# line_drawer

### Signal wires on met3, line_drawer

Scale: 3 px per um.
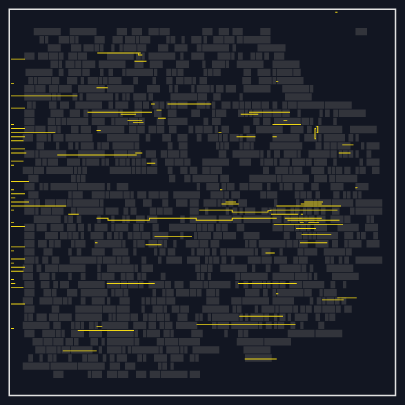

--- config.mk ---
export PLATFORM = sky130hd
export DESIGN_NAME = line_drawer
export DESIGN_NICKNAME = d
export VERILOG_FILES = /design/src/rtl/line_drawer.sv
export SDC_FILE = /design/constraint.sdc
export NUM_CORES = 1
export LEC_CHECK = 0
export CAP_MARGIN = 20
export CORE_MARGIN = 4
export CORE_UTILIZATION = 52
export DETAILED_ROUTE_END_ITERATION = 6
export PLACE_DENSITY = 0.73
export REMOVE_ABC_BUFFERS = 1
export SLEW_MARGIN = 20
export SYNTH_ARGS = -nofsm -noshare
export SYNTH_HDL_FRONTEND = slang
export SYNTH_SLANG_ARGS = --single-unit
--- constraint.sdc ---
create_clock -name clk -period 5.5 [get_ports clk]
set_input_delay 1.375 -clock clk [delete_from_list [all_inputs] [get_ports clk]]
set_output_delay 1.375 -clock clk [all_outputs]
set_load 0.1 [all_outputs]
--- src/rtl/line_drawer.sv ---
// Bresenham line rasteriser: one segment per command, one pixel per output handshake.
// Optional macro LINE_DRAWER_CLIP_EN: off-screen pixels are stepped through without being emitted.
module line_drawer #(
    parameter  int HOR_ACTIVE_PIXELS = 640,
    parameter  int VER_ACTIVE_PIXELS = 480,
    localparam int X_WIDTH = $clog2(HOR_ACTIVE_PIXELS),
    localparam int Y_WIDTH = $clog2(VER_ACTIVE_PIXELS)
) (
    input  logic               clk,
    input  logic               rst_n,
    input  logic [X_WIDTH-1:0] x1,
    input  logic [Y_WIDTH-1:0] y1,
    input  logic [X_WIDTH-1:0] x2,
    input  logic [Y_WIDTH-1:0] y2,
    input  logic               start,
    output logic               ready,
    output logic [X_WIDTH-1:0] pixel_x,
    output logic [Y_WIDTH-1:0] pixel_y,
    output logic               pixel_valid,
    input  logic               pixel_ready
);
    localparam int W = ((X_WIDTH > Y_WIDTH) ? X_WIDTH : Y_WIDTH) + 2;
`ifdef LINE_DRAWER_CLIP_EN
    localparam bit CLIP_EN = 1'b1;
`else
    localparam bit CLIP_EN = 1'b0;
`endif
    localparam logic [W-1:0]       H_LIM = W'(HOR_ACTIVE_PIXELS);
    localparam logic [W-1:0]       V_LIM = W'(VER_ACTIVE_PIXELS);
    localparam logic [X_WIDTH-1:0] X_ONE = X_WIDTH'(1);
    localparam logic [Y_WIDTH-1:0] Y_ONE = Y_WIDTH'(1);

    typedef enum logic [1:0] {
        IDLE  = 2'd0,
        SETUP = 2'd1,
        DRAW  = 2'd2
    } state_t;

    state_t                state_q, state_d;
    logic [X_WIDTH-1:0]    cur_x_q, cur_x_d, end_x_q, end_x_d;
    logic [Y_WIDTH-1:0]    cur_y_q, cur_y_d, end_y_q, end_y_d;
    logic signed [W-1:0]   dx_q, dx_d, dy_q, dy_d, err_q, err_d;
    logic                  sx_neg_q, sx_neg_d, sy_neg_q, sy_neg_d;
    logic                  valid_q, valid_d, ready_q, ready_d;

    logic signed [W-1:0]   cx_s, cy_s, ex_s, ey_s, adx_s, ady_s, e2_s, err_nx_s;
    logic [X_WIDTH-1:0]    nx_x_s;
    logic [Y_WIDTH-1:0]    nx_y_s;
    logic                  step_x_s, step_y_s, advance_s, at_end_s;

    function automatic logic on_screen(input logic [X_WIDTH-1:0] x, input logic [Y_WIDTH-1:0] y);
        on_screen = !CLIP_EN ||
                    (({{(W-X_WIDTH){1'b0}}, x} < H_LIM) && ({{(W-Y_WIDTH){1'b0}}, y} < V_LIM));
    endfunction

    // Next-state, Bresenham step and handshake logic
    always_comb begin
        state_d  = state_q;
        cur_x_d  = cur_x_q;
        cur_y_d  = cur_y_q;
        end_x_d  = end_x_q;
        end_y_d  = end_y_q;
        dx_d     = dx_q;
        dy_d     = dy_q;
        err_d    = err_q;
        sx_neg_d = sx_neg_q;
        sy_neg_d = sy_neg_q;
        valid_d  = valid_q;
        ready_d  = ready_q;

        cx_s  = $signed({{(W-X_WIDTH){1'b0}}, cur_x_q});
        cy_s  = $signed({{(W-Y_WIDTH){1'b0}}, cur_y_q});
        ex_s  = $signed({{(W-X_WIDTH){1'b0}}, end_x_q});
        ey_s  = $signed({{(W-Y_WIDTH){1'b0}}, end_y_q});
        adx_s = (ex_s > cx_s) ? (ex_s - cx_s) : (cx_s - ex_s);
        ady_s = (ey_s > cy_s) ? (ey_s - cy_s) : (cy_s - ey_s);

        // Both step decisions use the error term from before this step.
        e2_s      = err_q <<< 1;
        step_x_s  = (e2_s >= dy_q);
        step_y_s  = (e2_s <= dx_q);
        err_nx_s  = err_q + (step_x_s ? dy_q : {W{1'b0}}) + (step_y_s ? dx_q : {W{1'b0}});
        nx_x_s    = step_x_s ? (sx_neg_q ? (cur_x_q - X_ONE) : (cur_x_q + X_ONE)) : cur_x_q;
        nx_y_s    = step_y_s ? (sy_neg_q ? (cur_y_q - Y_ONE) : (cur_y_q + Y_ONE)) : cur_y_q;
        advance_s = !valid_q || pixel_ready;
        at_end_s  = (cur_x_q == end_x_q) && (cur_y_q == end_y_q);

        case (state_q)
            IDLE: begin
                ready_d = 1'b1;
                valid_d = 1'b0;
                if (start) begin
                    cur_x_d = x1;
                    cur_y_d = y1;
                    end_x_d = x2;
                    end_y_d = y2;
                    ready_d = 1'b0;
                    state_d = SETUP;
                end else begin
                    state_d = IDLE;
                end
            end
            SETUP: begin
                dx_d     = adx_s;
                dy_d     = -ady_s;
                err_d    = adx_s - ady_s;
                sx_neg_d = !(ex_s > cx_s);
                sy_neg_d = !(ey_s > cy_s);
                valid_d  = on_screen(cur_x_q, cur_y_q);
                state_d  = DRAW;
            end
            DRAW: begin
                if (advance_s) begin
                    if (at_end_s) begin
                        valid_d = 1'b0;
                        ready_d = 1'b1;
                        state_d = IDLE;
                    end else begin
                        cur_x_d = nx_x_s;
                        cur_y_d = nx_y_s;
                        err_d   = err_nx_s;
                        valid_d = on_screen(nx_x_s, nx_y_s);
                        state_d = DRAW;
                    end
                end else begin
                    state_d = DRAW;
                end
            end
            default: begin
                valid_d = 1'b0;
                ready_d = 1'b1;
                state_d = IDLE;
            end
        endcase
    end

    // State and datapath registers
    always_ff @(posedge clk or negedge rst_n) begin
        if (!rst_n) begin
            state_q  <= IDLE;
            cur_x_q  <= {X_WIDTH{1'b0}};
            cur_y_q  <= {Y_WIDTH{1'b0}};
            end_x_q  <= {X_WIDTH{1'b0}};
            end_y_q  <= {Y_WIDTH{1'b0}};
            dx_q     <= {W{1'b0}};
            dy_q     <= {W{1'b0}};
            err_q    <= {W{1'b0}};
            sx_neg_q <= 1'b0;
            sy_neg_q <= 1'b0;
            valid_q  <= 1'b0;
            ready_q  <= 1'b1;
        end else begin
            state_q  <= state_d;
            cur_x_q  <= cur_x_d;
            cur_y_q  <= cur_y_d;
            end_x_q  <= end_x_d;
            end_y_q  <= end_y_d;
            dx_q     <= dx_d;
            dy_q     <= dy_d;
            err_q    <= err_d;
            sx_neg_q <= sx_neg_d;
            sy_neg_q <= sy_neg_d;
            valid_q  <= valid_d;
            ready_q  <= ready_d;
        end
    end

    assign ready       = ready_q;
    assign pixel_valid = valid_q;
    assign pixel_x     = cur_x_q;
    assign pixel_y     = cur_y_q;

endmodule

# blk_reader

===== src/rtl/blk_reader.sv =====
// Block reader: captures one word per rising edge of valid into a FWFT FIFO
// and tracks a block of blk_len words through READ, DRAIN and DONE.
module blk_reader #(
    parameter int DW    = 8,
    parameter int DEPTH = 8,
    parameter int AW    = $clog2(DEPTH)
) (
    input  logic          clk_inputport,
    input  logic          reset,
    input  logic          valid,
    input  logic [DW-1:0] data_in,
    input  logic          start,
    input  logic [7:0]    blk_len,
    input  logic          rd_en,
    output logic [DW-1:0] data_out,
    output logic          empty,
    output logic          full,
    output logic [AW:0]   level,
    output logic          busy,
    output logic          blk_done,
    output logic          overflow,
    output logic [7:0]    words_rcvd
);

    typedef enum logic [1:0] {
        IDLE,
        READ,
        DRAIN,
        DONE
    } state_t;

    state_t state, state_nx;

    logic [DW-1:0] mem [DEPTH];
    logic [AW-1:0] wr_ptr, rd_ptr;
    logic [7:0]    len_q;
    logic          valid_q;
    logic          word_edge, accept, push, pop, go;

    assign word_edge = valid & ~valid_q;
    assign accept    = word_edge && (state == READ);
    assign empty     = (level == '0);
    assign full      = (level == (AW+1)'(DEPTH));
    // A full FIFO can still take a word if the head leaves in the same cycle.
    assign push      = accept && (!full || rd_en);
    assign pop       = rd_en && !empty;
    assign go        = start && (blk_len != 8'd0) && (state == IDLE);
    assign data_out  = mem[rd_ptr];
    assign busy      = (state == READ) || (state == DRAIN);
    assign blk_done  = (state == DONE);

    always_comb begin
        state_nx = state;
        unique case (state)
            IDLE:  if (go) state_nx = READ;
            READ:  if (accept && (words_rcvd + 8'd1 == len_q)) state_nx = DRAIN;
            DRAIN: if (empty) state_nx = DONE;
            DONE:  state_nx = IDLE;
            default: state_nx = IDLE;
        endcase
    end

    always_ff @(posedge clk_inputport) begin
        if (reset) begin
            state      <= IDLE;
            valid_q    <= 1'b0;
            wr_ptr     <= '0;
            rd_ptr     <= '0;
            level      <= '0;
            len_q      <= 8'd0;
            words_rcvd <= 8'd0;
            overflow   <= 1'b0;
        end else begin
            state   <= state_nx;
            valid_q <= valid;
            if (push) wr_ptr <= wr_ptr + AW'(1);
            if (pop)  rd_ptr <= rd_ptr + AW'(1);
            if (push && !pop)      level <= level + (AW+1)'(1);
            else if (pop && !push) level <= level - (AW+1)'(1);
            if (go) begin
                len_q      <= blk_len;
                words_rcvd <= 8'd0;
                overflow   <= 1'b0;
            end else if (accept) begin
                words_rcvd <= words_rcvd + 8'd1;
                if (!push) overflow <= 1'b1;
            end
        end
    end

    // Storage is deliberately left out of reset.
    always_ff @(posedge clk_inputport) begin
        if (push) mem[wr_ptr] <= data_in;
    end

endmodule


===== config.mk =====
export PLATFORM = sky130hd
export DESIGN_NAME = blk_reader
export DESIGN_NICKNAME = d
export VERILOG_FILES = /design/src/rtl/blk_reader.sv
export SDC_FILE = /design/constraint.sdc
export NUM_CORES = 1
export LEC_CHECK = 0
export CORE_ASPECT_RATIO = 0.7
export CORE_MARGIN = 1
export CORE_UTILIZATION = 40
export DETAILED_ROUTE_END_ITERATION = 7
export PLACE_DENSITY = 0.73
export SLEW_MARGIN = 15
export SYNTH_ARGS = -nofsm -noshare
export SYNTH_HDL_FRONTEND = slang
export SYNTH_SLANG_ARGS = --single-unit

===== constraint.sdc =====
create_clock -name clk_inputport -period 2.78 [get_ports clk_inputport]
set_clock_uncertainty 0.2 [all_clocks]
set_input_delay 0.417 -clock clk_inputport [delete_from_list [all_inputs] [get_ports clk_inputport]]
set_output_delay 0.417 -clock clk_inputport [all_outputs]
set_load 0.01 [all_outputs]

# req_gnt_chk_multi

[config.mk]
export PLATFORM = sky130hd
export DESIGN_NAME = req_gnt_chk_multi
export DESIGN_NICKNAME = d
export VERILOG_FILES = /design/src/rtl/req_gnt_chk_pkg.sv /design/src/rtl/req_gnt_chk_chan.sv /design/src/rtl/req_gnt_chk_multi.sv
export SDC_FILE = /design/constraint.sdc
export NUM_CORES = 1
export LEC_CHECK = 0
export CORE_ASPECT_RATIO = 1.2
export CORE_MARGIN = 3
export CORE_UTILIZATION = 25
export DETAILED_ROUTE_END_ITERATION = 12
export GPL_ROUTABILITY_DRIVEN = 0
export HOLD_SLACK_MARGIN = 0.15
export PLACE_DENSITY = 0.43
export SYNTH_ARGS = -nofsm -noshare
export SYNTH_HDL_FRONTEND = slang
export SYNTH_HIERARCHICAL = 1
export SYNTH_SLANG_ARGS = --single-unit
[constraint.sdc]
create_clock -name clk_ip -period 3.8 [get_ports clk_ip]
set_input_delay 0.38 -clock clk_ip [delete_from_list [all_inputs] [get_ports clk_ip]]
set_output_delay 0.38 -clock clk_ip [all_outputs]
set_load 0.01 [all_outputs]
[src/rtl/req_gnt_chk_pkg.sv]
// Shared state encodings, error codes and the error-name helper for the req/gnt checker.
// err_code_name is only called when REQ_GNT_CHK_DISPLAY_EN is defined.
package req_gnt_chk_pkg;

  localparam logic [1:0] ST_IDLE     = 2'd0;
  localparam logic [1:0] ST_WAIT_GNT = 2'd1;
  localparam logic [1:0] ST_CHK_DROP = 2'd2;

  typedef enum logic [2:0] {
    ERR_NONE         = 3'd0,
    ERR_REQ_IN_WAIT  = 3'd1,
    ERR_EARLY_GNT    = 3'd2,
    ERR_TIMEOUT      = 3'd3,
    ERR_GNT_HELD     = 3'd4,
    ERR_REQ_IN_DROP  = 3'd5,
    ERR_SPURIOUS_GNT = 3'd6
  } err_code_t;

  function automatic string err_code_name(input logic [2:0] code);
    case (code)
      3'd0:    return "NONE";
      3'd1:    return "REQ_IN_WAIT";
      3'd2:    return "EARLY_GNT";
      3'd3:    return "TIMEOUT";
      3'd4:    return "GNT_HELD";
      3'd5:    return "REQ_IN_DROP";
      3'd6:    return "SPURIOUS_GNT";
      default: return "UNKNOWN";
    endcase
  endfunction

endpackage

[src/rtl/req_gnt_chk_chan.sv]
// One req/gnt channel checker: FSM, latency counter, registered pass/fail pulses,
// last error code and saturating pass/fail counters.
module req_gnt_chk_chan
  import req_gnt_chk_pkg::*;
#(
  parameter int MIN_LAT = 1,
  parameter int MAX_LAT = 1,
  parameter int CNT_W   = 16
) (
  input  logic             clk_ip,
  input  logic             reset_ip,
  input  logic             chk_en_ip,
  input  logic             req_ip,
  input  logic             gnt_ip,
  output logic             pass_op,
  output logic             fail_op,
  output logic [2:0]       err_code_op,
  output logic [CNT_W-1:0] pass_cnt_op,
  output logic [CNT_W-1:0] fail_cnt_op
);

  localparam int               LAT_W   = $clog2(MAX_LAT + 1);
  localparam logic [LAT_W-1:0] LAT_MIN = LAT_W'(MIN_LAT);
  localparam logic [LAT_W-1:0] LAT_MAX = LAT_W'(MAX_LAT);
  localparam logic [CNT_W-1:0] CNT_MAX = {CNT_W{1'b1}};

  logic [1:0]       state_q, state_d;
  logic [LAT_W-1:0] lat_q, lat_d;
  logic             dec_pass, dec_fail;
  err_code_t        dec_code, err_q;
  logic             pass_q, fail_q;
  logic [CNT_W-1:0] pass_cnt_q, fail_cnt_q;

  // lat counts edges since req was accepted, so lat equals L on the edge gnt is sampled
  always_comb begin
    state_d  = state_q;
    lat_d    = lat_q;
    dec_pass = 1'b0;
    dec_fail = 1'b0;
    dec_code = ERR_NONE;
    case (state_q)
      ST_IDLE: begin
        if (gnt_ip) begin
          dec_fail = 1'b1;
          dec_code = ERR_SPURIOUS_GNT;
        end else if (req_ip) begin
          state_d = ST_WAIT_GNT;
          lat_d   = LAT_W'(1);
        end
      end
      ST_WAIT_GNT: begin
        if (req_ip) begin
          dec_fail = 1'b1;
          dec_code = ERR_REQ_IN_WAIT;
        end else if (gnt_ip && (lat_q < LAT_MIN)) begin
          dec_fail = 1'b1;
          dec_code = ERR_EARLY_GNT;
        end else if (gnt_ip) begin
          state_d = ST_CHK_DROP;
        end else if (lat_q == LAT_MAX) begin
          dec_fail = 1'b1;
          dec_code = ERR_TIMEOUT;
        end else begin
          lat_d = lat_q + LAT_W'(1);
        end
        if (dec_fail) state_d = ST_IDLE;
      end
      ST_CHK_DROP: begin
        state_d = ST_IDLE;
        if (gnt_ip) begin
          dec_fail = 1'b1;
          dec_code = ERR_GNT_HELD;
        end else if (req_ip) begin
          dec_fail = 1'b1;
          dec_code = ERR_REQ_IN_DROP;
        end else begin
          dec_pass = 1'b1;
        end
      end
      default: state_d = ST_IDLE;
    endcase
  end

  // Disable drops any in-flight check without a pulse; counters and error code hold
  always_ff @(posedge clk_ip) begin
    if (reset_ip) begin
      state_q    <= ST_IDLE;
      lat_q      <= '0;
      pass_q     <= 1'b0;
      fail_q     <= 1'b0;
      err_q      <= ERR_NONE;
      pass_cnt_q <= '0;
      fail_cnt_q <= '0;
    end else if (!chk_en_ip) begin
      state_q <= ST_IDLE;
      lat_q   <= '0;
      pass_q  <= 1'b0;
      fail_q  <= 1'b0;
    end else begin
      state_q <= state_d;
      lat_q   <= lat_d;
      pass_q  <= dec_pass;
      fail_q  <= dec_fail;
      if (dec_fail) err_q <= dec_code;
      if (dec_pass && (pass_cnt_q != CNT_MAX)) pass_cnt_q <= pass_cnt_q + CNT_W'(1);
      if (dec_fail && (fail_cnt_q != CNT_MAX)) fail_cnt_q <= fail_cnt_q + CNT_W'(1);
    end
  end

  assign pass_op     = pass_q;
  assign fail_op     = fail_q;
  assign err_code_op = err_q;
  assign pass_cnt_op = pass_cnt_q;
  assign fail_cnt_op = fail_cnt_q;

endmodule

[src/rtl/req_gnt_chk_multi.sv]
// NUM_CH-channel req/gnt protocol checker: channel instances, bus packing and sticky any_fail.
// Define REQ_GNT_CHK_DISPLAY_EN to print every pass/fail pulse in simulation.
module req_gnt_chk_multi
  import req_gnt_chk_pkg::*;
#(
  parameter int NUM_CH  = 4,
  parameter int MIN_LAT = 1,
  parameter int MAX_LAT = 1,
  parameter int CNT_W   = 16
) (
  input  logic                    clk_ip,
  input  logic                    reset_ip,
  input  logic                    chk_en_ip,
  input  logic [NUM_CH-1:0]       req_ip,
  input  logic [NUM_CH-1:0]       gnt_ip,
  output logic [NUM_CH-1:0]       pass_op,
  output logic [NUM_CH-1:0]       fail_op,
  output logic [3*NUM_CH-1:0]     err_code_op,
  output logic [CNT_W*NUM_CH-1:0] pass_cnt_op,
  output logic [CNT_W*NUM_CH-1:0] fail_cnt_op,
  output logic                    any_fail_op
);

  logic any_fail_q;

  for (genvar i = 0; i < NUM_CH; i++) begin : g_ch
    req_gnt_chk_chan #(
      .MIN_LAT (MIN_LAT),
      .MAX_LAT (MAX_LAT),
      .CNT_W   (CNT_W)
    ) u_chan (
      .clk_ip      (clk_ip),
      .reset_ip    (reset_ip),
      .chk_en_ip   (chk_en_ip),
      .req_ip      (req_ip[i]),
      .gnt_ip      (gnt_ip[i]),
      .pass_op     (pass_op[i]),
      .fail_op     (fail_op[i]),
      .err_code_op (err_code_op[3*i +: 3]),
      .pass_cnt_op (pass_cnt_op[CNT_W*i +: CNT_W]),
      .fail_cnt_op (fail_cnt_op[CNT_W*i +: CNT_W])
    );
  end

  // The live fail pulse is ORed in so any_fail rises in the same cycle as the first fail
  always_ff @(posedge clk_ip) begin
    if (reset_ip) any_fail_q <= 1'b0;
    else          any_fail_q <= any_fail_q | (|fail_op);
  end

  assign any_fail_op = any_fail_q | (|fail_op);

`ifdef REQ_GNT_CHK_DISPLAY_EN
  always @(posedge clk_ip) begin
    for (int i = 0; i < NUM_CH; i++) begin
      if (pass_op[i])
        $display("%0t req_gnt_chk ch%0d PASS %s", $time, i, err_code_name(ERR_NONE));
      if (fail_op[i])
        $display("%0t req_gnt_chk ch%0d FAIL %s", $time, i, err_code_name(err_code_op[3*i +: 3]));
    end
  end
`else
`endif

endmodule

# mips_io_ports

### src/rtl/mips_io_pkg.sv
// Shared constants for the Mips memory-mapped I/O port controller:
// per-channel register offsets and control/status bit positions.
package mips_io_pkg;

  localparam logic [1:0] OFF_OUT    = 2'd0;
  localparam logic [1:0] OFF_IN     = 2'd1;
  localparam logic [1:0] OFF_STATUS = 2'd2;
  localparam logic [1:0] OFF_CTRL   = 2'd3;

  localparam int STATUS_CHG = 0;
  localparam int CTRL_IE    = 0;

endpackage

### src/rtl/mips_io_channel.sv
// One I/O channel: output register, two-flop input synchroniser with sticky
// change detection, interrupt enable and the channel's read mux.
module mips_io_channel
  import mips_io_pkg::*;
#(
  parameter int WIDTH = 16
) (
  input  logic             clock,
  input  logic             reset,
  input  logic             sel,
  input  logic [1:0]       off,
  input  logic             wr_en,
  input  logic [WIDTH-1:0] wdata,
  input  logic [WIDTH-1:0] in_pin,
  output logic [WIDTH-1:0] out_val,
  output logic [WIDTH-1:0] rd_val,
  output logic             irq_req
);

  logic [WIDTH-1:0] s1;
  logic [WIDTH-1:0] s2;
  logic [WIDTH-1:0] prev;
  logic             chg;
  logic             ie;
  logic             wr_sel;
  logic             chg_set;
  logic             chg_clr;

  assign wr_sel  = wr_en & sel;
  assign chg_set = (s2 != prev);
  assign chg_clr = wr_sel & (off == OFF_STATUS) & wdata[STATUS_CHG];
  assign irq_req = chg & ie;

  // Register state; a fresh change beats a same-cycle write-1-to-clear.
  always_ff @(posedge clock) begin
    if (reset) begin
      s1      <= '0;
      s2      <= '0;
      prev    <= '0;
      out_val <= '0;
      chg     <= 1'b0;
      ie      <= 1'b0;
    end else begin
      s1   <= in_pin;
      s2   <= s1;
      prev <= s2;
      if (wr_sel && (off == OFF_OUT)) begin
        out_val <= wdata;
      end
      if (wr_sel && (off == OFF_CTRL)) begin
        ie <= wdata[CTRL_IE];
      end
      if (chg_set) begin
        chg <= 1'b1;
      end else if (chg_clr) begin
        chg <= 1'b0;
      end
    end
  end

  // Read mux over current register contents (pre-write values).
  always_comb begin
    rd_val = '0;
    case (off)
      OFF_OUT:    rd_val = out_val;
      OFF_IN:     rd_val = s2;
      OFF_STATUS: rd_val[STATUS_CHG] = chg;
      OFF_CTRL:   rd_val[CTRL_IE] = ie;
      default:    rd_val = '0;
    endcase
  end

endmodule

### src/rtl/mips_io_ports.sv
// Memory-mapped I/O port controller: decodes the word address into channel
// and register offset, registers read data and ORs channel interrupts.
module mips_io_ports
  import mips_io_pkg::*;
#(
  parameter int  WIDTH     = 16,
  parameter int  NUM_PORTS = 2,
  localparam int ADDR_W    = $clog2(NUM_PORTS) + 2
) (
  input  logic                       clock,
  input  logic                       reset,
  input  logic [ADDR_W-1:0]          addr,
  input  logic                       wr_en,
  input  logic [WIDTH-1:0]           wdata,
  input  logic                       rd_en,
  output logic [WIDTH-1:0]           rdata,
  output logic                       rvalid,
  input  logic [NUM_PORTS*WIDTH-1:0] in_port,
  output logic [NUM_PORTS*WIDTH-1:0] out_port,
  output logic                       irq
);

  localparam int IDX_W = (NUM_PORTS > 1) ? $clog2(NUM_PORTS) : 1;

  logic [IDX_W-1:0]     ch_idx;
  logic [1:0]           off;
  logic [NUM_PORTS-1:0] sel;
  logic [NUM_PORTS-1:0] irq_vec;
  logic [WIDTH-1:0]     rd_vals [NUM_PORTS];
  logic [WIDTH-1:0]     rd_mux;

  assign off = addr[1:0];

  if (NUM_PORTS > 1) begin : g_idx
    assign ch_idx = addr[ADDR_W-1:2];
  end else begin : g_idx_single
    assign ch_idx = 1'b0;
  end

  // Channel select; an index beyond NUM_PORTS matches nothing.
  always_comb begin
    sel = '0;
    for (int k = 0; k < NUM_PORTS; k++) begin
      sel[k] = (ch_idx == IDX_W'(k));
    end
  end

  for (genvar g = 0; g < NUM_PORTS; g++) begin : g_ch
    mips_io_channel #(.WIDTH(WIDTH)) u_ch (
      .clock   (clock),
      .reset   (reset),
      .sel     (sel[g]),
      .off     (off),
      .wr_en   (wr_en),
      .wdata   (wdata),
      .in_pin  (in_port[g*WIDTH +: WIDTH]),
      .out_val (out_port[g*WIDTH +: WIDTH]),
      .rd_val  (rd_vals[g]),
      .irq_req (irq_vec[g])
    );
  end

  // Read data from the selected channel; zero when out of range.
  always_comb begin
    rd_mux = '0;
    for (int k = 0; k < NUM_PORTS; k++) begin
      if (sel[k]) begin
        rd_mux = rd_mux | rd_vals[k];
      end else begin
        rd_mux = rd_mux;
      end
    end
  end

  // Registered read response; rdata holds between reads.
  always_ff @(posedge clock) begin
    if (reset) begin
      rdata  <= '0;
      rvalid <= 1'b0;
    end else begin
      rvalid <= rd_en;
      if (rd_en) begin
        rdata <= rd_mux;
      end
    end
  end

  assign irq = |irq_vec;

endmodule
### config.mk
export PLATFORM = sky130hd
export DESIGN_NAME = mips_io_ports
export DESIGN_NICKNAME = d
export VERILOG_FILES = /design/src/rtl/mips_io_pkg.sv /design/src/rtl/mips_io_channel.sv /design/src/rtl/mips_io_ports.sv
export SDC_FILE = /design/constraint.sdc
export NUM_CORES = 1
export LEC_CHECK = 0
export CAP_MARGIN = 20
export CORE_ASPECT_RATIO = 0.75
export CORE_MARGIN = 2
export CORE_UTILIZATION = 55
export DETAILED_ROUTE_END_ITERATION = 16
export GPL_ROUTABILITY_DRIVEN = 0
export PLACE_DENSITY_LB_ADDON = 0.12
export SLEW_MARGIN = 40
export SYNTH_ARGS = -nofsm -noshare
export SYNTH_HDL_FRONTEND = slang
export SYNTH_SLANG_ARGS = --single-unit
export TNS_END_PERCENT = 20
### constraint.sdc
create_clock -name clock -period 2.3 [get_ports clock]
set_input_delay 0.23 -clock clock [delete_from_list [all_inputs] [get_ports clock]]
set_output_delay 0.23 -clock clock [all_outputs]
set_load 0.03 [all_outputs]
### Placed cells, one color a class, req_gnt_chk_multi

Scale: 2 px per um.
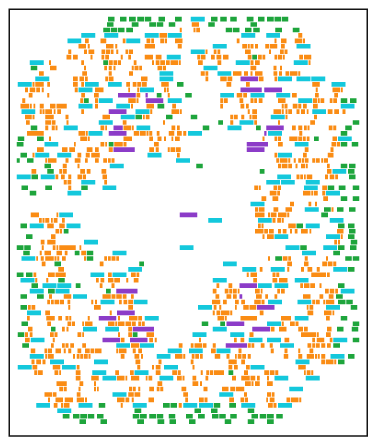
color	class	cells
cyan	sequential cells	161
purple	clock drivers and dummy loads	27
orange	combinational and other logic	825
green	remaining buffers and delay cells	177

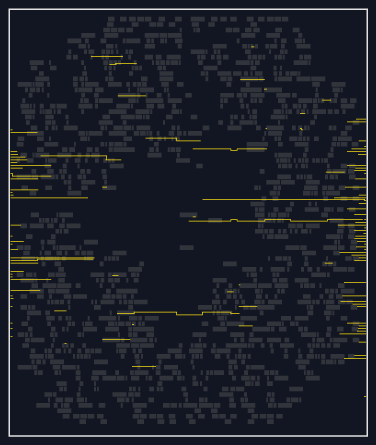
*Signal wires on met3, req_gnt_chk_multi*
Scale: 2 px per um.
nets with wire on the layer	98
share of all routed wire	4.2%
wire length on this layer	1090 um
met3 Use GR: 3.27%
Vias: 8451
WL final: 25800 um

==> deck_impl_summary.md, req_gnt_chk_multi <==
Implementation Results

Outcome
  – Status: completed

Route
  – Highest Signal Layer: met4

Place
  – Cell count after placement: 1625

GRT
  – Vias in the first global route: 7947
  – GRT met1 Usage: 17.4%

Setup path
  – Critical path destination: g_ch[2].u_chan/fail_cnt_op[5]
  – Critical-path cell list: clkdlybuf4s50_1 > inv_1 > ha_1 > nor2b_1 > o32a_1 > a2111oi_0 > mux2_2

CTS
  – Number of buffers created by CTS: 17

Synth
  – Synth top cells by count: dfxtp_1 (161), a21oi_1 (91), nor2_1 (88)
  – Most frequent cell after synthesis: dfxtp_1
  – Share of flip-flops with an asynchronous set or reset: 0%
  – Area leader, netlist: dfxtp_1
  – Cells after Synth: 1037

Timing
  – Hold Worst Slack: 0.407 ns
  – Slew @ Worst Pin: 1.00 ns

Layout
  – Dominant logic cell type in the layout: dfxtp_1

Floorplanning
  – # IOs: 160
## req_gnt_chk_multi: through the flow
step	setup slack (ns)	area (um2)
floorplan	1.57	8890
global placement	0.673	10900
detailed placement	0.617	10900
CTS	1.08	11500
global route	0.919	11500
finish	1.07	11500
## req_gnt_chk_multi: power by group through the flow
| stage | Clock [uW] | Sequential (uW) | Combinational (uW) |
|---|---|---|---|
| finish | 1940 | 1730 | 215 |
| global route | 2090 | 1730 | 241 |
| CTS | 2030 | 1730 | 220 |
| detailed placement | 0 | 1760 | 219 |
| global placement | 0 | 1760 | 218 |
| floorplan | 0 | 1760 | 142 |
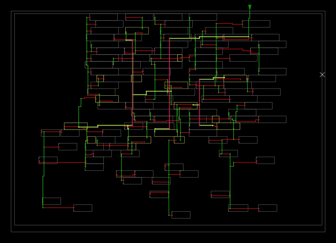
*Clock routing, blk_reader*
Clock Buffer Count: 9
clock group power: 1190 uW

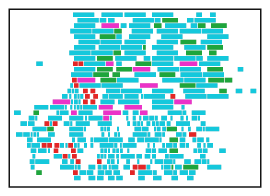
*Drive-strength map, blk_reader*
Scale: 2 px per um.
color	size	cells	share	most used
green	_2 cells	33	8.6%	mux4_2
cyan	_0 and _1 cells	309	80%	edfxtp_1
magenta	_6 and larger	14	3.6%	clkbuf_16
red	_3 and _4 cells	28	7.3%	buf_4

==> deck_impl_summary.md, blk_reader <==
Implementation Results

CTS
  – Clk latency late pin: 0.34 ns
  – Number of buffers created by CTS: 9
  – Clk buf depth: 2
  – H-tree depth: 3
  – Clock sinks: 97

Min path
  – Min-delay src: overflow
  – Hold/Removal Path Class: register to register

Outcome
  – Failing checks: design-rule violations
  – Status: finished with violations

Setup path
  – Cell family with most CP delay: simple AND/OR/NAND/NOR gates
  – Crit path launch: rd_en
  – Critical Path Fanout Max: 2
  – CP peak stage delay: 0.48 ns
  – Critical path destination: level[3]

Synth
  – Yosys aoi share: 6.29%
  – Synthesis Warnings: 0
  – Most frequent cell after synthesis: edfxtp_1
  – Area leader, netlist: edfxtp_1
  – Synth top area cells: edfxtp_1 (45%), dfxtp_1 (16%), mux4_2 (8.5%)

GRT
  – GRT overflow: 0
  – First-pass GRT wire length: 13600 um
  – Global Route Usage Sum: 16.4%

Layout
  – # diodes: 0
  – P&R area growth vs syn: 24.3%
  – Sequential cell area share: 49.1%

Timing
  – Final Setup Violations: 0
  – Post-route minimum period: 2.63 ns
  – Max Clk Rate: 380 MHz
  – Relative slew slack: 68.3%

Route
  – Detailed Route Iter0 Violations: 313
  – # DRC: 2
  – WL final: 8750 um

Pwr
  – Logic gate share of total power: 30.4%
  – Design Power: 4180 uW
  – Largest Pwr Group: registers
  – Flop+latch power: 1720 uW

Floorplanning
  – Die Footprint: 11000 um2
==> blk_reader: routing by layer <==
layer | global-route usage, % | wire length (um)
met4 | 5.54 | 88
met5 | 0 | 0
met1 | 21.5 | 4050
met3 | 4.46 | 444
met2 | 26.6 | 4160
==> blk_reader: registers in the layout, indices dropped and copies added (netlist names), named ones only <==
| signal | flops |
|---|---|
| len_q | 8 |
| level | 4 |
| mem | 64 |
| overflow | 1 |
| rd_ptr | 3 |
| state | 2 |
| valid_q | 1 |
| words_rcvd | 8 |
| wr_ptr | 3 |
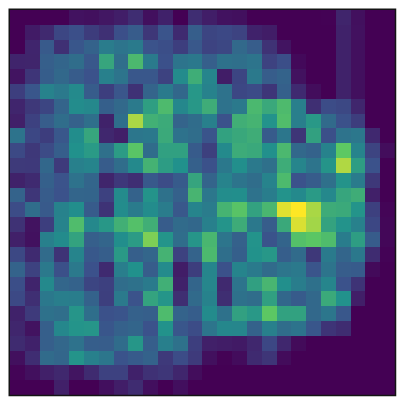
*Signal metal coverage by tile, line_drawer*
Scale: 3 px per um. The die is cut into 26 by 26 equal tiles; dark purple is low, yellow is high, scaled to the fullest tile. Values are wire area over tile area, all layers added.
emptiest ninth of the die	top right
mean over tiles	0.17
nearly empty tiles	16%
fullest tile	0.60
tiles over half the peak	16%

Notes on 'Signal wires on met3' of line_drawer above:
longest straight run	32.7 um
main direction	horizontal
share of all routed wire	3.9%
nets with wire on the layer	78
met3 Use GR: 2.83%
WL final: 18000 um
Vias: 6201

==> deck_impl_summary.md, line_drawer <==
Implementation Results

Outcome
  – Status: completed

Pwr
  – Switching power: 1990 uW
  – Flop+latch power: 716 uW
  – VDD IR-drop max: 359 uV

Synth
  – Share of flip-flops with an asynchronous set or reset: 100%
  – Yosys cell count: 874
  – Post-Syn Area per Cell: 8.60 um2
  – Area leader, netlist: dfrtp_1
  – Flip-flops with a built-in enable: 0

Timing
  – RSZ-0062 raised after global routing: no

Route
  – WL met3: 704 um

Layout
  – Clock Buffer Count: 12
  – Top cell category: combinational gates
  – Layout cell share with drive strength beyond 1: 5.41%
  – Top Layout Cells: inv_1 (97), ha_1 (97), nand2_1 (77), dfrtp_1 (77), a21oi_1 (71)
  – Comb gates: 667

CTS
  – Post-CTS Setup Repair Bufs: 0

Setup path
  – Cell family with most CP delay: AND-OR/OR-AND gates
## line_drawer: cells by family after synthesis
group | Yosys count | share of synthesized area [%]
flops | 78 | 26.0
xor+xnor | 49 | 5.71
compound gates | 239 | 20.2
simple gates | 220 | 14.3
mux | 43 | 5.99
fa+ha+maj | 116 | 21.1
buf+inv | 129 | 6.72
## line_drawer: worst max-delay path by stage
stage,to,startpoint
after floorplan,err_q[10],pixel_y[1]
after global placement,err_q[9],err_q[2]
after detailed placement,err_q[9],err_q[1]
after CTS,err_q[9],err_q[1]
after global routing,err_q[10],pixel_y[1]
final,err_q[9],err_q[1]
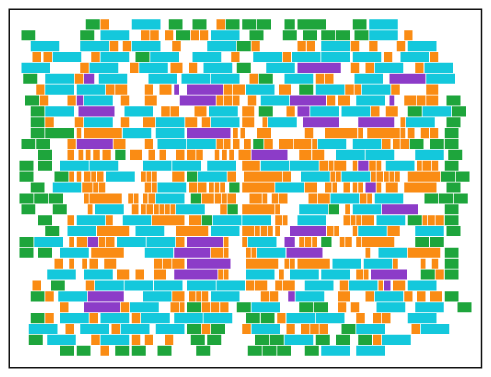
*Placed cells, one color a class, mips_io_ports*
Scale: 4 px per um.
color	class	cells
orange	combinational and other logic	321
cyan	sequential cells	149
purple	clock drivers and dummy loads	32
green	remaining buffers and delay cells	115
Final Util: 74.0%
floorplan row count: 31

==> deck_impl_summary.md, mips_io_ports <==
Implementation Results

Outcome
  – Status: completed

GRT
  – GRT busiest layer: met2
  – Largest net degree at the start of global routing: 89

Route
  – Vias: 3869
  – Routed met2 length: 6010 um
  – WL met3: 1030 um
  – Via/cell ratio: 5.17

Synth
  – Synth top area cells: dfxtp_1 (56%), nor2b_1 (13%), mux4_2 (6.3%)
  – Commonest flop: dfxtp_1
  – Synth Register Bits: 149
  – Yosys xor share: 5.26%

Setup path
  – Critical path depth: 2
  – Setup slack, reg-to-reg: 1.00 ns

Place
  – Post-detail-place hpwl: 8510 um

Layout
  – Comb gate area: 2150 um2
  – Layout net count: 659
  – Top Layout Cells: dfxtp_1 (149), nor2b_1 (111), clkdlybuf4s50_1 (103), nand2_1 (67), a21oi_1 (41)

CTS
  – Post-cts hold buffer count: 0

Timing
  – Post-route clock skew: 0.00331 ns

Floorplanning
  – Core area: 9540 um2
## mips_io_ports: final cells by class
type	count	area share, %
Clock buffer	19	6.13
Tap cell	132	2.34
Inverter	1	0.0532
Sequential cell	149	42.3
Multi-Input combinational cell	320	30.4
Timing Repair Buffer	115	16.2
Clock inverter	13	2.57
## mips_io_ports: power by group
group | switching (uW) | leakage, uW | total, uW | internal, uW
sequential | 54.9 | 0.00122 | 2720 | 2670
combinational | 207 | 0.00105 | 440 | 233
clock | 1030 | 0.000285 | 2840 | 1810

# calc_cmd_queue

### Placed cells, one color a class, calc_cmd_queue

Scale: 4 px per um.
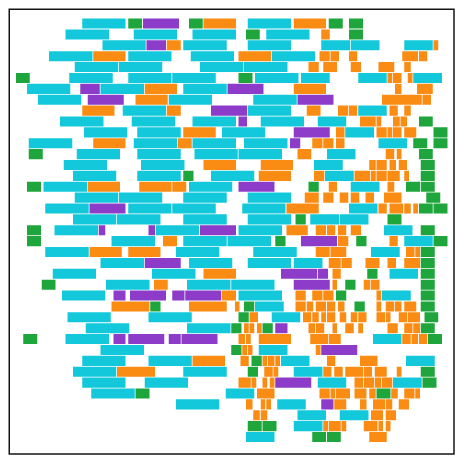

## config.mk

```make
export PLATFORM = sky130hd
export DESIGN_NAME = calc_cmd_queue
export DESIGN_NICKNAME = d
export VERILOG_FILES = /design/src/rtl/calc_cmd_queue.sv
export SDC_FILE = /design/constraint.sdc
export NUM_CORES = 1
export LEC_CHECK = 0
export CORE_UTILIZATION = 47
export CTS_CLUSTER_SIZE = 40
export DETAILED_ROUTE_END_ITERATION = 10
export PLACE_DENSITY = 0.67
export SYNTH_ARGS = -nofsm -noshare
export SYNTH_HDL_FRONTEND = slang
export SYNTH_SLANG_ARGS = --single-unit
```

## constraint.sdc

```tcl
create_clock -name clk -period 5 [get_ports clk]
set_clock_uncertainty 0.2 [all_clocks]
set_input_delay 0.75 -clock clk [delete_from_list [all_inputs] [get_ports clk]]
set_output_delay 0.75 -clock clk [all_outputs]
set_load 0.01 [all_outputs]
```

## src/rtl/calc_cmd_queue.sv

```systemverilog
`default_nettype none
// ============================================================================
//  Module      : calc_cmd_queue
//  Description : Command front end for the 8-bit accumulator calculator.
//                Buffers (opcode, operand) pairs in a FIFO and replays them
//                as single-cycle enable strobes. After each issue it samples
//                the calculator flags and can halt on overflow until resumed.
//  Revision    : 1.0  initial release
// ============================================================================
module calc_cmd_queue #(
    parameter int DEPTH = 8,
    parameter int OPW   = 4,
    parameter int DW    = 8
) (
    input  logic                     clk,
    input  logic                     rst,
    input  logic                     in_valid,
    output logic                     in_ready,
    input  logic [OPW-1:0]           in_op,
    input  logic [DW-1:0]            in_data,
    input  logic                     hold,
    input  logic                     halt_on_ovf,
    input  logic                     resume,
    input  logic                     flush,
    input  logic [2:0]               flags_in,
    output logic                     out_en,
    output logic [OPW-1:0]           out_op,
    output logic [DW-1:0]            out_data,
    output logic [$clog2(DEPTH):0]   count,
    output logic                     halted,
    output logic [7:0]               skip_cnt
);

    localparam int c_AW = $clog2(DEPTH);
    localparam int c_CW = c_AW + 1;
    localparam int c_EW = OPW + DW;

    // Opcodes the calculator does not implement; they are dropped unissued.
    localparam logic [OPW-1:0] c_OP_RSVD_A = OPW'(4'hB);
    localparam logic [OPW-1:0] c_OP_RSVD_B = OPW'(4'hC);
    localparam logic [c_CW-1:0] c_FULL      = c_CW'(DEPTH);
    localparam logic [7:0]      c_SKIP_MAX  = 8'hFF;

    typedef enum logic [1:0] {
        S_IDLE  = 2'd0,
        S_ISSUE = 2'd1,
        S_CHECK = 2'd2,
        S_HALT  = 2'd3
    } state_t;

    state_t             r_state;
    state_t             w_state_nxt;

    logic [c_EW-1:0]    r_mem [DEPTH];
    logic [c_AW-1:0]    r_wr_ptr;
    logic [c_AW-1:0]    r_rd_ptr;
    logic [c_CW-1:0]    r_count;
    logic               r_in_ready;
    logic               r_out_en;
    logic [OPW-1:0]     r_out_op;
    logic [DW-1:0]      r_out_data;
    logic               r_halted;
    logic [7:0]         r_skip_cnt;

    logic [c_EW-1:0]    w_head;
    logic [OPW-1:0]     w_head_op;
    logic [DW-1:0]      w_head_data;
    logic               w_head_rsvd;
    logic               w_nonempty;
    logic               w_push;
    logic               w_pop;
    logic               w_issue;
    logic               w_skip;
    logic [c_CW-1:0]    w_count_nxt;

    // Only the overflow flag steers the sequencer; neg/zero pass through
    // to software elsewhere.
    logic               w_unused_flags;
    assign w_unused_flags = ^flags_in[1:0];

    assign w_head      = r_mem[r_rd_ptr];
    assign w_head_op   = w_head[c_EW-1:DW];
    assign w_head_data = w_head[DW-1:0];
    assign w_head_rsvd = (w_head_op == c_OP_RSVD_A) || (w_head_op == c_OP_RSVD_B);
    assign w_nonempty  = (r_count != '0);

    // A push is gated by the registered ready, so a same-cycle pop never
    // makes room for it; flush drops any concurrent push.
    assign w_push = in_valid && r_in_ready && !flush;

    // Sequencer: decides pops, issues and skips for this cycle.
    always_comb begin
        w_state_nxt = r_state;
        w_pop       = 1'b0;
        w_issue     = 1'b0;
        w_skip      = 1'b0;
        if (flush) begin
            w_state_nxt = S_IDLE;
        end else begin
            case (r_state)
                S_IDLE: begin
                    if (w_nonempty && !hold) begin
                        w_pop = 1'b1;
                        if (w_head_rsvd) begin
                            w_skip = 1'b1;
                        end else begin
                            w_issue     = 1'b1;
                            w_state_nxt = S_ISSUE;
                        end
                    end
                end
                S_ISSUE: begin
                    w_state_nxt = S_CHECK;
                end
                S_CHECK: begin
                    if (halt_on_ovf && flags_in[2]) begin
                        w_state_nxt = S_HALT;
                    end else if (w_nonempty && !hold && !w_head_rsvd) begin
                        // Back-to-back issue; reserved heads go via IDLE to be skipped.
                        w_pop       = 1'b1;
                        w_issue     = 1'b1;
                        w_state_nxt = S_ISSUE;
                    end else begin
                        w_state_nxt = S_IDLE;
                    end
                end
                S_HALT: begin
                    if (resume) begin
                        w_state_nxt = S_IDLE;
                    end
                end
                default: begin
                    w_state_nxt = S_IDLE;
                end
            endcase
        end
    end

    // Occupancy after this edge; flush empties the queue outright.
    always_comb begin
        w_count_nxt = r_count;
        if (flush) begin
            w_count_nxt = '0;
        end else begin
            case ({w_push, w_pop})
                2'b10:   w_count_nxt = r_count + c_CW'(1);
                2'b01:   w_count_nxt = r_count - c_CW'(1);
                default: w_count_nxt = r_count;
            endcase
        end
    end

    // State register.
    always_ff @(posedge clk) begin
        if (rst) begin
            r_state <= S_IDLE;
        end else begin
            r_state <= w_state_nxt;
        end
    end

    // FIFO storage; contents are don't-care after reset so no reset here.
    always_ff @(posedge clk) begin
        if (w_push) begin
            r_mem[r_wr_ptr] <= {in_op, in_data};
        end
    end

    // FIFO pointers and occupancy; pointers wrap naturally at DEPTH.
    always_ff @(posedge clk) begin
        if (rst) begin
            r_wr_ptr   <= '0;
            r_rd_ptr   <= '0;
            r_count    <= '0;
            r_in_ready <= 1'b1;
        end else begin
            if (flush) begin
                r_wr_ptr <= '0;
                r_rd_ptr <= '0;
            end else begin
                if (w_push) begin
                    r_wr_ptr <= r_wr_ptr + c_AW'(1);
                end
                if (w_pop) begin
                    r_rd_ptr <= r_rd_ptr + c_AW'(1);
                end
            end
            r_count    <= w_count_nxt;
            r_in_ready <= (w_count_nxt != c_FULL);
        end
    end

    // Calculator strobe and operand registers; operands hold between strobes.
    always_ff @(posedge clk) begin
        if (rst) begin
            r_out_en   <= 1'b0;
            r_out_op   <= '0;
            r_out_data <= '0;
        end else begin
            r_out_en <= w_issue;
            if (w_issue) begin
                r_out_op   <= w_head_op;
                r_out_data <= w_head_data;
            end
        end
    end

    // Status: halt indicator and saturating count of discarded opcodes.
    always_ff @(posedge clk) begin
        if (rst) begin
            r_halted   <= 1'b0;
            r_skip_cnt <= '0;
        end else begin
            r_halted <= (w_state_nxt == S_HALT);
            if (w_skip && (r_skip_cnt != c_SKIP_MAX)) begin
                r_skip_cnt <= r_skip_cnt + 8'd1;
            end
        end
    end

    assign in_ready = r_in_ready;
    assign out_en   = r_out_en;
    assign out_op   = r_out_op;
    assign out_data = r_out_data;
    assign count    = r_count;
    assign halted   = r_halted;
    assign skip_cnt = r_skip_cnt;

endmodule
`default_nettype wire

```

# aabb_scanner

**src/rtl/illusion_raster_pkg.sv**
```systemverilog
// Shared raster definitions: default coordinate width, coordinate type and
// the AABB scanner state encoding.
package illusion_raster_pkg;

  localparam int unsigned COORD_WIDTH_DEFAULT = 11;

  typedef logic [COORD_WIDTH_DEFAULT-1:0] coord_t;

  typedef enum logic {
    IDLE = 1'b0,
    SCAN = 1'b1
  } scan_state_t;

endpackage

```
**src/rtl/aabb_scanner.sv**
```systemverilog
// Axis-aligned bounding-box scanner: accepts one box (inclusive min/max
// corners), then streams every pixel inside it in row-major order with a
// valid/ready handshake. Degenerate boxes produce a one-cycle empty pulse.
module aabb_scanner
  import illusion_raster_pkg::*;
#(
  parameter int unsigned COORD_WIDTH = COORD_WIDTH_DEFAULT
) (
  input  logic                        aClock,
  input  logic                        aReset,
  input  logic [1:0][COORD_WIDTH-1:0] aMin,
  input  logic [1:0][COORD_WIDTH-1:0] aMax,
  input  logic                        aValid,
  output logic                        anOutReady,
  output logic [1:0][COORD_WIDTH-1:0] anOutPixel,
  output logic                        anOutValid,
  input  logic                        aReady,
  output logic                        anOutLast,
  output logic                        anOutEmpty
);

  scan_state_t                 state;
  logic [1:0][COORD_WIDTH-1:0] box_min;
  logic [1:0][COORD_WIDTH-1:0] box_max;
  logic [1:0][COORD_WIDTH-1:0] pixel;
  logic                        empty;
  logic                        row_end;
  logic                        box_end;

  // End detection compares against the latched max so a max of all-ones
  // terminates without relying on counter overflow.
  always_comb begin
    row_end    = (pixel[0] == box_max[0]);
    box_end    = row_end && (pixel[1] == box_max[1]);
    anOutReady = (state == IDLE);
    anOutValid = (state == SCAN);
    anOutLast  = (state == SCAN) && box_end;
    anOutPixel = pixel;
    anOutEmpty = empty;
  end

  // Box acceptance, degenerate detection and row-major pixel stepping.
  always_ff @(posedge aClock or posedge aReset) begin
    if (aReset) begin
      state   <= IDLE;
      box_min <= '0;
      box_max <= '0;
      pixel   <= '0;
      empty   <= 1'b0;
    end else begin
      empty <= 1'b0;
      case (state)
        IDLE: begin
          if (aValid) begin
            box_min <= aMin;
            box_max <= aMax;
            if ((aMin[0] > aMax[0]) || (aMin[1] > aMax[1])) begin
              empty <= 1'b1;
            end else begin
              pixel <= aMin;
              state <= SCAN;
            end
          end
        end
        SCAN: begin
          if (aReady) begin
            if (box_end) begin
              state <= IDLE;
            end else if (row_end) begin
              pixel[0] <= box_min[0];
              pixel[1] <= pixel[1] + COORD_WIDTH'(1);
            end else begin
              pixel[0] <= pixel[0] + COORD_WIDTH'(1);
            end
          end
        end
        default: state <= IDLE;
      endcase
    end
  end

endmodule
```
**config.mk**
```make
export PLATFORM = sky130hd
export DESIGN_NAME = aabb_scanner
export DESIGN_NICKNAME = d
export VERILOG_FILES = /design/src/rtl/illusion_raster_pkg.sv /design/src/rtl/aabb_scanner.sv
export SDC_FILE = /design/constraint.sdc
export NUM_CORES = 1
export LEC_CHECK = 0
export ABC_CLOCK_PERIOD_IN_PS = 6350
export CORE_MARGIN = 2
export CORE_UTILIZATION = 56
export CTS_CLUSTER_SIZE = 12
export DETAILED_ROUTE_END_ITERATION = 8
export PLACE_DENSITY = 0.91
export SYNTH_ARGS = -nofsm -noshare
export SYNTH_HDL_FRONTEND = slang
export SYNTH_SLANG_ARGS = --single-unit
```
**constraint.sdc**
```tcl
create_clock -name aClock -period 6.35 [get_ports aClock]
set_clock_uncertainty 0.15 [all_clocks]
set_input_delay 1.27 -clock aClock [delete_from_list [all_inputs] [get_ports aClock]]
set_output_delay 1.27 -clock aClock [all_outputs]
set_load 0.03 [all_outputs]
```
### Signal wires on met3, aabb_scanner

Scale: 4 px per um.
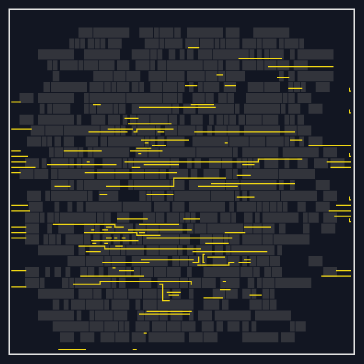
nets with wire on the layer	74
main direction	horizontal
longest straight run	33.4 um
Vias: 3488
WL final: 10500 um

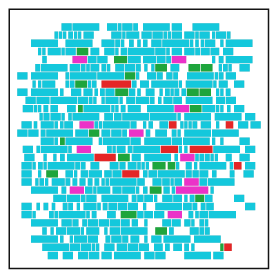
*Drive-strength map, aabb_scanner*
Scale: 3 px per um.
color	size	cells	share	most used
red	_3 and _4 cells	9	1.8%	buf_4
cyan	_0 and _1 cells	449	91%	nand2_1
magenta	_6 and larger	11	2.2%	clkbuf_8
green	_2 cells	23	4.7%	mux2_2

==> deck_impl_summary.md, aabb_scanner <==
Implementation Results

Layout
  – Sequential cell area share: 30.3%
  – Sequential cell area: 1430 um2
  – Non-filler cells, final: 569
  – Clock Buffer Count: 13
  – Dominant logic cell type in the layout: nand2_1
  – Non-CTS buffers: 77
  – P&R area growth vs syn: 25.4%
  – Non-clk invs: 33
  – Combinational share of cell area: 44.9%
  – Layout cell share with drive strength beyond 1: 8.74%
  – Final non-clock buffer share: 16.2%
  – # fillers: 443
  – Comb gates: 309

Place
  – DP Worst Slack: 2.12 ns
  – Cell count after placement: 553
  – Dpl cell area: 4520 um2
  – # port buffers: 73

GRT
  – GRT met1 Usage: 41.3%
  – GRT overflow: 0
  – Vias in the first global route: 3408

Setup path
  – Most common cell on crit path: nor3_1
  – Critical Path Fanout Max: 20
  – Worst Setup Start Kind: register
  – CP Data Required Time: 4.93 ns
  – Reg2Reg Launch Point: anOutValid
  – CP peak stage delay: 0.72 ns
  – Crit path launch: anOutPixel[7]
  – Reg2reg path depth: 7
  – Kind of end point of the critical path: output pin
  – CP Class: register to output pin

Synth
  – Synth Register Bits: 57
  – Mux cell area share after synthesis: 5.36%
  – Post-Syn Area per Cell: 9.03 um2
  – Synthesis Warnings: 0
  – Yosys xor share: 7.46%
  – Distinct cells, synth: 59
  – Cells after Synth: 416
  – Commonest flop: dfrtp_1

Route
  – # DRC: 5
  – DR WL/cell: 18.4 um
  – Detailed Route Iter0 Violations: 394
  – Highest Signal Layer: met4
  – Met1 Wirelength: 4450 um

Timing
  – Hold Worst Slack: 0.340 ns
  – RSZ-0062 raised after global routing: no
  – Max Clk Rate: 227 MHz

Run
  – Max cap viols: 0
  – Count of tool warnings: 26

Pwr
  – P_leak: 0.00220 uW
  – Largest Pwr Group: combinational logic
  – Power density cells: 388 nW/um2
  – Logic gate share of total power: 43.0%
  – Comb. pwr: 786 uW
  – Sw Share: 41.8%
  – Switching power: 762 uW
  – Int Power: 1060 uW

Floorplanning
  – Die Footprint: 7380 um2
  – Floorplan row count: 29
  – Tap cells: 77
  – Width of the die: 85.9 um

CTS
  – Number of buffers created by CTS: 9
  – Clk buf depth: 2
  – Clk latency late pin: 0.34 ns
  – H-tree depth: 3
  – CTS tree: built

Outcome
  – Failing checks: design-rule violations
  – Status: finished with violations
-- aabb_scanner: cell usage after synthesis, drive strengths merged (3+ instances only) --
cell type  count  area [um2]
o21ai         38         205
or3            4        25.0
nand3         12        65.1
xnor2          5        43.8
and3           4        26.3
a311oi         3        26.3
a21oi         15        86.3
o221ai         5        43.8
xor2          27         236
nor3          11        55.1
nor4           4        37.5
ha            24         300
nor2          14        52.6
nand2         81         304
buf            5        46.3
a22oi          3        22.5
dfrtp         57        1430
mux2i         10         100
inv           32         120
mux2           9         101
nand4          7        43.8
clkbuf        12        46.3
o211ai         3        22.5
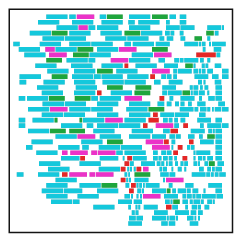
*Drive-strength map, calc_cmd_queue*
Scale: 2 px per um.
color	size	cells	share	most used
cyan	_0 and _1 cells	357	82%	edfxtp_1
red	_3 and _4 cells	25	5.7%	buf_4
magenta	_6 and larger	25	5.7%	clkbuf_16
green	_2 cells	31	7.1%	mux4_2
Final Cell Area: 6800 um2
P&R area growth vs syn: 22.1%
Non-CTS buffers: 63
setup ws final: 0.601 ns

## Picture notes: 'Placed cells, one color a class' of calc_cmd_queue
color	class	cells
green	remaining buffers and delay cells	63
orange	combinational and other logic	209
purple	clock drivers and dummy loads	32
cyan	sequential cells	134
floorplan row count: 39
sequential cell area share: 53.6%
Final Util: 59.3%

==> deck_impl_summary.md, calc_cmd_queue <==
Implementation Results

Route
  – # DRC: 0
  – Detailed Routing Iterations Pass 1: 4

Min path
  – Hold path endpoint: out_op[2]
  – Hold/Removal Path Class: register to register

Synth
  – Area leader, netlist: edfxtp_1
  – Simple-gate share of the synthesized area: 9.31%
  – Area leader share: 51.8%
  – Adder share: 1.35%
  – Top comb family, area: multiplexers

Pwr
  – Switching power: 524 uW

CTS
  – Post-cts resize count: 0
  – Number of buffers created by CTS: 17
  – Post-CTS Setup Repair Bufs: 0

Floorplanning
  – Width of the die: 111 um
  – Core area: 11500 um2
  – Init Core Util: 48.5%

Place
  – Post-detail-place hpwl: 6860 um

GRT
  – Global Route met2 Usage: 30.8%
  – First-pass GRT wire length: 17400 um

Outcome
  – Status: completed

Layout
  – Largest reg by FF count: r_mem
calc_cmd_queue: through the flow:
step	cell area (um2)	util (%)	setup slack [ns]
finish	6800	59.3	0.601
global route	6800	59.3	0.246
CTS	6800	59.3	0.580
detailed placement	6210	54.2	0.610
global placement	6210	54.2	0.605
floorplan	5570	-	0.616
calc_cmd_queue: cell type report:
class	count	area (um2)	share of cell area [%]
clock inverter	11	83.8	1.23
inverter	3	11.3	0.166
clock buffer	21	503	7.40
sequential	134	3640	53.6
timing repair buffer	63	588	8.65
multi-input combinational	206	1790	26.3
tap	143	179	2.63

==> gallery <==
Clock routing.
shot_01.png
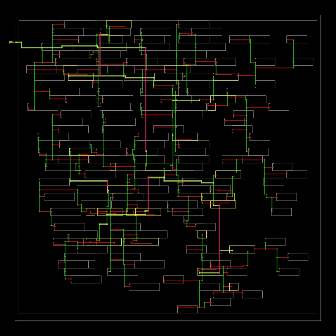
shot_02.png
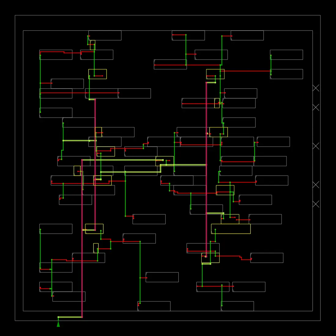
calc_cmd_queue: shot_01.png
aabb_scanner: shot_02.png
The one with the most clock buffers is shot_01.png.
The one with the most sequential cells is shot_01.png.


# main_control_fsm

### Signal metal coverage by tile, main_control_fsm

Scale: 8 px per um. The die is cut into 10 by 10 equal tiles; dark purple is low, yellow is high, scaled to the fullest tile. Values are wire area over tile area, all layers added.
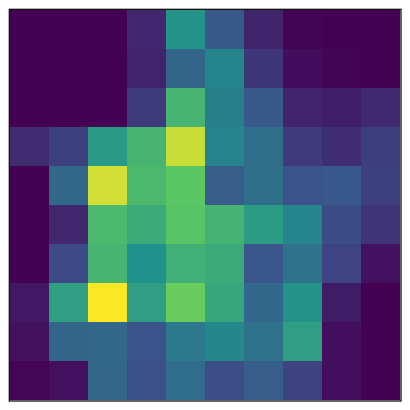

## src/rtl/main_control_fsm.sv

```systemverilog
// Multicycle RISC-V main control FSM: Moore decode of datapath selects and strobes,
// with fetch/branch write-enables qualified by the memory handshake and zero flag.
module main_control_fsm (
    input  logic       clk,
    input  logic       rst_n,
    input  logic [6:0] opcode_i,
    input  logic       zero_i,
    input  logic       mem_ready_i,
    output logic [1:0] alu_operation_o,
    output logic [1:0] alu_src_a_o,
    output logic [1:0] alu_src_b_o,
    output logic [1:0] result_src_o,
    output logic       adr_src_o,
    output logic       mem_read_o,
    output logic       mem_write_o,
    output logic       ir_write_o,
    output logic       pc_write_o,
    output logic       reg_write_o,
    output logic       illegal_o,
    output logic [3:0] state_o
);

    typedef enum logic [3:0] {
        S_FETCH     = 4'd0,
        S_DECODE    = 4'd1,
        S_MEM_ADR   = 4'd2,
        S_MEM_READ  = 4'd3,
        S_MEM_WB    = 4'd4,
        S_MEM_WRITE = 4'd5,
        S_EXEC_R    = 4'd6,
        S_EXEC_I    = 4'd7,
        S_ALU_WB    = 4'd8,
        S_BRANCH    = 4'd9,
        S_TRAP      = 4'd10
    } state_e;

    localparam logic [6:0] OP_LOAD   = 7'b0000011;
    localparam logic [6:0] OP_STORE  = 7'b0100011;
    localparam logic [6:0] OP_R_TYPE = 7'b0110011;
    localparam logic [6:0] OP_I_TYPE = 7'b0010011;
    localparam logic [6:0] OP_BRANCH = 7'b1100011;

    state_e state_q;
    state_e state_d;

    logic mem_read_s;
    logic mem_write_s;
    logic ir_write_s;
    logic pc_write_s;
    logic reg_write_s;
    logic illegal_s;

    // State register; reset returns to FETCH from anywhere, including TRAP.
    always_ff @(posedge clk or negedge rst_n) begin
        if (!rst_n) begin
            state_q <= S_FETCH;
        end else begin
            state_q <= state_d;
        end
    end

    // Next-state logic.
    always_comb begin
        state_d = state_q;
        case (state_q)
            S_FETCH:     state_d = mem_ready_i ? S_DECODE : S_FETCH;
            S_DECODE: begin
                case (opcode_i)
                    OP_LOAD, OP_STORE: state_d = S_MEM_ADR;
                    OP_R_TYPE:         state_d = S_EXEC_R;
                    OP_I_TYPE:         state_d = S_EXEC_I;
                    OP_BRANCH:         state_d = S_BRANCH;
                    default:           state_d = S_TRAP;
                endcase
            end
            S_MEM_ADR:   state_d = (opcode_i == OP_LOAD) ? S_MEM_READ : S_MEM_WRITE;
            S_MEM_READ:  state_d = mem_ready_i ? S_MEM_WB : S_MEM_READ;
            S_MEM_WB:    state_d = S_FETCH;
            S_MEM_WRITE: state_d = mem_ready_i ? S_FETCH : S_MEM_WRITE;
            S_EXEC_R:    state_d = S_ALU_WB;
            S_EXEC_I:    state_d = S_ALU_WB;
            S_ALU_WB:    state_d = S_FETCH;
            S_BRANCH:    state_d = S_FETCH;
            S_TRAP:      state_d = S_TRAP;
            default:     state_d = S_TRAP;
        endcase
    end

    // Output decode from state; only FETCH/BRANCH write-enables look at inputs.
    always_comb begin
        alu_operation_o = 2'b00;
        alu_src_a_o     = 2'b00;
        alu_src_b_o     = 2'b00;
        result_src_o    = 2'b00;
        adr_src_o       = 1'b0;
        mem_read_s      = 1'b0;
        mem_write_s     = 1'b0;
        ir_write_s      = 1'b0;
        pc_write_s      = 1'b0;
        reg_write_s     = 1'b0;
        illegal_s       = 1'b0;
        case (state_q)
            S_FETCH: begin
                alu_src_b_o  = 2'b10;
                result_src_o = 2'b10;
                mem_read_s   = 1'b1;
                ir_write_s   = mem_ready_i;
                pc_write_s   = mem_ready_i;
            end
            S_DECODE: begin
                alu_src_a_o = 2'b01;
                alu_src_b_o = 2'b01;
            end
            S_MEM_ADR: begin
                alu_src_a_o = 2'b10;
                alu_src_b_o = 2'b01;
            end
            S_MEM_READ: begin
                adr_src_o  = 1'b1;
                mem_read_s = 1'b1;
            end
            S_MEM_WB: begin
                result_src_o = 2'b01;
                reg_write_s  = 1'b1;
            end
            S_MEM_WRITE: begin
                adr_src_o   = 1'b1;
                mem_write_s = 1'b1;
            end
            S_EXEC_R: begin
                alu_src_a_o     = 2'b10;
                alu_operation_o = 2'b10;
            end
            S_EXEC_I: begin
                alu_src_a_o     = 2'b10;
                alu_src_b_o     = 2'b01;
                alu_operation_o = 2'b10;
            end
            S_ALU_WB: begin
                reg_write_s = 1'b1;
            end
            S_BRANCH: begin
                alu_src_a_o     = 2'b10;
                alu_operation_o = 2'b01;
                pc_write_s      = zero_i;
            end
            S_TRAP: begin
                illegal_s = 1'b1;
            end
            default: begin
                illegal_s = 1'b1;
            end
        endcase
    end

    // During reset the state already reads FETCH; strobes are also held low.
    assign mem_read_o  = mem_read_s  & rst_n;
    assign mem_write_o = mem_write_s & rst_n;
    assign ir_write_o  = ir_write_s  & rst_n;
    assign pc_write_o  = pc_write_s  & rst_n;
    assign reg_write_o = reg_write_s & rst_n;
    assign illegal_o   = illegal_s   & rst_n;
    assign state_o     = state_q;

endmodule

```

## config.mk

```make
export PLATFORM = sky130hd
export DESIGN_NAME = main_control_fsm
export DESIGN_NICKNAME = d
export VERILOG_FILES = /design/src/rtl/main_control_fsm.sv
export SDC_FILE = /design/constraint.sdc
export NUM_CORES = 1
export LEC_CHECK = 0
export CELL_PAD_IN_SITES_DETAIL_PLACEMENT = 1
export CELL_PAD_IN_SITES_GLOBAL_PLACEMENT = 1
export CORE_MARGIN = 2
export CORE_UTILIZATION = 28
export DETAILED_ROUTE_END_ITERATION = 8
export GPL_TIMING_DRIVEN = 0
export PLACE_DENSITY = 0.86
export SYNTH_ARGS = -nofsm -noshare
export SYNTH_HDL_FRONTEND = slang
export SYNTH_SLANG_ARGS = --single-unit
```

## constraint.sdc

```tcl
create_clock -name clk -period 3.3 [get_ports clk]
set_clock_uncertainty 0.2 [all_clocks]
set_input_delay 0.66 -clock clk [delete_from_list [all_inputs] [get_ports clk]]
set_output_delay 0.66 -clock clk [all_outputs]
set_load 0.03 [all_outputs]
```

# dram_wb_arbiter

[src/rtl/dram_arb_pkg.sv]
// Shared types and default sizing for the DRAM Wishbone arbiter.
`timescale 1ns/1ps
package dram_arb_pkg;

    typedef enum logic [1:0] {
        IDLE = 2'd0,
        BUSY = 2'd1,
        DONE = 2'd2
    } arb_state_t;

    localparam int DEF_NUM_MASTERS    = 4;
    localparam int DEF_WORD_SIZE      = 128;
    localparam int DEF_ADDR_WIDTH     = 32;
    localparam int DEF_TIMEOUT_CYCLES = 4096;

endpackage

[src/rtl/dram_wb_arbiter_rr_pick.sv]
// Combinational round-robin picker: first asserted request at or after ptr,
// searching upward and wrapping modulo N.
`timescale 1ns/1ps
module rr_pick #(
    parameter int N = 4
) (
    input  logic [N-1:0]         req,
    input  logic [$clog2(N)-1:0] ptr,
    output logic                 valid,
    output logic [$clog2(N)-1:0] idx
);
    localparam int IW = $clog2(N);

    logic [IW-1:0] cand_s [N];

    for (genvar k = 0; k < N; k++) begin : g_cand
        assign cand_s[k] = IW'((int'(ptr) + k) % N);
    end

    // Scan from the farthest candidate down so the nearest requester wins.
    always_comb begin
        valid = 1'b0;
        idx   = '0;
        for (int k = N - 1; k >= 0; k--) begin
            valid = valid | req[cand_s[k]];
            idx   = req[cand_s[k]] ? cand_s[k] : idx;
        end
    end

endmodule

[src/rtl/dram_wb_arbiter.sv]
// Round-robin Wishbone arbiter in front of the DRAM controller slave port.
// Optional watchdog abort is enabled with the ARB_TIMEOUT_EN macro.
`timescale 1ns/1ps
module dram_wb_arbiter
    import dram_arb_pkg::*;
#(
    parameter int NUM_MASTERS    = DEF_NUM_MASTERS,
    parameter int WORD_SIZE      = DEF_WORD_SIZE,
    parameter int ADDR_WIDTH     = DEF_ADDR_WIDTH,
    parameter int TIMEOUT_CYCLES = DEF_TIMEOUT_CYCLES
) (
    input  logic                              user_clk_i,
    input  logic                              rst_i,
    input  logic [NUM_MASTERS-1:0]            m_cyc_i,
    input  logic [NUM_MASTERS-1:0]            m_stb_i,
    input  logic [NUM_MASTERS-1:0]            m_we_i,
    input  logic [NUM_MASTERS*ADDR_WIDTH-1:0] m_addr_i,
    input  logic [NUM_MASTERS*WORD_SIZE-1:0]  m_data_i,
    output logic [WORD_SIZE-1:0]              m_data_o,
    output logic [NUM_MASTERS-1:0]            m_ack_o,
    output logic [NUM_MASTERS-1:0]            m_err_o,
    output logic                              s_cyc_o,
    output logic                              s_stb_o,
    output logic                              s_we_o,
    output logic [ADDR_WIDTH-1:0]             s_addr_o,
    output logic [WORD_SIZE-1:0]              s_data_o,
    input  logic [WORD_SIZE-1:0]              s_data_i,
    input  logic                              s_ack_i,
    output logic [$clog2(NUM_MASTERS)-1:0]    grant_o,
    output logic                              busy_o
);
    localparam int IW = $clog2(NUM_MASTERS);
    localparam logic [NUM_MASTERS-1:0] ONE_HOT0 = {{(NUM_MASTERS-1){1'b0}}, 1'b1};

    if (NUM_MASTERS < 2 || TIMEOUT_CYCLES < 1) begin : g_param_check
        $error("dram_wb_arbiter: NUM_MASTERS must be >= 2 and TIMEOUT_CYCLES >= 1");
    end

    logic [NUM_MASTERS-1:0] req_s;
    logic [ADDR_WIDTH-1:0]  addr_s [NUM_MASTERS];
    logic [WORD_SIZE-1:0]   wdata_s [NUM_MASTERS];
    logic                   pick_valid_s;
    logic [IW-1:0]          pick_idx_s;

    arb_state_t             state_r, state_nxt_s;
    logic [IW-1:0]          rr_ptr_r, rr_ptr_nxt_s;
    logic [IW-1:0]          grant_r, grant_nxt_s;
    logic                   s_cyc_r, s_cyc_nxt_s;
    logic                   s_we_r, s_we_nxt_s;
    logic [ADDR_WIDTH-1:0]  s_addr_r, s_addr_nxt_s;
    logic [WORD_SIZE-1:0]   s_data_r, s_data_nxt_s;
    logic [WORD_SIZE-1:0]   m_data_r, m_data_nxt_s;
    logic [NUM_MASTERS-1:0] m_ack_r, m_ack_nxt_s;
    logic                   busy_r;

`ifdef ARB_TIMEOUT_EN
    localparam int CW = $clog2(TIMEOUT_CYCLES + 1);
    logic [CW-1:0]          wdog_r, wdog_nxt_s;
    logic [NUM_MASTERS-1:0] m_err_r, m_err_nxt_s;
`endif

    assign req_s = m_cyc_i & m_stb_i;

    for (genvar i = 0; i < NUM_MASTERS; i++) begin : g_unpack
        assign addr_s[i]  = m_addr_i[i*ADDR_WIDTH +: ADDR_WIDTH];
        assign wdata_s[i] = m_data_i[i*WORD_SIZE +: WORD_SIZE];
    end

    rr_pick #(.N(NUM_MASTERS)) u_rr_pick (
        .req   (req_s),
        .ptr   (rr_ptr_r),
        .valid (pick_valid_s),
        .idx   (pick_idx_s)
    );

    // Next-state and next-output decode for the arbitration FSM.
    always_comb begin
        state_nxt_s  = state_r;
        rr_ptr_nxt_s = rr_ptr_r;
        grant_nxt_s  = grant_r;
        s_cyc_nxt_s  = s_cyc_r;
        s_we_nxt_s   = s_we_r;
        s_addr_nxt_s = s_addr_r;
        s_data_nxt_s = s_data_r;
        m_data_nxt_s = m_data_r;
        m_ack_nxt_s  = '0;
`ifdef ARB_TIMEOUT_EN
        wdog_nxt_s   = wdog_r;
        m_err_nxt_s  = '0;
`endif
        case (state_r)
            IDLE: begin
                if (pick_valid_s) begin
                    grant_nxt_s  = pick_idx_s;
                    s_we_nxt_s   = m_we_i[pick_idx_s];
                    s_addr_nxt_s = addr_s[pick_idx_s];
                    s_data_nxt_s = wdata_s[pick_idx_s];
                    s_cyc_nxt_s  = 1'b1;
                    state_nxt_s  = BUSY;
`ifdef ARB_TIMEOUT_EN
                    wdog_nxt_s   = '0;
`endif
                end else begin
                    state_nxt_s = IDLE;
                end
            end
            BUSY: begin
                // A completing ack takes priority over a simultaneous timeout.
                if (s_ack_i) begin
                    m_data_nxt_s = s_data_i;
                    m_ack_nxt_s  = ONE_HOT0 << grant_r;
                    s_cyc_nxt_s  = 1'b0;
                    rr_ptr_nxt_s = (grant_r == IW'(NUM_MASTERS - 1)) ? '0 : grant_r + IW'(1);
                    state_nxt_s  = DONE;
                end
`ifdef ARB_TIMEOUT_EN
                else if (wdog_r == CW'(TIMEOUT_CYCLES - 1)) begin
                    m_err_nxt_s  = ONE_HOT0 << grant_r;
                    s_cyc_nxt_s  = 1'b0;
                    rr_ptr_nxt_s = (grant_r == IW'(NUM_MASTERS - 1)) ? '0 : grant_r + IW'(1);
                    state_nxt_s  = DONE;
                end else begin
                    wdog_nxt_s = wdog_r + CW'(1);
                end
`else
                else begin
                    state_nxt_s = BUSY;
                end
`endif
            end
            DONE: begin
                state_nxt_s = IDLE;
            end
            default: begin
                state_nxt_s = IDLE;
                s_cyc_nxt_s = 1'b0;
            end
        endcase
    end

    // FSM state register.
    always_ff @(posedge user_clk_i) begin
        if (rst_i) begin
            state_r <= IDLE;
        end else begin
            state_r <= state_nxt_s;
        end
    end

    // Datapath and output registers.
    always_ff @(posedge user_clk_i) begin
        if (rst_i) begin
            rr_ptr_r <= '0;
            grant_r  <= '0;
            s_cyc_r  <= 1'b0;
            s_we_r   <= 1'b0;
            s_addr_r <= '0;
            s_data_r <= '0;
            m_data_r <= '0;
            m_ack_r  <= '0;
            busy_r   <= 1'b0;
`ifdef ARB_TIMEOUT_EN
            wdog_r   <= '0;
            m_err_r  <= '0;
`endif
        end else begin
            rr_ptr_r <= rr_ptr_nxt_s;
            grant_r  <= grant_nxt_s;
            s_cyc_r  <= s_cyc_nxt_s;
            s_we_r   <= s_we_nxt_s;
            s_addr_r <= s_addr_nxt_s;
            s_data_r <= s_data_nxt_s;
            m_data_r <= m_data_nxt_s;
            m_ack_r  <= m_ack_nxt_s;
            busy_r   <= (state_nxt_s != IDLE);
`ifdef ARB_TIMEOUT_EN
            wdog_r   <= wdog_nxt_s;
            m_err_r  <= m_err_nxt_s;
`endif
        end
    end

    assign s_cyc_o  = s_cyc_r;
    assign s_stb_o  = s_cyc_r;
    assign s_we_o   = s_we_r;
    assign s_addr_o = s_addr_r;
    assign s_data_o = s_data_r;
    assign m_data_o = m_data_r;
    assign m_ack_o  = m_ack_r;
    assign grant_o  = grant_r;
    assign busy_o   = busy_r;
`ifdef ARB_TIMEOUT_EN
    assign m_err_o  = m_err_r;
`else
    assign m_err_o  = '0;
`endif

endmodule

[config.mk]
export PLATFORM = sky130hd
export DESIGN_NAME = dram_wb_arbiter
export DESIGN_NICKNAME = d
export VERILOG_FILES = /design/src/rtl/dram_arb_pkg.sv /design/src/rtl/dram_wb_arbiter_rr_pick.sv /design/src/rtl/dram_wb_arbiter.sv
export SDC_FILE = /design/constraint.sdc
export NUM_CORES = 1
export LEC_CHECK = 0
export ABC_AREA = 1
export CORE_AREA = 2 2 424 426
export DETAILED_ROUTE_END_ITERATION = 16
export DIE_AREA = 0 0 426 428
export PLACE_DENSITY = 0.35
export SYNTH_ARGS = -nofsm -noshare
export SYNTH_HDL_FRONTEND = slang
export SYNTH_SLANG_ARGS = --single-unit
[constraint.sdc]
create_clock -name user_clk_i -period 3.9 [get_ports user_clk_i]
set_input_delay 0.39 -clock user_clk_i [delete_from_list [all_inputs] [get_ports user_clk_i]]
set_output_delay 0.39 -clock user_clk_i [all_outputs]
set_load 0.02 [all_outputs]
### Signal wires on met3, dram_wb_arbiter

Scale: 1 px per um.
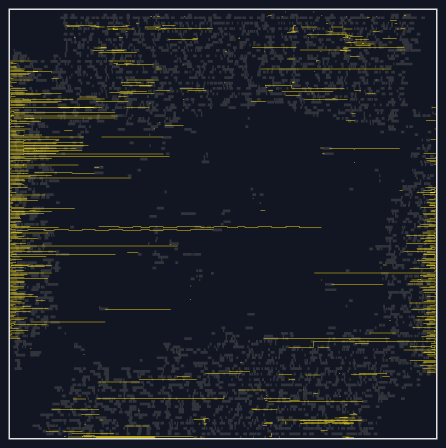
wire length on this layer	10100 um
longest straight run	167 um
nets with wire on the layer	514
share of all routed wire	7.4%

==> deck_impl_summary.md, dram_wb_arbiter <==
Implementation Results

Outcome
  – Status: completed

Pwr
  – Clock share of power: 26.0%
  – Seq pwr share: 25.2%
  – Int Power: 9390 uW
  – Switching power: 7130 uW

Setup path
  – Cell family with most CP delay: simple AND/OR/NAND/NOR gates
  – Worst Setup Start Kind: register
  – Crit path launch: rr_ptr_r[0]
  – Reg2Reg Launch Point: rr_ptr_r[0]
  – CP Data Arrival Time: 3.52 ns
  – CP Class: register to register
  – Crit path buf inv count: 4

Synth
  – Adder share: 0.0655%
  – Area leader, netlist: dfxtp_1
  – Flip-flops with a built-in enable: 0
  – Simple-gate share of the synthesized area: 42.7%
  – Yosys chip area: 19100 um2
  – Sequential cell area fraction in the yosys report: 31.5%
  – Mux cell area share after synthesis: 0%
  – Yosys cell count: 3397
  – Synth top area cells: dfxtp_1 (32%), nand3_1 (21%), inv_1 (16%)

Min path
  – Hold path endpoint: state_r[0]
  – Min-delay src: rst_i

Route
  – Met1 Wirelength: 54300 um
  – Detailed Routing Iterations Pass 1: 5
  – Vias: 24400
  – ANT nets after route: 0

CTS
  – Clock sinks: 301
  – Post-CTS Setup Repair Bufs: 0
  – Post-cts resize count: 0

Timing
  – Relative slew slack: 48.2%
  – Hold Fails Final Rpt: 0
  – Fin. max-slew vios: 0
  – Post-route minimum period: 3.01 ns
  – Final Setup Violations: 0
  – Setup TNS: 0 ns

Layout
  – Non-CTS buffers: 1147
  – Top cell category: non-clock buffers
  – # diodes: 35
  – Clk tree area frac: 4.41%
  – Dominant logic cell type in the layout: clkdlybuf4s50_1
  – Sequential cell area: 6030 um2

Floorplanning
  – Tap cells: 2355
  – Core area: 178000 um2
  – Die height: 428 um
  – Init Core Util: 10.8%

GRT
  – Initial antenna violation count: 48
  – Global Route Usage Sum: 14.2%
  – GRT busiest layer: met2
  – Met3 Use GR: 4.17%

Run
  – Max cap viols: 0

Place
  – # port buffers: 1080
==> dram_wb_arbiter: power by group through the flow <==
| stage | clock (uW) | combinational [uW] | sequential [uW] |
|---|---|---|---|
| global placement | 0 | 8230 | 4240 |
| CTS | 4530 | 8230 | 4190 |
| finish | 4290 | 8070 | 4160 |
| global route | 4610 | 8810 | 4250 |
| detailed placement | 0 | 8190 | 4240 |
| floorplan | 0 | 3330 | 4780 |
==> dram_wb_arbiter: flip-flops by register name (all words and copies together), names as in the netlist, 2 cells and up <==
register  flops
s_data_o    128
rr_ptr_r      2
m_ack_o       4
m_data_o    128
grant_o       2
s_addr_o     32
state_r       2
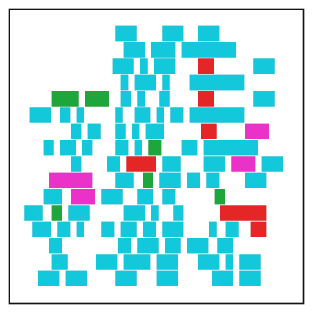
*Drive-strength map, main_control_fsm*
Scale: 6 px per um.
color	size	cells	share	most used
green	_2 cells	6	5.9%	buf_2
magenta	_6 and larger	4	4.0%	buf_6
cyan	_0 and _1 cells	85	84%	clkdlybuf4s50_1
red	_3 and _4 cells	6	5.9%	clkbuf_4

## Picture notes: 'Signal metal coverage by tile' of main_control_fsm
nearly empty tiles	21%
fullest tile	0.39
mean over tiles	0.11
tiles over half the peak	23%
densest ninth of the die	middle

==> deck_impl_summary.md, main_control_fsm <==
Implementation Results

CTS
  – Clock tree root buffer cell: clkbuf_4
  – Post-CTS Setup Repair Bufs: 0
  – Clock sinks: 4
  – H-tree depth: 1

Synth
  – Post-Syn Area per Cell: 8.14 um2
  – Cells after Synth: 69
  – Share of flip-flops with an asynchronous set or reset: 100%
  – Area leader, netlist: dfrtp_1
  – Yosys cell count: 69
  – Syn Std Cell Area: 562 um2
  – Distinct cells, synth: 33
  – Area leader share: 17.8%

Timing
  – RSZ-0062 raised after global routing: no
  – Final Cycle Share: 95.0%
  – Setup TNS: 0 ns
  – Post-route minimum period: 3.13 ns
  – Final Setup Violations: 0

Layout
  – Clock Buffer Count: 3
  – Max reg flops: 4
  – Final Util: 47.3%
  – Combinational share of cell area: 43.3%
  – Layout net count: 114

Pwr
  – Clock share of power: 6.9%
  – Seq pwr share: 10.2%
  – Logic gate share of total power: 82.9%
  – Power density cells: 896 nW/um2
  – Largest Pwr Group: combinational logic
  – Switching power: 420 uW
  – Int Power: 394 uW

Place
  – Dpl cell area: 886 um2
  – DP Worst Slack: -0.0447 ns
  – Cell count after placement: 125

Setup path
  – CP peak stage delay: 0.68 ns
  – Slowest CP cell: clkdlybuf4s50_1
  – Critical-path cell list: clkdlybuf4s50_1 > inv_1 > nor2_1 > clkdlybuf4s50_1
  – Critical Path Fanout Max: 7
  – Critical path destination: mem_read_o
  – Worst Setup Start Kind: primary input
  – Reg2Reg Launch Point: state_o[2]

Route
  – WL final: 1770 um
  – Vias: 634
  – # DRC: 0
  – DR WL/cell: 13.8 um
  – Via/cell ratio: 4.95
  – Routed met2 length: 901 um
  – Detailed Routing Iterations Pass 1: 2

GRT
  – Largest net degree at the start of global routing: 11
  – Vias in the first global route: 611
  – First-pass GRT wire length: 2850 um

Outcome
  – Status: completed

Floorplanning
  – Die height: 48.8 um
  – Init Core Util: 29.2%
  – Core area: 1920 um2

Run
  – Max cap viols: 0
  – Count of tool warnings: 26
[main_control_fsm: logic make-up after synthesis]
kind of cell    Yosys count  share of synthesized area [%]
simple gates             34                           41.0
compound gates           15                           18.9
buf+inv                  10                           12.0
flops                     4                           17.8
xor+xnor                  3                           4.68
mux                       3                           5.57
[main_control_fsm: critical path: cells and delay by family]
family | cells | cell delay (ns)
and+or+nand+nor | 1 | 0.13
buffers and inverters | 3 | 1.48

==> screenshots <==
Clock routing.
picture 1
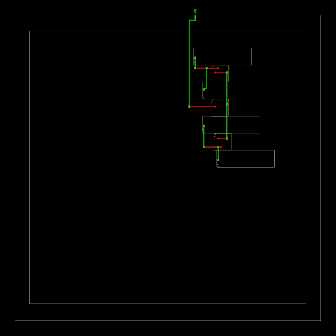
picture 2
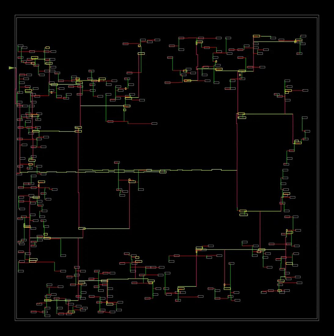
Picture 1 is main_control_fsm.
Picture 2 is dram_wb_arbiter.
The one with the most sequential cells is picture 2.
The one with the most clock buffers is picture 2.


# water_led_ctrl

### Signal wires on met3, water_led_ctrl

Scale: 4 px per um.
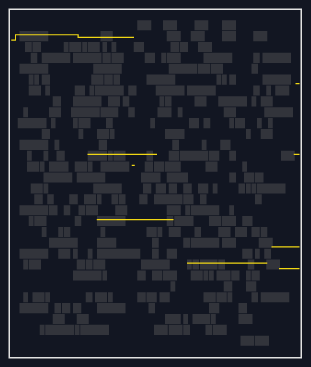

File: src/rtl/water_led_ctrl.sv
// -----------------------------------------------------------------------------
// water_led_ctrl
//
// Running-light sequencer for a bank of board LEDs. A prescaler divides
// sys_clk down to one step every STEP_CYCLES cycles. On each step the pattern
// state (lit position, ping-pong direction, blink phase) advances according
// to mode_i. All outputs are registered and appear one cycle after the
// internal tick. step_o pulses for exactly that cycle.
//
// Ports:
//   sys_clk    - sole clock (PLL output)
//   sys_rst_n  - synchronous, active-low reset
//   en_i       - 1 = run, 0 = pause (prescaler and pattern frozen)
//   clear_i    - synchronous restart to the reset state
//   mode_i     - 00 left, 01 right, 10 ping-pong, 11 all-blink
//   led_o      - LED pin drive, polarity set by LED_ACTIVE_LOW
//   pos_o      - current lit index
//   step_o     - one-cycle strobe when led_o/pos_o show a new step
// -----------------------------------------------------------------------------
module water_led_ctrl #(
    parameter int LED_NUM        = 8,
    parameter int STEP_CYCLES    = 12000000,
    parameter bit LED_ACTIVE_LOW = 1'b1
) (
    input  logic               sys_clk,
    input  logic               sys_rst_n,
    input  logic               en_i,
    input  logic               clear_i,
    input  logic [1:0]         mode_i,
    output logic [LED_NUM-1:0] led_o,
    output logic [3:0]         pos_o,
    output logic               step_o
);

    localparam int              CNT_W    = (STEP_CYCLES > 2) ? $clog2(STEP_CYCLES) : 1;
    localparam logic [CNT_W-1:0] CNT_LAST = CNT_W'(STEP_CYCLES - 1);
    localparam logic [3:0]      POS_LAST = 4'(LED_NUM - 1);

    localparam logic [1:0] MODE_LEFT  = 2'b00;
    localparam logic [1:0] MODE_RIGHT = 2'b01;
    localparam logic [1:0] MODE_PING  = 2'b10;
    localparam logic [1:0] MODE_BLINK = 2'b11;

    localparam logic [LED_NUM-1:0] LIT_ONE  = {{(LED_NUM-1){1'b0}}, 1'b1};
    localparam logic [LED_NUM-1:0] LIT_ALL  = {LED_NUM{1'b1}};
    localparam logic [LED_NUM-1:0] LIT_NONE = {LED_NUM{1'b0}};

    // Pin value that shows only LED0 lit; used on reset and clear.
    localparam logic [LED_NUM-1:0] LED_INIT = LED_ACTIVE_LOW ? ~LIT_ONE : LIT_ONE;

    // Pattern state
    logic [CNT_W-1:0]   cnt,      cnt_nxt;
    logic [3:0]         pos,      pos_nxt;
    logic               dir_up,   dir_up_nxt;
    logic               blink_on, blink_nxt;
    logic               tick;
    logic [LED_NUM-1:0] lit_vec;
    logic [LED_NUM-1:0] led_nxt;

    assign tick  = en_i && (cnt == CNT_LAST);
    assign pos_o = pos;

    // -------------------------------------------------------------------------
    // State register. Reset and clear share the same restart values.
    // -------------------------------------------------------------------------
    always_ff @(posedge sys_clk) begin
        if (!sys_rst_n || clear_i) begin
            cnt      <= '0;
            pos      <= '0;
            dir_up   <= 1'b1;
            blink_on <= 1'b0;
            step_o   <= 1'b0;
            led_o    <= LED_INIT;
        end else begin
            cnt      <= cnt_nxt;
            pos      <= pos_nxt;
            dir_up   <= dir_up_nxt;
            blink_on <= blink_nxt;
            step_o   <= tick;
            // The pin drive only changes on a step, so a mode_i change
            // between ticks never shows up early on the LEDs.
            if (tick) begin
                led_o <= led_nxt;
            end
        end
    end

    // -------------------------------------------------------------------------
    // Next-state logic. With en_i=0, tick is 0 and cnt_nxt=cnt, so the whole
    // block freezes without a separate hold path.
    // -------------------------------------------------------------------------
    always_comb begin
        cnt_nxt    = cnt;
        pos_nxt    = pos;
        dir_up_nxt = dir_up;
        blink_nxt  = blink_on;

        if (en_i) begin
            cnt_nxt = tick ? '0 : cnt + 1'b1;
        end

        if (tick) begin
            // Any non-blink step ends the blink phase.
            blink_nxt = 1'b0;
            case (mode_i)
                MODE_LEFT: begin
                    pos_nxt = (pos == POS_LAST) ? 4'd0 : pos + 4'd1;
                end
                MODE_RIGHT: begin
                    pos_nxt = (pos == 4'd0) ? POS_LAST : pos - 4'd1;
                end
                MODE_PING: begin
                    // Bounce turns around on the endpoint step itself so
                    // each endpoint is shown once per pass.
                    if (dir_up) begin
                        if (pos == POS_LAST) begin
                            dir_up_nxt = 1'b0;
                            pos_nxt    = pos - 4'd1;
                        end else begin
                            pos_nxt = pos + 4'd1;
                        end
                    end else begin
                        if (pos == 4'd0) begin
                            dir_up_nxt = 1'b1;
                            pos_nxt    = 4'd1;
                        end else begin
                            pos_nxt = pos - 4'd1;
                        end
                    end
                end
                default: begin
                    blink_nxt = ~blink_on;
                end
            endcase
        end
    end

    // -------------------------------------------------------------------------
    // Output decode for the step being taken this cycle.
    // -------------------------------------------------------------------------
    always_comb begin
        lit_vec = LIT_NONE;
        if (mode_i == MODE_BLINK) begin
            lit_vec = blink_nxt ? LIT_ALL : LIT_NONE;
        end else begin
            lit_vec = LIT_ONE << pos_nxt;
        end
        led_nxt = LED_ACTIVE_LOW ? ~lit_vec : lit_vec;
    end

endmodule

File: config.mk
export PLATFORM = sky130hd
export DESIGN_NAME = water_led_ctrl
export DESIGN_NICKNAME = d
export VERILOG_FILES = /design/src/rtl/water_led_ctrl.sv
export SDC_FILE = /design/constraint.sdc
export NUM_CORES = 1
export LEC_CHECK = 0
export CAP_MARGIN = 10
export CELL_PAD_IN_SITES_DETAIL_PLACEMENT = 0
export CELL_PAD_IN_SITES_GLOBAL_PLACEMENT = 2
export CORE_ASPECT_RATIO = 1.2
export CORE_UTILIZATION = 34
export CTS_CLUSTER_SIZE = 24
export DETAILED_ROUTE_END_ITERATION = 12
export PLACE_DENSITY_LB_ADDON = 0.05
export SETUP_SLACK_MARGIN = 0.05
export SYNTH_ARGS = -nofsm -noshare
export SYNTH_HDL_FRONTEND = slang
export SYNTH_SLANG_ARGS = --single-unit
File: constraint.sdc
create_clock -name sys_clk -period 3.7 [get_ports sys_clk]
set_clock_uncertainty 0.2 [all_clocks]
set_input_delay 1.11 -clock sys_clk [delete_from_list [all_inputs] [get_ports sys_clk]]
set_output_delay 1.11 -clock sys_clk [all_outputs]
set_load 0.005 [all_outputs]
# psum_pass_scheduler_flat

==> src/rtl/psum_pass_scheduler_if.sv <==
// Handshake bundle between the pass scheduler and the weight loader, feeder,
// systolic-array monitor and partial-sum accumulator.
interface psum_pass_scheduler_if #(
    parameter int MEM_DEPTH    = 256,
    parameter int MAX_PASSES   = 256,
    parameter int MATRIX_B_COL = 4
);
    localparam int PC_W = $clog2(MAX_PASSES + 1);
    localparam int WC_W = $clog2(MEM_DEPTH + 1);
    localparam int PI_W = (MAX_PASSES > 1) ? $clog2(MAX_PASSES) : 1;

    logic                    cfg_valid_i;
    logic                    cfg_ready_o;
    logic [PC_W-1:0]         cfg_num_passes_i;
    logic [WC_W-1:0]         cfg_num_windows_i;
    logic                    cfg_err_o;
    logic                    wgt_req_o;
    logic [PI_W-1:0]         wgt_pass_idx_o;
    logic                    wgt_ack_i;
    logic                    feed_go_o;
    logic [MATRIX_B_COL-1:0] sa_valid_monitor_i;
    logic                    acc_start_o;
    logic                    acc_first_pass_o;
    logic                    acc_last_pass_o;
    logic                    busy_o;
    logic                    layer_done_o;

    modport master (
        input  cfg_valid_i, cfg_num_passes_i, cfg_num_windows_i, wgt_ack_i, sa_valid_monitor_i,
        output cfg_ready_o, cfg_err_o, wgt_req_o, wgt_pass_idx_o, feed_go_o,
               acc_start_o, acc_first_pass_o, acc_last_pass_o, busy_o, layer_done_o
    );

    modport slave (
        output cfg_valid_i, cfg_num_passes_i, cfg_num_windows_i, wgt_ack_i, sa_valid_monitor_i,
        input  cfg_ready_o, cfg_err_o, wgt_req_o, wgt_pass_idx_o, feed_go_o,
               acc_start_o, acc_first_pass_o, acc_last_pass_o, busy_o, layer_done_o
    );
endinterface

==> src/rtl/psum_pass_scheduler.sv <==
// Sequences channel-tiled convolution passes: weight load, feeder launch, window
// counting and accumulator first/last-pass flag control with a drain guard.
module psum_pass_scheduler #(
    parameter int MEM_DEPTH    = 256,
    parameter int MAX_PASSES   = 256,
    parameter int MATRIX_A_ROW = 4,
    parameter int MATRIX_B_COL = 4,
    parameter int DRAIN_CYCLES = MATRIX_A_ROW + 1
) (
    input  logic                  clk_i,
    input  logic                  rst_async_n_i,
    psum_pass_scheduler_if.master bus
);
    localparam int PC_W = $clog2(MAX_PASSES + 1);
    localparam int WC_W = $clog2(MEM_DEPTH + 1);
    localparam int PI_W = (MAX_PASSES > 1) ? $clog2(MAX_PASSES) : 1;
    localparam int DC_W = $clog2(DRAIN_CYCLES + 1);

    localparam logic [2:0] S_IDLE   = 3'd0;
    localparam logic [2:0] S_START  = 3'd1;
    localparam logic [2:0] S_LOAD_W = 3'd2;
    localparam logic [2:0] S_RUN    = 3'd3;
    localparam logic [2:0] S_DRAIN  = 3'd4;

    logic [2:0]      state_q, state_d;
    logic [PC_W-1:0] num_passes_q, num_passes_d;
    logic [WC_W-1:0] num_windows_q, num_windows_d;
    logic [PC_W-1:0] pass_cnt_q, pass_cnt_d;
    logic [WC_W-1:0] win_cnt_q, win_cnt_d;
    logic [DC_W-1:0] drain_cnt_q, drain_cnt_d;
    logic            mon_prev_q, mon_prev_d;
    logic            cfg_ready_q, cfg_ready_d;
    logic            cfg_err_q, cfg_err_d;
    logic            wgt_req_q, wgt_req_d;
    logic [PI_W-1:0] wgt_idx_q, wgt_idx_d;
    logic            feed_go_q, feed_go_d;
    logic            acc_start_q, acc_start_d;
    logic            first_q, first_d;
    logic            last_q, last_d;
    logic            busy_q, busy_d;
    logic            done_q, done_d;

    logic            mon_last_s;
    logic            mon_fall_s;
    logic            cfg_ok_s;
    logic            pass_last_s;
    logic [WC_W-1:0] win_inc_s;
    logic            unused_mon_s;

    // Only the last column marks window completion; other columns are observed but unused.
    assign mon_last_s   = bus.sa_valid_monitor_i[MATRIX_B_COL-1];
    assign unused_mon_s = ^bus.sa_valid_monitor_i;
    assign mon_fall_s   = mon_prev_q & ~mon_last_s;
    assign win_inc_s    = win_cnt_q + WC_W'(1);
    assign pass_last_s  = ((pass_cnt_q + PC_W'(1)) == num_passes_q);
    assign cfg_ok_s     = (bus.cfg_num_passes_i  != {PC_W{1'b0}}) &&
                          (bus.cfg_num_passes_i  <= PC_W'(MAX_PASSES)) &&
                          (bus.cfg_num_windows_i != {WC_W{1'b0}}) &&
                          (bus.cfg_num_windows_i <= WC_W'(MEM_DEPTH));

    // Next-state and next-output computation; outputs are loaded one cycle ahead of their state.
    always_comb begin
        state_d       = state_q;
        num_passes_d  = num_passes_q;
        num_windows_d = num_windows_q;
        pass_cnt_d    = pass_cnt_q;
        win_cnt_d     = win_cnt_q;
        drain_cnt_d   = drain_cnt_q;
        cfg_ready_d   = cfg_ready_q;
        wgt_req_d     = wgt_req_q;
        wgt_idx_d     = wgt_idx_q;
        first_d       = first_q;
        last_d        = last_q;
        busy_d        = busy_q;
        cfg_err_d     = 1'b0;
        feed_go_d     = 1'b0;
        acc_start_d   = 1'b0;
        done_d        = 1'b0;
        // Edge history is wiped in START so a stale high never yields a counted edge.
        mon_prev_d    = (state_q == S_START) ? 1'b0 : mon_last_s;
        case (state_q)
            S_IDLE: begin
                if (bus.cfg_valid_i && cfg_ready_q) begin
                    if (cfg_ok_s) begin
                        num_passes_d  = bus.cfg_num_passes_i;
                        num_windows_d = bus.cfg_num_windows_i;
                        pass_cnt_d    = {PC_W{1'b0}};
                        cfg_ready_d   = 1'b0;
                        busy_d        = 1'b1;
                        acc_start_d   = 1'b1;
                        first_d       = 1'b1;
                        last_d        = (bus.cfg_num_passes_i == PC_W'(1));
                        state_d       = S_START;
                    end else begin
                        cfg_err_d = 1'b1;
                    end
                end else begin
                    cfg_ready_d = 1'b1;
                end
            end
            S_START: begin
                win_cnt_d = {WC_W{1'b0}};
                wgt_req_d = 1'b1;
                wgt_idx_d = pass_cnt_q[PI_W-1:0];
                state_d   = S_LOAD_W;
            end
            S_LOAD_W: begin
                if (bus.wgt_ack_i) begin
                    wgt_req_d = 1'b0;
                    feed_go_d = 1'b1;
                    state_d   = S_RUN;
                end else begin
                    wgt_req_d = 1'b1;
                end
            end
            S_RUN: begin
                if (mon_fall_s) begin
                    win_cnt_d = win_inc_s;
                    if (win_inc_s == num_windows_q) begin
                        drain_cnt_d = {DC_W{1'b0}};
                        state_d     = S_DRAIN;
                    end else begin
                        state_d = S_RUN;
                    end
                end else begin
                    state_d = S_RUN;
                end
            end
            S_DRAIN: begin
                // Flags change only here, after the last skewed row write has committed.
                if (drain_cnt_q == DC_W'(DRAIN_CYCLES - 1)) begin
                    if (pass_last_s) begin
                        done_d      = 1'b1;
                        first_d     = 1'b0;
                        last_d      = 1'b0;
                        busy_d      = 1'b0;
                        cfg_ready_d = 1'b1;
                        state_d     = S_IDLE;
                    end else begin
                        pass_cnt_d  = pass_cnt_q + PC_W'(1);
                        acc_start_d = 1'b1;
                        first_d     = 1'b0;
                        last_d      = ((pass_cnt_q + PC_W'(2)) == num_passes_q);
                        state_d     = S_START;
                    end
                end else begin
                    drain_cnt_d = drain_cnt_q + DC_W'(1);
                end
            end
            default: begin
                state_d     = S_IDLE;
                cfg_ready_d = 1'b1;
                busy_d      = 1'b0;
                wgt_req_d   = 1'b0;
                first_d     = 1'b0;
                last_d      = 1'b0;
            end
        endcase
    end

    // State, counter and output registers.
    always_ff @(posedge clk_i or negedge rst_async_n_i) begin
        if (!rst_async_n_i) begin
            state_q       <= S_IDLE;
            num_passes_q  <= {PC_W{1'b0}};
            num_windows_q <= {WC_W{1'b0}};
            pass_cnt_q    <= {PC_W{1'b0}};
            win_cnt_q     <= {WC_W{1'b0}};
            drain_cnt_q   <= {DC_W{1'b0}};
            mon_prev_q    <= 1'b0;
            cfg_ready_q   <= 1'b1;
            cfg_err_q     <= 1'b0;
            wgt_req_q     <= 1'b0;
            wgt_idx_q     <= {PI_W{1'b0}};
            feed_go_q     <= 1'b0;
            acc_start_q   <= 1'b0;
            first_q       <= 1'b0;
            last_q        <= 1'b0;
            busy_q        <= 1'b0;
            done_q        <= 1'b0;
        end else begin
            state_q       <= state_d;
            num_passes_q  <= num_passes_d;
            num_windows_q <= num_windows_d;
            pass_cnt_q    <= pass_cnt_d;
            win_cnt_q     <= win_cnt_d;
            drain_cnt_q   <= drain_cnt_d;
            mon_prev_q    <= mon_prev_d;
            cfg_ready_q   <= cfg_ready_d;
            cfg_err_q     <= cfg_err_d;
            wgt_req_q     <= wgt_req_d;
            wgt_idx_q     <= wgt_idx_d;
            feed_go_q     <= feed_go_d;
            acc_start_q   <= acc_start_d;
            first_q       <= first_d;
            last_q        <= last_d;
            busy_q        <= busy_d;
            done_q        <= done_d;
        end
    end

    assign bus.cfg_ready_o      = cfg_ready_q;
    assign bus.cfg_err_o        = cfg_err_q;
    assign bus.wgt_req_o        = wgt_req_q;
    assign bus.wgt_pass_idx_o   = wgt_idx_q;
    assign bus.feed_go_o        = feed_go_q;
    assign bus.acc_start_o      = acc_start_q;
    assign bus.acc_first_pass_o = first_q;
    assign bus.acc_last_pass_o  = last_q;
    assign bus.busy_o           = busy_q;
    assign bus.layer_done_o     = done_q;
endmodule

==> src/flat_wrapper.sv <==
// flat-port wrapper written by rule: the top's interface ports become plain ports
module psum_pass_scheduler_flat 
#(
    parameter int MEM_DEPTH    = 256,
    parameter int MAX_PASSES   = 256,
    parameter int MATRIX_A_ROW = 4,
    parameter int MATRIX_B_COL = 4,
    parameter int DRAIN_CYCLES = MATRIX_A_ROW + 1
)
  (clk_i, rst_async_n_i, bus_cfg_valid_i, bus_cfg_num_passes_i, bus_cfg_num_windows_i, bus_wgt_ack_i, bus_sa_valid_monitor_i, bus_cfg_ready_o, bus_cfg_err_o, bus_wgt_req_o, bus_wgt_pass_idx_o, bus_feed_go_o, bus_acc_start_o, bus_acc_first_pass_o, bus_acc_last_pass_o, bus_busy_o, bus_layer_done_o);
  psum_pass_scheduler_if #(.MEM_DEPTH(MEM_DEPTH), .MAX_PASSES(MAX_PASSES), .MATRIX_B_COL(MATRIX_B_COL)) bus_i ();
  input  logic clk_i;
  input  logic rst_async_n_i;
  input wire logic [$bits(bus_i.cfg_valid_i)-1:0] bus_cfg_valid_i;
  input wire logic [$bits(bus_i.cfg_num_passes_i)-1:0] bus_cfg_num_passes_i;
  input wire logic [$bits(bus_i.cfg_num_windows_i)-1:0] bus_cfg_num_windows_i;
  input wire logic [$bits(bus_i.wgt_ack_i)-1:0] bus_wgt_ack_i;
  input wire logic [$bits(bus_i.sa_valid_monitor_i)-1:0] bus_sa_valid_monitor_i;
  output wire logic [$bits(bus_i.cfg_ready_o)-1:0] bus_cfg_ready_o;
  output wire logic [$bits(bus_i.cfg_err_o)-1:0] bus_cfg_err_o;
  output wire logic [$bits(bus_i.wgt_req_o)-1:0] bus_wgt_req_o;
  output wire logic [$bits(bus_i.wgt_pass_idx_o)-1:0] bus_wgt_pass_idx_o;
  output wire logic [$bits(bus_i.feed_go_o)-1:0] bus_feed_go_o;
  output wire logic [$bits(bus_i.acc_start_o)-1:0] bus_acc_start_o;
  output wire logic [$bits(bus_i.acc_first_pass_o)-1:0] bus_acc_first_pass_o;
  output wire logic [$bits(bus_i.acc_last_pass_o)-1:0] bus_acc_last_pass_o;
  output wire logic [$bits(bus_i.busy_o)-1:0] bus_busy_o;
  output wire logic [$bits(bus_i.layer_done_o)-1:0] bus_layer_done_o;
  assign bus_i.cfg_valid_i = bus_cfg_valid_i;
  assign bus_i.cfg_num_passes_i = bus_cfg_num_passes_i;
  assign bus_i.cfg_num_windows_i = bus_cfg_num_windows_i;
  assign bus_i.wgt_ack_i = bus_wgt_ack_i;
  assign bus_i.sa_valid_monitor_i = bus_sa_valid_monitor_i;
  assign bus_cfg_ready_o = bus_i.cfg_ready_o;
  assign bus_cfg_err_o = bus_i.cfg_err_o;
  assign bus_wgt_req_o = bus_i.wgt_req_o;
  assign bus_wgt_pass_idx_o = bus_i.wgt_pass_idx_o;
  assign bus_feed_go_o = bus_i.feed_go_o;
  assign bus_acc_start_o = bus_i.acc_start_o;
  assign bus_acc_first_pass_o = bus_i.acc_first_pass_o;
  assign bus_acc_last_pass_o = bus_i.acc_last_pass_o;
  assign bus_busy_o = bus_i.busy_o;
  assign bus_layer_done_o = bus_i.layer_done_o;
  psum_pass_scheduler #(.MEM_DEPTH(MEM_DEPTH), .MAX_PASSES(MAX_PASSES), .MATRIX_A_ROW(MATRIX_A_ROW), .MATRIX_B_COL(MATRIX_B_COL), .DRAIN_CYCLES(DRAIN_CYCLES)) u_core (.clk_i(clk_i), .rst_async_n_i(rst_async_n_i), .bus(bus_i));
endmodule
==> config.mk <==
export PLATFORM = sky130hd
export DESIGN_NAME = psum_pass_scheduler_flat
export DESIGN_NICKNAME = d
export VERILOG_FILES = /design/src/rtl/psum_pass_scheduler_if.sv /design/src/rtl/psum_pass_scheduler.sv /design/src/flat_wrapper.sv
export SDC_FILE = /design/constraint.sdc
export NUM_CORES = 1
export LEC_CHECK = 0
export CORE_ASPECT_RATIO = 2
export CORE_UTILIZATION = 40
export DETAILED_ROUTE_END_ITERATION = 12
export GPL_ROUTABILITY_DRIVEN = 0
export GPL_TIMING_DRIVEN = 1
export PLACE_DENSITY_LB_ADDON = 0.05
export SLEW_MARGIN = 40
export SYNTH_ARGS = -nofsm -noshare
export SYNTH_HDL_FRONTEND = slang
export SYNTH_SLANG_ARGS = --single-unit
==> constraint.sdc <==
create_clock -name clk_i -period 2 [get_ports clk_i]
set_input_delay 0.6 -clock clk_i [delete_from_list [all_inputs] [get_ports clk_i]]
set_output_delay 0.6 -clock clk_i [all_outputs]
set_load 0.02 [all_outputs]
# abdulov_layer_scanner

`src/rtl/abdulov_layer_pkg.sv`:
```
// Shared types and constants for the layer ROM scanner.
package abdulov_layer_pkg;

  typedef enum logic [1:0] {
    IDLE  = 2'd0,
    SCAN  = 2'd1,
    DRAIN = 2'd2
  } scan_state_t;

  localparam int PIX_W       = 2;
  localparam int DEF_X_LIMIT = 240;
  localparam int DEF_Y_LIMIT = 240;

endpackage

```
`src/rtl/abdulov_pixel_fifo2.sv`:
```
// Two-entry pixel FIFO (code + last tag) between ROM read data and the pixel stream.
module abdulov_pixel_fifo2
  import abdulov_layer_pkg::*;
(
  input  logic             clk,
  input  logic             rst,
  input  logic             push,
  input  logic [PIX_W-1:0] push_data,
  input  logic             push_last,
  input  logic             pop,
  output logic [PIX_W-1:0] head_data,
  output logic             head_last,
  output logic             head_valid,
  output logic [1:0]       count
);

  logic [PIX_W-1:0] data_q [2];
  logic [PIX_W-1:0] data_d [2];
  logic [1:0]       last_q, last_d;
  logic             wr_q, wr_d;
  logic             rd_q, rd_d;
  logic [1:0]       count_q, count_d;
  logic             pop_ok;

  always_comb begin
    data_d  = data_q;
    last_d  = last_q;
    wr_d    = wr_q;
    rd_d    = rd_q;
    count_d = count_q;
    pop_ok  = pop && (count_q != 2'd0);
    if (push) begin
      data_d[wr_q] = push_data;
      last_d[wr_q] = push_last;
      wr_d         = ~wr_q;
    end
    if (pop_ok) begin
      rd_d = ~rd_q;
    end
    case ({push, pop_ok})
      2'b10:   count_d = count_q + 2'd1;
      2'b01:   count_d = count_q - 2'd1;
      default: count_d = count_q;
    endcase
  end

  always_ff @(posedge clk) begin
    if (rst) begin
      data_q[0] <= '0;
      data_q[1] <= '0;
      last_q    <= '0;
      wr_q      <= 1'b0;
      rd_q      <= 1'b0;
      count_q   <= 2'd0;
    end else begin
      data_q  <= data_d;
      last_q  <= last_d;
      wr_q    <= wr_d;
      rd_q    <= rd_d;
      count_q <= count_d;
    end
  end

  assign head_valid = (count_q != 2'd0);
  assign head_data  = data_q[rd_q];
  assign head_last  = last_q[rd_q] && head_valid;
  assign count      = count_q;

endmodule

```
`src/rtl/abdulov_layer_scanner.sv`:
```
// Scans one layer ROM frame in raster order with wrap-around scroll offsets.
// state | meaning
// IDLE  | waiting for FRAME_START
// SCAN  | first cycle computes row base, then issues ROM addresses
// DRAIN | all addresses issued, waiting for the last pixel handshake
module abdulov_layer_scanner
  import abdulov_layer_pkg::*;
#(
  parameter int X_LIMIT = DEF_X_LIMIT,
  parameter int Y_LIMIT = DEF_Y_LIMIT,
  parameter int ADDR_W  = $clog2(X_LIMIT) + $clog2(Y_LIMIT)
) (
  input  logic                       CLK,
  input  logic                       RESET,
  input  logic                       FRAME_START,
  input  logic [$clog2(X_LIMIT)-1:0] X_OFFSET,
  input  logic [$clog2(Y_LIMIT)-1:0] Y_OFFSET,
  output logic                       FRAME_BUSY,
  output logic                       FRAME_DONE,
  output logic [ADDR_W-1:0]          ROM_ADDRESS,
  input  logic [PIX_W-1:0]           ROM_DATA,
  output logic [PIX_W-1:0]           PIXEL_DATA,
  output logic                       PIXEL_VALID,
  input  logic                       PIXEL_READY,
  output logic                       PIXEL_LAST
);

  localparam int XW = $clog2(X_LIMIT);
  localparam int YW = $clog2(Y_LIMIT);
  localparam logic [XW:0]       X_LIM_C    = (XW+1)'(X_LIMIT);
  localparam logic [YW:0]       Y_LIM_C    = (YW+1)'(Y_LIMIT);
  localparam logic [XW-1:0]     X_MAX      = XW'(X_LIMIT - 1);
  localparam logic [YW-1:0]     Y_MAX      = YW'(Y_LIMIT - 1);
  localparam logic [ADDR_W-1:0] ROW_STRIDE = ADDR_W'(X_LIMIT);

  scan_state_t       state_q, state_d;
  logic              prep_q, prep_d;
  logic [XW-1:0]     xoff_q, xoff_d;
  logic [XW-1:0]     x_q, x_d, sx_q, sx_d;
  logic [YW-1:0]     y_q, y_d, sy_q, sy_d;
  logic [ADDR_W-1:0] row_base_q, row_base_d;
  logic              inflight_q, inflight_d;
  logic              inflight_last_q, inflight_last_d;
  logic              busy_q, busy_d;
  logic              done_q, done_d;

  logic [1:0]        fifo_count;
  logic              pop, issue, last_pix;
  logic [2:0]        occ;
  logic [XW-1:0]     xo_clamp;
  logic [YW-1:0]     yo_clamp;

  always_comb begin
    state_d         = state_q;
    prep_d          = prep_q;
    xoff_d          = xoff_q;
    x_d             = x_q;
    y_d             = y_q;
    sx_d            = sx_q;
    sy_d            = sy_q;
    row_base_d      = row_base_q;
    busy_d          = busy_q;
    done_d          = 1'b0;
    xo_clamp        = ({1'b0, X_OFFSET} >= X_LIM_C) ? '0 : X_OFFSET;
    yo_clamp        = ({1'b0, Y_OFFSET} >= Y_LIM_C) ? '0 : Y_OFFSET;
    pop             = PIXEL_VALID && PIXEL_READY;
    // Occupancy the buffer will have once this cycle's push and pop settle.
    occ             = 3'(fifo_count) + 3'(inflight_q) - 3'(pop);
    issue           = (state_q == SCAN) && !prep_q && (occ < 3'd2);
    last_pix        = (x_q == X_MAX) && (y_q == Y_MAX);
    inflight_d      = issue;
    inflight_last_d = issue && last_pix;

    case (state_q)
      IDLE: begin
        if (FRAME_START) begin
          xoff_d  = xo_clamp;
          sx_d    = xo_clamp;
          sy_d    = yo_clamp;
          x_d     = '0;
          y_d     = '0;
          prep_d  = 1'b1;
          busy_d  = 1'b1;
          state_d = SCAN;
        end
      end
      SCAN: begin
        if (prep_q) begin
          row_base_d = ADDR_W'(sy_q) * ROW_STRIDE;
          prep_d     = 1'b0;
        end else if (issue) begin
          if (x_q == X_MAX) begin
            x_d  = '0;
            y_d  = y_q + 1'b1;
            sx_d = xoff_q;
            if (sy_q == Y_MAX) begin
              sy_d       = '0;
              row_base_d = '0;
            end else begin
              sy_d       = sy_q + 1'b1;
              row_base_d = row_base_q + ROW_STRIDE;
            end
          end else begin
            x_d  = x_q + 1'b1;
            sx_d = (sx_q == X_MAX) ? '0 : sx_q + 1'b1;
          end
          if (last_pix) state_d = DRAIN;
        end
      end
      DRAIN: begin
        if (pop && PIXEL_LAST) begin
          busy_d  = 1'b0;
          done_d  = 1'b1;
          state_d = IDLE;
        end
      end
      default: state_d = IDLE;
    endcase
  end

  always_ff @(posedge CLK) begin
    if (RESET) begin
      state_q         <= IDLE;
      prep_q          <= 1'b0;
      xoff_q          <= '0;
      x_q             <= '0;
      y_q             <= '0;
      sx_q            <= '0;
      sy_q            <= '0;
      row_base_q      <= '0;
      inflight_q      <= 1'b0;
      inflight_last_q <= 1'b0;
      busy_q          <= 1'b0;
      done_q          <= 1'b0;
    end else begin
      state_q         <= state_d;
      prep_q          <= prep_d;
      xoff_q          <= xoff_d;
      x_q             <= x_d;
      y_q             <= y_d;
      sx_q            <= sx_d;
      sy_q            <= sy_d;
      row_base_q      <= row_base_d;
      inflight_q      <= inflight_d;
      inflight_last_q <= inflight_last_d;
      busy_q          <= busy_d;
      done_q          <= done_d;
    end
  end

  abdulov_pixel_fifo2 u_fifo (
    .clk        (CLK),
    .rst        (RESET),
    .push       (inflight_q),
    .push_data  (ROM_DATA),
    .push_last  (inflight_last_q),
    .pop        (pop),
    .head_data  (PIXEL_DATA),
    .head_last  (PIXEL_LAST),
    .head_valid (PIXEL_VALID),
    .count      (fifo_count)
  );

  assign ROM_ADDRESS = row_base_q + ADDR_W'(sx_q);
  assign FRAME_BUSY  = busy_q;
  assign FRAME_DONE  = done_q;

endmodule
```
`config.mk`:
```
export PLATFORM = sky130hd
export DESIGN_NAME = abdulov_layer_scanner
export DESIGN_NICKNAME = d
export VERILOG_FILES = /design/src/rtl/abdulov_layer_pkg.sv /design/src/rtl/abdulov_pixel_fifo2.sv /design/src/rtl/abdulov_layer_scanner.sv
export SDC_FILE = /design/constraint.sdc
export NUM_CORES = 1
export LEC_CHECK = 0
export ABC_AREA = 0
export CAP_MARGIN = 20
export CORE_MARGIN = 2
export CORE_UTILIZATION = 53
export DETAILED_ROUTE_END_ITERATION = 16
export MAX_ROUTING_LAYER = met4
export PLACE_DENSITY_LB_ADDON = 0.15
export SYNTH_ARGS = -nofsm -noshare
export SYNTH_HDL_FRONTEND = slang
export SYNTH_HIERARCHICAL = 1
export SYNTH_SLANG_ARGS = --single-unit
```
`constraint.sdc`:
```
create_clock -name CLK -period 3.17 [get_ports CLK]
set_clock_uncertainty 0.05 [all_clocks]
set_input_delay 0.7925 -clock CLK [delete_from_list [all_inputs] [get_ports CLK]]
set_output_delay 0.7925 -clock CLK [all_outputs]
set_load 0.01 [all_outputs]
```
### Placed cells, one color a class, abdulov_layer_scanner

Scale: 4 px per um.
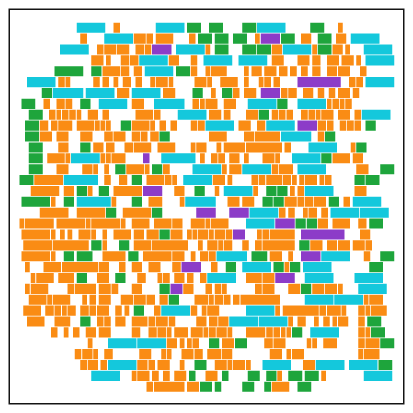
color	class	cells
purple	clock drivers and dummy loads	16
cyan	sequential cells	69
green	remaining buffers and delay cells	98
orange	combinational and other logic	466
Final Util: 68.9%
floorplan row count: 34
core area: 8680 um2

==> deck_impl_summary.md, abdulov_layer_scanner <==
Implementation Results

Synth
  – Mux cell area share after synthesis: 1.57%
  – Yosys aoi share: 20.8%
  – Flip-flops with a built-in enable: 0
  – Sequential cell area fraction in the yosys report: 29.3%
  – Share of flip-flops with an asynchronous set or reset: 0%
  – Area leader, netlist: dfxtp_1
  – Synth top cells by count: dfxtp_1 (69), nor2_1 (53), a21oi_1 (37)
  – Yosys cell count: 569

Route
  – Detailed Route Iter0 Violations: 290
  – WL final: 12400 um
  – Via/cell ratio: 6.04
  – ANT nets after route: 0
  – DR WL/cell: 16.4 um
  – Met1 Wirelength: 5410 um
  – Highest Signal Layer: met4

CTS
  – Post-cts hold buffer count: 0
  – Post-cts resize count: 29
  – Post-CTS Setup Repair Bufs: 4
  – CTS tree: built

Setup path
  – Critical path destination: y_q[7]
  – Worst Setup Start Kind: primary input
  – Slowest CP cell: fa_2
  – Crit path launch: PIXEL_READY
  – Setup slack, reg-to-reg: 0.06 ns
  – Kind of end point of the critical path: register
  – Cell family with most CP delay: simple AND/OR/NAND/NOR gates
  – CP Class: primary input to register
  – CP peak stage delay: 0.50 ns

GRT
  – Global Route met2 Usage: 44.2%
  – Vias in the first global route: 4335
  – Met3 Use GR: 4.22%
  – GRT met1 Usage: 34.0%

Timing
  – Hold Fails Final Rpt: 0
  – Post-route minimum period: 3.12 ns

Pwr
  – Comb. pwr: 679 uW
  – Clock share of power: 34.0%
  – Flop+latch power: 954 uW
  – VDD IR-drop max: 235 uV
  – Seq pwr share: 38.6%
  – Design Power: 2470 uW
  – P_leak: 0.00241 uW
  – Largest Pwr Group: registers

Layout
  – Clk tree area frac: 3.91%
  – Sequential cell area share: 23.4%
  – Dominant logic cell type in the layout: dfxtp_1
  – # fillers: 747
  – Layout net count: 711
  – Non-clk invs: 34
  – # diodes: 0
  – Top Layout Cells: dfxtp_1 (61), nor2_1 (52), buf_4 (51), a21oi_1 (34), clkdlybuf4s50_1 (34)
  – Sequential cell count: 69

Floorplanning
  – Die height: 98.3 um
  – Tap cells: 108
  – Init Core Util: 54.3%

Place
  – Gpl congestion: 0.921
  – DP Worst Slack: -0.468 ns

Outcome
  – Status: completed

Run
  – Max cap viols: 0

Min path
  – Hold depth: 2
abdulov_layer_scanner: stage by stage:
stage / TNS, ns / std cells / utilization, % / cell area [um2] / hold slack (ns)
after global placement: -9.71 / 737 / 63.9 / 5550 / 0.392
after detailed placement: -12.74 / 737 / 63.9 / 5550 / 0.402
after global routing: -0.0591 / 757 / 68.9 / 5980 / 0.427
after floorplan: 0 / 569 / - / 4740 / 0.383
after CTS: 0 / 757 / 67.9 / 5890 / 0.412
final: 0 / 757 / 68.9 / 5980 / 0.404
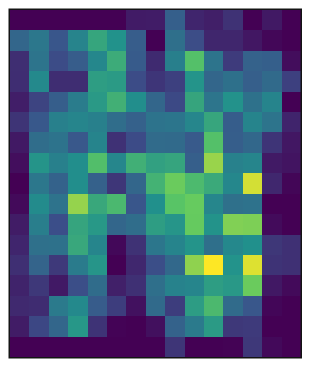
*Signal metal coverage by tile, water_led_ctrl*
Scale: 4 px per um. The die is cut into 15 by 17 equal tiles; dark purple is low, yellow is high, scaled to the fullest tile. Values are wire area over tile area, all layers added.
mean over tiles	0.12
nearly empty tiles	14%
tiles over half the peak	20%
fullest tile	0.38
densest ninth of the die	middle

Notes on 'Signal wires on met3' of water_led_ctrl above:
nets with wire on the layer	7
main direction	horizontal
share of all routed wire	2.1%
wire length on this layer	102 um
met3 Use GR: 3.14%
Vias: 1765

==> deck_impl_summary.md, water_led_ctrl <==
Implementation Results

Outcome
  – Status: completed

Synth
  – Adder share: 1.84%
  – Yosys aoi share: 14.3%
  – Synth top area cells: dfxtp_1 (38%), nor2_1 (6.8%), xor2_1 (6.5%)
  – Yosys xor share: 9.90%
  – Commonest flop: dfxtp_1
  – Yosys cell count: 248
  – Most frequent cell after synthesis: dfxtp_1
  – Top comb family, area: simple AND/OR/NAND/NOR gates

Timing
  – Fin. max-slew vios: 0
  – Final Cycle Share: 85.7%
  – Max Clk Rate: 315 MHz
  – Post-route minimum period: 3.17 ns
  – Final Setup Violations: 0

CTS
  – H-tree depth: 2
  – Post-cts hold buffer count: 0
  – Worst-path clk slew: 0.08 ns
  – Clock sinks: 39

Run
  – Count of tool warnings: 27

Pwr
  – VDD IR-drop max: 215 uV
  – Design Power: 824 uW
  – Seq pwr share: 51.1%
  – Logic gate share of total power: 5.4%

Setup path
  – Critical Path Fanout Max: 5
  – Critical path depth: 7
  – Slowest CP cell: clkdlybuf4s50_1
  – Kind of end point of the critical path: register

Route
  – Via/cell ratio: 4.97
  – DR WL/cell: 13.8 um
  – # DRC: 0
  – ANT nets after route: 0
  – Routed met2 length: 2510 um

Min path
  – Hold depth: 1
  – Hold path endpoint: led_o[5]
  – Min-delay src: led_o[5]

Place
  – DP Worst Slack: 0.240 ns
  – Gpl congestion: 0.774

Layout
  – Layout cell share with drive strength beyond 1: 9.82%
water_led_ctrl: registers in the layout, summed over array words and instances, names as in the netlist:
signal / cells
cnt: 24
step_o: 1
dir_up: 1
blink_on: 1
led_o: 8
pos_o: 4
water_led_ctrl: final cells by class:
type / count / area [um2]
fillers: 624 / 3230
multi-input cells: 192 / 1180
flip-flops and latches: 39 / 781
repair buffers: 31 / 278
well taps: 80 / 100
clock buffers: 5 / 68.8
clock inverters: 3 / 43.8
inverters: 5 / 18.8
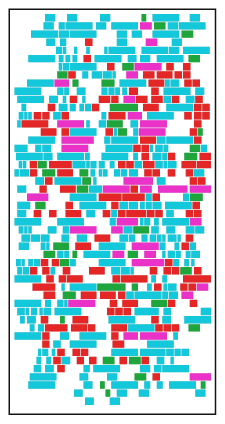
*Drive-strength map, psum_pass_scheduler_flat*
Scale: 3 px per um.
color	size	cells	share	most used
magenta	_6 and larger	32	6.5%	buf_6
red	_3 and _4 cells	142	29%	buf_4
cyan	_0 and _1 cells	282	57%	dfrtp_1
green	_2 cells	40	8.1%	mux2_2
P&R area growth vs syn: 58.2%
setup ws final: -0.247 ns
Non-CTS buffers: 158
Final Cell Area: 5560 um2

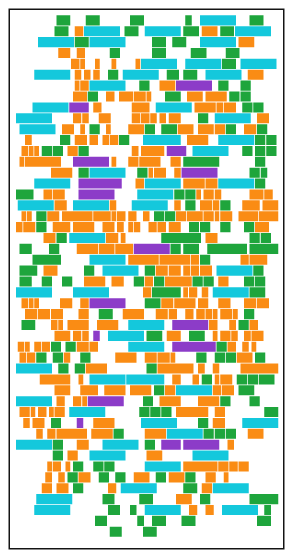
*Placed cells, one color a class, psum_pass_scheduler_flat*
Scale: 4 px per um.
color	class	cells
cyan	sequential cells	60
green	remaining buffers and delay cells	158
orange	combinational and other logic	262
purple	clock drivers and dummy loads	16
sequential cell area share: 27.1%
Final Util: 64.7%
core area: 8590 um2
floorplan row count: 48

==> deck_impl_summary.md, psum_pass_scheduler_flat <==
Implementation Results

Setup path
  – Worst Setup Start Kind: register
  – CP Data Required Time: 2.25 ns
  – CP Data Arrival Time: 2.50 ns
  – Cell family with most CP delay: AND-OR/OR-AND gates
  – CP Class: register to register
  – Crit path launch: u_core.pass_cnt_q[2]
  – Setup slack, reg-to-reg: -0.25 ns
  – Reg2reg path depth: 10
  – R2r endpoint: u_core.pass_cnt_q[0]

GRT
  – Global Route met2 Usage: 48.8%
  – First-pass GRT wire length: 17500 um
  – Global Route Usage Sum: 26.6%
  – Met3 Use GR: 5.07%
  – GRT overflow: 0

Outcome
  – Failing checks: negative setup slack
  – Status: finished with violations

Layout
  – Combinational share of cell area: 38.9%
  – Final non-clock buffer share: 25.2%
  – Comb gates: 254
  – Clk tree area frac: 6.06%
  – Clock Buffer Count: 12
  – Layout cell share with drive strength beyond 1: 43.1%
  – Sequential cell count: 60
  – Sequential cell area: 1500 um2
  – Top cell category: combinational gates

Synth
  – Synthesis Warnings: 0
  – Yosys xor share: 7.55%
  – Area leader, netlist: dfrtp_1
  – Area leader share: 42.0%
  – Cells after Synth: 342
  – Mapped Nets: 373
  – Mux cell area share after synthesis: 9.73%
  – Yosys chip area: 3510 um2
  – Simple-gate share of the synthesized area: 17.3%
  – Yosys aoi share: 17.0%

Run
  – Max cap viols: 0

Timing
  – Slew @ Worst Pin: 0.453 ns
  – Final Setup Violations: 37
  – Relative slew slack: 69.8%
  – RSZ-0062 raised after global routing: yes
  – Setup TNS: -7.00 ns
  – Final Cycle Share: 112%
  – Max Clk Rate: 445 MHz
  – Setup ws final: -0.247 ns

Pwr
  – Switching power: 2430 uW
  – Seq pwr share: 28.1%
  – Flop+latch power: 1970 uW
  – P_leak: 0.00252 uW

Route
  – Met1 Wirelength: 3900 um
  – Detailed Route Iter0 Violations: 142
  – # DRC: 0
  – Routed met2 length: 6440 um

CTS
  – Clk latency late pin: 0.33 ns
  – Clk buf depth: 2

Floorplanning
  – Width of the die: 68.3 um
  – Init Core Util: 40.9%
  – Die height: 135 um

Place
  – Post-detail-place hpwl: 7800 um
  – Dpl cell area: 4730 um2
==> psum_pass_scheduler_flat: repair_timing <==
item / 4_1_cts / 5_1_grt
resized: 77 / 20
buffers inserted: 18 / 3
gates cloned: 2 / 1
hold endpoints to repair: 0 / 0
setup endpoints to repair: 41 / 39
pin swaps: 29 / 10
hold buffers: 0 / 0
==> psum_pass_scheduler_flat: sequential cells by signal (all words and copies together) (netlist names), 3 cells and up <==
register	flops
u_core.state_q	3
u_core.num_windows_q	9
u_core.bus.wgt_pass_idx_o	8
u_core.win_cnt_q	9
u_core.num_passes_q	9
u_core.pass_cnt_q	9
u_core.drain_cnt_q	3

# rsc_step_ctrl

### Clock routing, rsc_step_ctrl

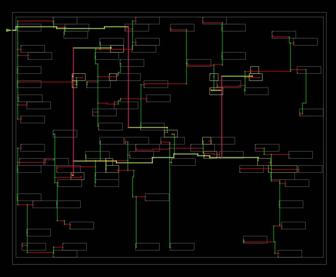

[src/rtl/rsc_step_ctrl.sv]
// rsc_step_ctrl: control front-end for the rotating-square display.
// Each raw switch or button goes through a two-flop synchronizer and then a
// debounce FSM. The debounced run level gates a rate counter that emits a
// one-cycle step pulse every TICK_DIV cycles. The debounced direction level
// goes straight out as cw.
// Optional feature: define RSC_SINGLE_STEP_EN to let a debounced btn_step press
// issue a single step while the display is stopped.

// Debounce FSM. A new level is accepted only after DB_CYCLES consecutive
// synchronized cycles at that level. 'fall' flags that 'level' drops on the
// next edge, so the rate logic can avoid a step on the cycle run goes low.
module rsc_debounce #(
   parameter int DB_CYCLES = 1_000_000
) (
   input  logic clk,
   input  logic reset,
   input  logic din,
   output logic level,
   output logic fall
);

   typedef enum logic [1:0] {LOW, WAIT_HI, HIGH, WAIT_LO} db_state_t;

   localparam int CW = $clog2(DB_CYCLES + 1);
   localparam logic [CW-1:0] DB_LAST = CW'(DB_CYCLES);
   localparam logic [CW-1:0] ONE     = CW'(1);

   db_state_t      state;
   logic [CW-1:0]  cnt;
   logic [CW-1:0]  cnt_inc;

   // Saturating increment so the counter can never wrap back to a small value
   assign cnt_inc = (cnt == DB_LAST) ? cnt : cnt + ONE;

   // Look-ahead of the HIGH-to-LOW acceptance, matching the FSM transitions below
   assign fall = ((state == WAIT_LO) && !din && (cnt_inc == DB_LAST)) ||
                 ((state == HIGH) && !din && (DB_CYCLES == 1));

   // Debounce state machine with the accepted level as a registered output
   always_ff @(posedge clk or posedge reset) begin
      if (reset) begin
         state <= LOW;
         cnt   <= '0;
         level <= 1'b0;
      end else begin
         case (state)
            LOW: begin
               if (din) begin
                  if (DB_CYCLES == 1) begin
                     state <= HIGH;
                     level <= 1'b1;
                     cnt   <= '0;
                  end else begin
                     state <= WAIT_HI;
                     cnt   <= ONE;
                  end
               end
            end
            WAIT_HI: begin
               if (!din) begin
                  state <= LOW;
                  cnt   <= '0;
               end else if (cnt_inc == DB_LAST) begin
                  state <= HIGH;
                  level <= 1'b1;
                  cnt   <= '0;
               end else begin
                  cnt   <= cnt_inc;
               end
            end
            HIGH: begin
               if (!din) begin
                  if (DB_CYCLES == 1) begin
                     state <= LOW;
                     level <= 1'b0;
                     cnt   <= '0;
                  end else begin
                     state <= WAIT_LO;
                     cnt   <= ONE;
                  end
               end
            end
            WAIT_LO: begin
               if (din) begin
                  state <= HIGH;
                  cnt   <= '0;
               end else if (cnt_inc == DB_LAST) begin
                  state <= LOW;
                  level <= 1'b0;
                  cnt   <= '0;
               end else begin
                  cnt   <= cnt_inc;
               end
            end
            default: begin
               state <= LOW;
               cnt   <= '0;
               level <= 1'b0;
            end
         endcase
      end
   end

endmodule

module rsc_step_ctrl #(
   parameter int TICK_DIV  = 50_000_000,
   parameter int DB_CYCLES = 1_000_000
) (
   input  logic clk,
   input  logic reset,
   input  logic sw_en,
   input  logic sw_cw,
   input  logic btn_step,
   output logic run,
   output logic cw,
   output logic step
);

   localparam int RW = $clog2(TICK_DIV);
   localparam logic [RW-1:0] RATE_LAST = RW'(TICK_DIV - 1);
   localparam logic [RW-1:0] RATE_ONE  = RW'(1);

   logic [1:0]    sync1;
   logic [1:0]    sync2;
   logic          run_fall;
   logic          cw_fall_unused;
   logic [RW-1:0] rate_cnt;
   logic          rate_hit;
   logic          single_hit;

   // Two-flop synchronizers for the run and direction switches
   always_ff @(posedge clk or posedge reset) begin
      if (reset) begin
         sync1 <= '0;
         sync2 <= '0;
      end else begin
         sync1 <= {sw_cw, sw_en};
         sync2 <= sync1;
      end
   end

   rsc_debounce #(.DB_CYCLES(DB_CYCLES)) u_db_en (
      .clk   (clk),
      .reset (reset),
      .din   (sync2[0]),
      .level (run),
      .fall  (run_fall)
   );

   // The direction level is the FSM's own output; the rotator samples it on step
   rsc_debounce #(.DB_CYCLES(DB_CYCLES)) u_db_cw (
      .clk   (clk),
      .reset (reset),
      .din   (sync2[1]),
      .level (cw),
      .fall  (cw_fall_unused)
   );

   // Rate counter runs only while run is high, so each resume starts a full period
   always_ff @(posedge clk or posedge reset) begin
      if (reset) begin
         rate_cnt <= '0;
      end else if (!run || (rate_cnt == RATE_LAST)) begin
         rate_cnt <= '0;
      end else begin
         rate_cnt <= rate_cnt + RATE_ONE;
      end
   end

   assign rate_hit = run && !run_fall && (rate_cnt == RATE_LAST);

`ifdef RSC_SINGLE_STEP_EN
   logic       btn_sync1;
   logic       btn_sync2;
   logic       btn_level;
   logic       btn_prev;
   logic       btn_fall_unused;

   // Synchronizer and previous-level register for the single-step button
   always_ff @(posedge clk or posedge reset) begin
      if (reset) begin
         btn_sync1 <= 1'b0;
         btn_sync2 <= 1'b0;
         btn_prev  <= 1'b0;
      end else begin
         btn_sync1 <= btn_step;
         btn_sync2 <= btn_sync1;
         btn_prev  <= btn_level;
      end
   end

   rsc_debounce #(.DB_CYCLES(DB_CYCLES)) u_db_btn (
      .clk   (clk),
      .reset (reset),
      .din   (btn_sync2),
      .level (btn_level),
      .fall  (btn_fall_unused)
   );

   assign single_hit = btn_level && !btn_prev && !run;
`else
   logic unused_btn;
   assign unused_btn = btn_step;
   assign single_hit = 1'b0;
`endif

   // Registered step pulse merging the rate and single-step sources
   always_ff @(posedge clk or posedge reset) begin
      if (reset) begin
         step <= 1'b0;
      end else begin
         step <= rate_hit || single_hit;
      end
   end

endmodule

[config.mk]
export PLATFORM = sky130hd
export DESIGN_NAME = rsc_step_ctrl
export DESIGN_NICKNAME = d
export VERILOG_FILES = /design/src/rtl/rsc_step_ctrl.sv
export SDC_FILE = /design/constraint.sdc
export NUM_CORES = 1
export LEC_CHECK = 0
export ABC_AREA = 1
export CORE_ASPECT_RATIO = 0.8
export CORE_UTILIZATION = 45
export CTS_BUF_LIST = sky130_fd_sc_hd__clkbuf_4 sky130_fd_sc_hd__clkbuf_8
export CTS_CLUSTER_DIAMETER = 40
export DETAILED_ROUTE_END_ITERATION = 10
export GPL_ROUTABILITY_DRIVEN = 1
export HOLD_SLACK_MARGIN = 0.12
export PLACE_DENSITY = 0.57
export SYNTH_ARGS = -nofsm -noshare
export SYNTH_HDL_FRONTEND = slang
export SYNTH_SLANG_ARGS = --single-unit
[constraint.sdc]
create_clock -name clk -period 6.5 [get_ports clk]
set_input_delay 1.3 -clock clk [delete_from_list [all_inputs] [get_ports clk]]
set_output_delay 1.3 -clock clk [all_outputs]
set_load 0.1 [all_outputs]
# uart_ram_loader

--- src/rtl/uart_ram_loader_pkg.sv ---
// Shared types and sizing for the UART-to-RAM loader.
package uart_ram_loader_pkg;

  typedef enum logic [2:0] {
    IDLE  = 3'd0,
    START = 3'd1,
    DATA  = 3'd2,
    STOP  = 3'd3,
    WRITE = 3'd4
  } uart_rx_state_t;

  localparam int ADDR_W = 8;
  localparam int DATA_W = 8;

  function automatic int clks_per_bit(input int clk_hz, input int baud);
    return clk_hz / baud;
  endfunction

endpackage

--- src/rtl/uart_ram_loader_rx.sv ---
// 8N1 bit-level receiver: synchronizer, framing FSM, one-cycle valid/frame_err pulses.
module uart_rx
  import uart_ram_loader_pkg::*;
#(
  parameter int CLKS_PER_BIT = 434
) (
  input  logic       clk,
  input  logic       rst_n,
  input  logic       en,
  input  logic       rx,
  output logic [7:0] data,
  output logic       valid,
  output logic       frame_err,
  output logic       busy
);

  localparam int CW = $clog2(CLKS_PER_BIT + 1);
  localparam logic [CW-1:0] FULL = CW'(CLKS_PER_BIT - 1);
  localparam logic [CW-1:0] HALF = CW'(CLKS_PER_BIT / 2 - 1);

  uart_rx_state_t state;
  logic          sync1;
  logic          rx_s;
  logic          armed;
  logic [CW-1:0] baud_cnt;
  logic [2:0]    bit_cnt;
  logic [7:0]    shift;

  assign busy = (state != IDLE);

  always_ff @(posedge clk or negedge rst_n) begin
    if (!rst_n) begin
      sync1     <= 1'b1;
      rx_s      <= 1'b1;
      state     <= IDLE;
      armed     <= 1'b0;
      baud_cnt  <= '0;
      bit_cnt   <= '0;
      shift     <= '0;
      data      <= '0;
      valid     <= 1'b0;
      frame_err <= 1'b0;
    end else begin
      sync1     <= rx;
      rx_s      <= sync1;
      valid     <= 1'b0;
      frame_err <= 1'b0;
      // Disable abandons any frame in flight; the line must idle high again before re-arming.
      if (state != IDLE && !en) begin
        state    <= IDLE;
        armed    <= 1'b0;
        baud_cnt <= '0;
        bit_cnt  <= '0;
      end else begin
        case (state)
          IDLE: begin
            if (rx_s) armed <= 1'b1;
            if (en && !rx_s && armed) begin
              state    <= START;
              baud_cnt <= '0;
              bit_cnt  <= '0;
            end
          end
          START: begin
            if (baud_cnt == HALF) begin
              baud_cnt <= '0;
              if (rx_s) begin
                state <= IDLE;
                armed <= 1'b0;
              end else begin
                state <= DATA;
              end
            end else begin
              baud_cnt <= baud_cnt + CW'(1);
            end
          end
          DATA: begin
            if (baud_cnt == FULL) begin
              baud_cnt <= '0;
              shift    <= {rx_s, shift[7:1]};
              if (bit_cnt == 3'd7) begin
                bit_cnt <= '0;
                state   <= STOP;
              end else begin
                bit_cnt <= bit_cnt + 3'd1;
              end
            end else begin
              baud_cnt <= baud_cnt + CW'(1);
            end
          end
          STOP: begin
            if (baud_cnt == FULL) begin
              baud_cnt <= '0;
              if (rx_s) begin
                state <= WRITE;
                data  <= shift;
                valid <= 1'b1;
              end else begin
                state     <= IDLE;
                armed     <= 1'b0;
                frame_err <= 1'b1;
              end
            end else begin
              baud_cnt <= baud_cnt + CW'(1);
            end
          end
          WRITE: begin
            state <= IDLE;
            armed <= 1'b0;
          end
          default: begin
            state <= IDLE;
            armed <= 1'b0;
          end
        endcase
      end
    end
  end

endmodule

--- src/rtl/uart_ram_loader.sv ---
// Streams received UART bytes into consecutive RAM addresses with sticky status flags.
module uart_ram_loader
  import uart_ram_loader_pkg::*;
#(
  parameter int CLK_HZ = 50_000_000,
  parameter int BAUD   = 115200
) (
  input  logic              clk1_50,
  input  logic              rst_,
  input  logic              en,
  input  logic              clr,
  input  logic              uart_rx,
  output logic              we,
  output logic [ADDR_W-1:0] addr,
  output logic [DATA_W-1:0] din,
  output logic              busy,
  output logic              frame_err,
  output logic              wrapped
);

  localparam int CLKS_PER_BIT = clks_per_bit(CLK_HZ, BAUD);

  logic ferr_pulse;

  uart_rx #(
    .CLKS_PER_BIT(CLKS_PER_BIT)
  ) u_rx (
    .clk      (clk1_50),
    .rst_n    (rst_),
    .en       (en),
    .rx       (uart_rx),
    .data     (din),
    .valid    (we),
    .frame_err(ferr_pulse),
    .busy     (busy)
  );

  // clr outranks the post-write increment and wrap; the write itself still lands at the old address.
  always_ff @(posedge clk1_50 or negedge rst_) begin
    if (!rst_) begin
      addr      <= '0;
      frame_err <= 1'b0;
      wrapped   <= 1'b0;
    end else if (clr) begin
      addr      <= '0;
      frame_err <= 1'b0;
      wrapped   <= 1'b0;
    end else begin
      if (we) begin
        addr <= addr + ADDR_W'(1);
        if (addr == {ADDR_W{1'b1}}) wrapped <= 1'b1;
      end
      if (ferr_pulse) frame_err <= 1'b1;
    end
  end

endmodule

--- config.mk ---
export PLATFORM = sky130hd
export DESIGN_NAME = uart_ram_loader
export DESIGN_NICKNAME = d
export VERILOG_FILES = /design/src/rtl/uart_ram_loader_pkg.sv /design/src/rtl/uart_ram_loader_rx.sv /design/src/rtl/uart_ram_loader.sv
export SDC_FILE = /design/constraint.sdc
export NUM_CORES = 1
export LEC_CHECK = 0
export CAP_MARGIN = 25
export CORE_MARGIN = 3
export CORE_UTILIZATION = 40
export DETAILED_ROUTE_END_ITERATION = 8
export HOLD_SLACK_MARGIN = 0.15
export PLACE_DENSITY = 0.59
export SLEW_MARGIN = 40
export SYNTH_ARGS = -nofsm -noshare
export SYNTH_HDL_FRONTEND = slang
export SYNTH_SLANG_ARGS = --single-unit
--- constraint.sdc ---
create_clock -name clk1_50 -period 1.5 [get_ports clk1_50]
set_input_delay 0.15 -clock clk1_50 [delete_from_list [all_inputs] [get_ports clk1_50]]
set_output_delay 0.15 -clock clk1_50 [all_outputs]
set_load 0.01 [all_outputs]
### Signal metal coverage by tile, uart_ram_loader

Scale: 4 px per um. The die is cut into 16 by 16 equal tiles; dark purple is low, yellow is high, scaled to the fullest tile. Values are wire area over tile area, all layers added.
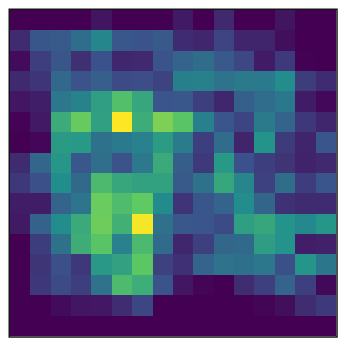
fullest tile	0.43
densest ninth of the die	middle
nearly empty tiles	19%

==> deck_impl_summary.md, uart_ram_loader <==
Implementation Results

Synth
  – Distinct cells, synth: 51
  – Yosys aoi share: 12.7%
  – Synthesis Warnings: 0
  – Syn Std Cell Area: 2280 um2
  – Yosys cell count: 205
  – Share of flip-flops with an asynchronous set or reset: 100%
  – Mapped Nets: 216

Route
  – Highest Signal Layer: met4
  – Via/cell ratio: 5.08
  – DR WL/cell: 13.5 um

Setup path
  – Crit path buf inv count: 3
  – Setup slack, reg-to-reg: -0.20 ns
  – Crit path launch: u_rx.baud_cnt[1]
  – Worst Setup Start Kind: register

Outcome
  – Status: finished with violations
  – Failing checks: negative setup slack

Floorplanning
  – Die height: 81.6 um
  – # IOs: 25
  – Tap cells: 70

Layout
  – Non-clk invs: 9
  – Sequential cell count: 46
  – Top Layout Cells: buf_4 (40), dfrtp_1 (38), clkdlybuf4s50_1 (21), nor2_1 (17), nand2_1 (17)
  – Combinational share of cell area: 36.5%
  – Sequential cell area: 1160 um2

Timing
  – Final Setup Violations: 31
  – Slew @ Worst Pin: 0.314 ns
  – Setup ws final: -0.198 ns
  – Post-route minimum period: 1.70 ns
  – Hold Fails Final Rpt: 0

GRT
  – GRT overflow: 0
  – Initial antenna violation count: 0

CTS
  – Clk latency late pin: 0.30 ns
  – Number of buffers created by CTS: 5
  – CTS tree: built

Pwr
  – P_leak: 0.00147 uW

Min path
  – Hold depth: 1

Run
  – Count of tool warnings: 31
[uart_ram_loader: per-stage QoR]
stage | power (uW) | setup WS (ns) | hold slack, ns | TNS [ns] | util, %
2_1_floorplan | 1850 | -0.182 | -0.146 | -1.54 | -
3_3_place_gp | 2240 | -0.239 | 0.149 | -5.14 | 54.8
3_5_place_dp | 2240 | -0.236 | 0.150 | -5.56 | 54.8
4_1_cts | 3160 | -0.210 | 0.237 | -5.19 | 58.9
5_1_grt | 3350 | -0.294 | 0.248 | -7.37 | 60.0
6_report | 3180 | -0.198 | 0.253 | -4.99 | 60.0
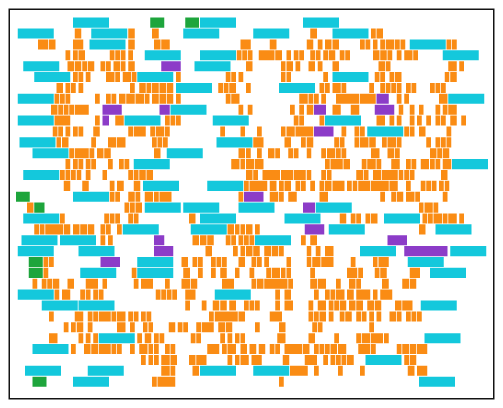
*Placed cells, one color a class, rsc_step_ctrl*
Scale: 4 px per um.
color	class	cells
cyan	sequential cells	77
green	remaining buffers and delay cells	7
orange	combinational and other logic	656
purple	clock drivers and dummy loads	16

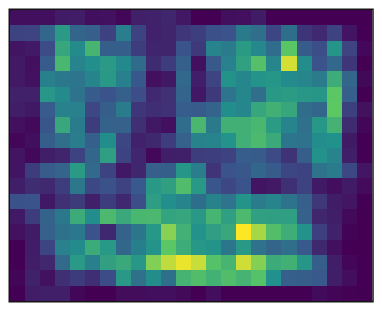
*Signal metal coverage by tile, rsc_step_ctrl*
Scale: 3 px per um. The die is cut into 24 by 19 equal tiles; dark purple is low, yellow is high, scaled to the fullest tile. Values are wire area over tile area, all layers added.
fullest tile	0.62
densest ninth of the die	bottom middle
nearly empty tiles	9.4%

About 'Clock routing' of rsc_step_ctrl:
clock group power: 380 uW
clk latency late pin: 0.36 ns
clock sinks: 77
number of buffers created by CTS: 9
sequential cell count: 77

==> deck_impl_summary.md, rsc_step_ctrl <==
Implementation Results

GRT
  – GRT overflow: 0
  – Largest net degree at the start of global routing: 78
  – Vias in the first global route: 4655
  – GRT met1 Usage: 37.9%
  – Global Route Usage Sum: 24.8%

Route
  – Detailed Routing Iterations Pass 1: 5
  – Via/cell ratio: 5.45
  – Routed met2 length: 5360 um
  – Vias: 4907
  – DR WL/cell: 14.8 um

Pwr
  – VDD IR-drop max: 110 uV
  – Power density cells: 193 nW/um2
  – Clock share of power: 36.0%
  – Sw Share: 31.7%

Synth
  – Yosys aoi share: 8.58%
  – Commonest flop: dfrtp_1
  – Synthesis Warnings: 0
  – Post-Syn Area per Cell: 6.84 um2
  – Mux cell area share after synthesis: 0%
  – Sequential cell area fraction in the yosys report: 37.9%

CTS
  – Clock tree root buffer cell: clkbuf_8
  – H-tree depth: 3

Timing
  – Setup ws final: 3.30 ns
  – Post-route minimum period: 3.20 ns
  – Max Clk Rate: 312 MHz

Place
  – Post-detail-place hpwl: 9940 um

Layout
  – Sequential cell area: 1930 um2
  – Non-CTS buffers: 7
  – Sequential cell area share: 35.2%
  – Max reg flops: 26
  – # diodes: 0
  – Final non-clock buffer share: 1.23%
  – # fillers: 1074
  – Final Util: 50.1%
  – Non-filler cells, final: 900

Run
  – Count of tool warnings: 31

Setup path
  – Critical path depth: 1
  – Cell family with most CP delay: buffers and inverters

Floorplanning
  – Die height: 97.0 um

Outcome
  – Status: completed
-- rsc_step_ctrl: cells by family after synthesis --
kind of cell	Yosys count
compound gates	72
xor+xnor	18
simple gates	447
flops	77
fa+ha+maj	7
buf+inv	121
-- rsc_step_ctrl: worst min-delay path by stage --
stage	start	endpoint	slack, ns	cells after the start
5_1_grt	sync1[1]	sync2[1]	0.37	0
2_1_floorplan	sync1[0]	sync2[0]	0.33	0
6_report	sync1[1]	sync2[1]	0.36	0
3_3_place_gp	sync1[0]	sync2[0]	0.33	0
3_5_place_dp	sync1[0]	sync2[0]	0.34	0
4_1_cts	sync1[0]	sync2[0]	0.36	0

==> layout pictures side by side <==
Signal wires on met3.
panel A
Scale: 3 px per um.
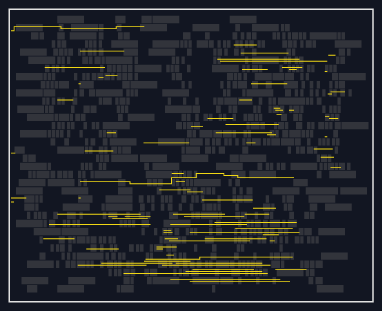
panel B
Scale: 4 px per um.
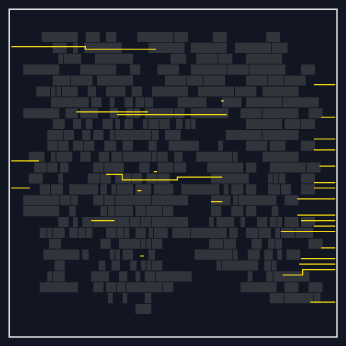
panel A -> rsc_step_ctrl
panel B -> uart_ram_loader


# uart_capture_buffer

### Signal metal coverage by tile, uart_capture_buffer

Scale: 4 px per um. The die is cut into 21 by 21 equal tiles; dark purple is low, yellow is high, scaled to the fullest tile. Values are wire area over tile area, all layers added.
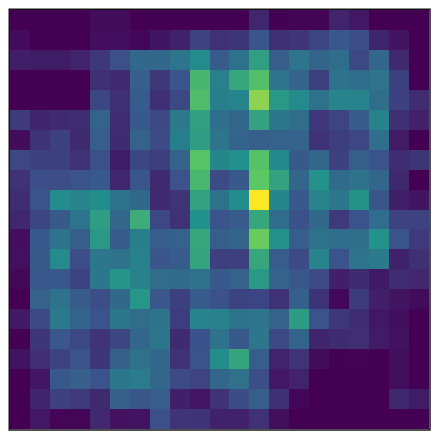

<file path="src/rtl/la_pkg.sv">
// Shared logic-analyzer definitions: capture FSM states and data-path constants.
package la_pkg;

  localparam int unsigned LA_BYTE_W  = 8;
  localparam int unsigned LA_DET_MAX = 255;

  typedef enum logic [1:0] {
    IDLE    = 2'd0,
    ARMED   = 2'd1,
    CAPTURE = 2'd2,
    DONE    = 2'd3
  } cap_state_t;

endpackage

</file>
<file path="src/rtl/uart_capture_buffer_fifo.sv">
// byte_fifo: synchronous byte FIFO with flush, registered read data and
// registered level/full/empty. Occupancy is tracked separately from the pointers.
module byte_fifo
  import la_pkg::*;
#(
  parameter int unsigned DEPTH = 8
) (
  input  logic                          clk,
  input  logic                          rst_n,
  input  logic                          wr,
  input  logic [LA_BYTE_W-1:0]          wr_data,
  input  logic                          rd,
  input  logic                          flush,
  output logic [LA_BYTE_W-1:0]          rd_data,
  output logic                          rd_valid,
  output logic [$clog2(DEPTH):0]        level,
  output logic                          full,
  output logic                          empty
);

  localparam int unsigned PW = $clog2(DEPTH);
  localparam int unsigned LW = PW + 1;

  logic [LA_BYTE_W-1:0] mem [DEPTH];
  logic [PW-1:0]        wr_ptr;
  logic [PW-1:0]        rd_ptr;
  logic                 do_rd_c;
  logic                 do_wr_c;
  logic [LW-1:0]        level_nxt_c;

  // A pop frees the slot a full-FIFO write needs; a pop on empty never bypasses.
  always_comb begin
    do_rd_c     = rd && !empty;
    do_wr_c     = wr && (!full || do_rd_c);
    level_nxt_c = level + LW'(do_wr_c) - LW'(do_rd_c);
  end

  always_ff @(posedge clk) begin
    if (do_wr_c && !flush) begin
      mem[wr_ptr] <= wr_data;
    end
  end

  always_ff @(posedge clk or negedge rst_n) begin
    if (!rst_n) begin
      wr_ptr   <= '0;
      rd_ptr   <= '0;
      rd_data  <= '0;
      rd_valid <= 1'b0;
      level    <= '0;
      full     <= 1'b0;
      empty    <= 1'b1;
    end else if (flush) begin
      wr_ptr   <= '0;
      rd_ptr   <= '0;
      rd_valid <= 1'b0;
      level    <= '0;
      full     <= 1'b0;
      empty    <= 1'b1;
    end else begin
      if (do_wr_c) begin
        wr_ptr <= wr_ptr + PW'(1);
      end
      if (do_rd_c) begin
        rd_data <= mem[rd_ptr];
        rd_ptr  <= rd_ptr + PW'(1);
      end
      rd_valid <= do_rd_c;
      level    <= level_nxt_c;
      full     <= (level_nxt_c == LW'(DEPTH));
      empty    <= (level_nxt_c == '0);
    end
  end

endmodule

</file>
<file path="src/rtl/uart_capture_buffer.sv">
// Capture stage after the UART decoder: arm/trigger FSM feeding a byte FIFO,
// plus a saturating frame-detect counter and sticky overflow flag.
module uart_capture_buffer
  import la_pkg::*;
#(
  parameter int unsigned DEPTH       = 8,
  parameter int unsigned CAPTURE_LEN = 8
) (
  input  logic                   clk,
  input  logic                   rst_n,
  input  logic [LA_BYTE_W-1:0]   in_data,
  input  logic                   in_valid,
  input  logic                   in_detected,
  input  logic                   arm,
  input  logic                   trig_en,
  input  logic [LA_BYTE_W-1:0]   trig_byte,
  input  logic                   rd_en,
  output logic [LA_BYTE_W-1:0]   rd_data,
  output logic                   rd_valid,
  output logic                   empty,
  output logic                   full,
  output logic [$clog2(DEPTH):0] level,
  output logic                   busy,
  output logic                   done,
  output logic                   triggered,
  output logic                   overflow,
  output logic [7:0]             det_count
);

  localparam int unsigned CW = 8;
  localparam logic [CW-1:0] CAP_LEN = CW'(CAPTURE_LEN);
  localparam logic [7:0]    DET_MAX = 8'(LA_DET_MAX);

  cap_state_t           state_q;
  cap_state_t           state_d;
  logic [CW-1:0]        cnt_q;
  logic [CW-1:0]        cnt_d;
  logic [LA_BYTE_W-1:0] trig_q;
  logic                 wr_c;
  logic                 trig_hit_c;
  logic                 busy_d;
  logic                 done_d;

  // Next-state: arm wins over everything; overflowed bytes still count toward the window.
  always_comb begin
    state_d    = state_q;
    cnt_d      = cnt_q;
    wr_c       = 1'b0;
    trig_hit_c = 1'b0;
    if (arm) begin
      state_d = trig_en ? ARMED : CAPTURE;
      cnt_d   = '0;
    end else begin
      case (state_q)
        ARMED: begin
          if (in_valid && (in_data == trig_q)) begin
            trig_hit_c = 1'b1;
            wr_c       = 1'b1;
            cnt_d      = CW'(1);
            state_d    = (CAPTURE_LEN == 32'd1) ? DONE : CAPTURE;
          end
        end
        CAPTURE: begin
          if (in_valid) begin
            wr_c  = 1'b1;
            cnt_d = cnt_q + CW'(1);
            if (cnt_d == CAP_LEN) begin
              state_d = DONE;
            end
          end
        end
        default: ;
      endcase
    end
    busy_d = (state_d == ARMED) || (state_d == CAPTURE);
    done_d = (state_d == DONE);
  end

  always_ff @(posedge clk or negedge rst_n) begin
    if (!rst_n) begin
      state_q   <= IDLE;
      cnt_q     <= '0;
      trig_q    <= '0;
      busy      <= 1'b0;
      done      <= 1'b0;
      triggered <= 1'b0;
      overflow  <= 1'b0;
      det_count <= '0;
    end else begin
      state_q <= state_d;
      cnt_q   <= cnt_d;
      busy    <= busy_d;
      done    <= done_d;
      if (arm) begin
        trig_q    <= trig_byte;
        triggered <= 1'b0;
        overflow  <= 1'b0;
        det_count <= '0;
      end else begin
        if (trig_hit_c) begin
          triggered <= 1'b1;
        end
        if (wr_c && full && !rd_en) begin
          overflow <= 1'b1;
        end
        if (in_detected && (state_q != IDLE) && (det_count != DET_MAX)) begin
          det_count <= det_count + 8'd1;
        end
      end
    end
  end

  byte_fifo #(
    .DEPTH(DEPTH)
  ) u_fifo (
    .clk      (clk),
    .rst_n    (rst_n),
    .wr       (wr_c),
    .wr_data  (in_data),
    .rd       (rd_en && !arm),
    .flush    (arm),
    .rd_data  (rd_data),
    .rd_valid (rd_valid),
    .level    (level),
    .full     (full),
    .empty    (empty)
  );

endmodule

</file>
<file path="config.mk">
export PLATFORM = sky130hd
export DESIGN_NAME = uart_capture_buffer
export DESIGN_NICKNAME = d
export VERILOG_FILES = /design/src/rtl/la_pkg.sv /design/src/rtl/uart_capture_buffer_fifo.sv /design/src/rtl/uart_capture_buffer.sv
export SDC_FILE = /design/constraint.sdc
export NUM_CORES = 1
export LEC_CHECK = 0
export CAP_MARGIN = 20
export CORE_MARGIN = 2
export CORE_UTILIZATION = 50
export DETAILED_ROUTE_END_ITERATION = 12
export PLACE_DENSITY = 0.74
export SLEW_MARGIN = 20
export SYNTH_ARGS = -nofsm -noshare
export SYNTH_HDL_FRONTEND = slang
export SYNTH_HIERARCHICAL = 1
export SYNTH_SLANG_ARGS = --single-unit
</file>
<file path="constraint.sdc">
create_clock -name clk -period 2.6 [get_ports clk]
set_clock_uncertainty 0.05 [all_clocks]
set_input_delay 0.52 -clock clk [delete_from_list [all_inputs] [get_ports clk]]
set_output_delay 0.52 -clock clk [all_outputs]
set_load 0.005 [all_outputs]
</file>
# dma_complete_sched_flat

### config.mk
export PLATFORM = sky130hd
export DESIGN_NAME = dma_complete_sched_flat
export DESIGN_NICKNAME = d
export VERILOG_FILES = /design/src/rtl/gemmm2s_pkg.sv /design/src/rtl/dma_complete_sched_if.sv /design/src/rtl/dma_complete_sched.sv /design/src/flat_wrapper.sv
export SDC_FILE = /design/constraint.sdc
export NUM_CORES = 1
export LEC_CHECK = 0
export CAP_MARGIN = 20
export CORE_MARGIN = 1
export CORE_UTILIZATION = 39
export DETAILED_ROUTE_END_ITERATION = 10
export PLACE_DENSITY = 0.82
export RECOVER_POWER = 25
export SYNTH_ARGS = -nofsm -noshare
export SYNTH_HDL_FRONTEND = slang
export SYNTH_SLANG_ARGS = --single-unit
### constraint.sdc
create_clock -name clk -period 6.7 [get_ports clk]
set_input_delay 1.34 -clock clk [delete_from_list [all_inputs] [get_ports clk]]
set_output_delay 1.34 -clock clk [all_outputs]
set_load 0.02 [all_outputs]
### src/rtl/gemmm2s_pkg.sv
// Shared types and limits for the gemmm2s DMA/TLAST path.
// The defaults are also used for the TLAST calculator's outstanding-packet limit.
package gemmm2s_pkg;

    localparam int DEFAULT_MAX_PENDING  = 4;
    localparam int DEFAULT_STARVE_LIMIT = 16;

    typedef enum logic [1:0] {
        IDLE = 2'd0,
        WAIT = 2'd1,
        FIRE = 2'd2
    } dma_sched_state_t;

endpackage

### src/rtl/dma_complete_sched_if.sv
// Valid/ready address-beat channel between the AW tap, the scheduler and the TLAST calculator.
interface dma_complete_sched_if #(
    parameter int ADDR_WIDTH = 12
);

    logic [ADDR_WIDTH-1:0] data;
    logic                  valid;
    logic                  ready;

    modport master (output data, output valid, input ready);
    modport slave  (input data, input valid, output ready);

endinterface

### src/rtl/dma_complete_sched.sv
// Queues PS DMA-complete pulses and re-issues each one in a cycle where no address beat
// can be accepted, so the calculator never sees a completion and a beat together.
module dma_complete_sched
    import gemmm2s_pkg::*;
#(
    parameter int  ADDR_WIDTH   = 12,
    parameter int  MAX_PENDING  = DEFAULT_MAX_PENDING,
    parameter int  STARVE_LIMIT = DEFAULT_STARVE_LIMIT,
    localparam int PEND_W       = $clog2(MAX_PENDING + 1)
) (
    input  logic                    clk,
    input  logic                    reset_n,
    input  logic                    i_irq_done,
    dma_complete_sched_if.slave     s_addr,
    dma_complete_sched_if.master    m_addr,
    output logic                    o_dma_complete,
    output logic [PEND_W-1:0]       o_pending,
    output logic                    o_overflow
);

    localparam int                  STARVE_W   = (STARVE_LIMIT > 1) ? $clog2(STARVE_LIMIT) : 1;
    localparam logic [STARVE_W-1:0] STARVE_MAX = STARVE_W'(STARVE_LIMIT - 1);
    localparam logic [PEND_W-1:0]   PEND_MAX   = PEND_W'(MAX_PENDING);

    dma_sched_state_t      state_q, state_d;
    logic [PEND_W-1:0]     pending_q, pending_d;
    logic [STARVE_W-1:0]   starve_q, starve_d;
    logic                  overflow_q, overflow_d;
    logic                  dma_complete_q, dma_complete_d;
    logic                  fire;
    logic                  accept;
    logic [ADDR_WIDTH-1:0] beat_data;

    // A full queue still takes a new pulse in the cycle it releases one.
    always_comb begin
        fire           = (state_q == WAIT) && (!s_addr.valid || starve_q == STARVE_MAX);
        accept         = i_irq_done && !(pending_q == PEND_MAX && !fire);
        pending_d      = pending_q + PEND_W'(accept) - PEND_W'(fire);
        overflow_d     = overflow_q || (i_irq_done && !accept);
        state_d        = state_q;
        starve_d       = starve_q;

        case (state_q)
            IDLE: begin
                starve_d = '0;
                if (pending_q != '0 || i_irq_done) begin
                    state_d = WAIT;
                end
            end
            WAIT: begin
                if (fire) begin
                    state_d  = FIRE;
                    starve_d = '0;
                end else if (starve_q != STARVE_MAX) begin
                    starve_d = starve_q + 1'b1;
                end
            end
            FIRE: begin
                starve_d = '0;
                state_d  = (pending_d != '0) ? WAIT : IDLE;
            end
            default: begin
                state_d  = IDLE;
                starve_d = '0;
            end
        endcase

        dma_complete_d = (state_d == FIRE);
    end

    always_ff @(posedge clk or negedge reset_n) begin
        if (!reset_n) begin
            state_q        <= IDLE;
            pending_q      <= '0;
            starve_q       <= '0;
            overflow_q     <= 1'b0;
            dma_complete_q <= 1'b0;
        end else begin
            state_q        <= state_d;
            pending_q      <= pending_d;
            starve_q       <= starve_d;
            overflow_q     <= overflow_d;
            dma_complete_q <= dma_complete_d;
        end
    end

    // The beat channel is blocked for exactly the completion cycle and while in reset.
    assign beat_data      = s_addr.data;
    assign m_addr.data    = beat_data;
    assign m_addr.valid   = reset_n && s_addr.valid && !dma_complete_q;
    assign s_addr.ready   = reset_n && m_addr.ready && !dma_complete_q;

    assign o_dma_complete = dma_complete_q;
    assign o_pending      = pending_q;
    assign o_overflow     = overflow_q;

endmodule

### src/flat_wrapper.sv
// flat-port wrapper written by rule: the top's interface ports become plain ports
module dma_complete_sched_flat import gemmm2s_pkg::*;
#(
    parameter int  ADDR_WIDTH   = 12,
    parameter int  MAX_PENDING  = DEFAULT_MAX_PENDING,
    parameter int  STARVE_LIMIT = DEFAULT_STARVE_LIMIT,
    localparam int PEND_W       = $clog2(MAX_PENDING + 1)
)
  (clk, reset_n, i_irq_done, o_dma_complete, o_pending, o_overflow, s_addr_data, s_addr_valid, s_addr_ready, m_addr_data, m_addr_valid, m_addr_ready);
  dma_complete_sched_if #(.ADDR_WIDTH(ADDR_WIDTH)) s_addr_i ();
  dma_complete_sched_if #(.ADDR_WIDTH(ADDR_WIDTH)) m_addr_i ();
  input  logic clk;
  input  logic reset_n;
  input  logic i_irq_done;
  output logic o_dma_complete;
  output logic [PEND_W-1:0] o_pending;
  output logic o_overflow;
  input wire logic [$bits(s_addr_i.data)-1:0] s_addr_data;
  input wire logic [$bits(s_addr_i.valid)-1:0] s_addr_valid;
  output wire logic [$bits(s_addr_i.ready)-1:0] s_addr_ready;
  output wire logic [$bits(m_addr_i.data)-1:0] m_addr_data;
  output wire logic [$bits(m_addr_i.valid)-1:0] m_addr_valid;
  input wire logic [$bits(m_addr_i.ready)-1:0] m_addr_ready;
  assign s_addr_i.data = s_addr_data;
  assign s_addr_i.valid = s_addr_valid;
  assign s_addr_ready = s_addr_i.ready;
  assign m_addr_data = m_addr_i.data;
  assign m_addr_valid = m_addr_i.valid;
  assign m_addr_i.ready = m_addr_ready;
  dma_complete_sched #(.ADDR_WIDTH(ADDR_WIDTH), .MAX_PENDING(MAX_PENDING), .STARVE_LIMIT(STARVE_LIMIT)) u_core (.clk(clk), .reset_n(reset_n), .i_irq_done(i_irq_done), .s_addr(s_addr_i), .m_addr(m_addr_i), .o_dma_complete(o_dma_complete), .o_pending(o_pending), .o_overflow(o_overflow));
endmodule
# store_commit_flat

===== src/rtl/pipeline_pkg.sv =====
// rtl/pipeline_pkg.sv - shared pipeline types: exception causes, store sizes, commit states
package pipeline_pkg;

    localparam logic [5:0] EXC_STORE_MISALIGNED   = 6'd6;
    localparam logic [5:0] EXC_STORE_ACCESS_FAULT = 6'd7;

    // Encoding 2'd3 is deliberately absent: it is the illegal size.
    typedef enum logic [1:0] {
        SIZE_BYTE = 2'd0,
        SIZE_HALF = 2'd1,
        SIZE_WORD = 2'd2
    } store_size_e;

    typedef enum logic [1:0] {
        IDLE       = 2'd0,
        STORE_WAIT = 2'd1,
        FLUSH      = 2'd2
    } commit_state_e;

endpackage


===== src/rtl/store_commit_if.sv =====
// rtl/store_commit_if.sv - execute-bundle handshake and data-memory store bus
// master: execute stage / memory side (drives bundle, dmem_ack)
// slave:  store_commit (drives ex_stall and the dmem request)
interface store_commit_if;
    logic        ex_valid;
    logic        ex_stall;
    logic [4:0]  ex_rd;
    logic [31:0] ex_rd_val;
    logic [31:0] ex_inst_pc;
    logic [31:0] ex_jump_pc;
    logic        ex_jump;
    logic [5:0]  ex_exception_num;
    logic [31:0] ex_exception_val;
    logic        ex_exception_valid;
    logic [31:0] ex_store_addr;
    logic [31:0] ex_store_val;
    logic [1:0]  ex_store_size;
    logic        ex_store_valid;
    logic        dmem_req;
    logic [31:0] dmem_addr;
    logic [31:0] dmem_wdata;
    logic [3:0]  dmem_wstrb;
    logic        dmem_ack;

    modport master (
        output ex_valid, ex_rd, ex_rd_val, ex_inst_pc, ex_jump_pc, ex_jump,
               ex_exception_num, ex_exception_val, ex_exception_valid,
               ex_store_addr, ex_store_val, ex_store_size, ex_store_valid, dmem_ack,
        input  ex_stall, dmem_req, dmem_addr, dmem_wdata, dmem_wstrb
    );

    modport slave (
        input  ex_valid, ex_rd, ex_rd_val, ex_inst_pc, ex_jump_pc, ex_jump,
               ex_exception_num, ex_exception_val, ex_exception_valid,
               ex_store_addr, ex_store_val, ex_store_size, ex_store_valid, dmem_ack,
        output ex_stall, dmem_req, dmem_addr, dmem_wdata, dmem_wstrb
    );
endinterface


===== src/rtl/store_align.sv =====
// rtl/store_align.sv - combinational store lane alignment and misalignment detection
// in:  addr (byte address), size (store size code), val (right-aligned data)
// out: word_addr, wstrb (byte enables), wdata (lane-replicated), misaligned
module store_align
    import pipeline_pkg::*;
(
    input  logic [31:0] addr,
    input  logic [1:0]  size,
    input  logic [31:0] val,
    output logic [31:0] word_addr,
    output logic [3:0]  wstrb,
    output logic [31:0] wdata,
    output logic        misaligned
);

    assign word_addr = {addr[31:2], 2'b00};

    always_comb begin
        wstrb      = 4'h0;
        wdata      = val;
        misaligned = 1'b1;
        case (size)
            SIZE_BYTE: begin
                wstrb      = 4'b0001 << addr[1:0];
                wdata      = {4{val[7:0]}};
                misaligned = 1'b0;
            end
            SIZE_HALF: begin
                wstrb      = 4'b0011 << addr[1:0];
                wdata      = {2{val[15:0]}};
                misaligned = addr[0];
            end
            SIZE_WORD: begin
                wstrb      = 4'hF;
                wdata      = val;
                misaligned = (addr[1:0] != 2'b00);
            end
            default: begin
                misaligned = 1'b1;
            end
        endcase
    end

endmodule


===== src/rtl/store_commit.sv =====
// rtl/store_commit.sv - final pipeline stage: writeback, stores, redirects, traps
// ports: clk, reset (sync, active-high); bus (store_commit_if.slave: execute bundle,
//        ex_stall, dmem store bus); wb_en/wb_rd/wb_val; commit_rd; redirect_valid/pc;
//        flush_out; trap_valid/num/val/pc; retire; instret (only with STORE_COMMIT_INSTRET_EN)
// macro: STORE_COMMIT_INSTRET_EN adds a 64-bit retired-instruction counter output
module store_commit
    import pipeline_pkg::*;
#(
    parameter int DMEM_TIMEOUT  = 255,
    parameter bit FLUSH_ON_JUMP = 1'b1
) (
    input  logic           clk,
    input  logic           reset,
    store_commit_if.slave  bus,
    output logic           wb_en,
    output logic [4:0]     wb_rd,
    output logic [31:0]    wb_val,
    output logic [4:0]     commit_rd,
    output logic           redirect_valid,
    output logic [31:0]    redirect_pc,
    output logic           flush_out,
    output logic           trap_valid,
    output logic [5:0]     trap_num,
    output logic [31:0]    trap_val,
    output logic [31:0]    trap_pc,
    output logic           retire
`ifdef STORE_COMMIT_INSTRET_EN
    ,
    output logic [63:0]    instret
`endif
);

    localparam int CW          = (DMEM_TIMEOUT > 1) ? $clog2(DMEM_TIMEOUT) : 1;
    localparam int TO_LAST_INT = (DMEM_TIMEOUT > 0) ? DMEM_TIMEOUT - 1 : 0;
    localparam logic [CW-1:0] TO_LAST = TO_LAST_INT[CW-1:0];

    commit_state_e state_q, state_d;
    logic [CW-1:0] cnt_q, cnt_d;
    logic [31:0]   st_addr_q, st_addr_d;
    logic [31:0]   st_pc_q, st_pc_d;

    logic          wb_en_d, redirect_valid_d, flush_d, trap_valid_d, retire_d;
    logic [4:0]    wb_rd_d, commit_rd_d;
    logic [31:0]   wb_val_d, redirect_pc_d, trap_val_d, trap_pc_d;
    logic [5:0]    trap_num_d;
    logic          req_q, req_d;
    logic [31:0]   addr_q, addr_d, wdata_q, wdata_d;
    logic [3:0]    wstrb_q, wstrb_d;

    logic [31:0]   al_addr, al_wdata;
    logic [3:0]    al_wstrb;
    logic          al_misaligned;
    logic          accept;

    store_align u_align (
        .addr       (bus.ex_store_addr),
        .size       (bus.ex_store_size),
        .val        (bus.ex_store_val),
        .word_addr  (al_addr),
        .wstrb      (al_wstrb),
        .wdata      (al_wdata),
        .misaligned (al_misaligned)
    );

    assign bus.ex_stall   = (state_q != IDLE);
    assign bus.dmem_req   = req_q;
    assign bus.dmem_addr  = addr_q;
    assign bus.dmem_wdata = wdata_q;
    assign bus.dmem_wstrb = wstrb_q;

    assign accept = bus.ex_valid && (state_q == IDLE);

    always_comb begin
        state_d          = state_q;
        cnt_d            = cnt_q;
        st_addr_d        = st_addr_q;
        st_pc_d          = st_pc_q;
        wb_en_d          = 1'b0;
        redirect_valid_d = 1'b0;
        flush_d          = 1'b0;
        trap_valid_d     = 1'b0;
        retire_d         = 1'b0;
        wb_rd_d          = wb_rd;
        wb_val_d         = wb_val;
        commit_rd_d      = commit_rd;
        redirect_pc_d    = redirect_pc;
        trap_num_d       = trap_num;
        trap_val_d       = trap_val;
        trap_pc_d        = trap_pc;
        req_d            = req_q;
        addr_d           = addr_q;
        wdata_d          = wdata_q;
        wstrb_d          = wstrb_q;

        case (state_q)
            IDLE: begin
                if (accept) begin
                    if (bus.ex_exception_valid) begin
                        trap_valid_d = 1'b1;
                        trap_num_d   = bus.ex_exception_num;
                        trap_val_d   = bus.ex_exception_val;
                        trap_pc_d    = bus.ex_inst_pc;
                        flush_d      = 1'b1;
                        state_d      = FLUSH;
                    end else if (bus.ex_store_valid) begin
                        if (al_misaligned) begin
                            trap_valid_d = 1'b1;
                            trap_num_d   = EXC_STORE_MISALIGNED;
                            trap_val_d   = bus.ex_store_addr;
                            trap_pc_d    = bus.ex_inst_pc;
                            flush_d      = 1'b1;
                            state_d      = FLUSH;
                        end else begin
                            req_d       = 1'b1;
                            addr_d      = al_addr;
                            wdata_d     = al_wdata;
                            wstrb_d     = al_wstrb;
                            st_addr_d   = bus.ex_store_addr;
                            st_pc_d     = bus.ex_inst_pc;
                            commit_rd_d = bus.ex_rd;
                            cnt_d       = '0;
                            state_d     = STORE_WAIT;
                        end
                    end else begin
                        // Jumps and plain ops share the writeback path (link register).
                        wb_en_d  = (bus.ex_rd != 5'd0);
                        wb_rd_d  = bus.ex_rd;
                        wb_val_d = bus.ex_rd_val;
                        retire_d = 1'b1;
                        if (bus.ex_jump) begin
                            redirect_valid_d = 1'b1;
                            redirect_pc_d    = bus.ex_jump_pc;
                            flush_d          = FLUSH_ON_JUMP;
                            state_d          = FLUSH_ON_JUMP ? FLUSH : IDLE;
                        end
                    end
                end
            end
            STORE_WAIT: begin
                // Ack is checked first so it wins over a coincident timeout.
                if (bus.dmem_ack) begin
                    req_d       = 1'b0;
                    retire_d    = 1'b1;
                    commit_rd_d = 5'd0;
                    state_d     = IDLE;
                end else if ((DMEM_TIMEOUT != 0) && (cnt_q == TO_LAST)) begin
                    req_d        = 1'b0;
                    trap_valid_d = 1'b1;
                    trap_num_d   = EXC_STORE_ACCESS_FAULT;
                    trap_val_d   = st_addr_q;
                    trap_pc_d    = st_pc_q;
                    flush_d      = 1'b1;
                    commit_rd_d  = 5'd0;
                    state_d      = FLUSH;
                end else begin
                    cnt_d = cnt_q + 1'b1;
                end
            end
            FLUSH: begin
                state_d = IDLE;
            end
            default: begin
                state_d = IDLE;
            end
        endcase
    end

    always_ff @(posedge clk) begin
        if (reset) begin
            state_q        <= IDLE;
            cnt_q          <= '0;
            st_addr_q      <= 32'd0;
            st_pc_q        <= 32'd0;
            wb_en          <= 1'b0;
            wb_rd          <= 5'd0;
            wb_val         <= 32'd0;
            commit_rd      <= 5'd0;
            redirect_valid <= 1'b0;
            redirect_pc    <= 32'd0;
            flush_out      <= 1'b0;
            trap_valid     <= 1'b0;
            trap_num       <= 6'd0;
            trap_val       <= 32'd0;
            trap_pc        <= 32'd0;
            retire         <= 1'b0;
            req_q          <= 1'b0;
            addr_q         <= 32'd0;
            wdata_q        <= 32'd0;
            wstrb_q        <= 4'd0;
        end else begin
            state_q        <= state_d;
            cnt_q          <= cnt_d;
            st_addr_q      <= st_addr_d;
            st_pc_q        <= st_pc_d;
            wb_en          <= wb_en_d;
            wb_rd          <= wb_rd_d;
            wb_val         <= wb_val_d;
            commit_rd      <= commit_rd_d;
            redirect_valid <= redirect_valid_d;
            redirect_pc    <= redirect_pc_d;
            flush_out      <= flush_d;
            trap_valid     <= trap_valid_d;
            trap_num       <= trap_num_d;
            trap_val       <= trap_val_d;
            trap_pc        <= trap_pc_d;
            retire         <= retire_d;
            req_q          <= req_d;
            addr_q         <= addr_d;
            wdata_q        <= wdata_d;
            wstrb_q        <= wstrb_d;
        end
    end

`ifdef STORE_COMMIT_INSTRET_EN
    always_ff @(posedge clk) begin
        if (reset) begin
            instret <= 64'd0;
        end else if (retire_d) begin
            instret <= instret + 64'd1;
        end
    end
`endif

endmodule


===== src/flat_wrapper.sv =====
// flat-port wrapper written by rule: the top's interface ports become plain ports
module store_commit_flat import pipeline_pkg::*;
#(
    parameter int DMEM_TIMEOUT  = 255,
    parameter bit FLUSH_ON_JUMP = 1'b1
)
  (clk, reset, wb_en, wb_rd, wb_val, commit_rd, redirect_valid, redirect_pc, flush_out, trap_valid, trap_num, trap_val, trap_pc, retire, bus_ex_valid, bus_ex_rd, bus_ex_rd_val, bus_ex_inst_pc, bus_ex_jump_pc, bus_ex_jump, bus_ex_exception_num, bus_ex_exception_val, bus_ex_exception_valid, bus_ex_store_addr, bus_ex_store_val, bus_ex_store_size, bus_ex_store_valid, bus_dmem_ack, bus_ex_stall, bus_dmem_req, bus_dmem_addr, bus_dmem_wdata, bus_dmem_wstrb);
  store_commit_if bus_i ();
  input  logic clk;
  input  logic reset;
  output logic wb_en;
  output logic [4:0] wb_rd;
  output logic [31:0] wb_val;
  output logic [4:0] commit_rd;
  output logic redirect_valid;
  output logic [31:0] redirect_pc;
  output logic flush_out;
  output logic trap_valid;
  output logic [5:0] trap_num;
  output logic [31:0] trap_val;
  output logic [31:0] trap_pc;
  output logic retire;
  input wire logic [$bits(bus_i.ex_valid)-1:0] bus_ex_valid;
  input wire logic [$bits(bus_i.ex_rd)-1:0] bus_ex_rd;
  input wire logic [$bits(bus_i.ex_rd_val)-1:0] bus_ex_rd_val;
  input wire logic [$bits(bus_i.ex_inst_pc)-1:0] bus_ex_inst_pc;
  input wire logic [$bits(bus_i.ex_jump_pc)-1:0] bus_ex_jump_pc;
  input wire logic [$bits(bus_i.ex_jump)-1:0] bus_ex_jump;
  input wire logic [$bits(bus_i.ex_exception_num)-1:0] bus_ex_exception_num;
  input wire logic [$bits(bus_i.ex_exception_val)-1:0] bus_ex_exception_val;
  input wire logic [$bits(bus_i.ex_exception_valid)-1:0] bus_ex_exception_valid;
  input wire logic [$bits(bus_i.ex_store_addr)-1:0] bus_ex_store_addr;
  input wire logic [$bits(bus_i.ex_store_val)-1:0] bus_ex_store_val;
  input wire logic [$bits(bus_i.ex_store_size)-1:0] bus_ex_store_size;
  input wire logic [$bits(bus_i.ex_store_valid)-1:0] bus_ex_store_valid;
  input wire logic [$bits(bus_i.dmem_ack)-1:0] bus_dmem_ack;
  output wire logic [$bits(bus_i.ex_stall)-1:0] bus_ex_stall;
  output wire logic [$bits(bus_i.dmem_req)-1:0] bus_dmem_req;
  output wire logic [$bits(bus_i.dmem_addr)-1:0] bus_dmem_addr;
  output wire logic [$bits(bus_i.dmem_wdata)-1:0] bus_dmem_wdata;
  output wire logic [$bits(bus_i.dmem_wstrb)-1:0] bus_dmem_wstrb;
  assign bus_i.ex_valid = bus_ex_valid;
  assign bus_i.ex_rd = bus_ex_rd;
  assign bus_i.ex_rd_val = bus_ex_rd_val;
  assign bus_i.ex_inst_pc = bus_ex_inst_pc;
  assign bus_i.ex_jump_pc = bus_ex_jump_pc;
  assign bus_i.ex_jump = bus_ex_jump;
  assign bus_i.ex_exception_num = bus_ex_exception_num;
  assign bus_i.ex_exception_val = bus_ex_exception_val;
  assign bus_i.ex_exception_valid = bus_ex_exception_valid;
  assign bus_i.ex_store_addr = bus_ex_store_addr;
  assign bus_i.ex_store_val = bus_ex_store_val;
  assign bus_i.ex_store_size = bus_ex_store_size;
  assign bus_i.ex_store_valid = bus_ex_store_valid;
  assign bus_i.dmem_ack = bus_dmem_ack;
  assign bus_ex_stall = bus_i.ex_stall;
  assign bus_dmem_req = bus_i.dmem_req;
  assign bus_dmem_addr = bus_i.dmem_addr;
  assign bus_dmem_wdata = bus_i.dmem_wdata;
  assign bus_dmem_wstrb = bus_i.dmem_wstrb;
  store_commit #(.DMEM_TIMEOUT(DMEM_TIMEOUT), .FLUSH_ON_JUMP(FLUSH_ON_JUMP)) u_core (.clk(clk), .reset(reset), .bus(bus_i), .wb_en(wb_en), .wb_rd(wb_rd), .wb_val(wb_val), .commit_rd(commit_rd), .redirect_valid(redirect_valid), .redirect_pc(redirect_pc), .flush_out(flush_out), .trap_valid(trap_valid), .trap_num(trap_num), .trap_val(trap_val), .trap_pc(trap_pc), .retire(retire));
endmodule

===== config.mk =====
export PLATFORM = sky130hd
export DESIGN_NAME = store_commit_flat
export DESIGN_NICKNAME = d
export VERILOG_FILES = /design/src/rtl/pipeline_pkg.sv /design/src/rtl/store_commit_if.sv /design/src/rtl/store_align.sv /design/src/rtl/store_commit.sv /design/src/flat_wrapper.sv
export SDC_FILE = /design/constraint.sdc
export NUM_CORES = 1
export LEC_CHECK = 0
export ABC_AREA = 1
export CORE_UTILIZATION = 30
export CTS_BUF_LIST = sky130_fd_sc_hd__clkbuf_4 sky130_fd_sc_hd__clkbuf_8 sky130_fd_sc_hd__clkbuf_16
export CTS_CLUSTER_SIZE = 8
export DETAILED_ROUTE_END_ITERATION = 8
export DONT_BUFFER_PORTS = 1
export GPL_TIMING_DRIVEN = 0
export PLACE_DENSITY = 0.55
export REMOVE_ABC_BUFFERS = 1
export SYNTH_ARGS = -nofsm -noshare
export SYNTH_HDL_FRONTEND = slang
export SYNTH_SLANG_ARGS = --single-unit

===== constraint.sdc =====
create_clock -name clk -period 5.66 [get_ports clk]
set_clock_uncertainty 0.2 [all_clocks]
set_input_delay 1.698 -clock clk [delete_from_list [all_inputs] [get_ports clk]]
set_output_delay 1.698 -clock clk [all_outputs]
set_load 0.01 [all_outputs]

### Signal metal coverage by tile, store_commit_flat

Scale: 2 px per um. The die is cut into 39 by 39 equal tiles; dark purple is low, yellow is high, scaled to the fullest tile. Values are wire area over tile area, all layers added.
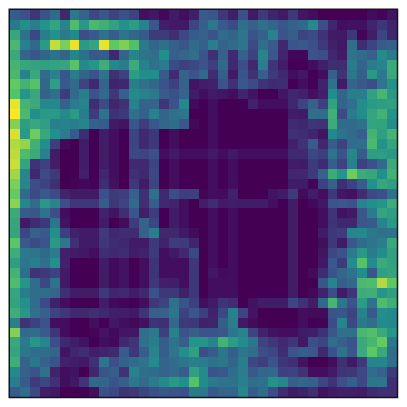
tiles over half the peak	11%
mean over tiles	0.16
nearly empty tiles	16%
emptiest ninth of the die	middle
densest ninth of the die	top left
fullest tile	0.70

==> deck_impl_summary.md, store_commit_flat <==
Implementation Results

Outcome
  – Status: finished with violations
  – Failing checks: design-rule violations

Floorplanning
  – Tap cells: 461
  – Floorplan row count: 69
  – Die height: 193 um
  – Die Footprint: 37400 um2
  – Width of the die: 193 um

Layout
  – Layout net count: 1681
  – Final non-clock buffer share: 1.48%
  – Comb gates: 1097
  – Clock Buffer Count: 42
  – # fillers: 3854
  – Clk tree area frac: 8.64%
  – Final Util: 33.5%
  – Top cell category: flip-flops and latches
  – Sequential cell area share: 43.4%

Setup path
  – CP Data Arrival Time: 4.37 ns
  – CP Class: primary input to register
  – R2r endpoint: u_core.redirect_pc[22]
  – Kind of end point of the critical path: register
  – Setup slack, reg-to-reg: 2.27 ns
  – Critical path destination: u_core.redirect_pc[22]
  – Worst Setup Start Kind: primary input

Synth
  – Mux cell area share after synthesis: 0%
  – Sequential cell area fraction in the yosys report: 47.4%
  – Yosys cell count: 1556
  – Yosys xor share: 0.0797%
  – Distinct cells, synth: 32
  – Simple-gate share of the synthesized area: 26.0%
  – Flip-flops with a built-in enable: 0
  – Most frequent cell after synthesis: nor2_1
  – Yosys aoi share: 16.9%

GRT
  – Largest net degree at the start of global routing: 123
  – Vias in the first global route: 9621
  – First-pass GRT wire length: 54600 um
  – GRT overflow: 0

Min path
  – Min-delay src: u_core.st_pc_q[20]
  – Hold/Removal Path Class: register to register

Pwr
  – VDD IR-drop max: 217 uV

Timing
  – Final Setup Violations: 0
  – Setup ws final: 1.50 ns
  – RSZ-0062 raised after global routing: no
  – Setup TNS: 0 ns
  – Fin. max-slew vios: 0
  – Max Clk Rate: 240 MHz

Run
  – Max cap viols: 0
  – Count of tool warnings: 28

Route
  – Detailed Route Iter0 Violations: 448
  – Vias: 9631
  – # DRC: 29
  – WL final: 35100 um

CTS
  – Number of buffers created by CTS: 38
  – Clock tree root buffer cell: clkbuf_16
  – Worst-path clk slew: 0.05 ns
  – Clk buf depth: 3

Place
  – Cell count after placement: 1888
  – Post-detail-place hpwl: 23800 um
  – Dpl cell area: 11000 um2
[store_commit_flat: where the power goes]
part	internal [uW]	total (uW)	switching [uW]	leakage [uW]
clock	1240	2040	799	0.000511
sequential	1920	2030	103	0.00212
combinational	105	308	203	0.00223
[store_commit_flat: routing by layer]
metal	up-vias	GRT usage (%)	routed length, um
li1	4761	-	-
met1	4394	19.6	13200
met2	404	32.3	16800
met3	68	7.43	3730
met4	4	9.36	1370
met5	-	0	31
[store_commit_flat: worst max-delay path: stages]
cell     delay [ns]
nor2_1         0.21
nand2_2        0.50
nor2_2         1.04
inv_2          0.50
nor2_1         0.29
nor2_1         0.07
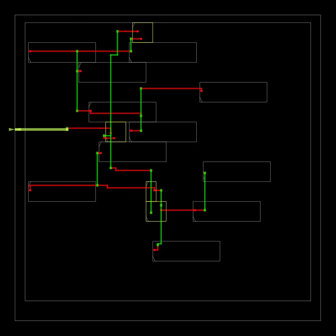
*Clock routing, dma_complete_sched_flat*
Clock Buffer Count: 4
clock sinks: 11
number of buffers created by CTS: 3

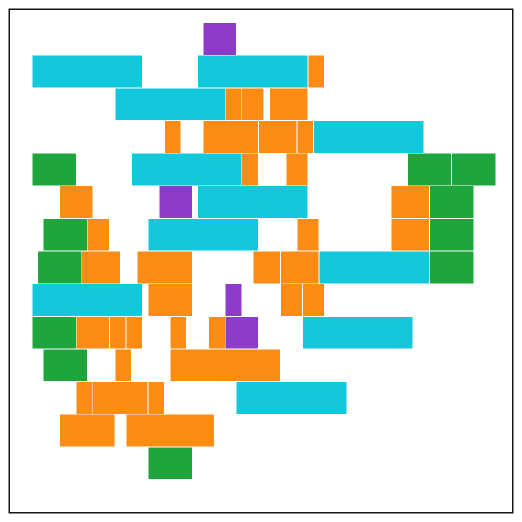
*Placed cells, one color a class, dma_complete_sched_flat*
Scale: 12 px per um.
color	class	cells
cyan	sequential cells	11
green	remaining buffers and delay cells	11
orange	combinational and other logic	34
purple	clock drivers and dummy loads	4
core area: 1490 um2
floorplan row count: 14
Final Cell Area: 686 um2
sequential cell area share: 40.1%

==> deck_impl_summary.md, dma_complete_sched_flat <==
Implementation Results

Layout
  – Layout cell share with drive strength beyond 1: 10.0%
  – Sequential cell area: 275 um2
  – Top cell category: flip-flops and latches
  – # fillers: 145
  – Sequential cell count: 11
  – Comb gate area: 235 um2
  – Clk tree area frac: 3.83%
  – Non-CTS buffers: 11

Setup path
  – Critical Path Fanout Max: 13
  – CP Data Arrival Time: 3.04 ns
  – Slowest CP cell: dlygate4sd3_1
  – CP Class: primary input to output pin
  – R2r endpoint: u_core.state_q[0]
  – Reg2reg path depth: 11
  – Setup slack, reg-to-reg: 4.17 ns
  – CP peak stage delay: 0.87 ns
  – Crit path launch: reset_n

GRT
  – Global Route met2 Usage: 19.7%
  – GRT overflow: 0
  – GRT met1 Usage: 15.1%

Place
  – Gpl congestion: 0.695

Min path
  – Hold/Removal Path Class: register to register
  – Hold depth: 1

Route
  – WL met3: 67 um
  – Detailed Route Iter0 Violations: 6
  – Routed met2 length: 417 um
  – Via/cell ratio: 5.03
  – DR WL/cell: 12.0 um
  – Met1 Wirelength: 430 um

Synth
  – Syn Std Cell Area: 619 um2
  – Mapped Nets: 78
  – Cells after Synth: 57
  – Share of flip-flops with an asynchronous set or reset: 100%
  – Simple-gate share of the synthesized area: 14.9%
  – Synth Register Bits: 11
  – Yosys chip area: 619 um2
  – Post-Syn Area per Cell: 10.9 um2
  – Synth top cells by count: buf_4 (12), dfrtp_1 (11), inv_1 (5), nor2_1 (5)

Pwr
  – Design Power: 301 uW
  – Clock share of power: 14.9%
  – Clock group power: 44.7 uW
  – Switching power: 113 uW
  – P_leak: 0.000314 uW

Timing
  – Final Setup Violations: 0
  – Setup ws final: 2.32 ns
  – RSZ-0062 raised after global routing: no
  – Setup TNS: 0 ns
  – Post-route minimum period: 4.38 ns

Outcome
  – Status: completed

Floorplanning
  – Width of the die: 41.9 um
  – # IOs: 36

CTS
  – CTS tree: built
  – Clk latency late pin: 0.27 ns
  – Clock tree root buffer cell: clkbuf_4
dma_complete_sched_flat: metrics by stage:
| step | hold WS [ns] | std cells | utilization, % |
|---|---|---|---|
| after floorplan | 0.433 | 57 | - |
| after global placement | 0.447 | 72 | 44.3 |
| after detailed placement | 0.462 | 72 | 44.3 |
| after CTS | 0.472 | 76 | 46.1 |
| after global routing | 0.485 | 76 | 46.1 |
| final | 0.469 | 76 | 46.1 |
dma_complete_sched_flat: worst max-delay path: cells and delay by family:
kind          cells  cell delay (ns)
simple gates      1             0.24
buf+inv           2             1.46
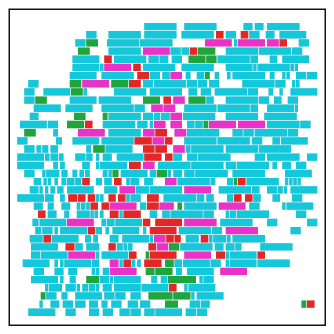
*Drive-strength map, uart_capture_buffer*
Scale: 3 px per um.
color	size	cells	share
red	_3 and _4 cells	54	11%
cyan	_0 and _1 cells	379	75%
green	_2 cells	34	6.7%
magenta	_6 and larger	37	7.3%
setup ws final: -0.233 ns
P&R area growth vs syn: 34.5%
Final Cell Area: 6830 um2
Non-CTS buffers: 99

About 'Signal metal coverage by tile' of uart_capture_buffer:
tiles over half the peak	7.7%
fullest tile	0.72
nearly empty tiles	14%
emptiest ninth of the die	bottom right
mean over tiles	0.17
densest ninth of the die	middle

==> deck_impl_summary.md, uart_capture_buffer <==
Implementation Results

Place
  – Cell count after placement: 599
  – Post-detail-place hpwl: 7720 um

Route
  – Met1 Wirelength: 5040 um
  – ANT nets after route: 0
  – WL met3: 582 um
  – # DRC: 0
  – Highest Signal Layer: met4

Setup path
  – CP Data Required Time: 2.77 ns
  – Kind of end point of the critical path: register
  – Worst Setup Start Kind: register
  – Reg2Reg Launch Point: trig_q[6]

Timing
  – Setup ws final: -0.233 ns
  – Hold Worst Slack: 0.0731 ns
  – Max Clk Rate: 353 MHz
  – Relative slew slack: 52.2%
  – Final Cycle Share: 109%
  – Hold Fails Final Rpt: 0
  – Final Setup Violations: 67

Floorplanning
  – Die Footprint: 11000 um2
  – # IOs: 50
  – Init Core Util: 51.8%
  – Core area: 9820 um2

Synth
  – Most frequent cell after synthesis: edfxtp_1
  – Synthesis Warnings: 6
  – Cells after Synth: 388
  – Sequential cell area fraction in the yosys report: 62.9%
  – Yosys cell count: 388
  – Adder share: 3.35%
  – Flip-flops with a built-in enable: 64
  – Mapped Nets: 424
  – Synth Register Bits: 115
  – Yosys xor share: 3.96%
  – Synth top cells by count: edfxtp_1 (64), dfrtp_1 (50), mux2i_1 (35)

Layout
  – Non-filler cells, final: 637
  – Dominant logic cell type in the layout: edfxtp_1
  – Clk tree area frac: 8.15%
  – Sequential cell area: 3200 um2
  – Layout cell share with drive strength beyond 1: 24.8%
  – Non-clk invs: 12
  – Final Util: 69.6%
  – Largest reg by FF count: u_fifo/mem
  – Sequential cell count: 115
  – # diodes: 0
  – Sequential cell area share: 46.8%

CTS
  – Post-cts resize count: 50
  – Clock sinks: 115
  – Clock tree root buffer cell: clkbuf_8
  – Clk latency late pin: 0.51 ns
  – Post-cts hold buffer count: 0

Run
  – Count of tool warnings: 31
  – Max cap viols: 0

GRT
  – First-pass GRT wire length: 18500 um
  – Met3 Use GR: 5.68%
  – Largest net degree at the start of global routing: 52
  – GRT busiest layer: met2

Pwr
  – Logic gate share of total power: 20.8%
  – Comb. pwr: 1140 uW
  – Clock group power: 2150 uW
  – Design Power: 5480 uW

Outcome
  – Status: finished with violations
  – Failing checks: negative setup slack

Min path
  – Hold/Removal Path Class: primary input to asynchronous set/reset pin
## uart_capture_buffer: critical path: stages, from the launching register on
cell,delay (ns)
dfrtp_1,0.42
xnor2_2,0.16
nand3_2,0.13
nor3_2,0.20
nand2_1,0.13
a21oi_4,0.19
o21ai_4,0.09
buf_4,0.14
buf_6,0.10
buf_6,0.11
or3b_4,0.47
nor3_4,0.19
buf_6,0.16

# wb_stage

[src/rtl/wb_stage.sv]
// Writeback stage: MEM/WB register, late load-response wait, load alignment/extension, regfile write port.
// Optional 64-bit retired-instruction counter enabled by defining WB_RETIRE_CNT_EN.
module wb_stage (
  input  logic        clk,
  input  logic        rst_n,
  input  logic        mem_valid,
  output logic        mem_ready,
  input  logic [4:0]  mem_rd,
  input  logic        mem_RegWrite,
  input  logic        mem_MemToReg,
  input  logic [2:0]  mem_Mmask,
  input  logic [31:0] mem_alu_result,
  input  logic        dmem_rvalid,
  input  logic [31:0] dmem_rdata,
  output logic [31:0] writedata,
  output logic [4:0]  write_rd,
  output logic        wb_RegWrite,
  output logic        wb_stall
`ifdef WB_RETIRE_CNT_EN
  ,
  output logic [63:0] retire_count
`endif
);

  typedef enum logic {IDLE, WAIT_LOAD} state_e;

  state_e      state_q;
  logic        v_q;
  logic [4:0]  rd_q;
  logic        regwrite_q;
  logic        memtoreg_q;
  logic [2:0]  mmask_q;
  logic [31:0] alu_q;

  logic        retiring;
  logic        capture;
  logic [31:0] shifted;
  logic [7:0]  ld_byte;
  logic [15:0] ld_half;
  logic        sext;
  logic [31:0] load_data;

  // A load retires in the first cycle its response is present, which may be its first WB cycle.
  assign retiring  = v_q && (!memtoreg_q || dmem_rvalid);
  assign mem_ready = !v_q || retiring;
  assign capture   = mem_valid && mem_ready;
  assign wb_stall  = v_q && memtoreg_q && !dmem_rvalid;

  assign shifted = dmem_rdata >> {alu_q[1:0], 3'b000};
  assign ld_byte = shifted[7:0];
  assign ld_half = alu_q[1] ? dmem_rdata[31:16] : dmem_rdata[15:0];
  assign sext    = !mmask_q[2];

  // NOTE: every variable written in always_comb gets a default first, so no latch is inferred.
  always_comb begin
    load_data = dmem_rdata;
    case (mmask_q[1:0])
      2'b00:   load_data = {{24{ld_byte[7] & sext}}, ld_byte};
      2'b01:   load_data = {{16{ld_half[15] & sext}}, ld_half};
      default: load_data = dmem_rdata;
    endcase
  end

  assign writedata   = memtoreg_q ? load_data : alu_q;
  assign write_rd    = rd_q;
  assign wb_RegWrite = retiring && regwrite_q && (rd_q != 5'd0);

  // NOTE: sequential state uses non-blocking assignments so every register samples pre-edge values.
  always_ff @(posedge clk or negedge rst_n) begin
    if (!rst_n) begin
      state_q    <= IDLE;
      v_q        <= 1'b0;
      rd_q       <= 5'd0;
      regwrite_q <= 1'b0;
      memtoreg_q <= 1'b0;
      mmask_q    <= 3'b000;
      alu_q      <= 32'd0;
    end else begin
      state_q <= wb_stall ? WAIT_LOAD : IDLE;
      if (capture) begin
        v_q        <= 1'b1;
        rd_q       <= mem_rd;
        regwrite_q <= mem_RegWrite;
        memtoreg_q <= mem_MemToReg;
        mmask_q    <= mem_Mmask;
        alu_q      <= mem_alu_result;
      end else if (retiring) begin
        v_q <= 1'b0;
      end
    end
  end

`ifdef WB_RETIRE_CNT_EN
  logic [63:0] retire_cnt_q;

  always_ff @(posedge clk or negedge rst_n) begin
    if (!rst_n) begin
      retire_cnt_q <= 64'd0;
    end else if (retiring) begin
      retire_cnt_q <= retire_cnt_q + 64'd1;
    end
  end

  assign retire_count = retire_cnt_q;
`endif

endmodule

[config.mk]
export PLATFORM = sky130hd
export DESIGN_NAME = wb_stage
export DESIGN_NICKNAME = d
export VERILOG_FILES = /design/src/rtl/wb_stage.sv
export SDC_FILE = /design/constraint.sdc
export NUM_CORES = 1
export LEC_CHECK = 0
export CORE_MARGIN = 3
export CORE_UTILIZATION = 38
export CTS_CLUSTER_DIAMETER = 120
export DETAILED_ROUTE_END_ITERATION = 8
export GPL_ROUTABILITY_DRIVEN = 0
export PLACE_DENSITY = 0.86
export SYNTH_ARGS = -nofsm -noshare
export SYNTH_HDL_FRONTEND = slang
export SYNTH_SLANG_ARGS = --single-unit
export TNS_END_PERCENT = 30
[constraint.sdc]
create_clock -name clk -period 1.8 [get_ports clk]
set_input_delay 0.45 -clock clk [delete_from_list [all_inputs] [get_ports clk]]
set_output_delay 0.45 -clock clk [all_outputs]
set_load 0.1 [all_outputs]
# key_stp_collect

===== config.mk =====
export PLATFORM = sky130hd
export DESIGN_NAME = key_stp_collect
export DESIGN_NICKNAME = d
export VERILOG_FILES = /design/src/rtl/key_stp_pkg.sv /design/src/rtl/key_stp_collect_rk_regfile.sv /design/src/rtl/key_stp_collect.sv
export SDC_FILE = /design/constraint.sdc
export NUM_CORES = 2
export LEC_CHECK = 0
export CORE_ASPECT_RATIO = 0.9
export CORE_MARGIN = 3
export CORE_UTILIZATION = 30
export DETAILED_ROUTE_END_ITERATION = 8
export PLACE_DENSITY = 0.56
export SLEW_MARGIN = 20
export SYNTH_ARGS = -nofsm -noshare
export SYNTH_HDL_FRONTEND = slang
export SYNTH_SLANG_ARGS = --single-unit

===== constraint.sdc =====
create_clock -name clk -period 1.9 [get_ports clk]
set_input_delay 0.19 -clock clk [delete_from_list [all_inputs] [get_ports clk]]
set_output_delay 0.19 -clock clk [all_outputs]
set_load 0.05 [all_outputs]

===== src/rtl/key_stp_pkg.sv =====
// Shared types and constants for the round-key serial-to-parallel collector.
package key_stp_pkg;

    localparam int BYTES_PER_RK   = 16;
    localparam int BYTE_W         = 8;
    localparam int RK_W           = 128;
    localparam int CNT_W          = 4;
    localparam int NUM_RK_DEFAULT = 11;

    typedef enum logic [1:0] {
        IDLE    = 2'd0,
        COLLECT = 2'd1,
        COMMIT  = 2'd2
    } key_stp_state_e;

endpackage : key_stp_pkg


===== src/rtl/key_stp_collect_rk_regfile.sv =====
// Round-key register file: NUM_RK x 128-bit slots, one write port and a
// registered read port. Out-of-range reads return zero.
module rk_regfile
    import key_stp_pkg::*;
#(
    parameter int NUM_RK = NUM_RK_DEFAULT
) (
    input  logic                 clk,
    input  logic                 rst,
    input  logic                 we,
    input  logic [CNT_W-1:0]     wr_idx,
    input  logic [RK_W-1:0]      wr_data,
    input  logic [CNT_W-1:0]     rd_idx,
    output logic [RK_W-1:0]      rd_data
);

    logic [RK_W-1:0] mem_q [0:NUM_RK-1];
    logic [RK_W-1:0] mem_d [0:NUM_RK-1];
    logic [RK_W-1:0] rd_data_q;
    logic [RK_W-1:0] rd_data_d;

    // Next-state for storage and read data; the read uses the pre-write contents.
    always_comb begin
        mem_d = mem_q;
        if (we && (int'(wr_idx) < NUM_RK)) begin
            mem_d[wr_idx] = wr_data;
        end else begin
            mem_d = mem_q;
        end
        if (int'(rd_idx) < NUM_RK) begin
            rd_data_d = mem_q[rd_idx];
        end else begin
            rd_data_d = {RK_W{1'b0}};
        end
    end

    // Storage and read-data registers, cleared by synchronous reset.
    always_ff @(posedge clk) begin
        if (rst) begin
            for (int i = 0; i < NUM_RK; i++) begin
                mem_q[i] <= {RK_W{1'b0}};
            end
            rd_data_q <= {RK_W{1'b0}};
        end else begin
            mem_q     <= mem_d;
            rd_data_q <= rd_data_d;
        end
    end

    assign rd_data = rd_data_q;

endmodule : rk_regfile


===== src/rtl/key_stp_collect.sv =====
// Serial-to-parallel round-key collector: reassembles 16-byte frames into
// 128-bit words (first byte in [127:120]) and stores them by slot index.
// Optional inter-byte timeout: define KEY_STP_TIMEOUT_EN.
module key_stp_collect
    import key_stp_pkg::*;
#(
    parameter int NUM_RK      = NUM_RK_DEFAULT,
    parameter int TIMEOUT_CYC = 32
) (
    input  logic                 clk,
    input  logic                 rst,
    input  logic                 start,
    input  logic [CNT_W-1:0]     kcnt,
    input  logic [BYTE_W-1:0]    din,
    input  logic                 din_valid,
    output logic                 busy,
    output logic [RK_W-1:0]      blk,
    output logic                 blk_valid,
    output logic [NUM_RK-1:0]    rk_valid,
    input  logic [CNT_W-1:0]     rd_idx,
    output logic [RK_W-1:0]      rd_data,
    output logic                 err
);

    key_stp_state_e      state_q, state_d;
    logic [CNT_W-1:0]    cnt_q, cnt_d;
    logic [CNT_W-1:0]    idx_q, idx_d;
    logic [RK_W-1:0]     shift_q, shift_d;
    logic [RK_W-1:0]     blk_q, blk_d;
    logic                blk_valid_q, blk_valid_d;
    logic [NUM_RK-1:0]   rk_valid_q, rk_valid_d;
    logic                err_q, err_d;
    logic                busy_q, busy_d;
    logic                we_s;
    logic [RK_W-1:0]     shift_next_s;

`ifdef KEY_STP_TIMEOUT_EN
    localparam int ST_W = $clog2(TIMEOUT_CYC + 1);
    logic [ST_W-1:0]     stall_q, stall_d;
`endif

    assign shift_next_s = {shift_q[RK_W-BYTE_W-1:0], din};

    // Frame FSM, byte assembly, sticky error and slot-valid tracking.
    always_comb begin
        state_d     = state_q;
        cnt_d       = cnt_q;
        idx_d       = idx_q;
        shift_d     = shift_q;
        blk_d       = blk_q;
        blk_valid_d = 1'b0;
        rk_valid_d  = rk_valid_q;
        err_d       = err_q;
        we_s        = 1'b0;
`ifdef KEY_STP_TIMEOUT_EN
        stall_d     = stall_q;
`endif
        case (state_q)
            IDLE: begin
                if (start) begin
                    // A byte arriving with start is dropped silently.
                    if (int'(kcnt) < NUM_RK) begin
                        idx_d   = kcnt;
                        cnt_d   = {CNT_W{1'b0}};
                        shift_d = {RK_W{1'b0}};
                        state_d = COLLECT;
`ifdef KEY_STP_TIMEOUT_EN
                        stall_d = {ST_W{1'b0}};
`endif
                    end else begin
                        err_d = 1'b1;
                    end
                end else if (din_valid) begin
                    err_d = 1'b1;
                end else begin
                    state_d = IDLE;
                end
            end
            COLLECT: begin
                if (start) begin
                    err_d = 1'b1;
                end else begin
                    err_d = err_q;
                end
                if (din_valid) begin
                    shift_d = shift_next_s;
`ifdef KEY_STP_TIMEOUT_EN
                    stall_d = {ST_W{1'b0}};
`endif
                    if (cnt_q == 4'd15) begin
                        cnt_d       = {CNT_W{1'b0}};
                        blk_d       = shift_next_s;
                        blk_valid_d = 1'b1;
                        state_d     = COMMIT;
                    end else begin
                        cnt_d = cnt_q + 4'd1;
                    end
                end else begin
`ifdef KEY_STP_TIMEOUT_EN
                    if (stall_q == ST_W'(TIMEOUT_CYC - 1)) begin
                        state_d = IDLE;
                        err_d   = 1'b1;
                        cnt_d   = {CNT_W{1'b0}};
                        shift_d = {RK_W{1'b0}};
                        stall_d = {ST_W{1'b0}};
                    end else begin
                        stall_d = stall_q + ST_W'(1);
                    end
`else
                    state_d = COLLECT;
`endif
                end
            end
            COMMIT: begin
                we_s              = 1'b1;
                rk_valid_d[idx_q] = 1'b1;
                state_d           = IDLE;
                if (start || din_valid) begin
                    err_d = 1'b1;
                end else begin
                    err_d = err_q;
                end
            end
            default: begin
                state_d = IDLE;
            end
        endcase
        busy_d = (state_d != IDLE);
    end

    // State and output registers with synchronous reset.
    always_ff @(posedge clk) begin
        if (rst) begin
            state_q     <= IDLE;
            cnt_q       <= {CNT_W{1'b0}};
            idx_q       <= {CNT_W{1'b0}};
            shift_q     <= {RK_W{1'b0}};
            blk_q       <= {RK_W{1'b0}};
            blk_valid_q <= 1'b0;
            rk_valid_q  <= {NUM_RK{1'b0}};
            err_q       <= 1'b0;
            busy_q      <= 1'b0;
`ifdef KEY_STP_TIMEOUT_EN
            stall_q     <= {ST_W{1'b0}};
`endif
        end else begin
            state_q     <= state_d;
            cnt_q       <= cnt_d;
            idx_q       <= idx_d;
            shift_q     <= shift_d;
            blk_q       <= blk_d;
            blk_valid_q <= blk_valid_d;
            rk_valid_q  <= rk_valid_d;
            err_q       <= err_d;
            busy_q      <= busy_d;
`ifdef KEY_STP_TIMEOUT_EN
            stall_q     <= stall_d;
`endif
        end
    end

    rk_regfile #(
        .NUM_RK (NUM_RK)
    ) u_rk_regfile (
        .clk     (clk),
        .rst     (rst),
        .we      (we_s),
        .wr_idx  (idx_q),
        .wr_data (shift_q),
        .rd_idx  (rd_idx),
        .rd_data (rd_data)
    );

    assign busy      = busy_q;
    assign blk       = blk_q;
    assign blk_valid = blk_valid_q;
    assign rk_valid  = rk_valid_q;
    assign err       = err_q;

endmodule : key_stp_collect


### Signal wires on met3, key_stp_collect

Scale: 1 px per um.
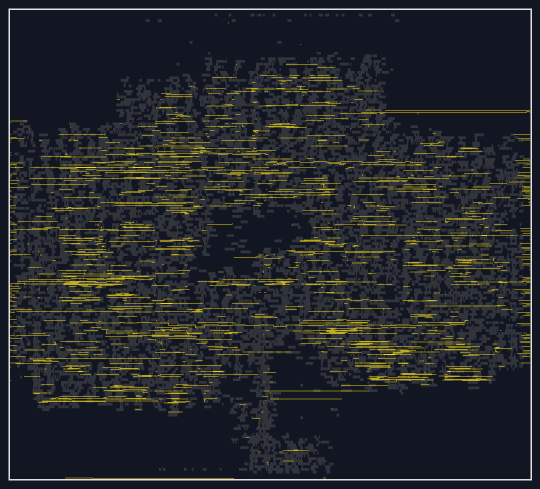
main direction	horizontal
nets with wire on the layer	636

==> deck_impl_summary.md, key_stp_collect <==
Implementation Results

Run
  – Max cap viols: 0

Synth
  – Synth top area cells: dfxtp_1 (51%), nand2_1 (17%), a21oi_1 (11%)
  – Mapped Nets: 8942
  – Share of flip-flops with an asynchronous set or reset: 0%
  – Area leader, netlist: dfxtp_1
  – Sequential cell area fraction in the yosys report: 50.9%

Floorplanning
  – Floorplan row count: 169

Setup path
  – Setup slack, reg-to-reg: 0.004 ns
  – Critical path depth: 8
  – Slowest CP cell: dfxtp_4

CTS
  – Clock tree root buffer cell: clkbuf_16

Outcome
  – Status: completed

Timing
  – Relative slew slack: 28.6%
  – Final Cycle Share: 99.8%

GRT
  – GRT busiest layer: met2

Layout
  – Clk tree area frac: 7.07%

Pwr
  – Seq pwr share: 48.6%

Place
  – Post-detail-place hpwl: 158000 um
## key_stp_collect: layout by cell type, fill, tap and decap left out, types with 10 or more instances in the layout
master	instances
a211o_1	128
a21oi_1	1537
a22oi_1	69
a22oi_2	61
and2_4	10
buf_12	185
buf_16	12
buf_2	22
buf_4	239
bufinv_16	13
clkbuf_1	50
clkbuf_16	195
clkbuf_2	14
clkbuf_8	42
clkdlybuf4s15_1	14
clkdlybuf4s15_2	163
clkdlybuf4s50_1	16
clkinv_2	29
dfxtp_1	1809
dlygate4sd3_1	10
mux2i_1	642
nand2_1	3201
nand2_4	11
nor2_1	162
o21ai_0	130
o22ai_1	256
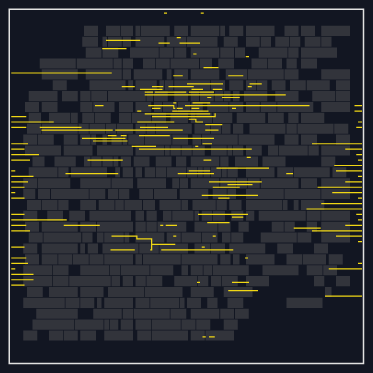
*Signal wires on met3, wb_stage*
Scale: 4 px per um.
wire length on this layer	796 um
main direction	horizontal
nets with wire on the layer	106
WL final: 11100 um
met3 Use GR: 6.49%
Vias: 2894

==> deck_impl_summary.md, wb_stage <==
Implementation Results

CTS
  – Post-CTS Setup Repair Bufs: 1
  – Clk buf depth: 2

Synth
  – Mux cell area share after synthesis: 23.6%
  – Syn Std Cell Area: 2570 um2
  – Synth top cells by count: mux2_2 (51), dfrtp_1 (43), a21oi_1 (14), a22oi_1 (14)
  – Top comb family, area: multiplexers

Timing
  – Final Setup Violations: 35
  – Setup ws final: -0.683 ns
  – Post-route clock skew: 0.00768 ns
  – Setup TNS: -20.04 ns

Layout
  – Non-clk invs: 6
  – Sequential cell area: 1100 um2
  – Combinational share of cell area: 34.0%

Place
  – # port buffers: 117

GRT
  – Global Route met2 Usage: 48.6%
  – GRT met1 Usage: 35.4%
  – First-pass GRT wire length: 17000 um

Route
  – Detailed Routing Iterations Pass 1: 5

Pwr
  – P_leak: 0.00211 uW
  – Flop+latch power: 1240 uW
  – Seq pwr share: 21.2%

Outcome
  – Status: finished with violations
  – Failing checks: negative setup slack

Floorplanning
  – Floorplan row count: 29

Setup path
  – CP Class: register to output pin
wb_stage: how the worst max path moves through the flow:
stage / slack, ns / start / end / cells after the start
global placement: -0.72 / dmem_rdata[31] / writedata[31] / 7
finish: -0.68 / alu_q[1] / writedata[13] / 5
detailed placement: -0.77 / dmem_rdata[15] / writedata[9] / 6
CTS: -0.66 / alu_q[1] / writedata[13] / 5
global route: -0.73 / alu_q[1] / writedata[13] / 5
floorplan: -1.14 / alu_q[1] / writedata[1] / 4
wb_stage: flip-flops by register name, summed over array words and instances (netlist names):
name and flops:
alu_q 32, write_rd 5, mmask_q 3, memtoreg_q 1, regwrite_q 1, v_q 1

==> notes/layouts.md <==
Pictures saved along the way, in no particular order.

Signal metal coverage by tile.
Plate I
The die is cut into 26 by 23 equal tiles; dark purple is low, yellow is high, scaled to the fullest tile. Values are wire area over tile area, all layers added.
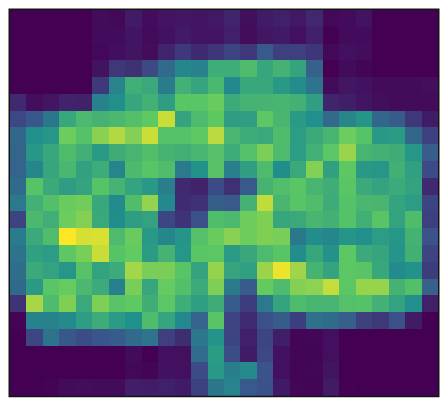
Plate II
Scale: 4 px per um. The die is cut into 18 by 18 equal tiles; dark purple is low, yellow is high, scaled to the fullest tile. Values are wire area over tile area, all layers added.
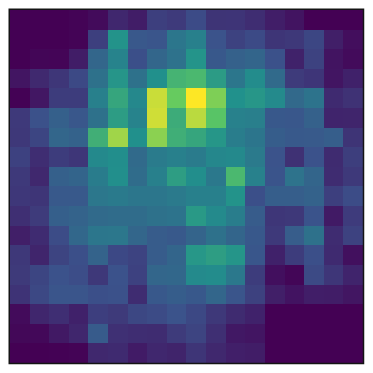
key_stp_collect: Plate I
wb_stage: Plate II


# sc_serial_reg_loader

### config.mk
export PLATFORM = sky130hd
export DESIGN_NAME = sc_serial_reg_loader
export DESIGN_NICKNAME = d
export VERILOG_FILES = /design/src/rtl/sc_loader_pkg.sv /design/src/rtl/sc_loader_shifter.sv /design/src/rtl/sc_serial_reg_loader.sv
export SDC_FILE = /design/constraint.sdc
export NUM_CORES = 1
export LEC_CHECK = 0
export ABC_AREA = 1
export CORE_AREA = 2 2 54 56
export CTS_CLUSTER_DIAMETER = 150
export DETAILED_ROUTE_END_ITERATION = 8
export DIE_AREA = 0 0 56 58
export PLACE_DENSITY = 0.63
export REMOVE_ABC_BUFFERS = 1
export SYNTH_ARGS = -nofsm -noshare
export SYNTH_HDL_FRONTEND = slang
export SYNTH_SLANG_ARGS = --single-unit
### constraint.sdc
create_clock -name SC_RegGENERAL_CLOCK_50 -period 2.4 [get_ports SC_RegGENERAL_CLOCK_50]
set_input_delay 0.48 -clock SC_RegGENERAL_CLOCK_50 [delete_from_list [all_inputs] [get_ports SC_RegGENERAL_CLOCK_50]]
set_output_delay 0.48 -clock SC_RegGENERAL_CLOCK_50 [all_outputs]
set_load 0.05 [all_outputs]
### src/rtl/sc_loader_pkg.sv
// Shared definitions for the serial register loader: FSM state encoding and default bus width.
// Optional even-parity trailer bit is enabled by defining SC_LOADER_PARITY_EN.
package sc_loader_pkg;

  localparam int DEFAULT_DATAWIDTH_BUS = 8;

  localparam logic [1:0] ST_IDLE   = 2'd0;
  localparam logic [1:0] ST_SHIFT  = 2'd1;
  localparam logic [1:0] ST_PARITY = 2'd2;
  localparam logic [1:0] ST_WRITE  = 2'd3;

  typedef enum logic [1:0] {
    S_IDLE   = ST_IDLE,
    S_SHIFT  = ST_SHIFT,
    S_PARITY = ST_PARITY,
    S_WRITE  = ST_WRITE
  } loader_state_t;

endpackage

### src/rtl/sc_loader_shifter.sv
// MSB-first shift register with saturating bit counter and last-bit flag.
// With SC_LOADER_PARITY_EN defined it also keeps the running XOR of accepted bits.
module sc_loader_shifter
  import sc_loader_pkg::*;
#(
  parameter int DATAWIDTH_BUS = DEFAULT_DATAWIDTH_BUS
) (
  input  logic                     SC_RegGENERAL_CLOCK_50,
  input  logic                     SC_RegGENERAL_Reset_InHigh,
  input  logic                     clr_in,
  input  logic                     shift_in,
  input  logic                     bit_in,
  output logic [DATAWIDTH_BUS-1:0] word_next_out,
  output logic                     last_bit_out
`ifdef SC_LOADER_PARITY_EN
  ,
  output logic [DATAWIDTH_BUS-1:0] word_out,
  output logic                     parity_out
`endif
);

  localparam int CNT_W = $clog2(DATAWIDTH_BUS);
  localparam logic [CNT_W-1:0] CNT_LAST = CNT_W'(DATAWIDTH_BUS - 1);

  logic [DATAWIDTH_BUS-1:0] shreg_q, shreg_d;
  logic [CNT_W-1:0]         cnt_q, cnt_d;

  always_comb begin
    shreg_d = shreg_q;
    cnt_d   = cnt_q;
    if (clr_in) begin
      shreg_d = '0;
      cnt_d   = '0;
    end else if (shift_in) begin
      shreg_d = {shreg_q[DATAWIDTH_BUS-2:0], bit_in};
      // Saturates: the FSM leaves SHIFT on the last bit, so no wrap inside a frame.
      if (cnt_q != CNT_LAST) cnt_d = cnt_q + 1'b1;
    end
  end

  always_ff @(posedge SC_RegGENERAL_CLOCK_50 or posedge SC_RegGENERAL_Reset_InHigh) begin
    if (SC_RegGENERAL_Reset_InHigh) begin
      shreg_q <= '0;
      cnt_q   <= '0;
    end else begin
      shreg_q <= shreg_d;
      cnt_q   <= cnt_d;
    end
  end

  assign word_next_out = {shreg_q[DATAWIDTH_BUS-2:0], bit_in};
  assign last_bit_out  = (cnt_q == CNT_LAST);

`ifdef SC_LOADER_PARITY_EN
  logic par_q, par_d;

  always_comb begin
    par_d = par_q;
    if (clr_in)        par_d = 1'b0;
    else if (shift_in) par_d = par_q ^ bit_in;
  end

  always_ff @(posedge SC_RegGENERAL_CLOCK_50 or posedge SC_RegGENERAL_Reset_InHigh) begin
    if (SC_RegGENERAL_Reset_InHigh) par_q <= 1'b0;
    else                            par_q <= par_d;
  end

  assign word_out   = shreg_q;
  assign parity_out = par_q;
`endif

endmodule

### src/rtl/sc_serial_reg_loader.sv
// Serial-to-parallel loader feeding the write-enabled register: MSB-first assembly, one-cycle active-low strobe.
// Define SC_LOADER_PARITY_EN to require an even-parity bit after each word.
module sc_serial_reg_loader
  import sc_loader_pkg::*;
#(
  parameter int DATAWIDTH_BUS = DEFAULT_DATAWIDTH_BUS
) (
  input  logic                     SC_RegGENERAL_CLOCK_50,
  input  logic                     SC_RegGENERAL_Reset_InHigh,
  input  logic                     sc_loader_start_in,
  input  logic                     sc_loader_bit_in,
  input  logic                     sc_loader_bit_valid_in,
  output logic [DATAWIDTH_BUS-1:0] sc_loader_DataBUS_Out,
  output logic                     sc_loader_Write_OutLow,
  output logic                     sc_loader_busy_out,
  output logic                     sc_loader_frame_err_out,
  output logic                     sc_loader_parity_err_out
);

  // Handshake: a bit is taken on every rising edge where bit_valid is high while a
  // frame is shifting; there is no back-pressure, and start overrides a same-cycle bit.

  loader_state_t            state_q, state_d;
  logic [DATAWIDTH_BUS-1:0] data_q, data_d;
  logic                     write_n_q, write_n_d;
  logic                     busy_q, busy_d;
  logic                     frame_err_q, frame_err_d;
  logic                     clr, shift_en, last_bit;
  logic [DATAWIDTH_BUS-1:0] word_next;
`ifdef SC_LOADER_PARITY_EN
  logic [DATAWIDTH_BUS-1:0] word_cur;
  logic                     run_par;
  logic                     parity_err_q, parity_err_d;
`endif

  sc_loader_shifter #(.DATAWIDTH_BUS(DATAWIDTH_BUS)) u_shifter (
    .SC_RegGENERAL_CLOCK_50     (SC_RegGENERAL_CLOCK_50),
    .SC_RegGENERAL_Reset_InHigh (SC_RegGENERAL_Reset_InHigh),
    .clr_in                     (clr),
    .shift_in                   (shift_en),
    .bit_in                     (sc_loader_bit_in),
    .word_next_out              (word_next),
    .last_bit_out               (last_bit)
`ifdef SC_LOADER_PARITY_EN
    ,
    .word_out                   (word_cur),
    .parity_out                 (run_par)
`endif
  );

  always_comb begin
    state_d     = state_q;
    data_d      = data_q;
    write_n_d   = 1'b1;
    frame_err_d = frame_err_q;
    clr         = 1'b0;
    shift_en    = 1'b0;
`ifdef SC_LOADER_PARITY_EN
    parity_err_d = parity_err_q;
`endif
    case (state_q)
      S_IDLE: begin
        if (sc_loader_start_in) begin
          clr         = 1'b1;
          frame_err_d = 1'b0;
`ifdef SC_LOADER_PARITY_EN
          parity_err_d = 1'b0;
`endif
          state_d     = S_SHIFT;
        end
      end
      S_SHIFT: begin
        if (sc_loader_start_in) begin
          clr         = 1'b1;
          frame_err_d = 1'b1;
          state_d     = S_SHIFT;
        end else if (sc_loader_bit_valid_in) begin
          shift_en = 1'b1;
          if (last_bit) begin
`ifdef SC_LOADER_PARITY_EN
            state_d = S_PARITY;
`else
            state_d   = S_WRITE;
            write_n_d = 1'b0;
            data_d    = word_next;
`endif
          end
        end
      end
`ifdef SC_LOADER_PARITY_EN
      S_PARITY: begin
        if (sc_loader_start_in) begin
          clr         = 1'b1;
          frame_err_d = 1'b1;
          state_d     = S_SHIFT;
        end else if (sc_loader_bit_valid_in) begin
          if (run_par == sc_loader_bit_in) begin
            state_d   = S_WRITE;
            write_n_d = 1'b0;
            data_d    = word_cur;
          end else begin
            parity_err_d = 1'b1;
            state_d      = S_IDLE;
          end
        end
      end
`endif
      S_WRITE: begin
        // Strobe lasts this one cycle; a start seen now opens the next frame directly.
        clr = 1'b1;
        if (sc_loader_start_in) begin
          frame_err_d = 1'b0;
`ifdef SC_LOADER_PARITY_EN
          parity_err_d = 1'b0;
`endif
          state_d     = S_SHIFT;
        end else begin
          state_d = S_IDLE;
        end
      end
      default: state_d = S_IDLE;
    endcase
    busy_d = (state_d != S_IDLE);
  end

  always_ff @(posedge SC_RegGENERAL_CLOCK_50 or posedge SC_RegGENERAL_Reset_InHigh) begin
    if (SC_RegGENERAL_Reset_InHigh) begin
      state_q     <= S_IDLE;
      data_q      <= '0;
      write_n_q   <= 1'b1;
      busy_q      <= 1'b0;
      frame_err_q <= 1'b0;
    end else begin
      state_q     <= state_d;
      data_q      <= data_d;
      write_n_q   <= write_n_d;
      busy_q      <= busy_d;
      frame_err_q <= frame_err_d;
    end
  end

`ifdef SC_LOADER_PARITY_EN
  always_ff @(posedge SC_RegGENERAL_CLOCK_50 or posedge SC_RegGENERAL_Reset_InHigh) begin
    if (SC_RegGENERAL_Reset_InHigh) parity_err_q <= 1'b0;
    else                            parity_err_q <= parity_err_d;
  end
  assign sc_loader_parity_err_out = parity_err_q;
`else
  assign sc_loader_parity_err_out = 1'b0;
`endif

  assign sc_loader_DataBUS_Out   = data_q;
  assign sc_loader_Write_OutLow  = write_n_q;
  assign sc_loader_busy_out      = busy_q;
  assign sc_loader_frame_err_out = frame_err_q;

endmodule

# fifo_pack_reader

--- config.mk ---
export PLATFORM = sky130hd
export DESIGN_NAME = fifo_pack_reader
export DESIGN_NICKNAME = d
export VERILOG_FILES = /design/src/rtl/fifo_pack_reader.sv
export SDC_FILE = /design/constraint.sdc
export NUM_CORES = 1
export LEC_CHECK = 0
export CORE_MARGIN = 10
export CORE_UTILIZATION = 35
export DETAILED_ROUTE_END_ITERATION = 10
export PLACE_DENSITY_LB_ADDON = 0.12
export SLEW_MARGIN = 30
export SYNTH_ARGS = -nofsm -noshare
export SYNTH_HDL_FRONTEND = slang
export SYNTH_SLANG_ARGS = --single-unit
--- constraint.sdc ---
create_clock -name clk -period 3.1 [get_ports clk]
set_input_delay 0.465 -clock clk [delete_from_list [all_inputs] [get_ports clk]]
set_output_delay 0.465 -clock clk [all_outputs]
set_load 0.03 [all_outputs]
--- src/rtl/fifo_pack_reader.sv ---
// fifo_pack_reader
// Pops bw-bit words from a single-clock FIFO read port and packs `pack`
// consecutive words into one wide beat. The beat is offered downstream on a
// valid/ready handshake. Word 0 (popped first) sits in the least
// significant lane.
//
// Optional feature: define FIFO_PACK_READER_FLUSH_EN to let i_flush emit a
// partially filled group. Without the macro i_flush is ignored and every beat
// carries exactly `pack` words.
//
// Ports
//   clk         single clock, rising edge
//   reset       asynchronous, active-low; clears all state immediately
//   fifo_empty  FIFO empty flag
//   fifo_rd     FIFO pop request (one word per high cycle)
//   fifo_out    FIFO read data, valid the cycle after fifo_rd
//   i_flush     emit a partial group (only with FIFO_PACK_READER_FLUSH_EN)
//   i_ready     downstream accepts the beat
//   o_valid     packed beat available
//   o_data      packed beat, word k in bits [k*bw +: bw]
//   o_words     number of valid words in o_data
module fifo_pack_reader #(
   parameter int unsigned bw   = 8,
   parameter int unsigned pack = 4
) (
   input  logic                        clk,
   input  logic                        reset,
   input  logic                        fifo_empty,
   output logic                        fifo_rd,
   input  logic [bw-1:0]               fifo_out,
   input  logic                        i_flush,
   input  logic                        i_ready,
   output logic                        o_valid,
   output logic [pack*bw-1:0]          o_data,
   output logic [$clog2(pack+1)-1:0]   o_words
);

   localparam int unsigned CW = $clog2(pack + 1);
   localparam logic [CW-1:0] PACK_C = CW'(pack);
   localparam logic [CW-1:0] LAST_C = CW'(pack - 1);
   localparam logic [CW-1:0] ONE_C  = CW'(1);

   // Reject configurations outside the supported group size
   if (pack == 0 || pack > 16) begin : g_bad_pack
      $error("fifo_pack_reader: pack must be in 1..16");
   end
   if (bw == 0) begin : g_bad_bw
      $error("fifo_pack_reader: bw must be at least 1");
   end

   typedef enum logic {
      FILL = 1'b0,
      HOLD = 1'b1
   } state_t;

   state_t         state_q;
   state_t         state_d;

   logic [CW-1:0]  issue_cnt;
   logic [CW-1:0]  cap_cnt;
   logic           rd_d;

   logic           issue_c;
   logic           capture_c;
   logic           release_c;
   logic           flush_armed_c;
   logic           flush_go_c;
   logic [CW-1:0]  words_d;

`ifndef FIFO_PACK_READER_FLUSH_EN
   logic unused_flush;
   assign unused_flush = i_flush;
`endif

   // Next-state, pop request and beat-size selection
   always_comb begin
      state_d       = state_q;
      issue_c       = 1'b0;
      capture_c     = rd_d;
      release_c     = 1'b0;
      flush_armed_c = 1'b0;
      flush_go_c    = 1'b0;
      words_d       = o_words;

`ifdef FIFO_PACK_READER_FLUSH_EN
      // A pending flush blocks new pops so the group can close once the
      // word already in flight has landed.
      flush_armed_c = i_flush && (cap_cnt != '0);
      flush_go_c    = flush_armed_c && (issue_cnt == cap_cnt);
`endif

      case (state_q)
         FILL: begin
            // reset gating keeps the pop request quiet while reset is held
            issue_c = reset && !fifo_empty && (issue_cnt < PACK_C) && !flush_armed_c;
            if (rd_d && (cap_cnt == LAST_C)) begin
               state_d = HOLD;
               words_d = PACK_C;
            end else if (flush_go_c) begin
               state_d = HOLD;
               words_d = cap_cnt;
            end
         end
         HOLD: begin
            if (i_ready) begin
               state_d   = FILL;
               release_c = 1'b1;
            end
         end
         default: begin
            state_d = FILL;
         end
      endcase
   end

   // State register
   always_ff @(posedge clk or negedge reset) begin
      if (!reset) begin
         state_q <= FILL;
      end else begin
         state_q <= state_d;
      end
   end

   // Counters, in-flight flag and lane capture
   always_ff @(posedge clk or negedge reset) begin
      if (!reset) begin
         issue_cnt <= '0;
         cap_cnt   <= '0;
         rd_d      <= 1'b0;
         o_data    <= '0;
         o_words   <= '0;
      end else begin
         rd_d <= issue_c;
         if (release_c) begin
            issue_cnt <= '0;
            cap_cnt   <= '0;
            o_data    <= '0;
            o_words   <= '0;
         end else begin
            if (issue_c) begin
               issue_cnt <= issue_cnt + ONE_C;
            end
            if (capture_c) begin
               cap_cnt <= cap_cnt + ONE_C;
               for (int unsigned k = 0; k < pack; k++) begin
                  if (cap_cnt == CW'(k)) begin
                     o_data[k*bw +: bw] <= fifo_out;
                  end
               end
            end
            o_words <= words_d;
         end
      end
   end

   assign fifo_rd = issue_c;
   assign o_valid = (state_q == HOLD);

endmodule

# ps2_direction_decoder

<file path="src/rtl/ps2_direction_decoder.sv">
// Turns PS/2 set-2 scan-code bytes into held direction buttons plus step pulses,
// with E0/F0 prefix tracking, typematic suppression and optional auto-repeat.
module ps2_direction_decoder #(
  parameter bit          BTN_ACTIVE_LOW = 1'b1,
  parameter bit          WASD_EN        = 1'b1,
  parameter bit          KEYPAD_EN      = 1'b1,
  parameter int unsigned REPEAT_CYCLES  = 2500000,
  parameter int unsigned PREFIX_TIMEOUT = 500000
) (
  input  logic       clock,
  input  logic       reset,
  input  logic [7:0] ps2_key_data,
  input  logic       ps2_key_pressed,
  output logic       btn_up,
  output logic       btn_down,
  output logic       btn_left,
  output logic       btn_right,
  output logic       step_up,
  output logic       step_down,
  output logic       step_left,
  output logic       step_right,
  output logic [3:0] held
);

  localparam int unsigned CW = (REPEAT_CYCLES > 0) ? $clog2(REPEAT_CYCLES + 1) : 1;
  localparam int unsigned TW = (PREFIX_TIMEOUT > 1) ? $clog2(PREFIX_TIMEOUT) : 1;
  localparam logic [CW-1:0] RLOAD = CW'(REPEAT_CYCLES);
  localparam logic [TW-1:0] TLAST = TW'(PREFIX_TIMEOUT - 1);

  localparam logic [1:0] StIdle    = 2'd0;
  localparam logic [1:0] StGotE0   = 2'd1;
  localparam logic [1:0] StGotF0   = 2'd2;
  localparam logic [1:0] StGotE0F0 = 2'd3;

  logic [1:0]    state_q, state_d;
  logic [TW-1:0] tcnt_q, tcnt_d;
  logic [3:0]    held_q, held_d;
  logic [3:0]    step_q, step_d;
  logic [CW-1:0] cnt_q [4];
  logic [CW-1:0] cnt_d [4];

  logic       is_ext, is_brk, code_ev, bat;
  logic [3:0] dir;

  // Direction vector order is {up, down, left, right}.
  always_comb begin
    dir     = 4'b0000;
    is_ext  = (state_q == StGotE0) || (state_q == StGotE0F0);
    is_brk  = (state_q == StGotF0) || (state_q == StGotE0F0);
    code_ev = ps2_key_pressed && (ps2_key_data != 8'hE0) && (ps2_key_data != 8'hF0);
    bat     = code_ev && (state_q == StIdle) && (ps2_key_data == 8'hAA);
    case (ps2_key_data)
      8'h75:   if (is_ext || KEYPAD_EN) dir = 4'b1000;
      8'h72:   if (is_ext || KEYPAD_EN) dir = 4'b0100;
      8'h6B:   if (is_ext || KEYPAD_EN) dir = 4'b0010;
      8'h74:   if (is_ext || KEYPAD_EN) dir = 4'b0001;
      8'h1D:   if (!is_ext && WASD_EN) dir = 4'b1000;
      8'h1B:   if (!is_ext && WASD_EN) dir = 4'b0100;
      8'h1C:   if (!is_ext && WASD_EN) dir = 4'b0010;
      8'h23:   if (!is_ext && WASD_EN) dir = 4'b0001;
      default: dir = 4'b0000;
    endcase
  end

  always_comb begin
    state_d = state_q;
    tcnt_d  = '0;
    if (ps2_key_pressed) begin
      if (ps2_key_data == 8'hE0) begin
        state_d = StGotE0;
      end else if (ps2_key_data == 8'hF0) begin
        state_d = is_ext ? StGotE0F0 : StGotF0;
      end else begin
        state_d = StIdle;
      end
    end else if ((state_q != StIdle) && (PREFIX_TIMEOUT != 0)) begin
      if (tcnt_q == TLAST) begin
        state_d = StIdle;
      end else begin
        tcnt_d = tcnt_q + 1'b1;
      end
    end
  end

  // A break or BAT in the same cycle as a repeat expiry wins and drops the pulse.
  always_comb begin
    held_d = held_q;
    step_d = 4'b0000;
    for (int i = 0; i < 4; i++) begin
      cnt_d[i] = cnt_q[i];
      if ((REPEAT_CYCLES != 0) && held_q[i]) begin
        if (cnt_q[i] == CW'(1)) begin
          step_d[i] = 1'b1;
          cnt_d[i]  = RLOAD;
        end else begin
          cnt_d[i] = cnt_q[i] - 1'b1;
        end
      end
      if (bat || (code_ev && is_brk && dir[i])) begin
        held_d[i] = 1'b0;
        step_d[i] = 1'b0;
        cnt_d[i]  = '0;
      end else if (code_ev && !is_brk && dir[i] && !held_q[i]) begin
        held_d[i] = 1'b1;
        step_d[i] = 1'b1;
        cnt_d[i]  = RLOAD;
      end
    end
  end

  always_ff @(posedge clock) begin
    if (reset) begin
      state_q <= StIdle;
      tcnt_q  <= '0;
      held_q  <= 4'b0000;
      step_q  <= 4'b0000;
      for (int i = 0; i < 4; i++) cnt_q[i] <= '0;
    end else begin
      state_q <= state_d;
      tcnt_q  <= tcnt_d;
      held_q  <= held_d;
      step_q  <= step_d;
      for (int i = 0; i < 4; i++) cnt_q[i] <= cnt_d[i];
    end
  end

  assign held       = held_q;
  assign step_up    = step_q[3];
  assign step_down  = step_q[2];
  assign step_left  = step_q[1];
  assign step_right = step_q[0];
  assign btn_up     = held_q[3] ^ BTN_ACTIVE_LOW;
  assign btn_down   = held_q[2] ^ BTN_ACTIVE_LOW;
  assign btn_left   = held_q[1] ^ BTN_ACTIVE_LOW;
  assign btn_right  = held_q[0] ^ BTN_ACTIVE_LOW;

endmodule

</file>
<file path="config.mk">
export PLATFORM = sky130hd
export DESIGN_NAME = ps2_direction_decoder
export DESIGN_NICKNAME = d
export VERILOG_FILES = /design/src/rtl/ps2_direction_decoder.sv
export SDC_FILE = /design/constraint.sdc
export NUM_CORES = 1
export LEC_CHECK = 0
export CORE_MARGIN = 4
export CORE_UTILIZATION = 32
export DETAILED_ROUTE_END_ITERATION = 12
export GPL_ROUTABILITY_DRIVEN = 0
export HOLD_SLACK_MARGIN = 0.12
export PLACE_DENSITY = 0.48
export SLEW_MARGIN = 5
export SYNTH_ARGS = -nofsm -noshare
export SYNTH_HDL_FRONTEND = slang
export SYNTH_SLANG_ARGS = --single-unit
</file>
<file path="constraint.sdc">
create_clock -name clock -period 3.7 [get_ports clock]
set_clock_uncertainty 0.15 [all_clocks]
set_input_delay 0.74 -clock clock [delete_from_list [all_inputs] [get_ports clock]]
set_output_delay 0.74 -clock clock [all_outputs]
set_load 0.05 [all_outputs]
</file>
# stream_max_finder_flat

**config.mk**
```make
export PLATFORM = sky130hd
export DESIGN_NAME = stream_max_finder_flat
export DESIGN_NICKNAME = d
export VERILOG_FILES = /design/src/rtl/stream_max_finder_if.sv /design/src/rtl/stream_max_finder.sv /design/src/flat_wrapper.sv
export SDC_FILE = /design/constraint.sdc
export NUM_CORES = 1
export LEC_CHECK = 0
export ABC_CLOCK_PERIOD_IN_PS = 4050
export CORE_AREA = 2 2 64 66
export DETAILED_ROUTE_END_ITERATION = 6
export DIE_AREA = 0 0 66 68
export GPL_ROUTABILITY_DRIVEN = 0
export PLACE_DENSITY = 0.58
export SETUP_SLACK_MARGIN = 0.05
export SYNTH_ARGS = -nofsm -noshare
export SYNTH_HDL_FRONTEND = slang
export SYNTH_SLANG_ARGS = --single-unit
export TNS_END_PERCENT = 100
```
**constraint.sdc**
```tcl
create_clock -name i_clk -period 4.05 [get_ports i_clk]
set_clock_uncertainty 0.2 [all_clocks]
set_input_delay 1.0125 -clock i_clk [delete_from_list [all_inputs] [get_ports i_clk]]
set_output_delay 1.0125 -clock i_clk [all_outputs]
set_load 0.02 [all_outputs]
```
**src/rtl/stream_max_finder_if.sv**
```systemverilog
// Sample-in / result-out bundle for stream_max_finder; slave is the finder, master is the source/consumer side.
interface stream_max_finder_if #(
   parameter int WIDTH     = 8,
   parameter int FRAME_LEN = 4
);
   localparam int IDX_W = $clog2(FRAME_LEN);

   logic             in_valid;
   logic             in_ready;
   logic [WIDTH-1:0] in_data;
   logic             flush;
   logic             out_valid;
   logic             out_ready;
   logic [WIDTH-1:0] out_max;
   logic [IDX_W-1:0] out_idx;

   modport slave (
      input  in_valid, in_data, flush, out_ready,
      output in_ready, out_valid, out_max, out_idx
   );

   modport master (
      output in_valid, in_data, flush, out_ready,
      input  in_ready, out_valid, out_max, out_idx
   );
endinterface

```
**src/rtl/stream_max_finder.sv**
```systemverilog
// Framed running max (earliest index wins ties); result registered one edge after the last accept.
// Input stalls (in_ready=0) only while a result is held for an out_valid/out_ready handshake.
module stream_max_finder #(
   parameter int WIDTH     = 8,
   parameter int FRAME_LEN = 4
) (
   input logic                i_clk,
   input logic                i_rst_n,
   stream_max_finder_if.slave bus
);
   localparam int IDX_W = $clog2(FRAME_LEN);
   localparam logic [IDX_W-1:0] LAST_IDX = IDX_W'(FRAME_LEN - 1);

   typedef enum logic {
      ST_ACCUM = 1'b0,
      ST_DONE  = 1'b1
   } state_t;

   state_t           r_state;
   state_t           w_state_nxt;
   logic [IDX_W-1:0] r_cnt;
   logic [WIDTH-1:0] r_run_max;
   logic [IDX_W-1:0] r_run_idx;
   logic             r_out_valid;
   logic [WIDTH-1:0] r_out_max;
   logic [IDX_W-1:0] r_out_idx;

   logic             w_accept;
   logic             w_flush;
   logic             w_last;
   logic             w_take_new;
   logic [WIDTH-1:0] w_cand_max;
   logic [IDX_W-1:0] w_cand_idx;

   // The first sample of a frame always seeds the running max; later ones need a strict win.
   assign w_last     = (r_cnt == LAST_IDX);
   assign w_take_new = (r_cnt == '0) || (bus.in_data > r_run_max);
   assign w_cand_max = w_take_new ? bus.in_data : r_run_max;
   assign w_cand_idx = w_take_new ? r_cnt : r_run_idx;

   always_ff @(posedge i_clk or negedge i_rst_n) begin
      if (!i_rst_n) begin
         r_state <= ST_ACCUM;
      end else begin
         r_state <= w_state_nxt;
      end
   end

   always_comb begin
      w_state_nxt = r_state;
      w_accept    = 1'b0;
      w_flush     = 1'b0;
      case (r_state)
         ST_ACCUM: begin
            w_flush  = bus.flush;
            w_accept = bus.in_valid && !bus.flush;
            if (w_accept && w_last) begin
               w_state_nxt = ST_DONE;
            end
         end
         ST_DONE: begin
            if (bus.out_ready) begin
               w_state_nxt = ST_ACCUM;
            end
         end
         default: w_state_nxt = ST_ACCUM;
      endcase
   end

   always_ff @(posedge i_clk or negedge i_rst_n) begin
      if (!i_rst_n) begin
         r_cnt       <= '0;
         r_run_max   <= '0;
         r_run_idx   <= '0;
         r_out_valid <= 1'b0;
         r_out_max   <= '0;
         r_out_idx   <= '0;
      end else if (w_flush) begin
         r_cnt <= '0;
      end else if (w_accept) begin
         r_run_max <= w_cand_max;
         r_run_idx <= w_cand_idx;
         if (w_last) begin
            r_cnt       <= '0;
            r_out_max   <= w_cand_max;
            r_out_idx   <= w_cand_idx;
            r_out_valid <= 1'b1;
         end else begin
            r_cnt <= r_cnt + IDX_W'(1);
         end
      end else if (r_out_valid && bus.out_ready) begin
         r_out_valid <= 1'b0;
      end
   end

   assign bus.in_ready  = (r_state == ST_ACCUM);
   assign bus.out_valid = r_out_valid;
   assign bus.out_max   = r_out_max;
   assign bus.out_idx   = r_out_idx;
endmodule

```
**src/flat_wrapper.sv**
```systemverilog
// flat-port wrapper written by rule: the top's interface ports become plain ports
module stream_max_finder_flat 
#(
   parameter int WIDTH     = 8,
   parameter int FRAME_LEN = 4
)
  (i_clk, i_rst_n, bus_in_valid, bus_in_data, bus_flush, bus_out_ready, bus_in_ready, bus_out_valid, bus_out_max, bus_out_idx);
  stream_max_finder_if #(.WIDTH(WIDTH), .FRAME_LEN(FRAME_LEN)) bus_i ();
  input logic i_clk;
  input logic i_rst_n;
  input wire logic [$bits(bus_i.in_valid)-1:0] bus_in_valid;
  input wire logic [$bits(bus_i.in_data)-1:0] bus_in_data;
  input wire logic [$bits(bus_i.flush)-1:0] bus_flush;
  input wire logic [$bits(bus_i.out_ready)-1:0] bus_out_ready;
  output wire logic [$bits(bus_i.in_ready)-1:0] bus_in_ready;
  output wire logic [$bits(bus_i.out_valid)-1:0] bus_out_valid;
  output wire logic [$bits(bus_i.out_max)-1:0] bus_out_max;
  output wire logic [$bits(bus_i.out_idx)-1:0] bus_out_idx;
  assign bus_i.in_valid = bus_in_valid;
  assign bus_i.in_data = bus_in_data;
  assign bus_i.flush = bus_flush;
  assign bus_i.out_ready = bus_out_ready;
  assign bus_in_ready = bus_i.in_ready;
  assign bus_out_valid = bus_i.out_valid;
  assign bus_out_max = bus_i.out_max;
  assign bus_out_idx = bus_i.out_idx;
  stream_max_finder #(.WIDTH(WIDTH), .FRAME_LEN(FRAME_LEN)) u_core (.i_clk(i_clk), .i_rst_n(i_rst_n), .bus(bus_i));
endmodule
```
### Placed cells, one color a class, ps2_direction_decoder

Scale: 3 px per um.
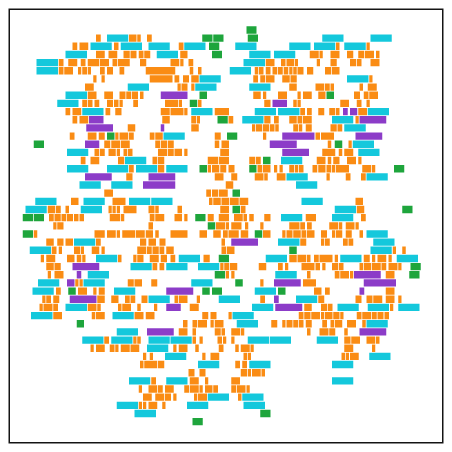
color	class	cells
purple	clock drivers and dummy loads	31
cyan	sequential cells	117
orange	combinational and other logic	569
green	remaining buffers and delay cells	40
sequential cell area share: 33.0%
core area: 18100 um2

==> deck_impl_summary.md, ps2_direction_decoder <==
Implementation Results

Outcome
  – Status: completed

Layout
  – Final Util: 39.2%
  – Sequential cell count: 117
  – # diodes: 0
  – Largest regs: cnt_q x88, tcnt_q x19
  – Final Cell Area: 7090 um2
  – Comb gates: 538

Synth
  – Synthesis Warnings: 0
  – Synth top area cells: dfxtp_1 (40%), nor2_1 (6.4%), xnor2_1 (6.1%)
  – Syn Std Cell Area: 5920 um2
  – Mapped Nets: 724
  – Flip-flops with a built-in enable: 0
  – Post-Syn Area per Cell: 8.41 um2

GRT
  – Global Route met2 Usage: 22.4%
  – Met3 Use GR: 4.00%

CTS
  – Worst-path clk slew: 0.06 ns
  – Clk latency late pin: 0.42 ns

Route
  – # DRC: 0
  – Via/cell ratio: 5.30
  – Met1 Wirelength: 6960 um

Timing
  – Max Clk Rate: 324 MHz
  – Hold Worst Slack: 0.291 ns

Pwr
  – Logic gate share of total power: 4.2%
  – Power density cells: 436 nW/um2

Floorplanning
  – Floorplan row count: 49
  – # IOs: 23
ps2_direction_decoder: logic make-up after synthesis:
logic type / share of synthesized area, %
AND/OR/NAND/NOR: 32.2
flip-flops: 39.6
AND-OR/OR-AND: 13.2
XOR/XNOR: 9.47
buffers and inverters: 3.36
adder cells (fa/ha/maj): 1.90
multiplexers: 0.338
ps2_direction_decoder: power by group through the flow:
stage	Clock (uW)	Sequential (uW)	Combinational, uW
after detailed placement	0	1300	129
after global routing	1800	1270	142
final	1690	1270	129
after floorplan	0	1300	83.4
after global placement	0	1300	127
after CTS	1730	1270	129
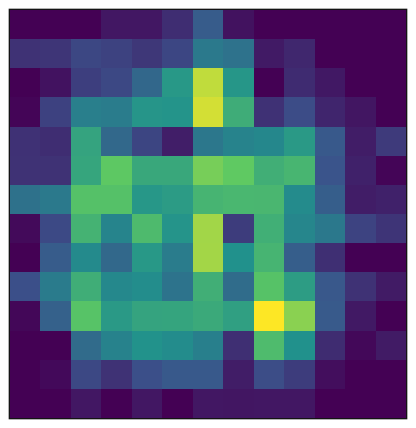
*Signal metal coverage by tile, stream_max_finder_flat*
Scale: 6 px per um. The die is cut into 13 by 14 equal tiles; dark purple is low, yellow is high, scaled to the fullest tile. Values are wire area over tile area, all layers added.
tiles over half the peak	25%
nearly empty tiles	19%
mean over tiles	0.11
emptiest ninth of the die	top right
densest ninth of the die	middle

==> deck_impl_summary.md, stream_max_finder_flat <==
Implementation Results

Outcome
  – Status: completed

GRT
  – Largest net degree at the start of global routing: 25
  – First-pass GRT wire length: 5750 um
  – GRT overflow: 0
  – Initial antenna violation count: 0
  – Global Route met2 Usage: 30.7%

Synth
  – Yosys chip area: 1440 um2
  – Distinct cells, synth: 30
  – Yosys aoi share: 26.6%
  – Synth top area cells: dfrtp_1 (42%), a31oi_1 (9.1%), ha_1 (8.7%)
  – Post-Syn Area per Cell: 9.72 um2
  – Synth Register Bits: 24
  – Flip-flops with a built-in enable: 0
  – Share of flip-flops with an asynchronous set or reset: 100%
  – Cells after Synth: 148
  – Most frequent cell after synthesis: dfrtp_1
  – Yosys xor share: 0%
  – Sequential cell area fraction in the yosys report: 41.7%
  – Mapped Nets: 171

Floorplanning
  – # IOs: 25
  – Width of the die: 66 um
  – Core area: 3860 um2
  – Die Footprint: 4490 um2
  – Die height: 68 um
  – Init Core Util: 37.3%

Place
  – Dpl cell area: 1740 um2
  – Post-detail-place hpwl: 2390 um
  – # port buffers: 24

Timing
  – Final Setup Violations: 0
  – Setup TNS: 0 ns

Layout
  – Final Cell Area: 1810 um2
  – Sequential cell area: 601 um2
  – # fillers: 403
  – Sequential cell count: 24
  – Top cell category: combinational gates
  – Final non-clock buffer share: 14.9%
  – Combinational share of cell area: 41.7%
  – Top Layout Cells: clkdlybuf4s50_1 (24), dfrtp_1 (24), a31oi_1 (21), inv_1 (13), nor2_1 (13)
  – Non-filler cells, final: 223
  – Final Util: 46.9%
  – Sequential cell area share: 33.2%
  – Comb gate area: 754 um2
  – P&R area growth vs syn: 25.7%

Setup path
  – Critical Path Fanout Max: 12
  – Crit path launch: bus_in_data[0]
  – Cell family with most CP delay: simple AND/OR/NAND/NOR gates
  – CP peak stage delay: 0.50 ns
  – Setup slack, reg-to-reg: 1.62 ns
  – Kind of end point of the critical path: register

Route
  – # DRC: 0
  – DR WL/cell: 14.8 um
  – Routed met2 length: 1620 um
  – WL final: 3300 um

Run
  – Max cap viols: 0

CTS
  – Post-cts resize count: 0
  – Post-cts hold buffer count: 0
  – CTS tree: built
  – Clk latency late pin: 0.27 ns

Pwr
  – Power density cells: 508 nW/um2
  – VDD IR-drop max: 204 uV
## stream_max_finder_flat: where the power goes
| group | internal [uW] | switching [uW] |
|---|---|---|
| logic | 173 | 185 |
| clock network | 132 | 81.3 |
| registers | 305 | 42.1 |
## stream_max_finder_flat: final timing paths
kind                       cells past startpoint                    end
max in group asynchronous                      2  u_core.bus.out_max[2]
hold / removal                                 1   u_core.bus.out_valid
setup / recovery                               8    u_core.r_run_max[2]
setup reg to reg                               7    u_core.r_run_max[2]
min in group asynchronous                      2    u_core.r_run_max[6]
hold reg to reg                                1   u_core.bus.out_valid
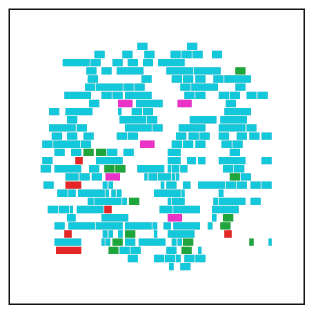
*Drive-strength map, fifo_pack_reader*
Scale: 3 px per um.
color	size	cells	share	most used
magenta	_6 and larger	5	2.3%	clkbuf_8
green	_2 cells	15	7.0%	a21bo_2
red	_3 and _4 cells	6	2.8%	buf_4
cyan	_0 and _1 cells	187	88%	clkdlybuf4s50_1
Non-CTS buffers: 50
P&R area growth vs syn: 26.5%

==> deck_impl_summary.md, fifo_pack_reader <==
Implementation Results

GRT
  – Initial antenna violation count: 0
  – Largest net degree at the start of global routing: 42
  – Global Route met2 Usage: 17.2%
  – Global Route Usage Sum: 10.6%

Setup path
  – Kind of end point of the critical path: output pin
  – CP peak stage delay: 0.76 ns
  – Reg2reg path depth: 4
  – Reg2Reg Launch Point: cap_cnt[0]
  – Cell family with most CP delay: buffers and inverters

Layout
  – # diodes: 0
  – Max reg flops: 32
  – Layout cell share with drive strength beyond 1: 12.2%
  – # fillers: 538

CTS
  – Post-cts hold buffer count: 0
  – H-tree depth: 2
  – Post-CTS Setup Repair Bufs: 0

Place
  – Gpl congestion: 0.686
  – # port buffers: 46
  – Dpl cell area: 2600 um2

Outcome
  – Status: completed

Timing
  – Slew @ Worst Pin: 0.646 ns
  – Post-route minimum period: 2.52 ns

Pwr
  – Seq pwr share: 33.7%
  – Power density cells: 997 nW/um2

Route
  – WL final: 5060 um
  – Met1 Wirelength: 2290 um
  – ANT nets after route: 0

Synth
  – Yosys xor share: 0.413%
  – Top comb family, area: AND-OR/OR-AND gates

Floorplanning
  – Floorplan row count: 28
-- fifo_pack_reader: cell type report --
class                   instances  area [um2]  share of cell area [%]
clock buffers                   8        80.1                    2.99
inverters                       4        15.0                   0.560
multi-input cells             110         978                    36.5
flip-flops and latches         41        1030                    38.3
well taps                      75        93.8                    3.50
repair buffers                 50         485                    18.1
-- fifo_pack_reader: per-stage QoR --
stage                     worst slack [ns]  power [uW]  hold slack [ns]
after floorplan                       1.45        1820            0.169
after global placement               0.610        2330            0.467
after detailed placement             0.570        2360            0.509
after CTS                            0.559        2710            0.316
after global routing                 0.519        2850            0.344
final                                0.580        2670            0.304
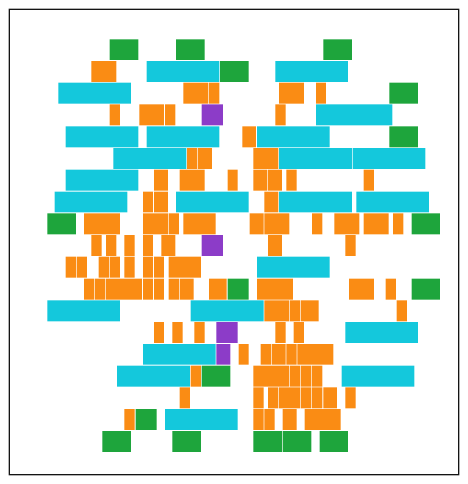
*Placed cells, one color a class, sc_serial_reg_loader*
Scale: 8 px per um.
color	class	cells
orange	combinational and other logic	91
green	remaining buffers and delay cells	17
purple	clock drivers and dummy loads	4
cyan	sequential cells	23

==> deck_impl_summary.md, sc_serial_reg_loader <==
Implementation Results

Outcome
  – Status: completed

Route
  – DR WL/cell: 10.5 um
  – ANT nets after route: 0
  – Routed met2 length: 845 um
  – Detailed Routing Iterations Pass 1: 4

Synth
  – Yosys cell count: 118
  – Simple-gate share of the synthesized area: 17.8%
  – Syn Std Cell Area: 1120 um2

Layout
  – Final non-clock buffer share: 12.7%
  – Comb gate area: 420 um2
  – Clk tree area frac: 2.11%
  – Top cell category: flip-flops and latches
  – Layout net count: 147
  – Comb gates: 71

Setup path
  – Worst Setup Start Kind: register
  – Critical-path cell list: clkdlybuf4s50_1
  – Crit path launch: sc_loader_Write_OutLow
  – Cell family with most CP delay: buffers and inverters
  – CP Class: register to output pin

GRT
  – Vias in the first global route: 758
  – Global Route met2 Usage: 20.5%
  – GRT overflow: 0
  – Largest net degree at the start of global routing: 24

Pwr
  – Largest Pwr Group: registers
  – Int Power: 568 uW
  – Switching power: 300 uW
  – Power density cells: 666 nW/um2

CTS
  – Post-cts resize count: 0
  – Number of buffers created by CTS: 3
  – H-tree depth: 1

Timing
  – Post-route clock skew: 0.00556 ns

Floorplanning
  – Core area: 2660 um2
## sc_serial_reg_loader: synthesized netlist by cell type
master	n
buf_4	1
buf_6	2
clkbuf_8	1
conb_1	1
dfrtp_1	22
dfstp_2	1
ha_1	6
inv_1	19
inv_2	1
nand2_1	25
nand2_2	1
nand2_4	2
nand3_1	8
nor2_1	8
nor2_2	1
o211ai_1	1
o21ai_0	3
o21ai_1	3
o21ai_2	12

==> gallery <==
Clock routing.
(a)
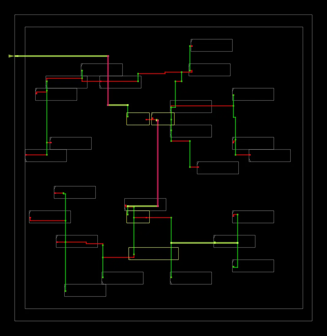
(b)
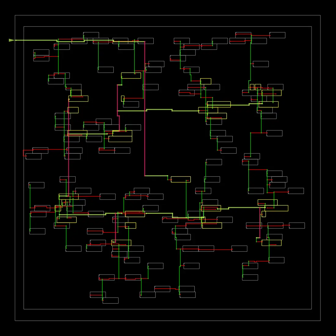
(c)
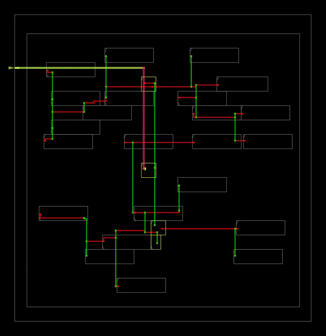
(d)
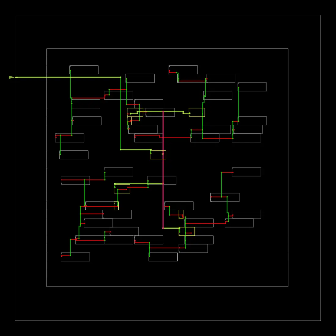
- most clock buffers: (b)
- most sequential cells: (b)
(d) is fifo_pack_reader.
(c) is sc_serial_reg_loader.
(a) is stream_max_finder_flat.
(b) is ps2_direction_decoder.


# mem_port_arbiter

### Drive-strength map, mem_port_arbiter

Scale: 3 px per um.
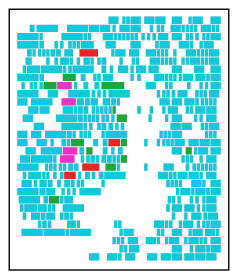

File: config.mk
export PLATFORM = sky130hd
export DESIGN_NAME = mem_port_arbiter
export DESIGN_NICKNAME = d
export VERILOG_FILES = /design/src/rtl/mem_port_arbiter.sv
export SDC_FILE = /design/constraint.sdc
export NUM_CORES = 1
export LEC_CHECK = 0
export ABC_AREA = 1
export CORE_ASPECT_RATIO = 1.2
export CORE_MARGIN = 2
export CORE_UTILIZATION = 39
export DETAILED_ROUTE_END_ITERATION = 12
export GPL_TIMING_DRIVEN = 0
export PLACE_DENSITY = 0.86
export RECOVER_POWER = 25
export REMOVE_ABC_BUFFERS = 1
export SETUP_SLACK_MARGIN = 0.15
export SYNTH_ARGS = -nofsm -noshare
export SYNTH_HDL_FRONTEND = slang
export SYNTH_SLANG_ARGS = --single-unit
File: constraint.sdc
create_clock -name mem_clk -period 3.85 [get_ports mem_clk]
set_input_delay 0.77 -clock mem_clk [delete_from_list [all_inputs] [get_ports mem_clk]]
set_output_delay 0.77 -clock mem_clk [all_outputs]
set_load 0.03 [all_outputs]
File: src/rtl/mem_port_arbiter.sv
// Round-robin arbiter sharing one SDRAM controller port between a writer and a reader.
// One transaction at a time, with watchdogs on the handshake and burst phases.
module mem_port_arbiter #(
    parameter int ADDR_W     = 23,
    parameter int DATA_W     = 16,
    parameter int BURST_MAX  = 256,
    parameter int HS_TIMEOUT = 1023
) (
    input  logic              mem_clk,
    input  logic              reset,
    input  logic              ctrlr_good,

    input  logic              w_req,
    input  logic              w_burst,
    input  logic [ADDR_W-1:0] w_addr,
    input  logic [DATA_W-1:0] w_data,
    output logic              w_grant,
    output logic              w_op_begun,
    output logic              w_data_ok,

    input  logic              r_req,
    input  logic              r_burst,
    input  logic [ADDR_W-1:0] r_addr,
    output logic              r_grant,
    output logic              r_op_begun,
    output logic              r_data_ok,
    output logic [DATA_W-1:0] r_data,

    output logic              ctrl_wr,
    output logic              ctrl_rd,
    output logic              ctrl_burst,
    output logic [ADDR_W-1:0] ctrl_addr,
    output logic [DATA_W-1:0] ctrl_wdata,
    input  logic              ctrl_op_begun,
    input  logic              ctrl_data_ok,
    input  logic [DATA_W-1:0] ctrl_rdata,

    output logic              err_timeout,
    output logic              err_overrun
);

    localparam int BCW = $clog2(BURST_MAX + 1);
    localparam int HCW = $clog2(HS_TIMEOUT + 1);
    localparam logic [BCW-1:0] BURST_LAST = BCW'(BURST_MAX - 1);
    localparam logic [HCW-1:0] HS_LAST    = HCW'(HS_TIMEOUT - 1);

    typedef enum logic [2:0] {
        ST_INIT,
        ST_IDLE,
        ST_CMD,
        ST_WAIT_DATA,
        ST_BURST,
        ST_TURN
    } state_t;

    state_t         state_q, state_d;
    logic           gnt_w_q, gnt_w_d;
    logic           gnt_r_q, gnt_r_d;
    logic           last_r_q, last_r_d;
    logic           abort_q, abort_d;
    logic [BCW-1:0] burst_cnt_q, burst_cnt_d;
    logic [HCW-1:0] hs_cnt_q, hs_cnt_d;
    logic           err_timeout_q, err_timeout_d;
    logic           err_overrun_q, err_overrun_d;

    logic req_g;
    logic burst_g;
    logic active;

    assign req_g   = gnt_w_q ? w_req : r_req;
    assign burst_g = gnt_w_q ? w_burst : r_burst;
    assign active  = (state_q == ST_CMD) || (state_q == ST_WAIT_DATA) || (state_q == ST_BURST);

    always_comb begin
        state_d       = state_q;
        gnt_w_d       = gnt_w_q;
        gnt_r_d       = gnt_r_q;
        last_r_d      = last_r_q;
        abort_d       = abort_q;
        burst_cnt_d   = '0;
        hs_cnt_d      = '0;
        err_timeout_d = err_timeout_q;
        err_overrun_d = err_overrun_q;

        if (!ctrlr_good) begin
            state_d = ST_INIT;
            gnt_w_d = 1'b0;
            gnt_r_d = 1'b0;
            abort_d = 1'b0;
        end else begin
            case (state_q)
                ST_INIT: state_d = ST_IDLE;
                ST_IDLE: begin
                    abort_d = 1'b0;
                    // On a tie the port that was not served last wins.
                    if (w_req && (!r_req || last_r_q)) begin
                        gnt_w_d = 1'b1;
                        state_d = ST_CMD;
                    end else if (r_req) begin
                        gnt_r_d = 1'b1;
                        state_d = ST_CMD;
                    end
                end
                ST_CMD: begin
                    if (ctrl_op_begun) begin
                        state_d = ST_WAIT_DATA;
                    end else if (!req_g) begin
                        abort_d = 1'b1;
                        state_d = ST_TURN;
                    end else if (hs_cnt_q == HS_LAST) begin
                        err_timeout_d = 1'b1;
                        state_d       = ST_TURN;
                    end else begin
                        hs_cnt_d = hs_cnt_q + 1'b1;
                    end
                end
                ST_WAIT_DATA: begin
                    if (ctrl_data_ok) begin
                        state_d = ST_BURST;
                    end else if (hs_cnt_q == HS_LAST) begin
                        err_timeout_d = 1'b1;
                        state_d       = ST_TURN;
                    end else begin
                        hs_cnt_d = hs_cnt_q + 1'b1;
                    end
                end
                ST_BURST: begin
                    if (!burst_g) begin
                        state_d = ST_TURN;
                    end else if (burst_cnt_q == BURST_LAST) begin
                        err_overrun_d = 1'b1;
                        state_d       = ST_TURN;
                    end else begin
                        burst_cnt_d = burst_cnt_q + 1'b1;
                    end
                end
                ST_TURN: begin
                    // An aborted command does not count as service.
                    if (!abort_q) begin
                        last_r_d = gnt_r_q;
                    end
                    gnt_w_d = 1'b0;
                    gnt_r_d = 1'b0;
                    abort_d = 1'b0;
                    state_d = ST_IDLE;
                end
                default: state_d = ST_INIT;
            endcase
        end
    end

    always_ff @(posedge mem_clk) begin
        if (reset) begin
            state_q       <= ST_INIT;
            gnt_w_q       <= 1'b0;
            gnt_r_q       <= 1'b0;
            last_r_q      <= 1'b1;
            abort_q       <= 1'b0;
            burst_cnt_q   <= '0;
            hs_cnt_q      <= '0;
            err_timeout_q <= 1'b0;
            err_overrun_q <= 1'b0;
        end else begin
            state_q       <= state_d;
            gnt_w_q       <= gnt_w_d;
            gnt_r_q       <= gnt_r_d;
            last_r_q      <= last_r_d;
            abort_q       <= abort_d;
            burst_cnt_q   <= burst_cnt_d;
            hs_cnt_q      <= hs_cnt_d;
            err_timeout_q <= err_timeout_d;
            err_overrun_q <= err_overrun_d;
        end
    end

    assign w_grant     = gnt_w_q;
    assign r_grant     = gnt_r_q;
    assign w_op_begun  = gnt_w_q & ctrl_op_begun;
    assign w_data_ok   = gnt_w_q & ctrl_data_ok;
    assign r_op_begun  = gnt_r_q & ctrl_op_begun;
    assign r_data_ok   = gnt_r_q & ctrl_data_ok;
    assign r_data      = ctrl_rdata;

    assign ctrl_wr     = (state_q == ST_CMD) & gnt_w_q & w_req;
    assign ctrl_rd     = (state_q == ST_CMD) & gnt_r_q & r_req;
    assign ctrl_burst  = (state_q == ST_BURST) & burst_g;
    assign ctrl_addr   = !active ? '0 : (gnt_w_q ? w_addr : r_addr);
    assign ctrl_wdata  = (active && gnt_w_q) ? w_data : '0;

    assign err_timeout = err_timeout_q;
    assign err_overrun = err_overrun_q;

endmodule
# sync_fifo_param

--- src/rtl/shared_pkg.sv ---
// Shared defaults, read-mode enum and parameter-legality helper for the sync FIFO family.
package shared_pkg;

    localparam int DEF_DATA_WIDTH = 16;
    localparam int DEF_DEPTH      = 8;

    typedef enum logic {
        STD  = 1'b0,
        FWFT = 1'b1
    } fifo_mode_e;

    // Depth must be a power of two no smaller than 4.
    function automatic bit depth_ok(input int depth);
        return (depth >= 4) && ((depth & (depth - 1)) == 0);
    endfunction

endpackage

--- src/rtl/fifo_mem.sv ---
// DEPTH x DATA_WIDTH storage: synchronous write, asynchronous read, no reset.
module fifo_mem #(
    parameter int DATA_WIDTH = 16,
    parameter int DEPTH      = 8,
    parameter int AW         = $clog2(DEPTH)
) (
    input  logic                  clk,
    input  logic                  we_i,
    input  logic [AW-1:0]         waddr_i,
    input  logic [DATA_WIDTH-1:0] wdata_i,
    input  logic [AW-1:0]         raddr_i,
    output logic [DATA_WIDTH-1:0] rdata_o
);

    logic [DATA_WIDTH-1:0] mem_q [DEPTH];

    always_ff @(posedge clk) begin
        if (we_i) mem_q[waddr_i] <= wdata_i;
    end

    assign rdata_o = mem_q[raddr_i];

endmodule

--- src/rtl/sync_fifo_param.sv ---
// Single-clock parametrised FIFO with programmable thresholds, occupancy count,
// status pulses and a standard or first-word-fall-through read port.
module sync_fifo_param #(
    parameter int DATA_WIDTH = shared_pkg::DEF_DATA_WIDTH,
    parameter int DEPTH      = shared_pkg::DEF_DEPTH,
    parameter int AFULL_TH   = DEPTH - 1,
    parameter int AEMPTY_TH  = 1,
    parameter int FWFT       = 0
) (
    input  logic                       clk,
    input  logic                       rst_n,
    input  logic                       wr_en,
    input  logic                       rd_en,
    input  logic [DATA_WIDTH-1:0]      data_in,
    output logic [DATA_WIDTH-1:0]      data_out,
    output logic                       wr_ack,
    output logic                       overflow,
    output logic                       underflow,
    output logic                       full,
    output logic                       empty,
    output logic                       almostfull,
    output logic                       almostempty,
    output logic [$clog2(DEPTH):0]     count
);
    import shared_pkg::*;

    localparam int AW = $clog2(DEPTH);
    localparam int CW = AW + 1;
    localparam fifo_mode_e MODE = (FWFT != 0) ? shared_pkg::FWFT : STD;

    if (!depth_ok(DEPTH)) begin : g_bad_depth
        $error("sync_fifo_param: DEPTH must be a power of two and >= 4");
    end
    if (AFULL_TH < 1 || AFULL_TH > DEPTH - 1 || AEMPTY_TH < 1 || AEMPTY_TH >= AFULL_TH) begin : g_bad_th
        $error("sync_fifo_param: thresholds out of range");
    end
    if (FWFT != 0 && FWFT != 1) begin : g_bad_mode
        $error("sync_fifo_param: FWFT must be 0 or 1");
    end

    logic [AW-1:0]         wr_ptr_q, wr_ptr_d, rd_ptr_q, rd_ptr_d;
    logic [CW-1:0]         count_q, count_d;
    logic                  wr_ack_q, overflow_q, underflow_q;
    logic                  rd_acc, wr_acc;
    logic [DATA_WIDTH-1:0] head;

    assign full        = (count_q == CW'(DEPTH));
    assign empty       = (count_q == '0);
    assign almostfull  = (count_q >= CW'(AFULL_TH)) && !full;
    assign almostempty = !empty && (count_q <= CW'(AEMPTY_TH));

    // A full FIFO still takes a write when the same cycle frees a slot.
    assign rd_acc = rd_en && !empty;
    assign wr_acc = wr_en && (!full || rd_acc);

    always_comb begin
        wr_ptr_d = wr_acc ? wr_ptr_q + 1'b1 : wr_ptr_q;
        rd_ptr_d = rd_acc ? rd_ptr_q + 1'b1 : rd_ptr_q;
        count_d  = count_q;
        if (wr_acc && !rd_acc)      count_d = count_q + 1'b1;
        else if (rd_acc && !wr_acc) count_d = count_q - 1'b1;
    end

    always_ff @(posedge clk) begin
        if (!rst_n) begin
            wr_ptr_q    <= '0;
            rd_ptr_q    <= '0;
            count_q     <= '0;
            wr_ack_q    <= 1'b0;
            overflow_q  <= 1'b0;
            underflow_q <= 1'b0;
        end else begin
            wr_ptr_q    <= wr_ptr_d;
            rd_ptr_q    <= rd_ptr_d;
            count_q     <= count_d;
            wr_ack_q    <= wr_acc;
            overflow_q  <= wr_en && !wr_acc;
            underflow_q <= rd_en && !rd_acc;
        end
    end

    fifo_mem #(
        .DATA_WIDTH (DATA_WIDTH),
        .DEPTH      (DEPTH),
        .AW         (AW)
    ) u_mem (
        .clk     (clk),
        .we_i    (wr_acc),
        .waddr_i (wr_ptr_q),
        .wdata_i (data_in),
        .raddr_i (rd_ptr_q),
        .rdata_o (head)
    );

    if (MODE == shared_pkg::FWFT) begin : g_fwft
        assign data_out = empty ? '0 : head;
    end else begin : g_std
        logic [DATA_WIDTH-1:0] data_q;
        always_ff @(posedge clk) begin
            if (!rst_n)      data_q <= '0;
            else if (rd_acc) data_q <= head;
        end
        assign data_out = data_q;
    end

    assign wr_ack    = wr_ack_q;
    assign overflow  = overflow_q;
    assign underflow = underflow_q;
    assign count     = count_q;

endmodule

--- config.mk ---
export PLATFORM = sky130hd
export DESIGN_NAME = sync_fifo_param
export DESIGN_NICKNAME = d
export VERILOG_FILES = /design/src/rtl/shared_pkg.sv /design/src/rtl/fifo_mem.sv /design/src/rtl/sync_fifo_param.sv
export SDC_FILE = /design/constraint.sdc
export NUM_CORES = 1
export LEC_CHECK = 0
export CAP_MARGIN = 25
export CORE_UTILIZATION = 35
export DETAILED_ROUTE_END_ITERATION = 7
export GPL_ROUTABILITY_DRIVEN = 1
export SKIP_LAST_GASP = 1
export SYNTH_ARGS = -nofsm -noshare
export SYNTH_HDL_FRONTEND = slang
export SYNTH_SLANG_ARGS = --single-unit
--- constraint.sdc ---
create_clock -name clk -period 3.7 [get_ports clk]
set_input_delay 0.925 -clock clk [delete_from_list [all_inputs] [get_ports clk]]
set_output_delay 0.925 -clock clk [all_outputs]
set_load 0.005 [all_outputs]

==> screenshots <==
Clock routing.
image #1
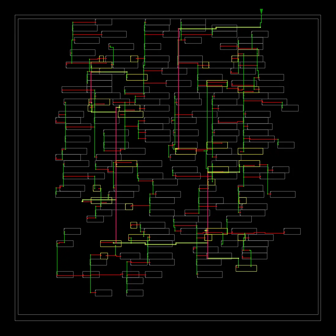
image #2
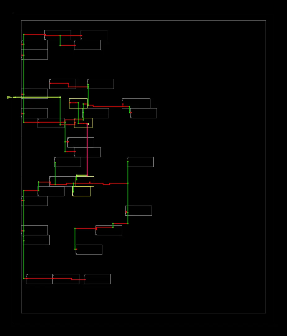
mem_port_arbiter is image #2.
sync_fifo_param is image #1.

### Signal wires on met3, sync_fifo_param

Scale: 3 px per um.
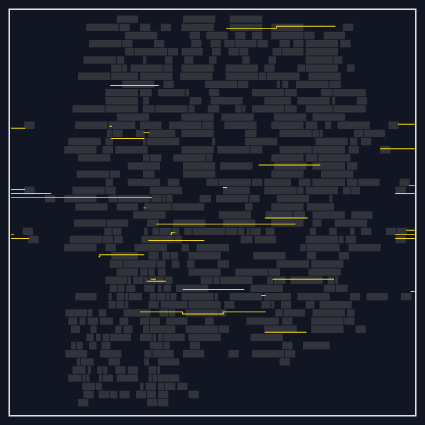
main direction	horizontal
longest straight run	46.7 um
wire length on this layer	404 um
nets with wire on the layer	23
share of all routed wire	3.3%

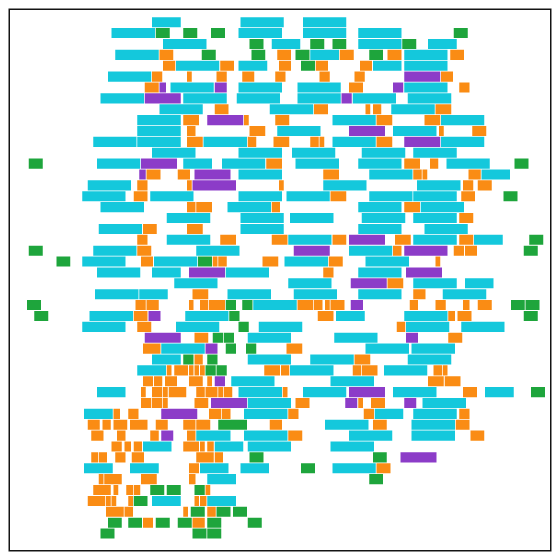
*Placed cells, one color a class, sync_fifo_param*
Scale: 4 px per um.
color	class	cells
orange	combinational and other logic	203
green	remaining buffers and delay cells	60
cyan	sequential cells	157
purple	clock drivers and dummy loads	32
sequential cell area share: 59.0%
Final Util: 43.4%
floorplan row count: 48

==> deck_impl_summary.md, sync_fifo_param <==
Implementation Results

Min path
  – Hold/Removal Path Class: register to register
  – Hold depth: 1

Layout
  – # diodes: 0
  – Combinational share of cell area: 21.4%
  – Dominant logic cell type in the layout: edfxtp_1
  – Max reg flops: 128
  – Layout net count: 466

CTS
  – H-tree depth: 4
  – Clk buf depth: 2
  – Post-cts hold buffer count: 0
  – Clk latency late pin: 0.42 ns

Pwr
  – Int Power: 3730 uW
  – P_leak: 0.00252 uW
  – Power density cells: 682 nW/um2
  – Logic gate share of total power: 23.0%

Setup path
  – Worst Setup Start Kind: register

Synth
  – Mux cell area share after synthesis: 10.8%
  – Adder share: 1.42%
  – Syn Std Cell Area: 6190 um2
  – Sequential cell area fraction in the yosys report: 71.5%
  – Top comb family, area: multiplexers

GRT
  – Initial antenna violation count: 0

Route
  – Vias: 3271
  – ANT nets after route: 0

Timing
  – Hold Fails Final Rpt: 0
  – Max Clk Rate: 326 MHz

Floorplanning
  – Die height: 135 um

Place
  – Gpl congestion: 0.692

Outcome
  – Status: completed
-- sync_fifo_param: Yosys cell counts (6+ instances only) --
cell type    n  share of area [%]
edfxtp_1   128                 62
o22ai_1     15                1.5
a22o_1      12                1.7
mux2_2      27                4.9
inv_1        6               0.36
nor2_1      20                1.2
nand2_1      8               0.49
mux2i_1     33                5.3
ha_1         7                1.4
a22oi_1     15                1.8
and2_1       7               0.71
dfxtp_1     29                9.4
-- sync_fifo_param: routing by layer --
layer  up-vias  track usage, %
li1       1582               -
met1      1628            17.6
met2        48            23.9
met3        13            3.27
met4         0            6.55
met5         -               0
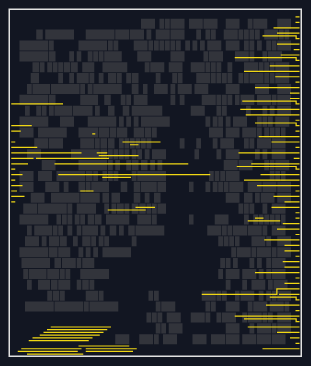
*Signal wires on met3, mem_port_arbiter*
Scale: 4 px per um.
longest straight run	37.7 um
share of all routed wire	12%
wire length on this layer	793 um
main direction	horizontal
nets with wire on the layer	101
met3 Use GR: 6.05%
WL final: 6590 um
Vias: 2597

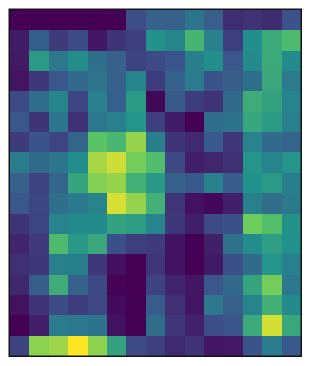
*Signal metal coverage by tile, mem_port_arbiter*
Scale: 4 px per um. The die is cut into 15 by 17 equal tiles; dark purple is low, yellow is high, scaled to the fullest tile. Values are wire area over tile area, all layers added.
tiles over half the peak	22%
densest ninth of the die	middle
nearly empty tiles	6.3%
fullest tile	0.53
emptiest ninth of the die	bottom middle

## Picture notes: 'Drive-strength map' of mem_port_arbiter
color	size	cells	share
green	_2 cells	12	2.5%
magenta	_6 and larger	4	0.83%
cyan	_0 and _1 cells	460	96%
red	_3 and _4 cells	4	0.83%
P&R area growth vs syn: 52.9%
Final Cell Area: 3370 um2
Non-CTS buffers: 120
setup ws final: 0.354 ns

==> deck_impl_summary.md, mem_port_arbiter <==
Implementation Results

Pwr
  – Sw Share: 24.6%
  – Logic gate share of total power: 23.9%
  – Design Power: 623 uW

Synth
  – Cells after Synth: 380
  – Post-Syn Area per Cell: 5.80 um2
  – Commonest flop: dfxtp_1
  – Synth top area cells: dfxtp_1 (25%), nand2_1 (22%), inv_1 (12%)

Setup path
  – CP peak stage delay: 0.74 ns
  – CP Class: register to output pin
  – CP Data Required Time: 3.08 ns

Route
  – Met1 Wirelength: 2630 um
  – Via/cell ratio: 4.77
  – WL met3: 792 um
  – Detailed Route Iter0 Violations: 78
  – # DRC: 0

Floorplanning
  – Width of the die: 72.7 um
  – Floorplan row count: 30

Timing
  – Hold Fails Final Rpt: 0
  – Post-route minimum period: 3.50 ns
  – Slew @ Worst Pin: 0.803 ns
  – Final Cycle Share: 90.8%
  – Fin. max-slew vios: 0

GRT
  – Global Route met2 Usage: 36.4%
  – First-pass GRT wire length: 10200 um

Place
  – Dpl cell area: 3330 um2

Outcome
  – Status: completed

CTS
  – H-tree depth: 1
  – Worst-path clk slew: 0.09 ns

Min path
  – Hold depth: 1
==> mem_port_arbiter: cells in the final DEF (no fill, tap or decap), drive strengths merged <==
master / instances
a21oi: 11
a31oi: 1
clkbuf: 4
clkdlybuf4s50: 116
dfxtp: 28
dlygate4sd3: 4
ha: 4
inv: 74
nand2: 133
nand3: 22
nand3b: 1
nand4: 2
nor2: 56
nor3: 5
nor3b: 3
o211ai: 2
o21ai: 4
o31ai: 1
or3: 1
xnor2: 2
xor2: 6


==> gallery <==
Drive-strength map.
Plate I
Scale: 4 px per um.
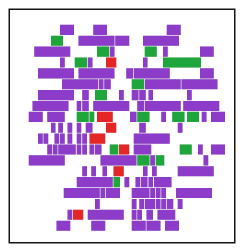
Plate II
Scale: 4 px per um.
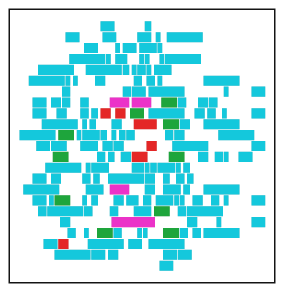
Plate III
Scale: 2 px per um.
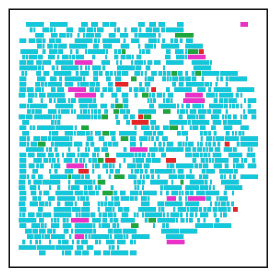
Plate IV
Scale: 3 px per um.
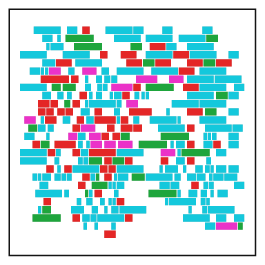
Plate V
Scale: 1.5 px per um.
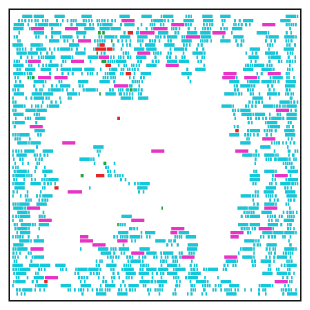
Plate VI
Scale: 2 px per um.
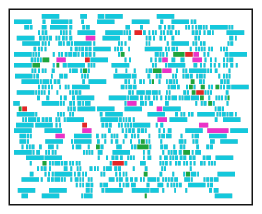
Of these, fewest cells: Plate I
Plate I -> sc_serial_reg_loader
Plate VI -> rsc_step_ctrl
Plate V -> store_commit_flat
Plate II -> stream_max_finder_flat
Plate III -> line_drawer
Plate IV -> uart_ram_loader

Key to Plate VI:
color	size	cells	share	most used
cyan	_0 and _1 cells	711	94%	nand2_1
magenta	_6 and larger	13	1.7%	clkbuf_8
red	_3 and _4 cells	7	0.93%	nor2_4
green	_2 cells	25	3.3%	nor2_2


==> layout pictures side by side <==
Signal metal coverage by tile.
Plate I
Scale: 4 px per um. The die is cut into 20 by 20 equal tiles; dark purple is low, yellow is high, scaled to the fullest tile. Values are wire area over tile area, all layers added.
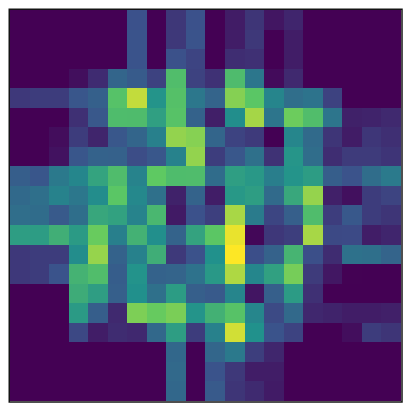
Plate II
Scale: 4 px per um. The die is cut into 20 by 20 equal tiles; dark purple is low, yellow is high, scaled to the fullest tile. Values are wire area over tile area, all layers added.
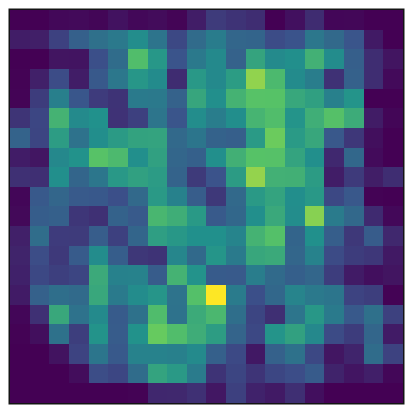
Plate III
Scale: 1 px per um. The die is cut into 21 by 21 equal tiles; dark purple is low, yellow is high, scaled to the fullest tile. Values are wire area over tile area, all layers added.
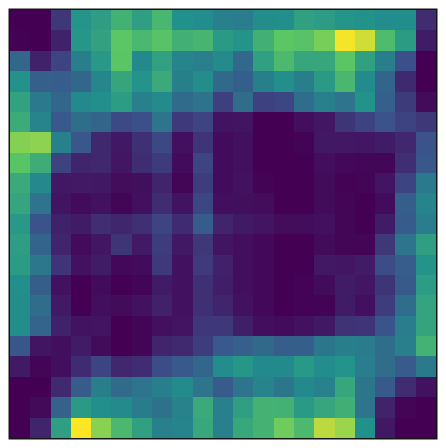
Plate IV
Scale: 3 px per um. The die is cut into 25 by 18 equal tiles; dark purple is low, yellow is high, scaled to the fullest tile. Values are wire area over tile area, all layers added.
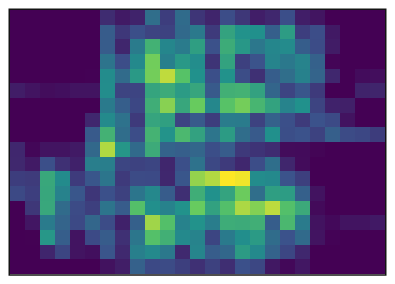
Plate V
Scale: 2 px per um. The die is cut into 18 by 21 equal tiles; dark purple is low, yellow is high, scaled to the fullest tile. Values are wire area over tile area, all layers added.
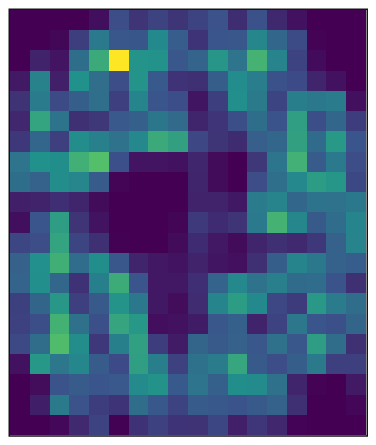
Plate VI
Scale: 10 px per um. The die is cut into 8 by 8 equal tiles; dark purple is low, yellow is high, scaled to the fullest tile. Values are wire area over tile area, all layers added.
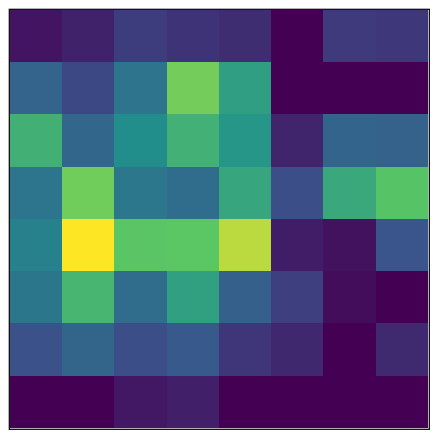
dma_complete_sched_flat -> Plate VI
fifo_pack_reader -> Plate I
req_gnt_chk_multi -> Plate V
abdulov_layer_scanner -> Plate II
blk_reader -> Plate IV
dram_wb_arbiter -> Plate III

Power and IR drop assume default switching activity.
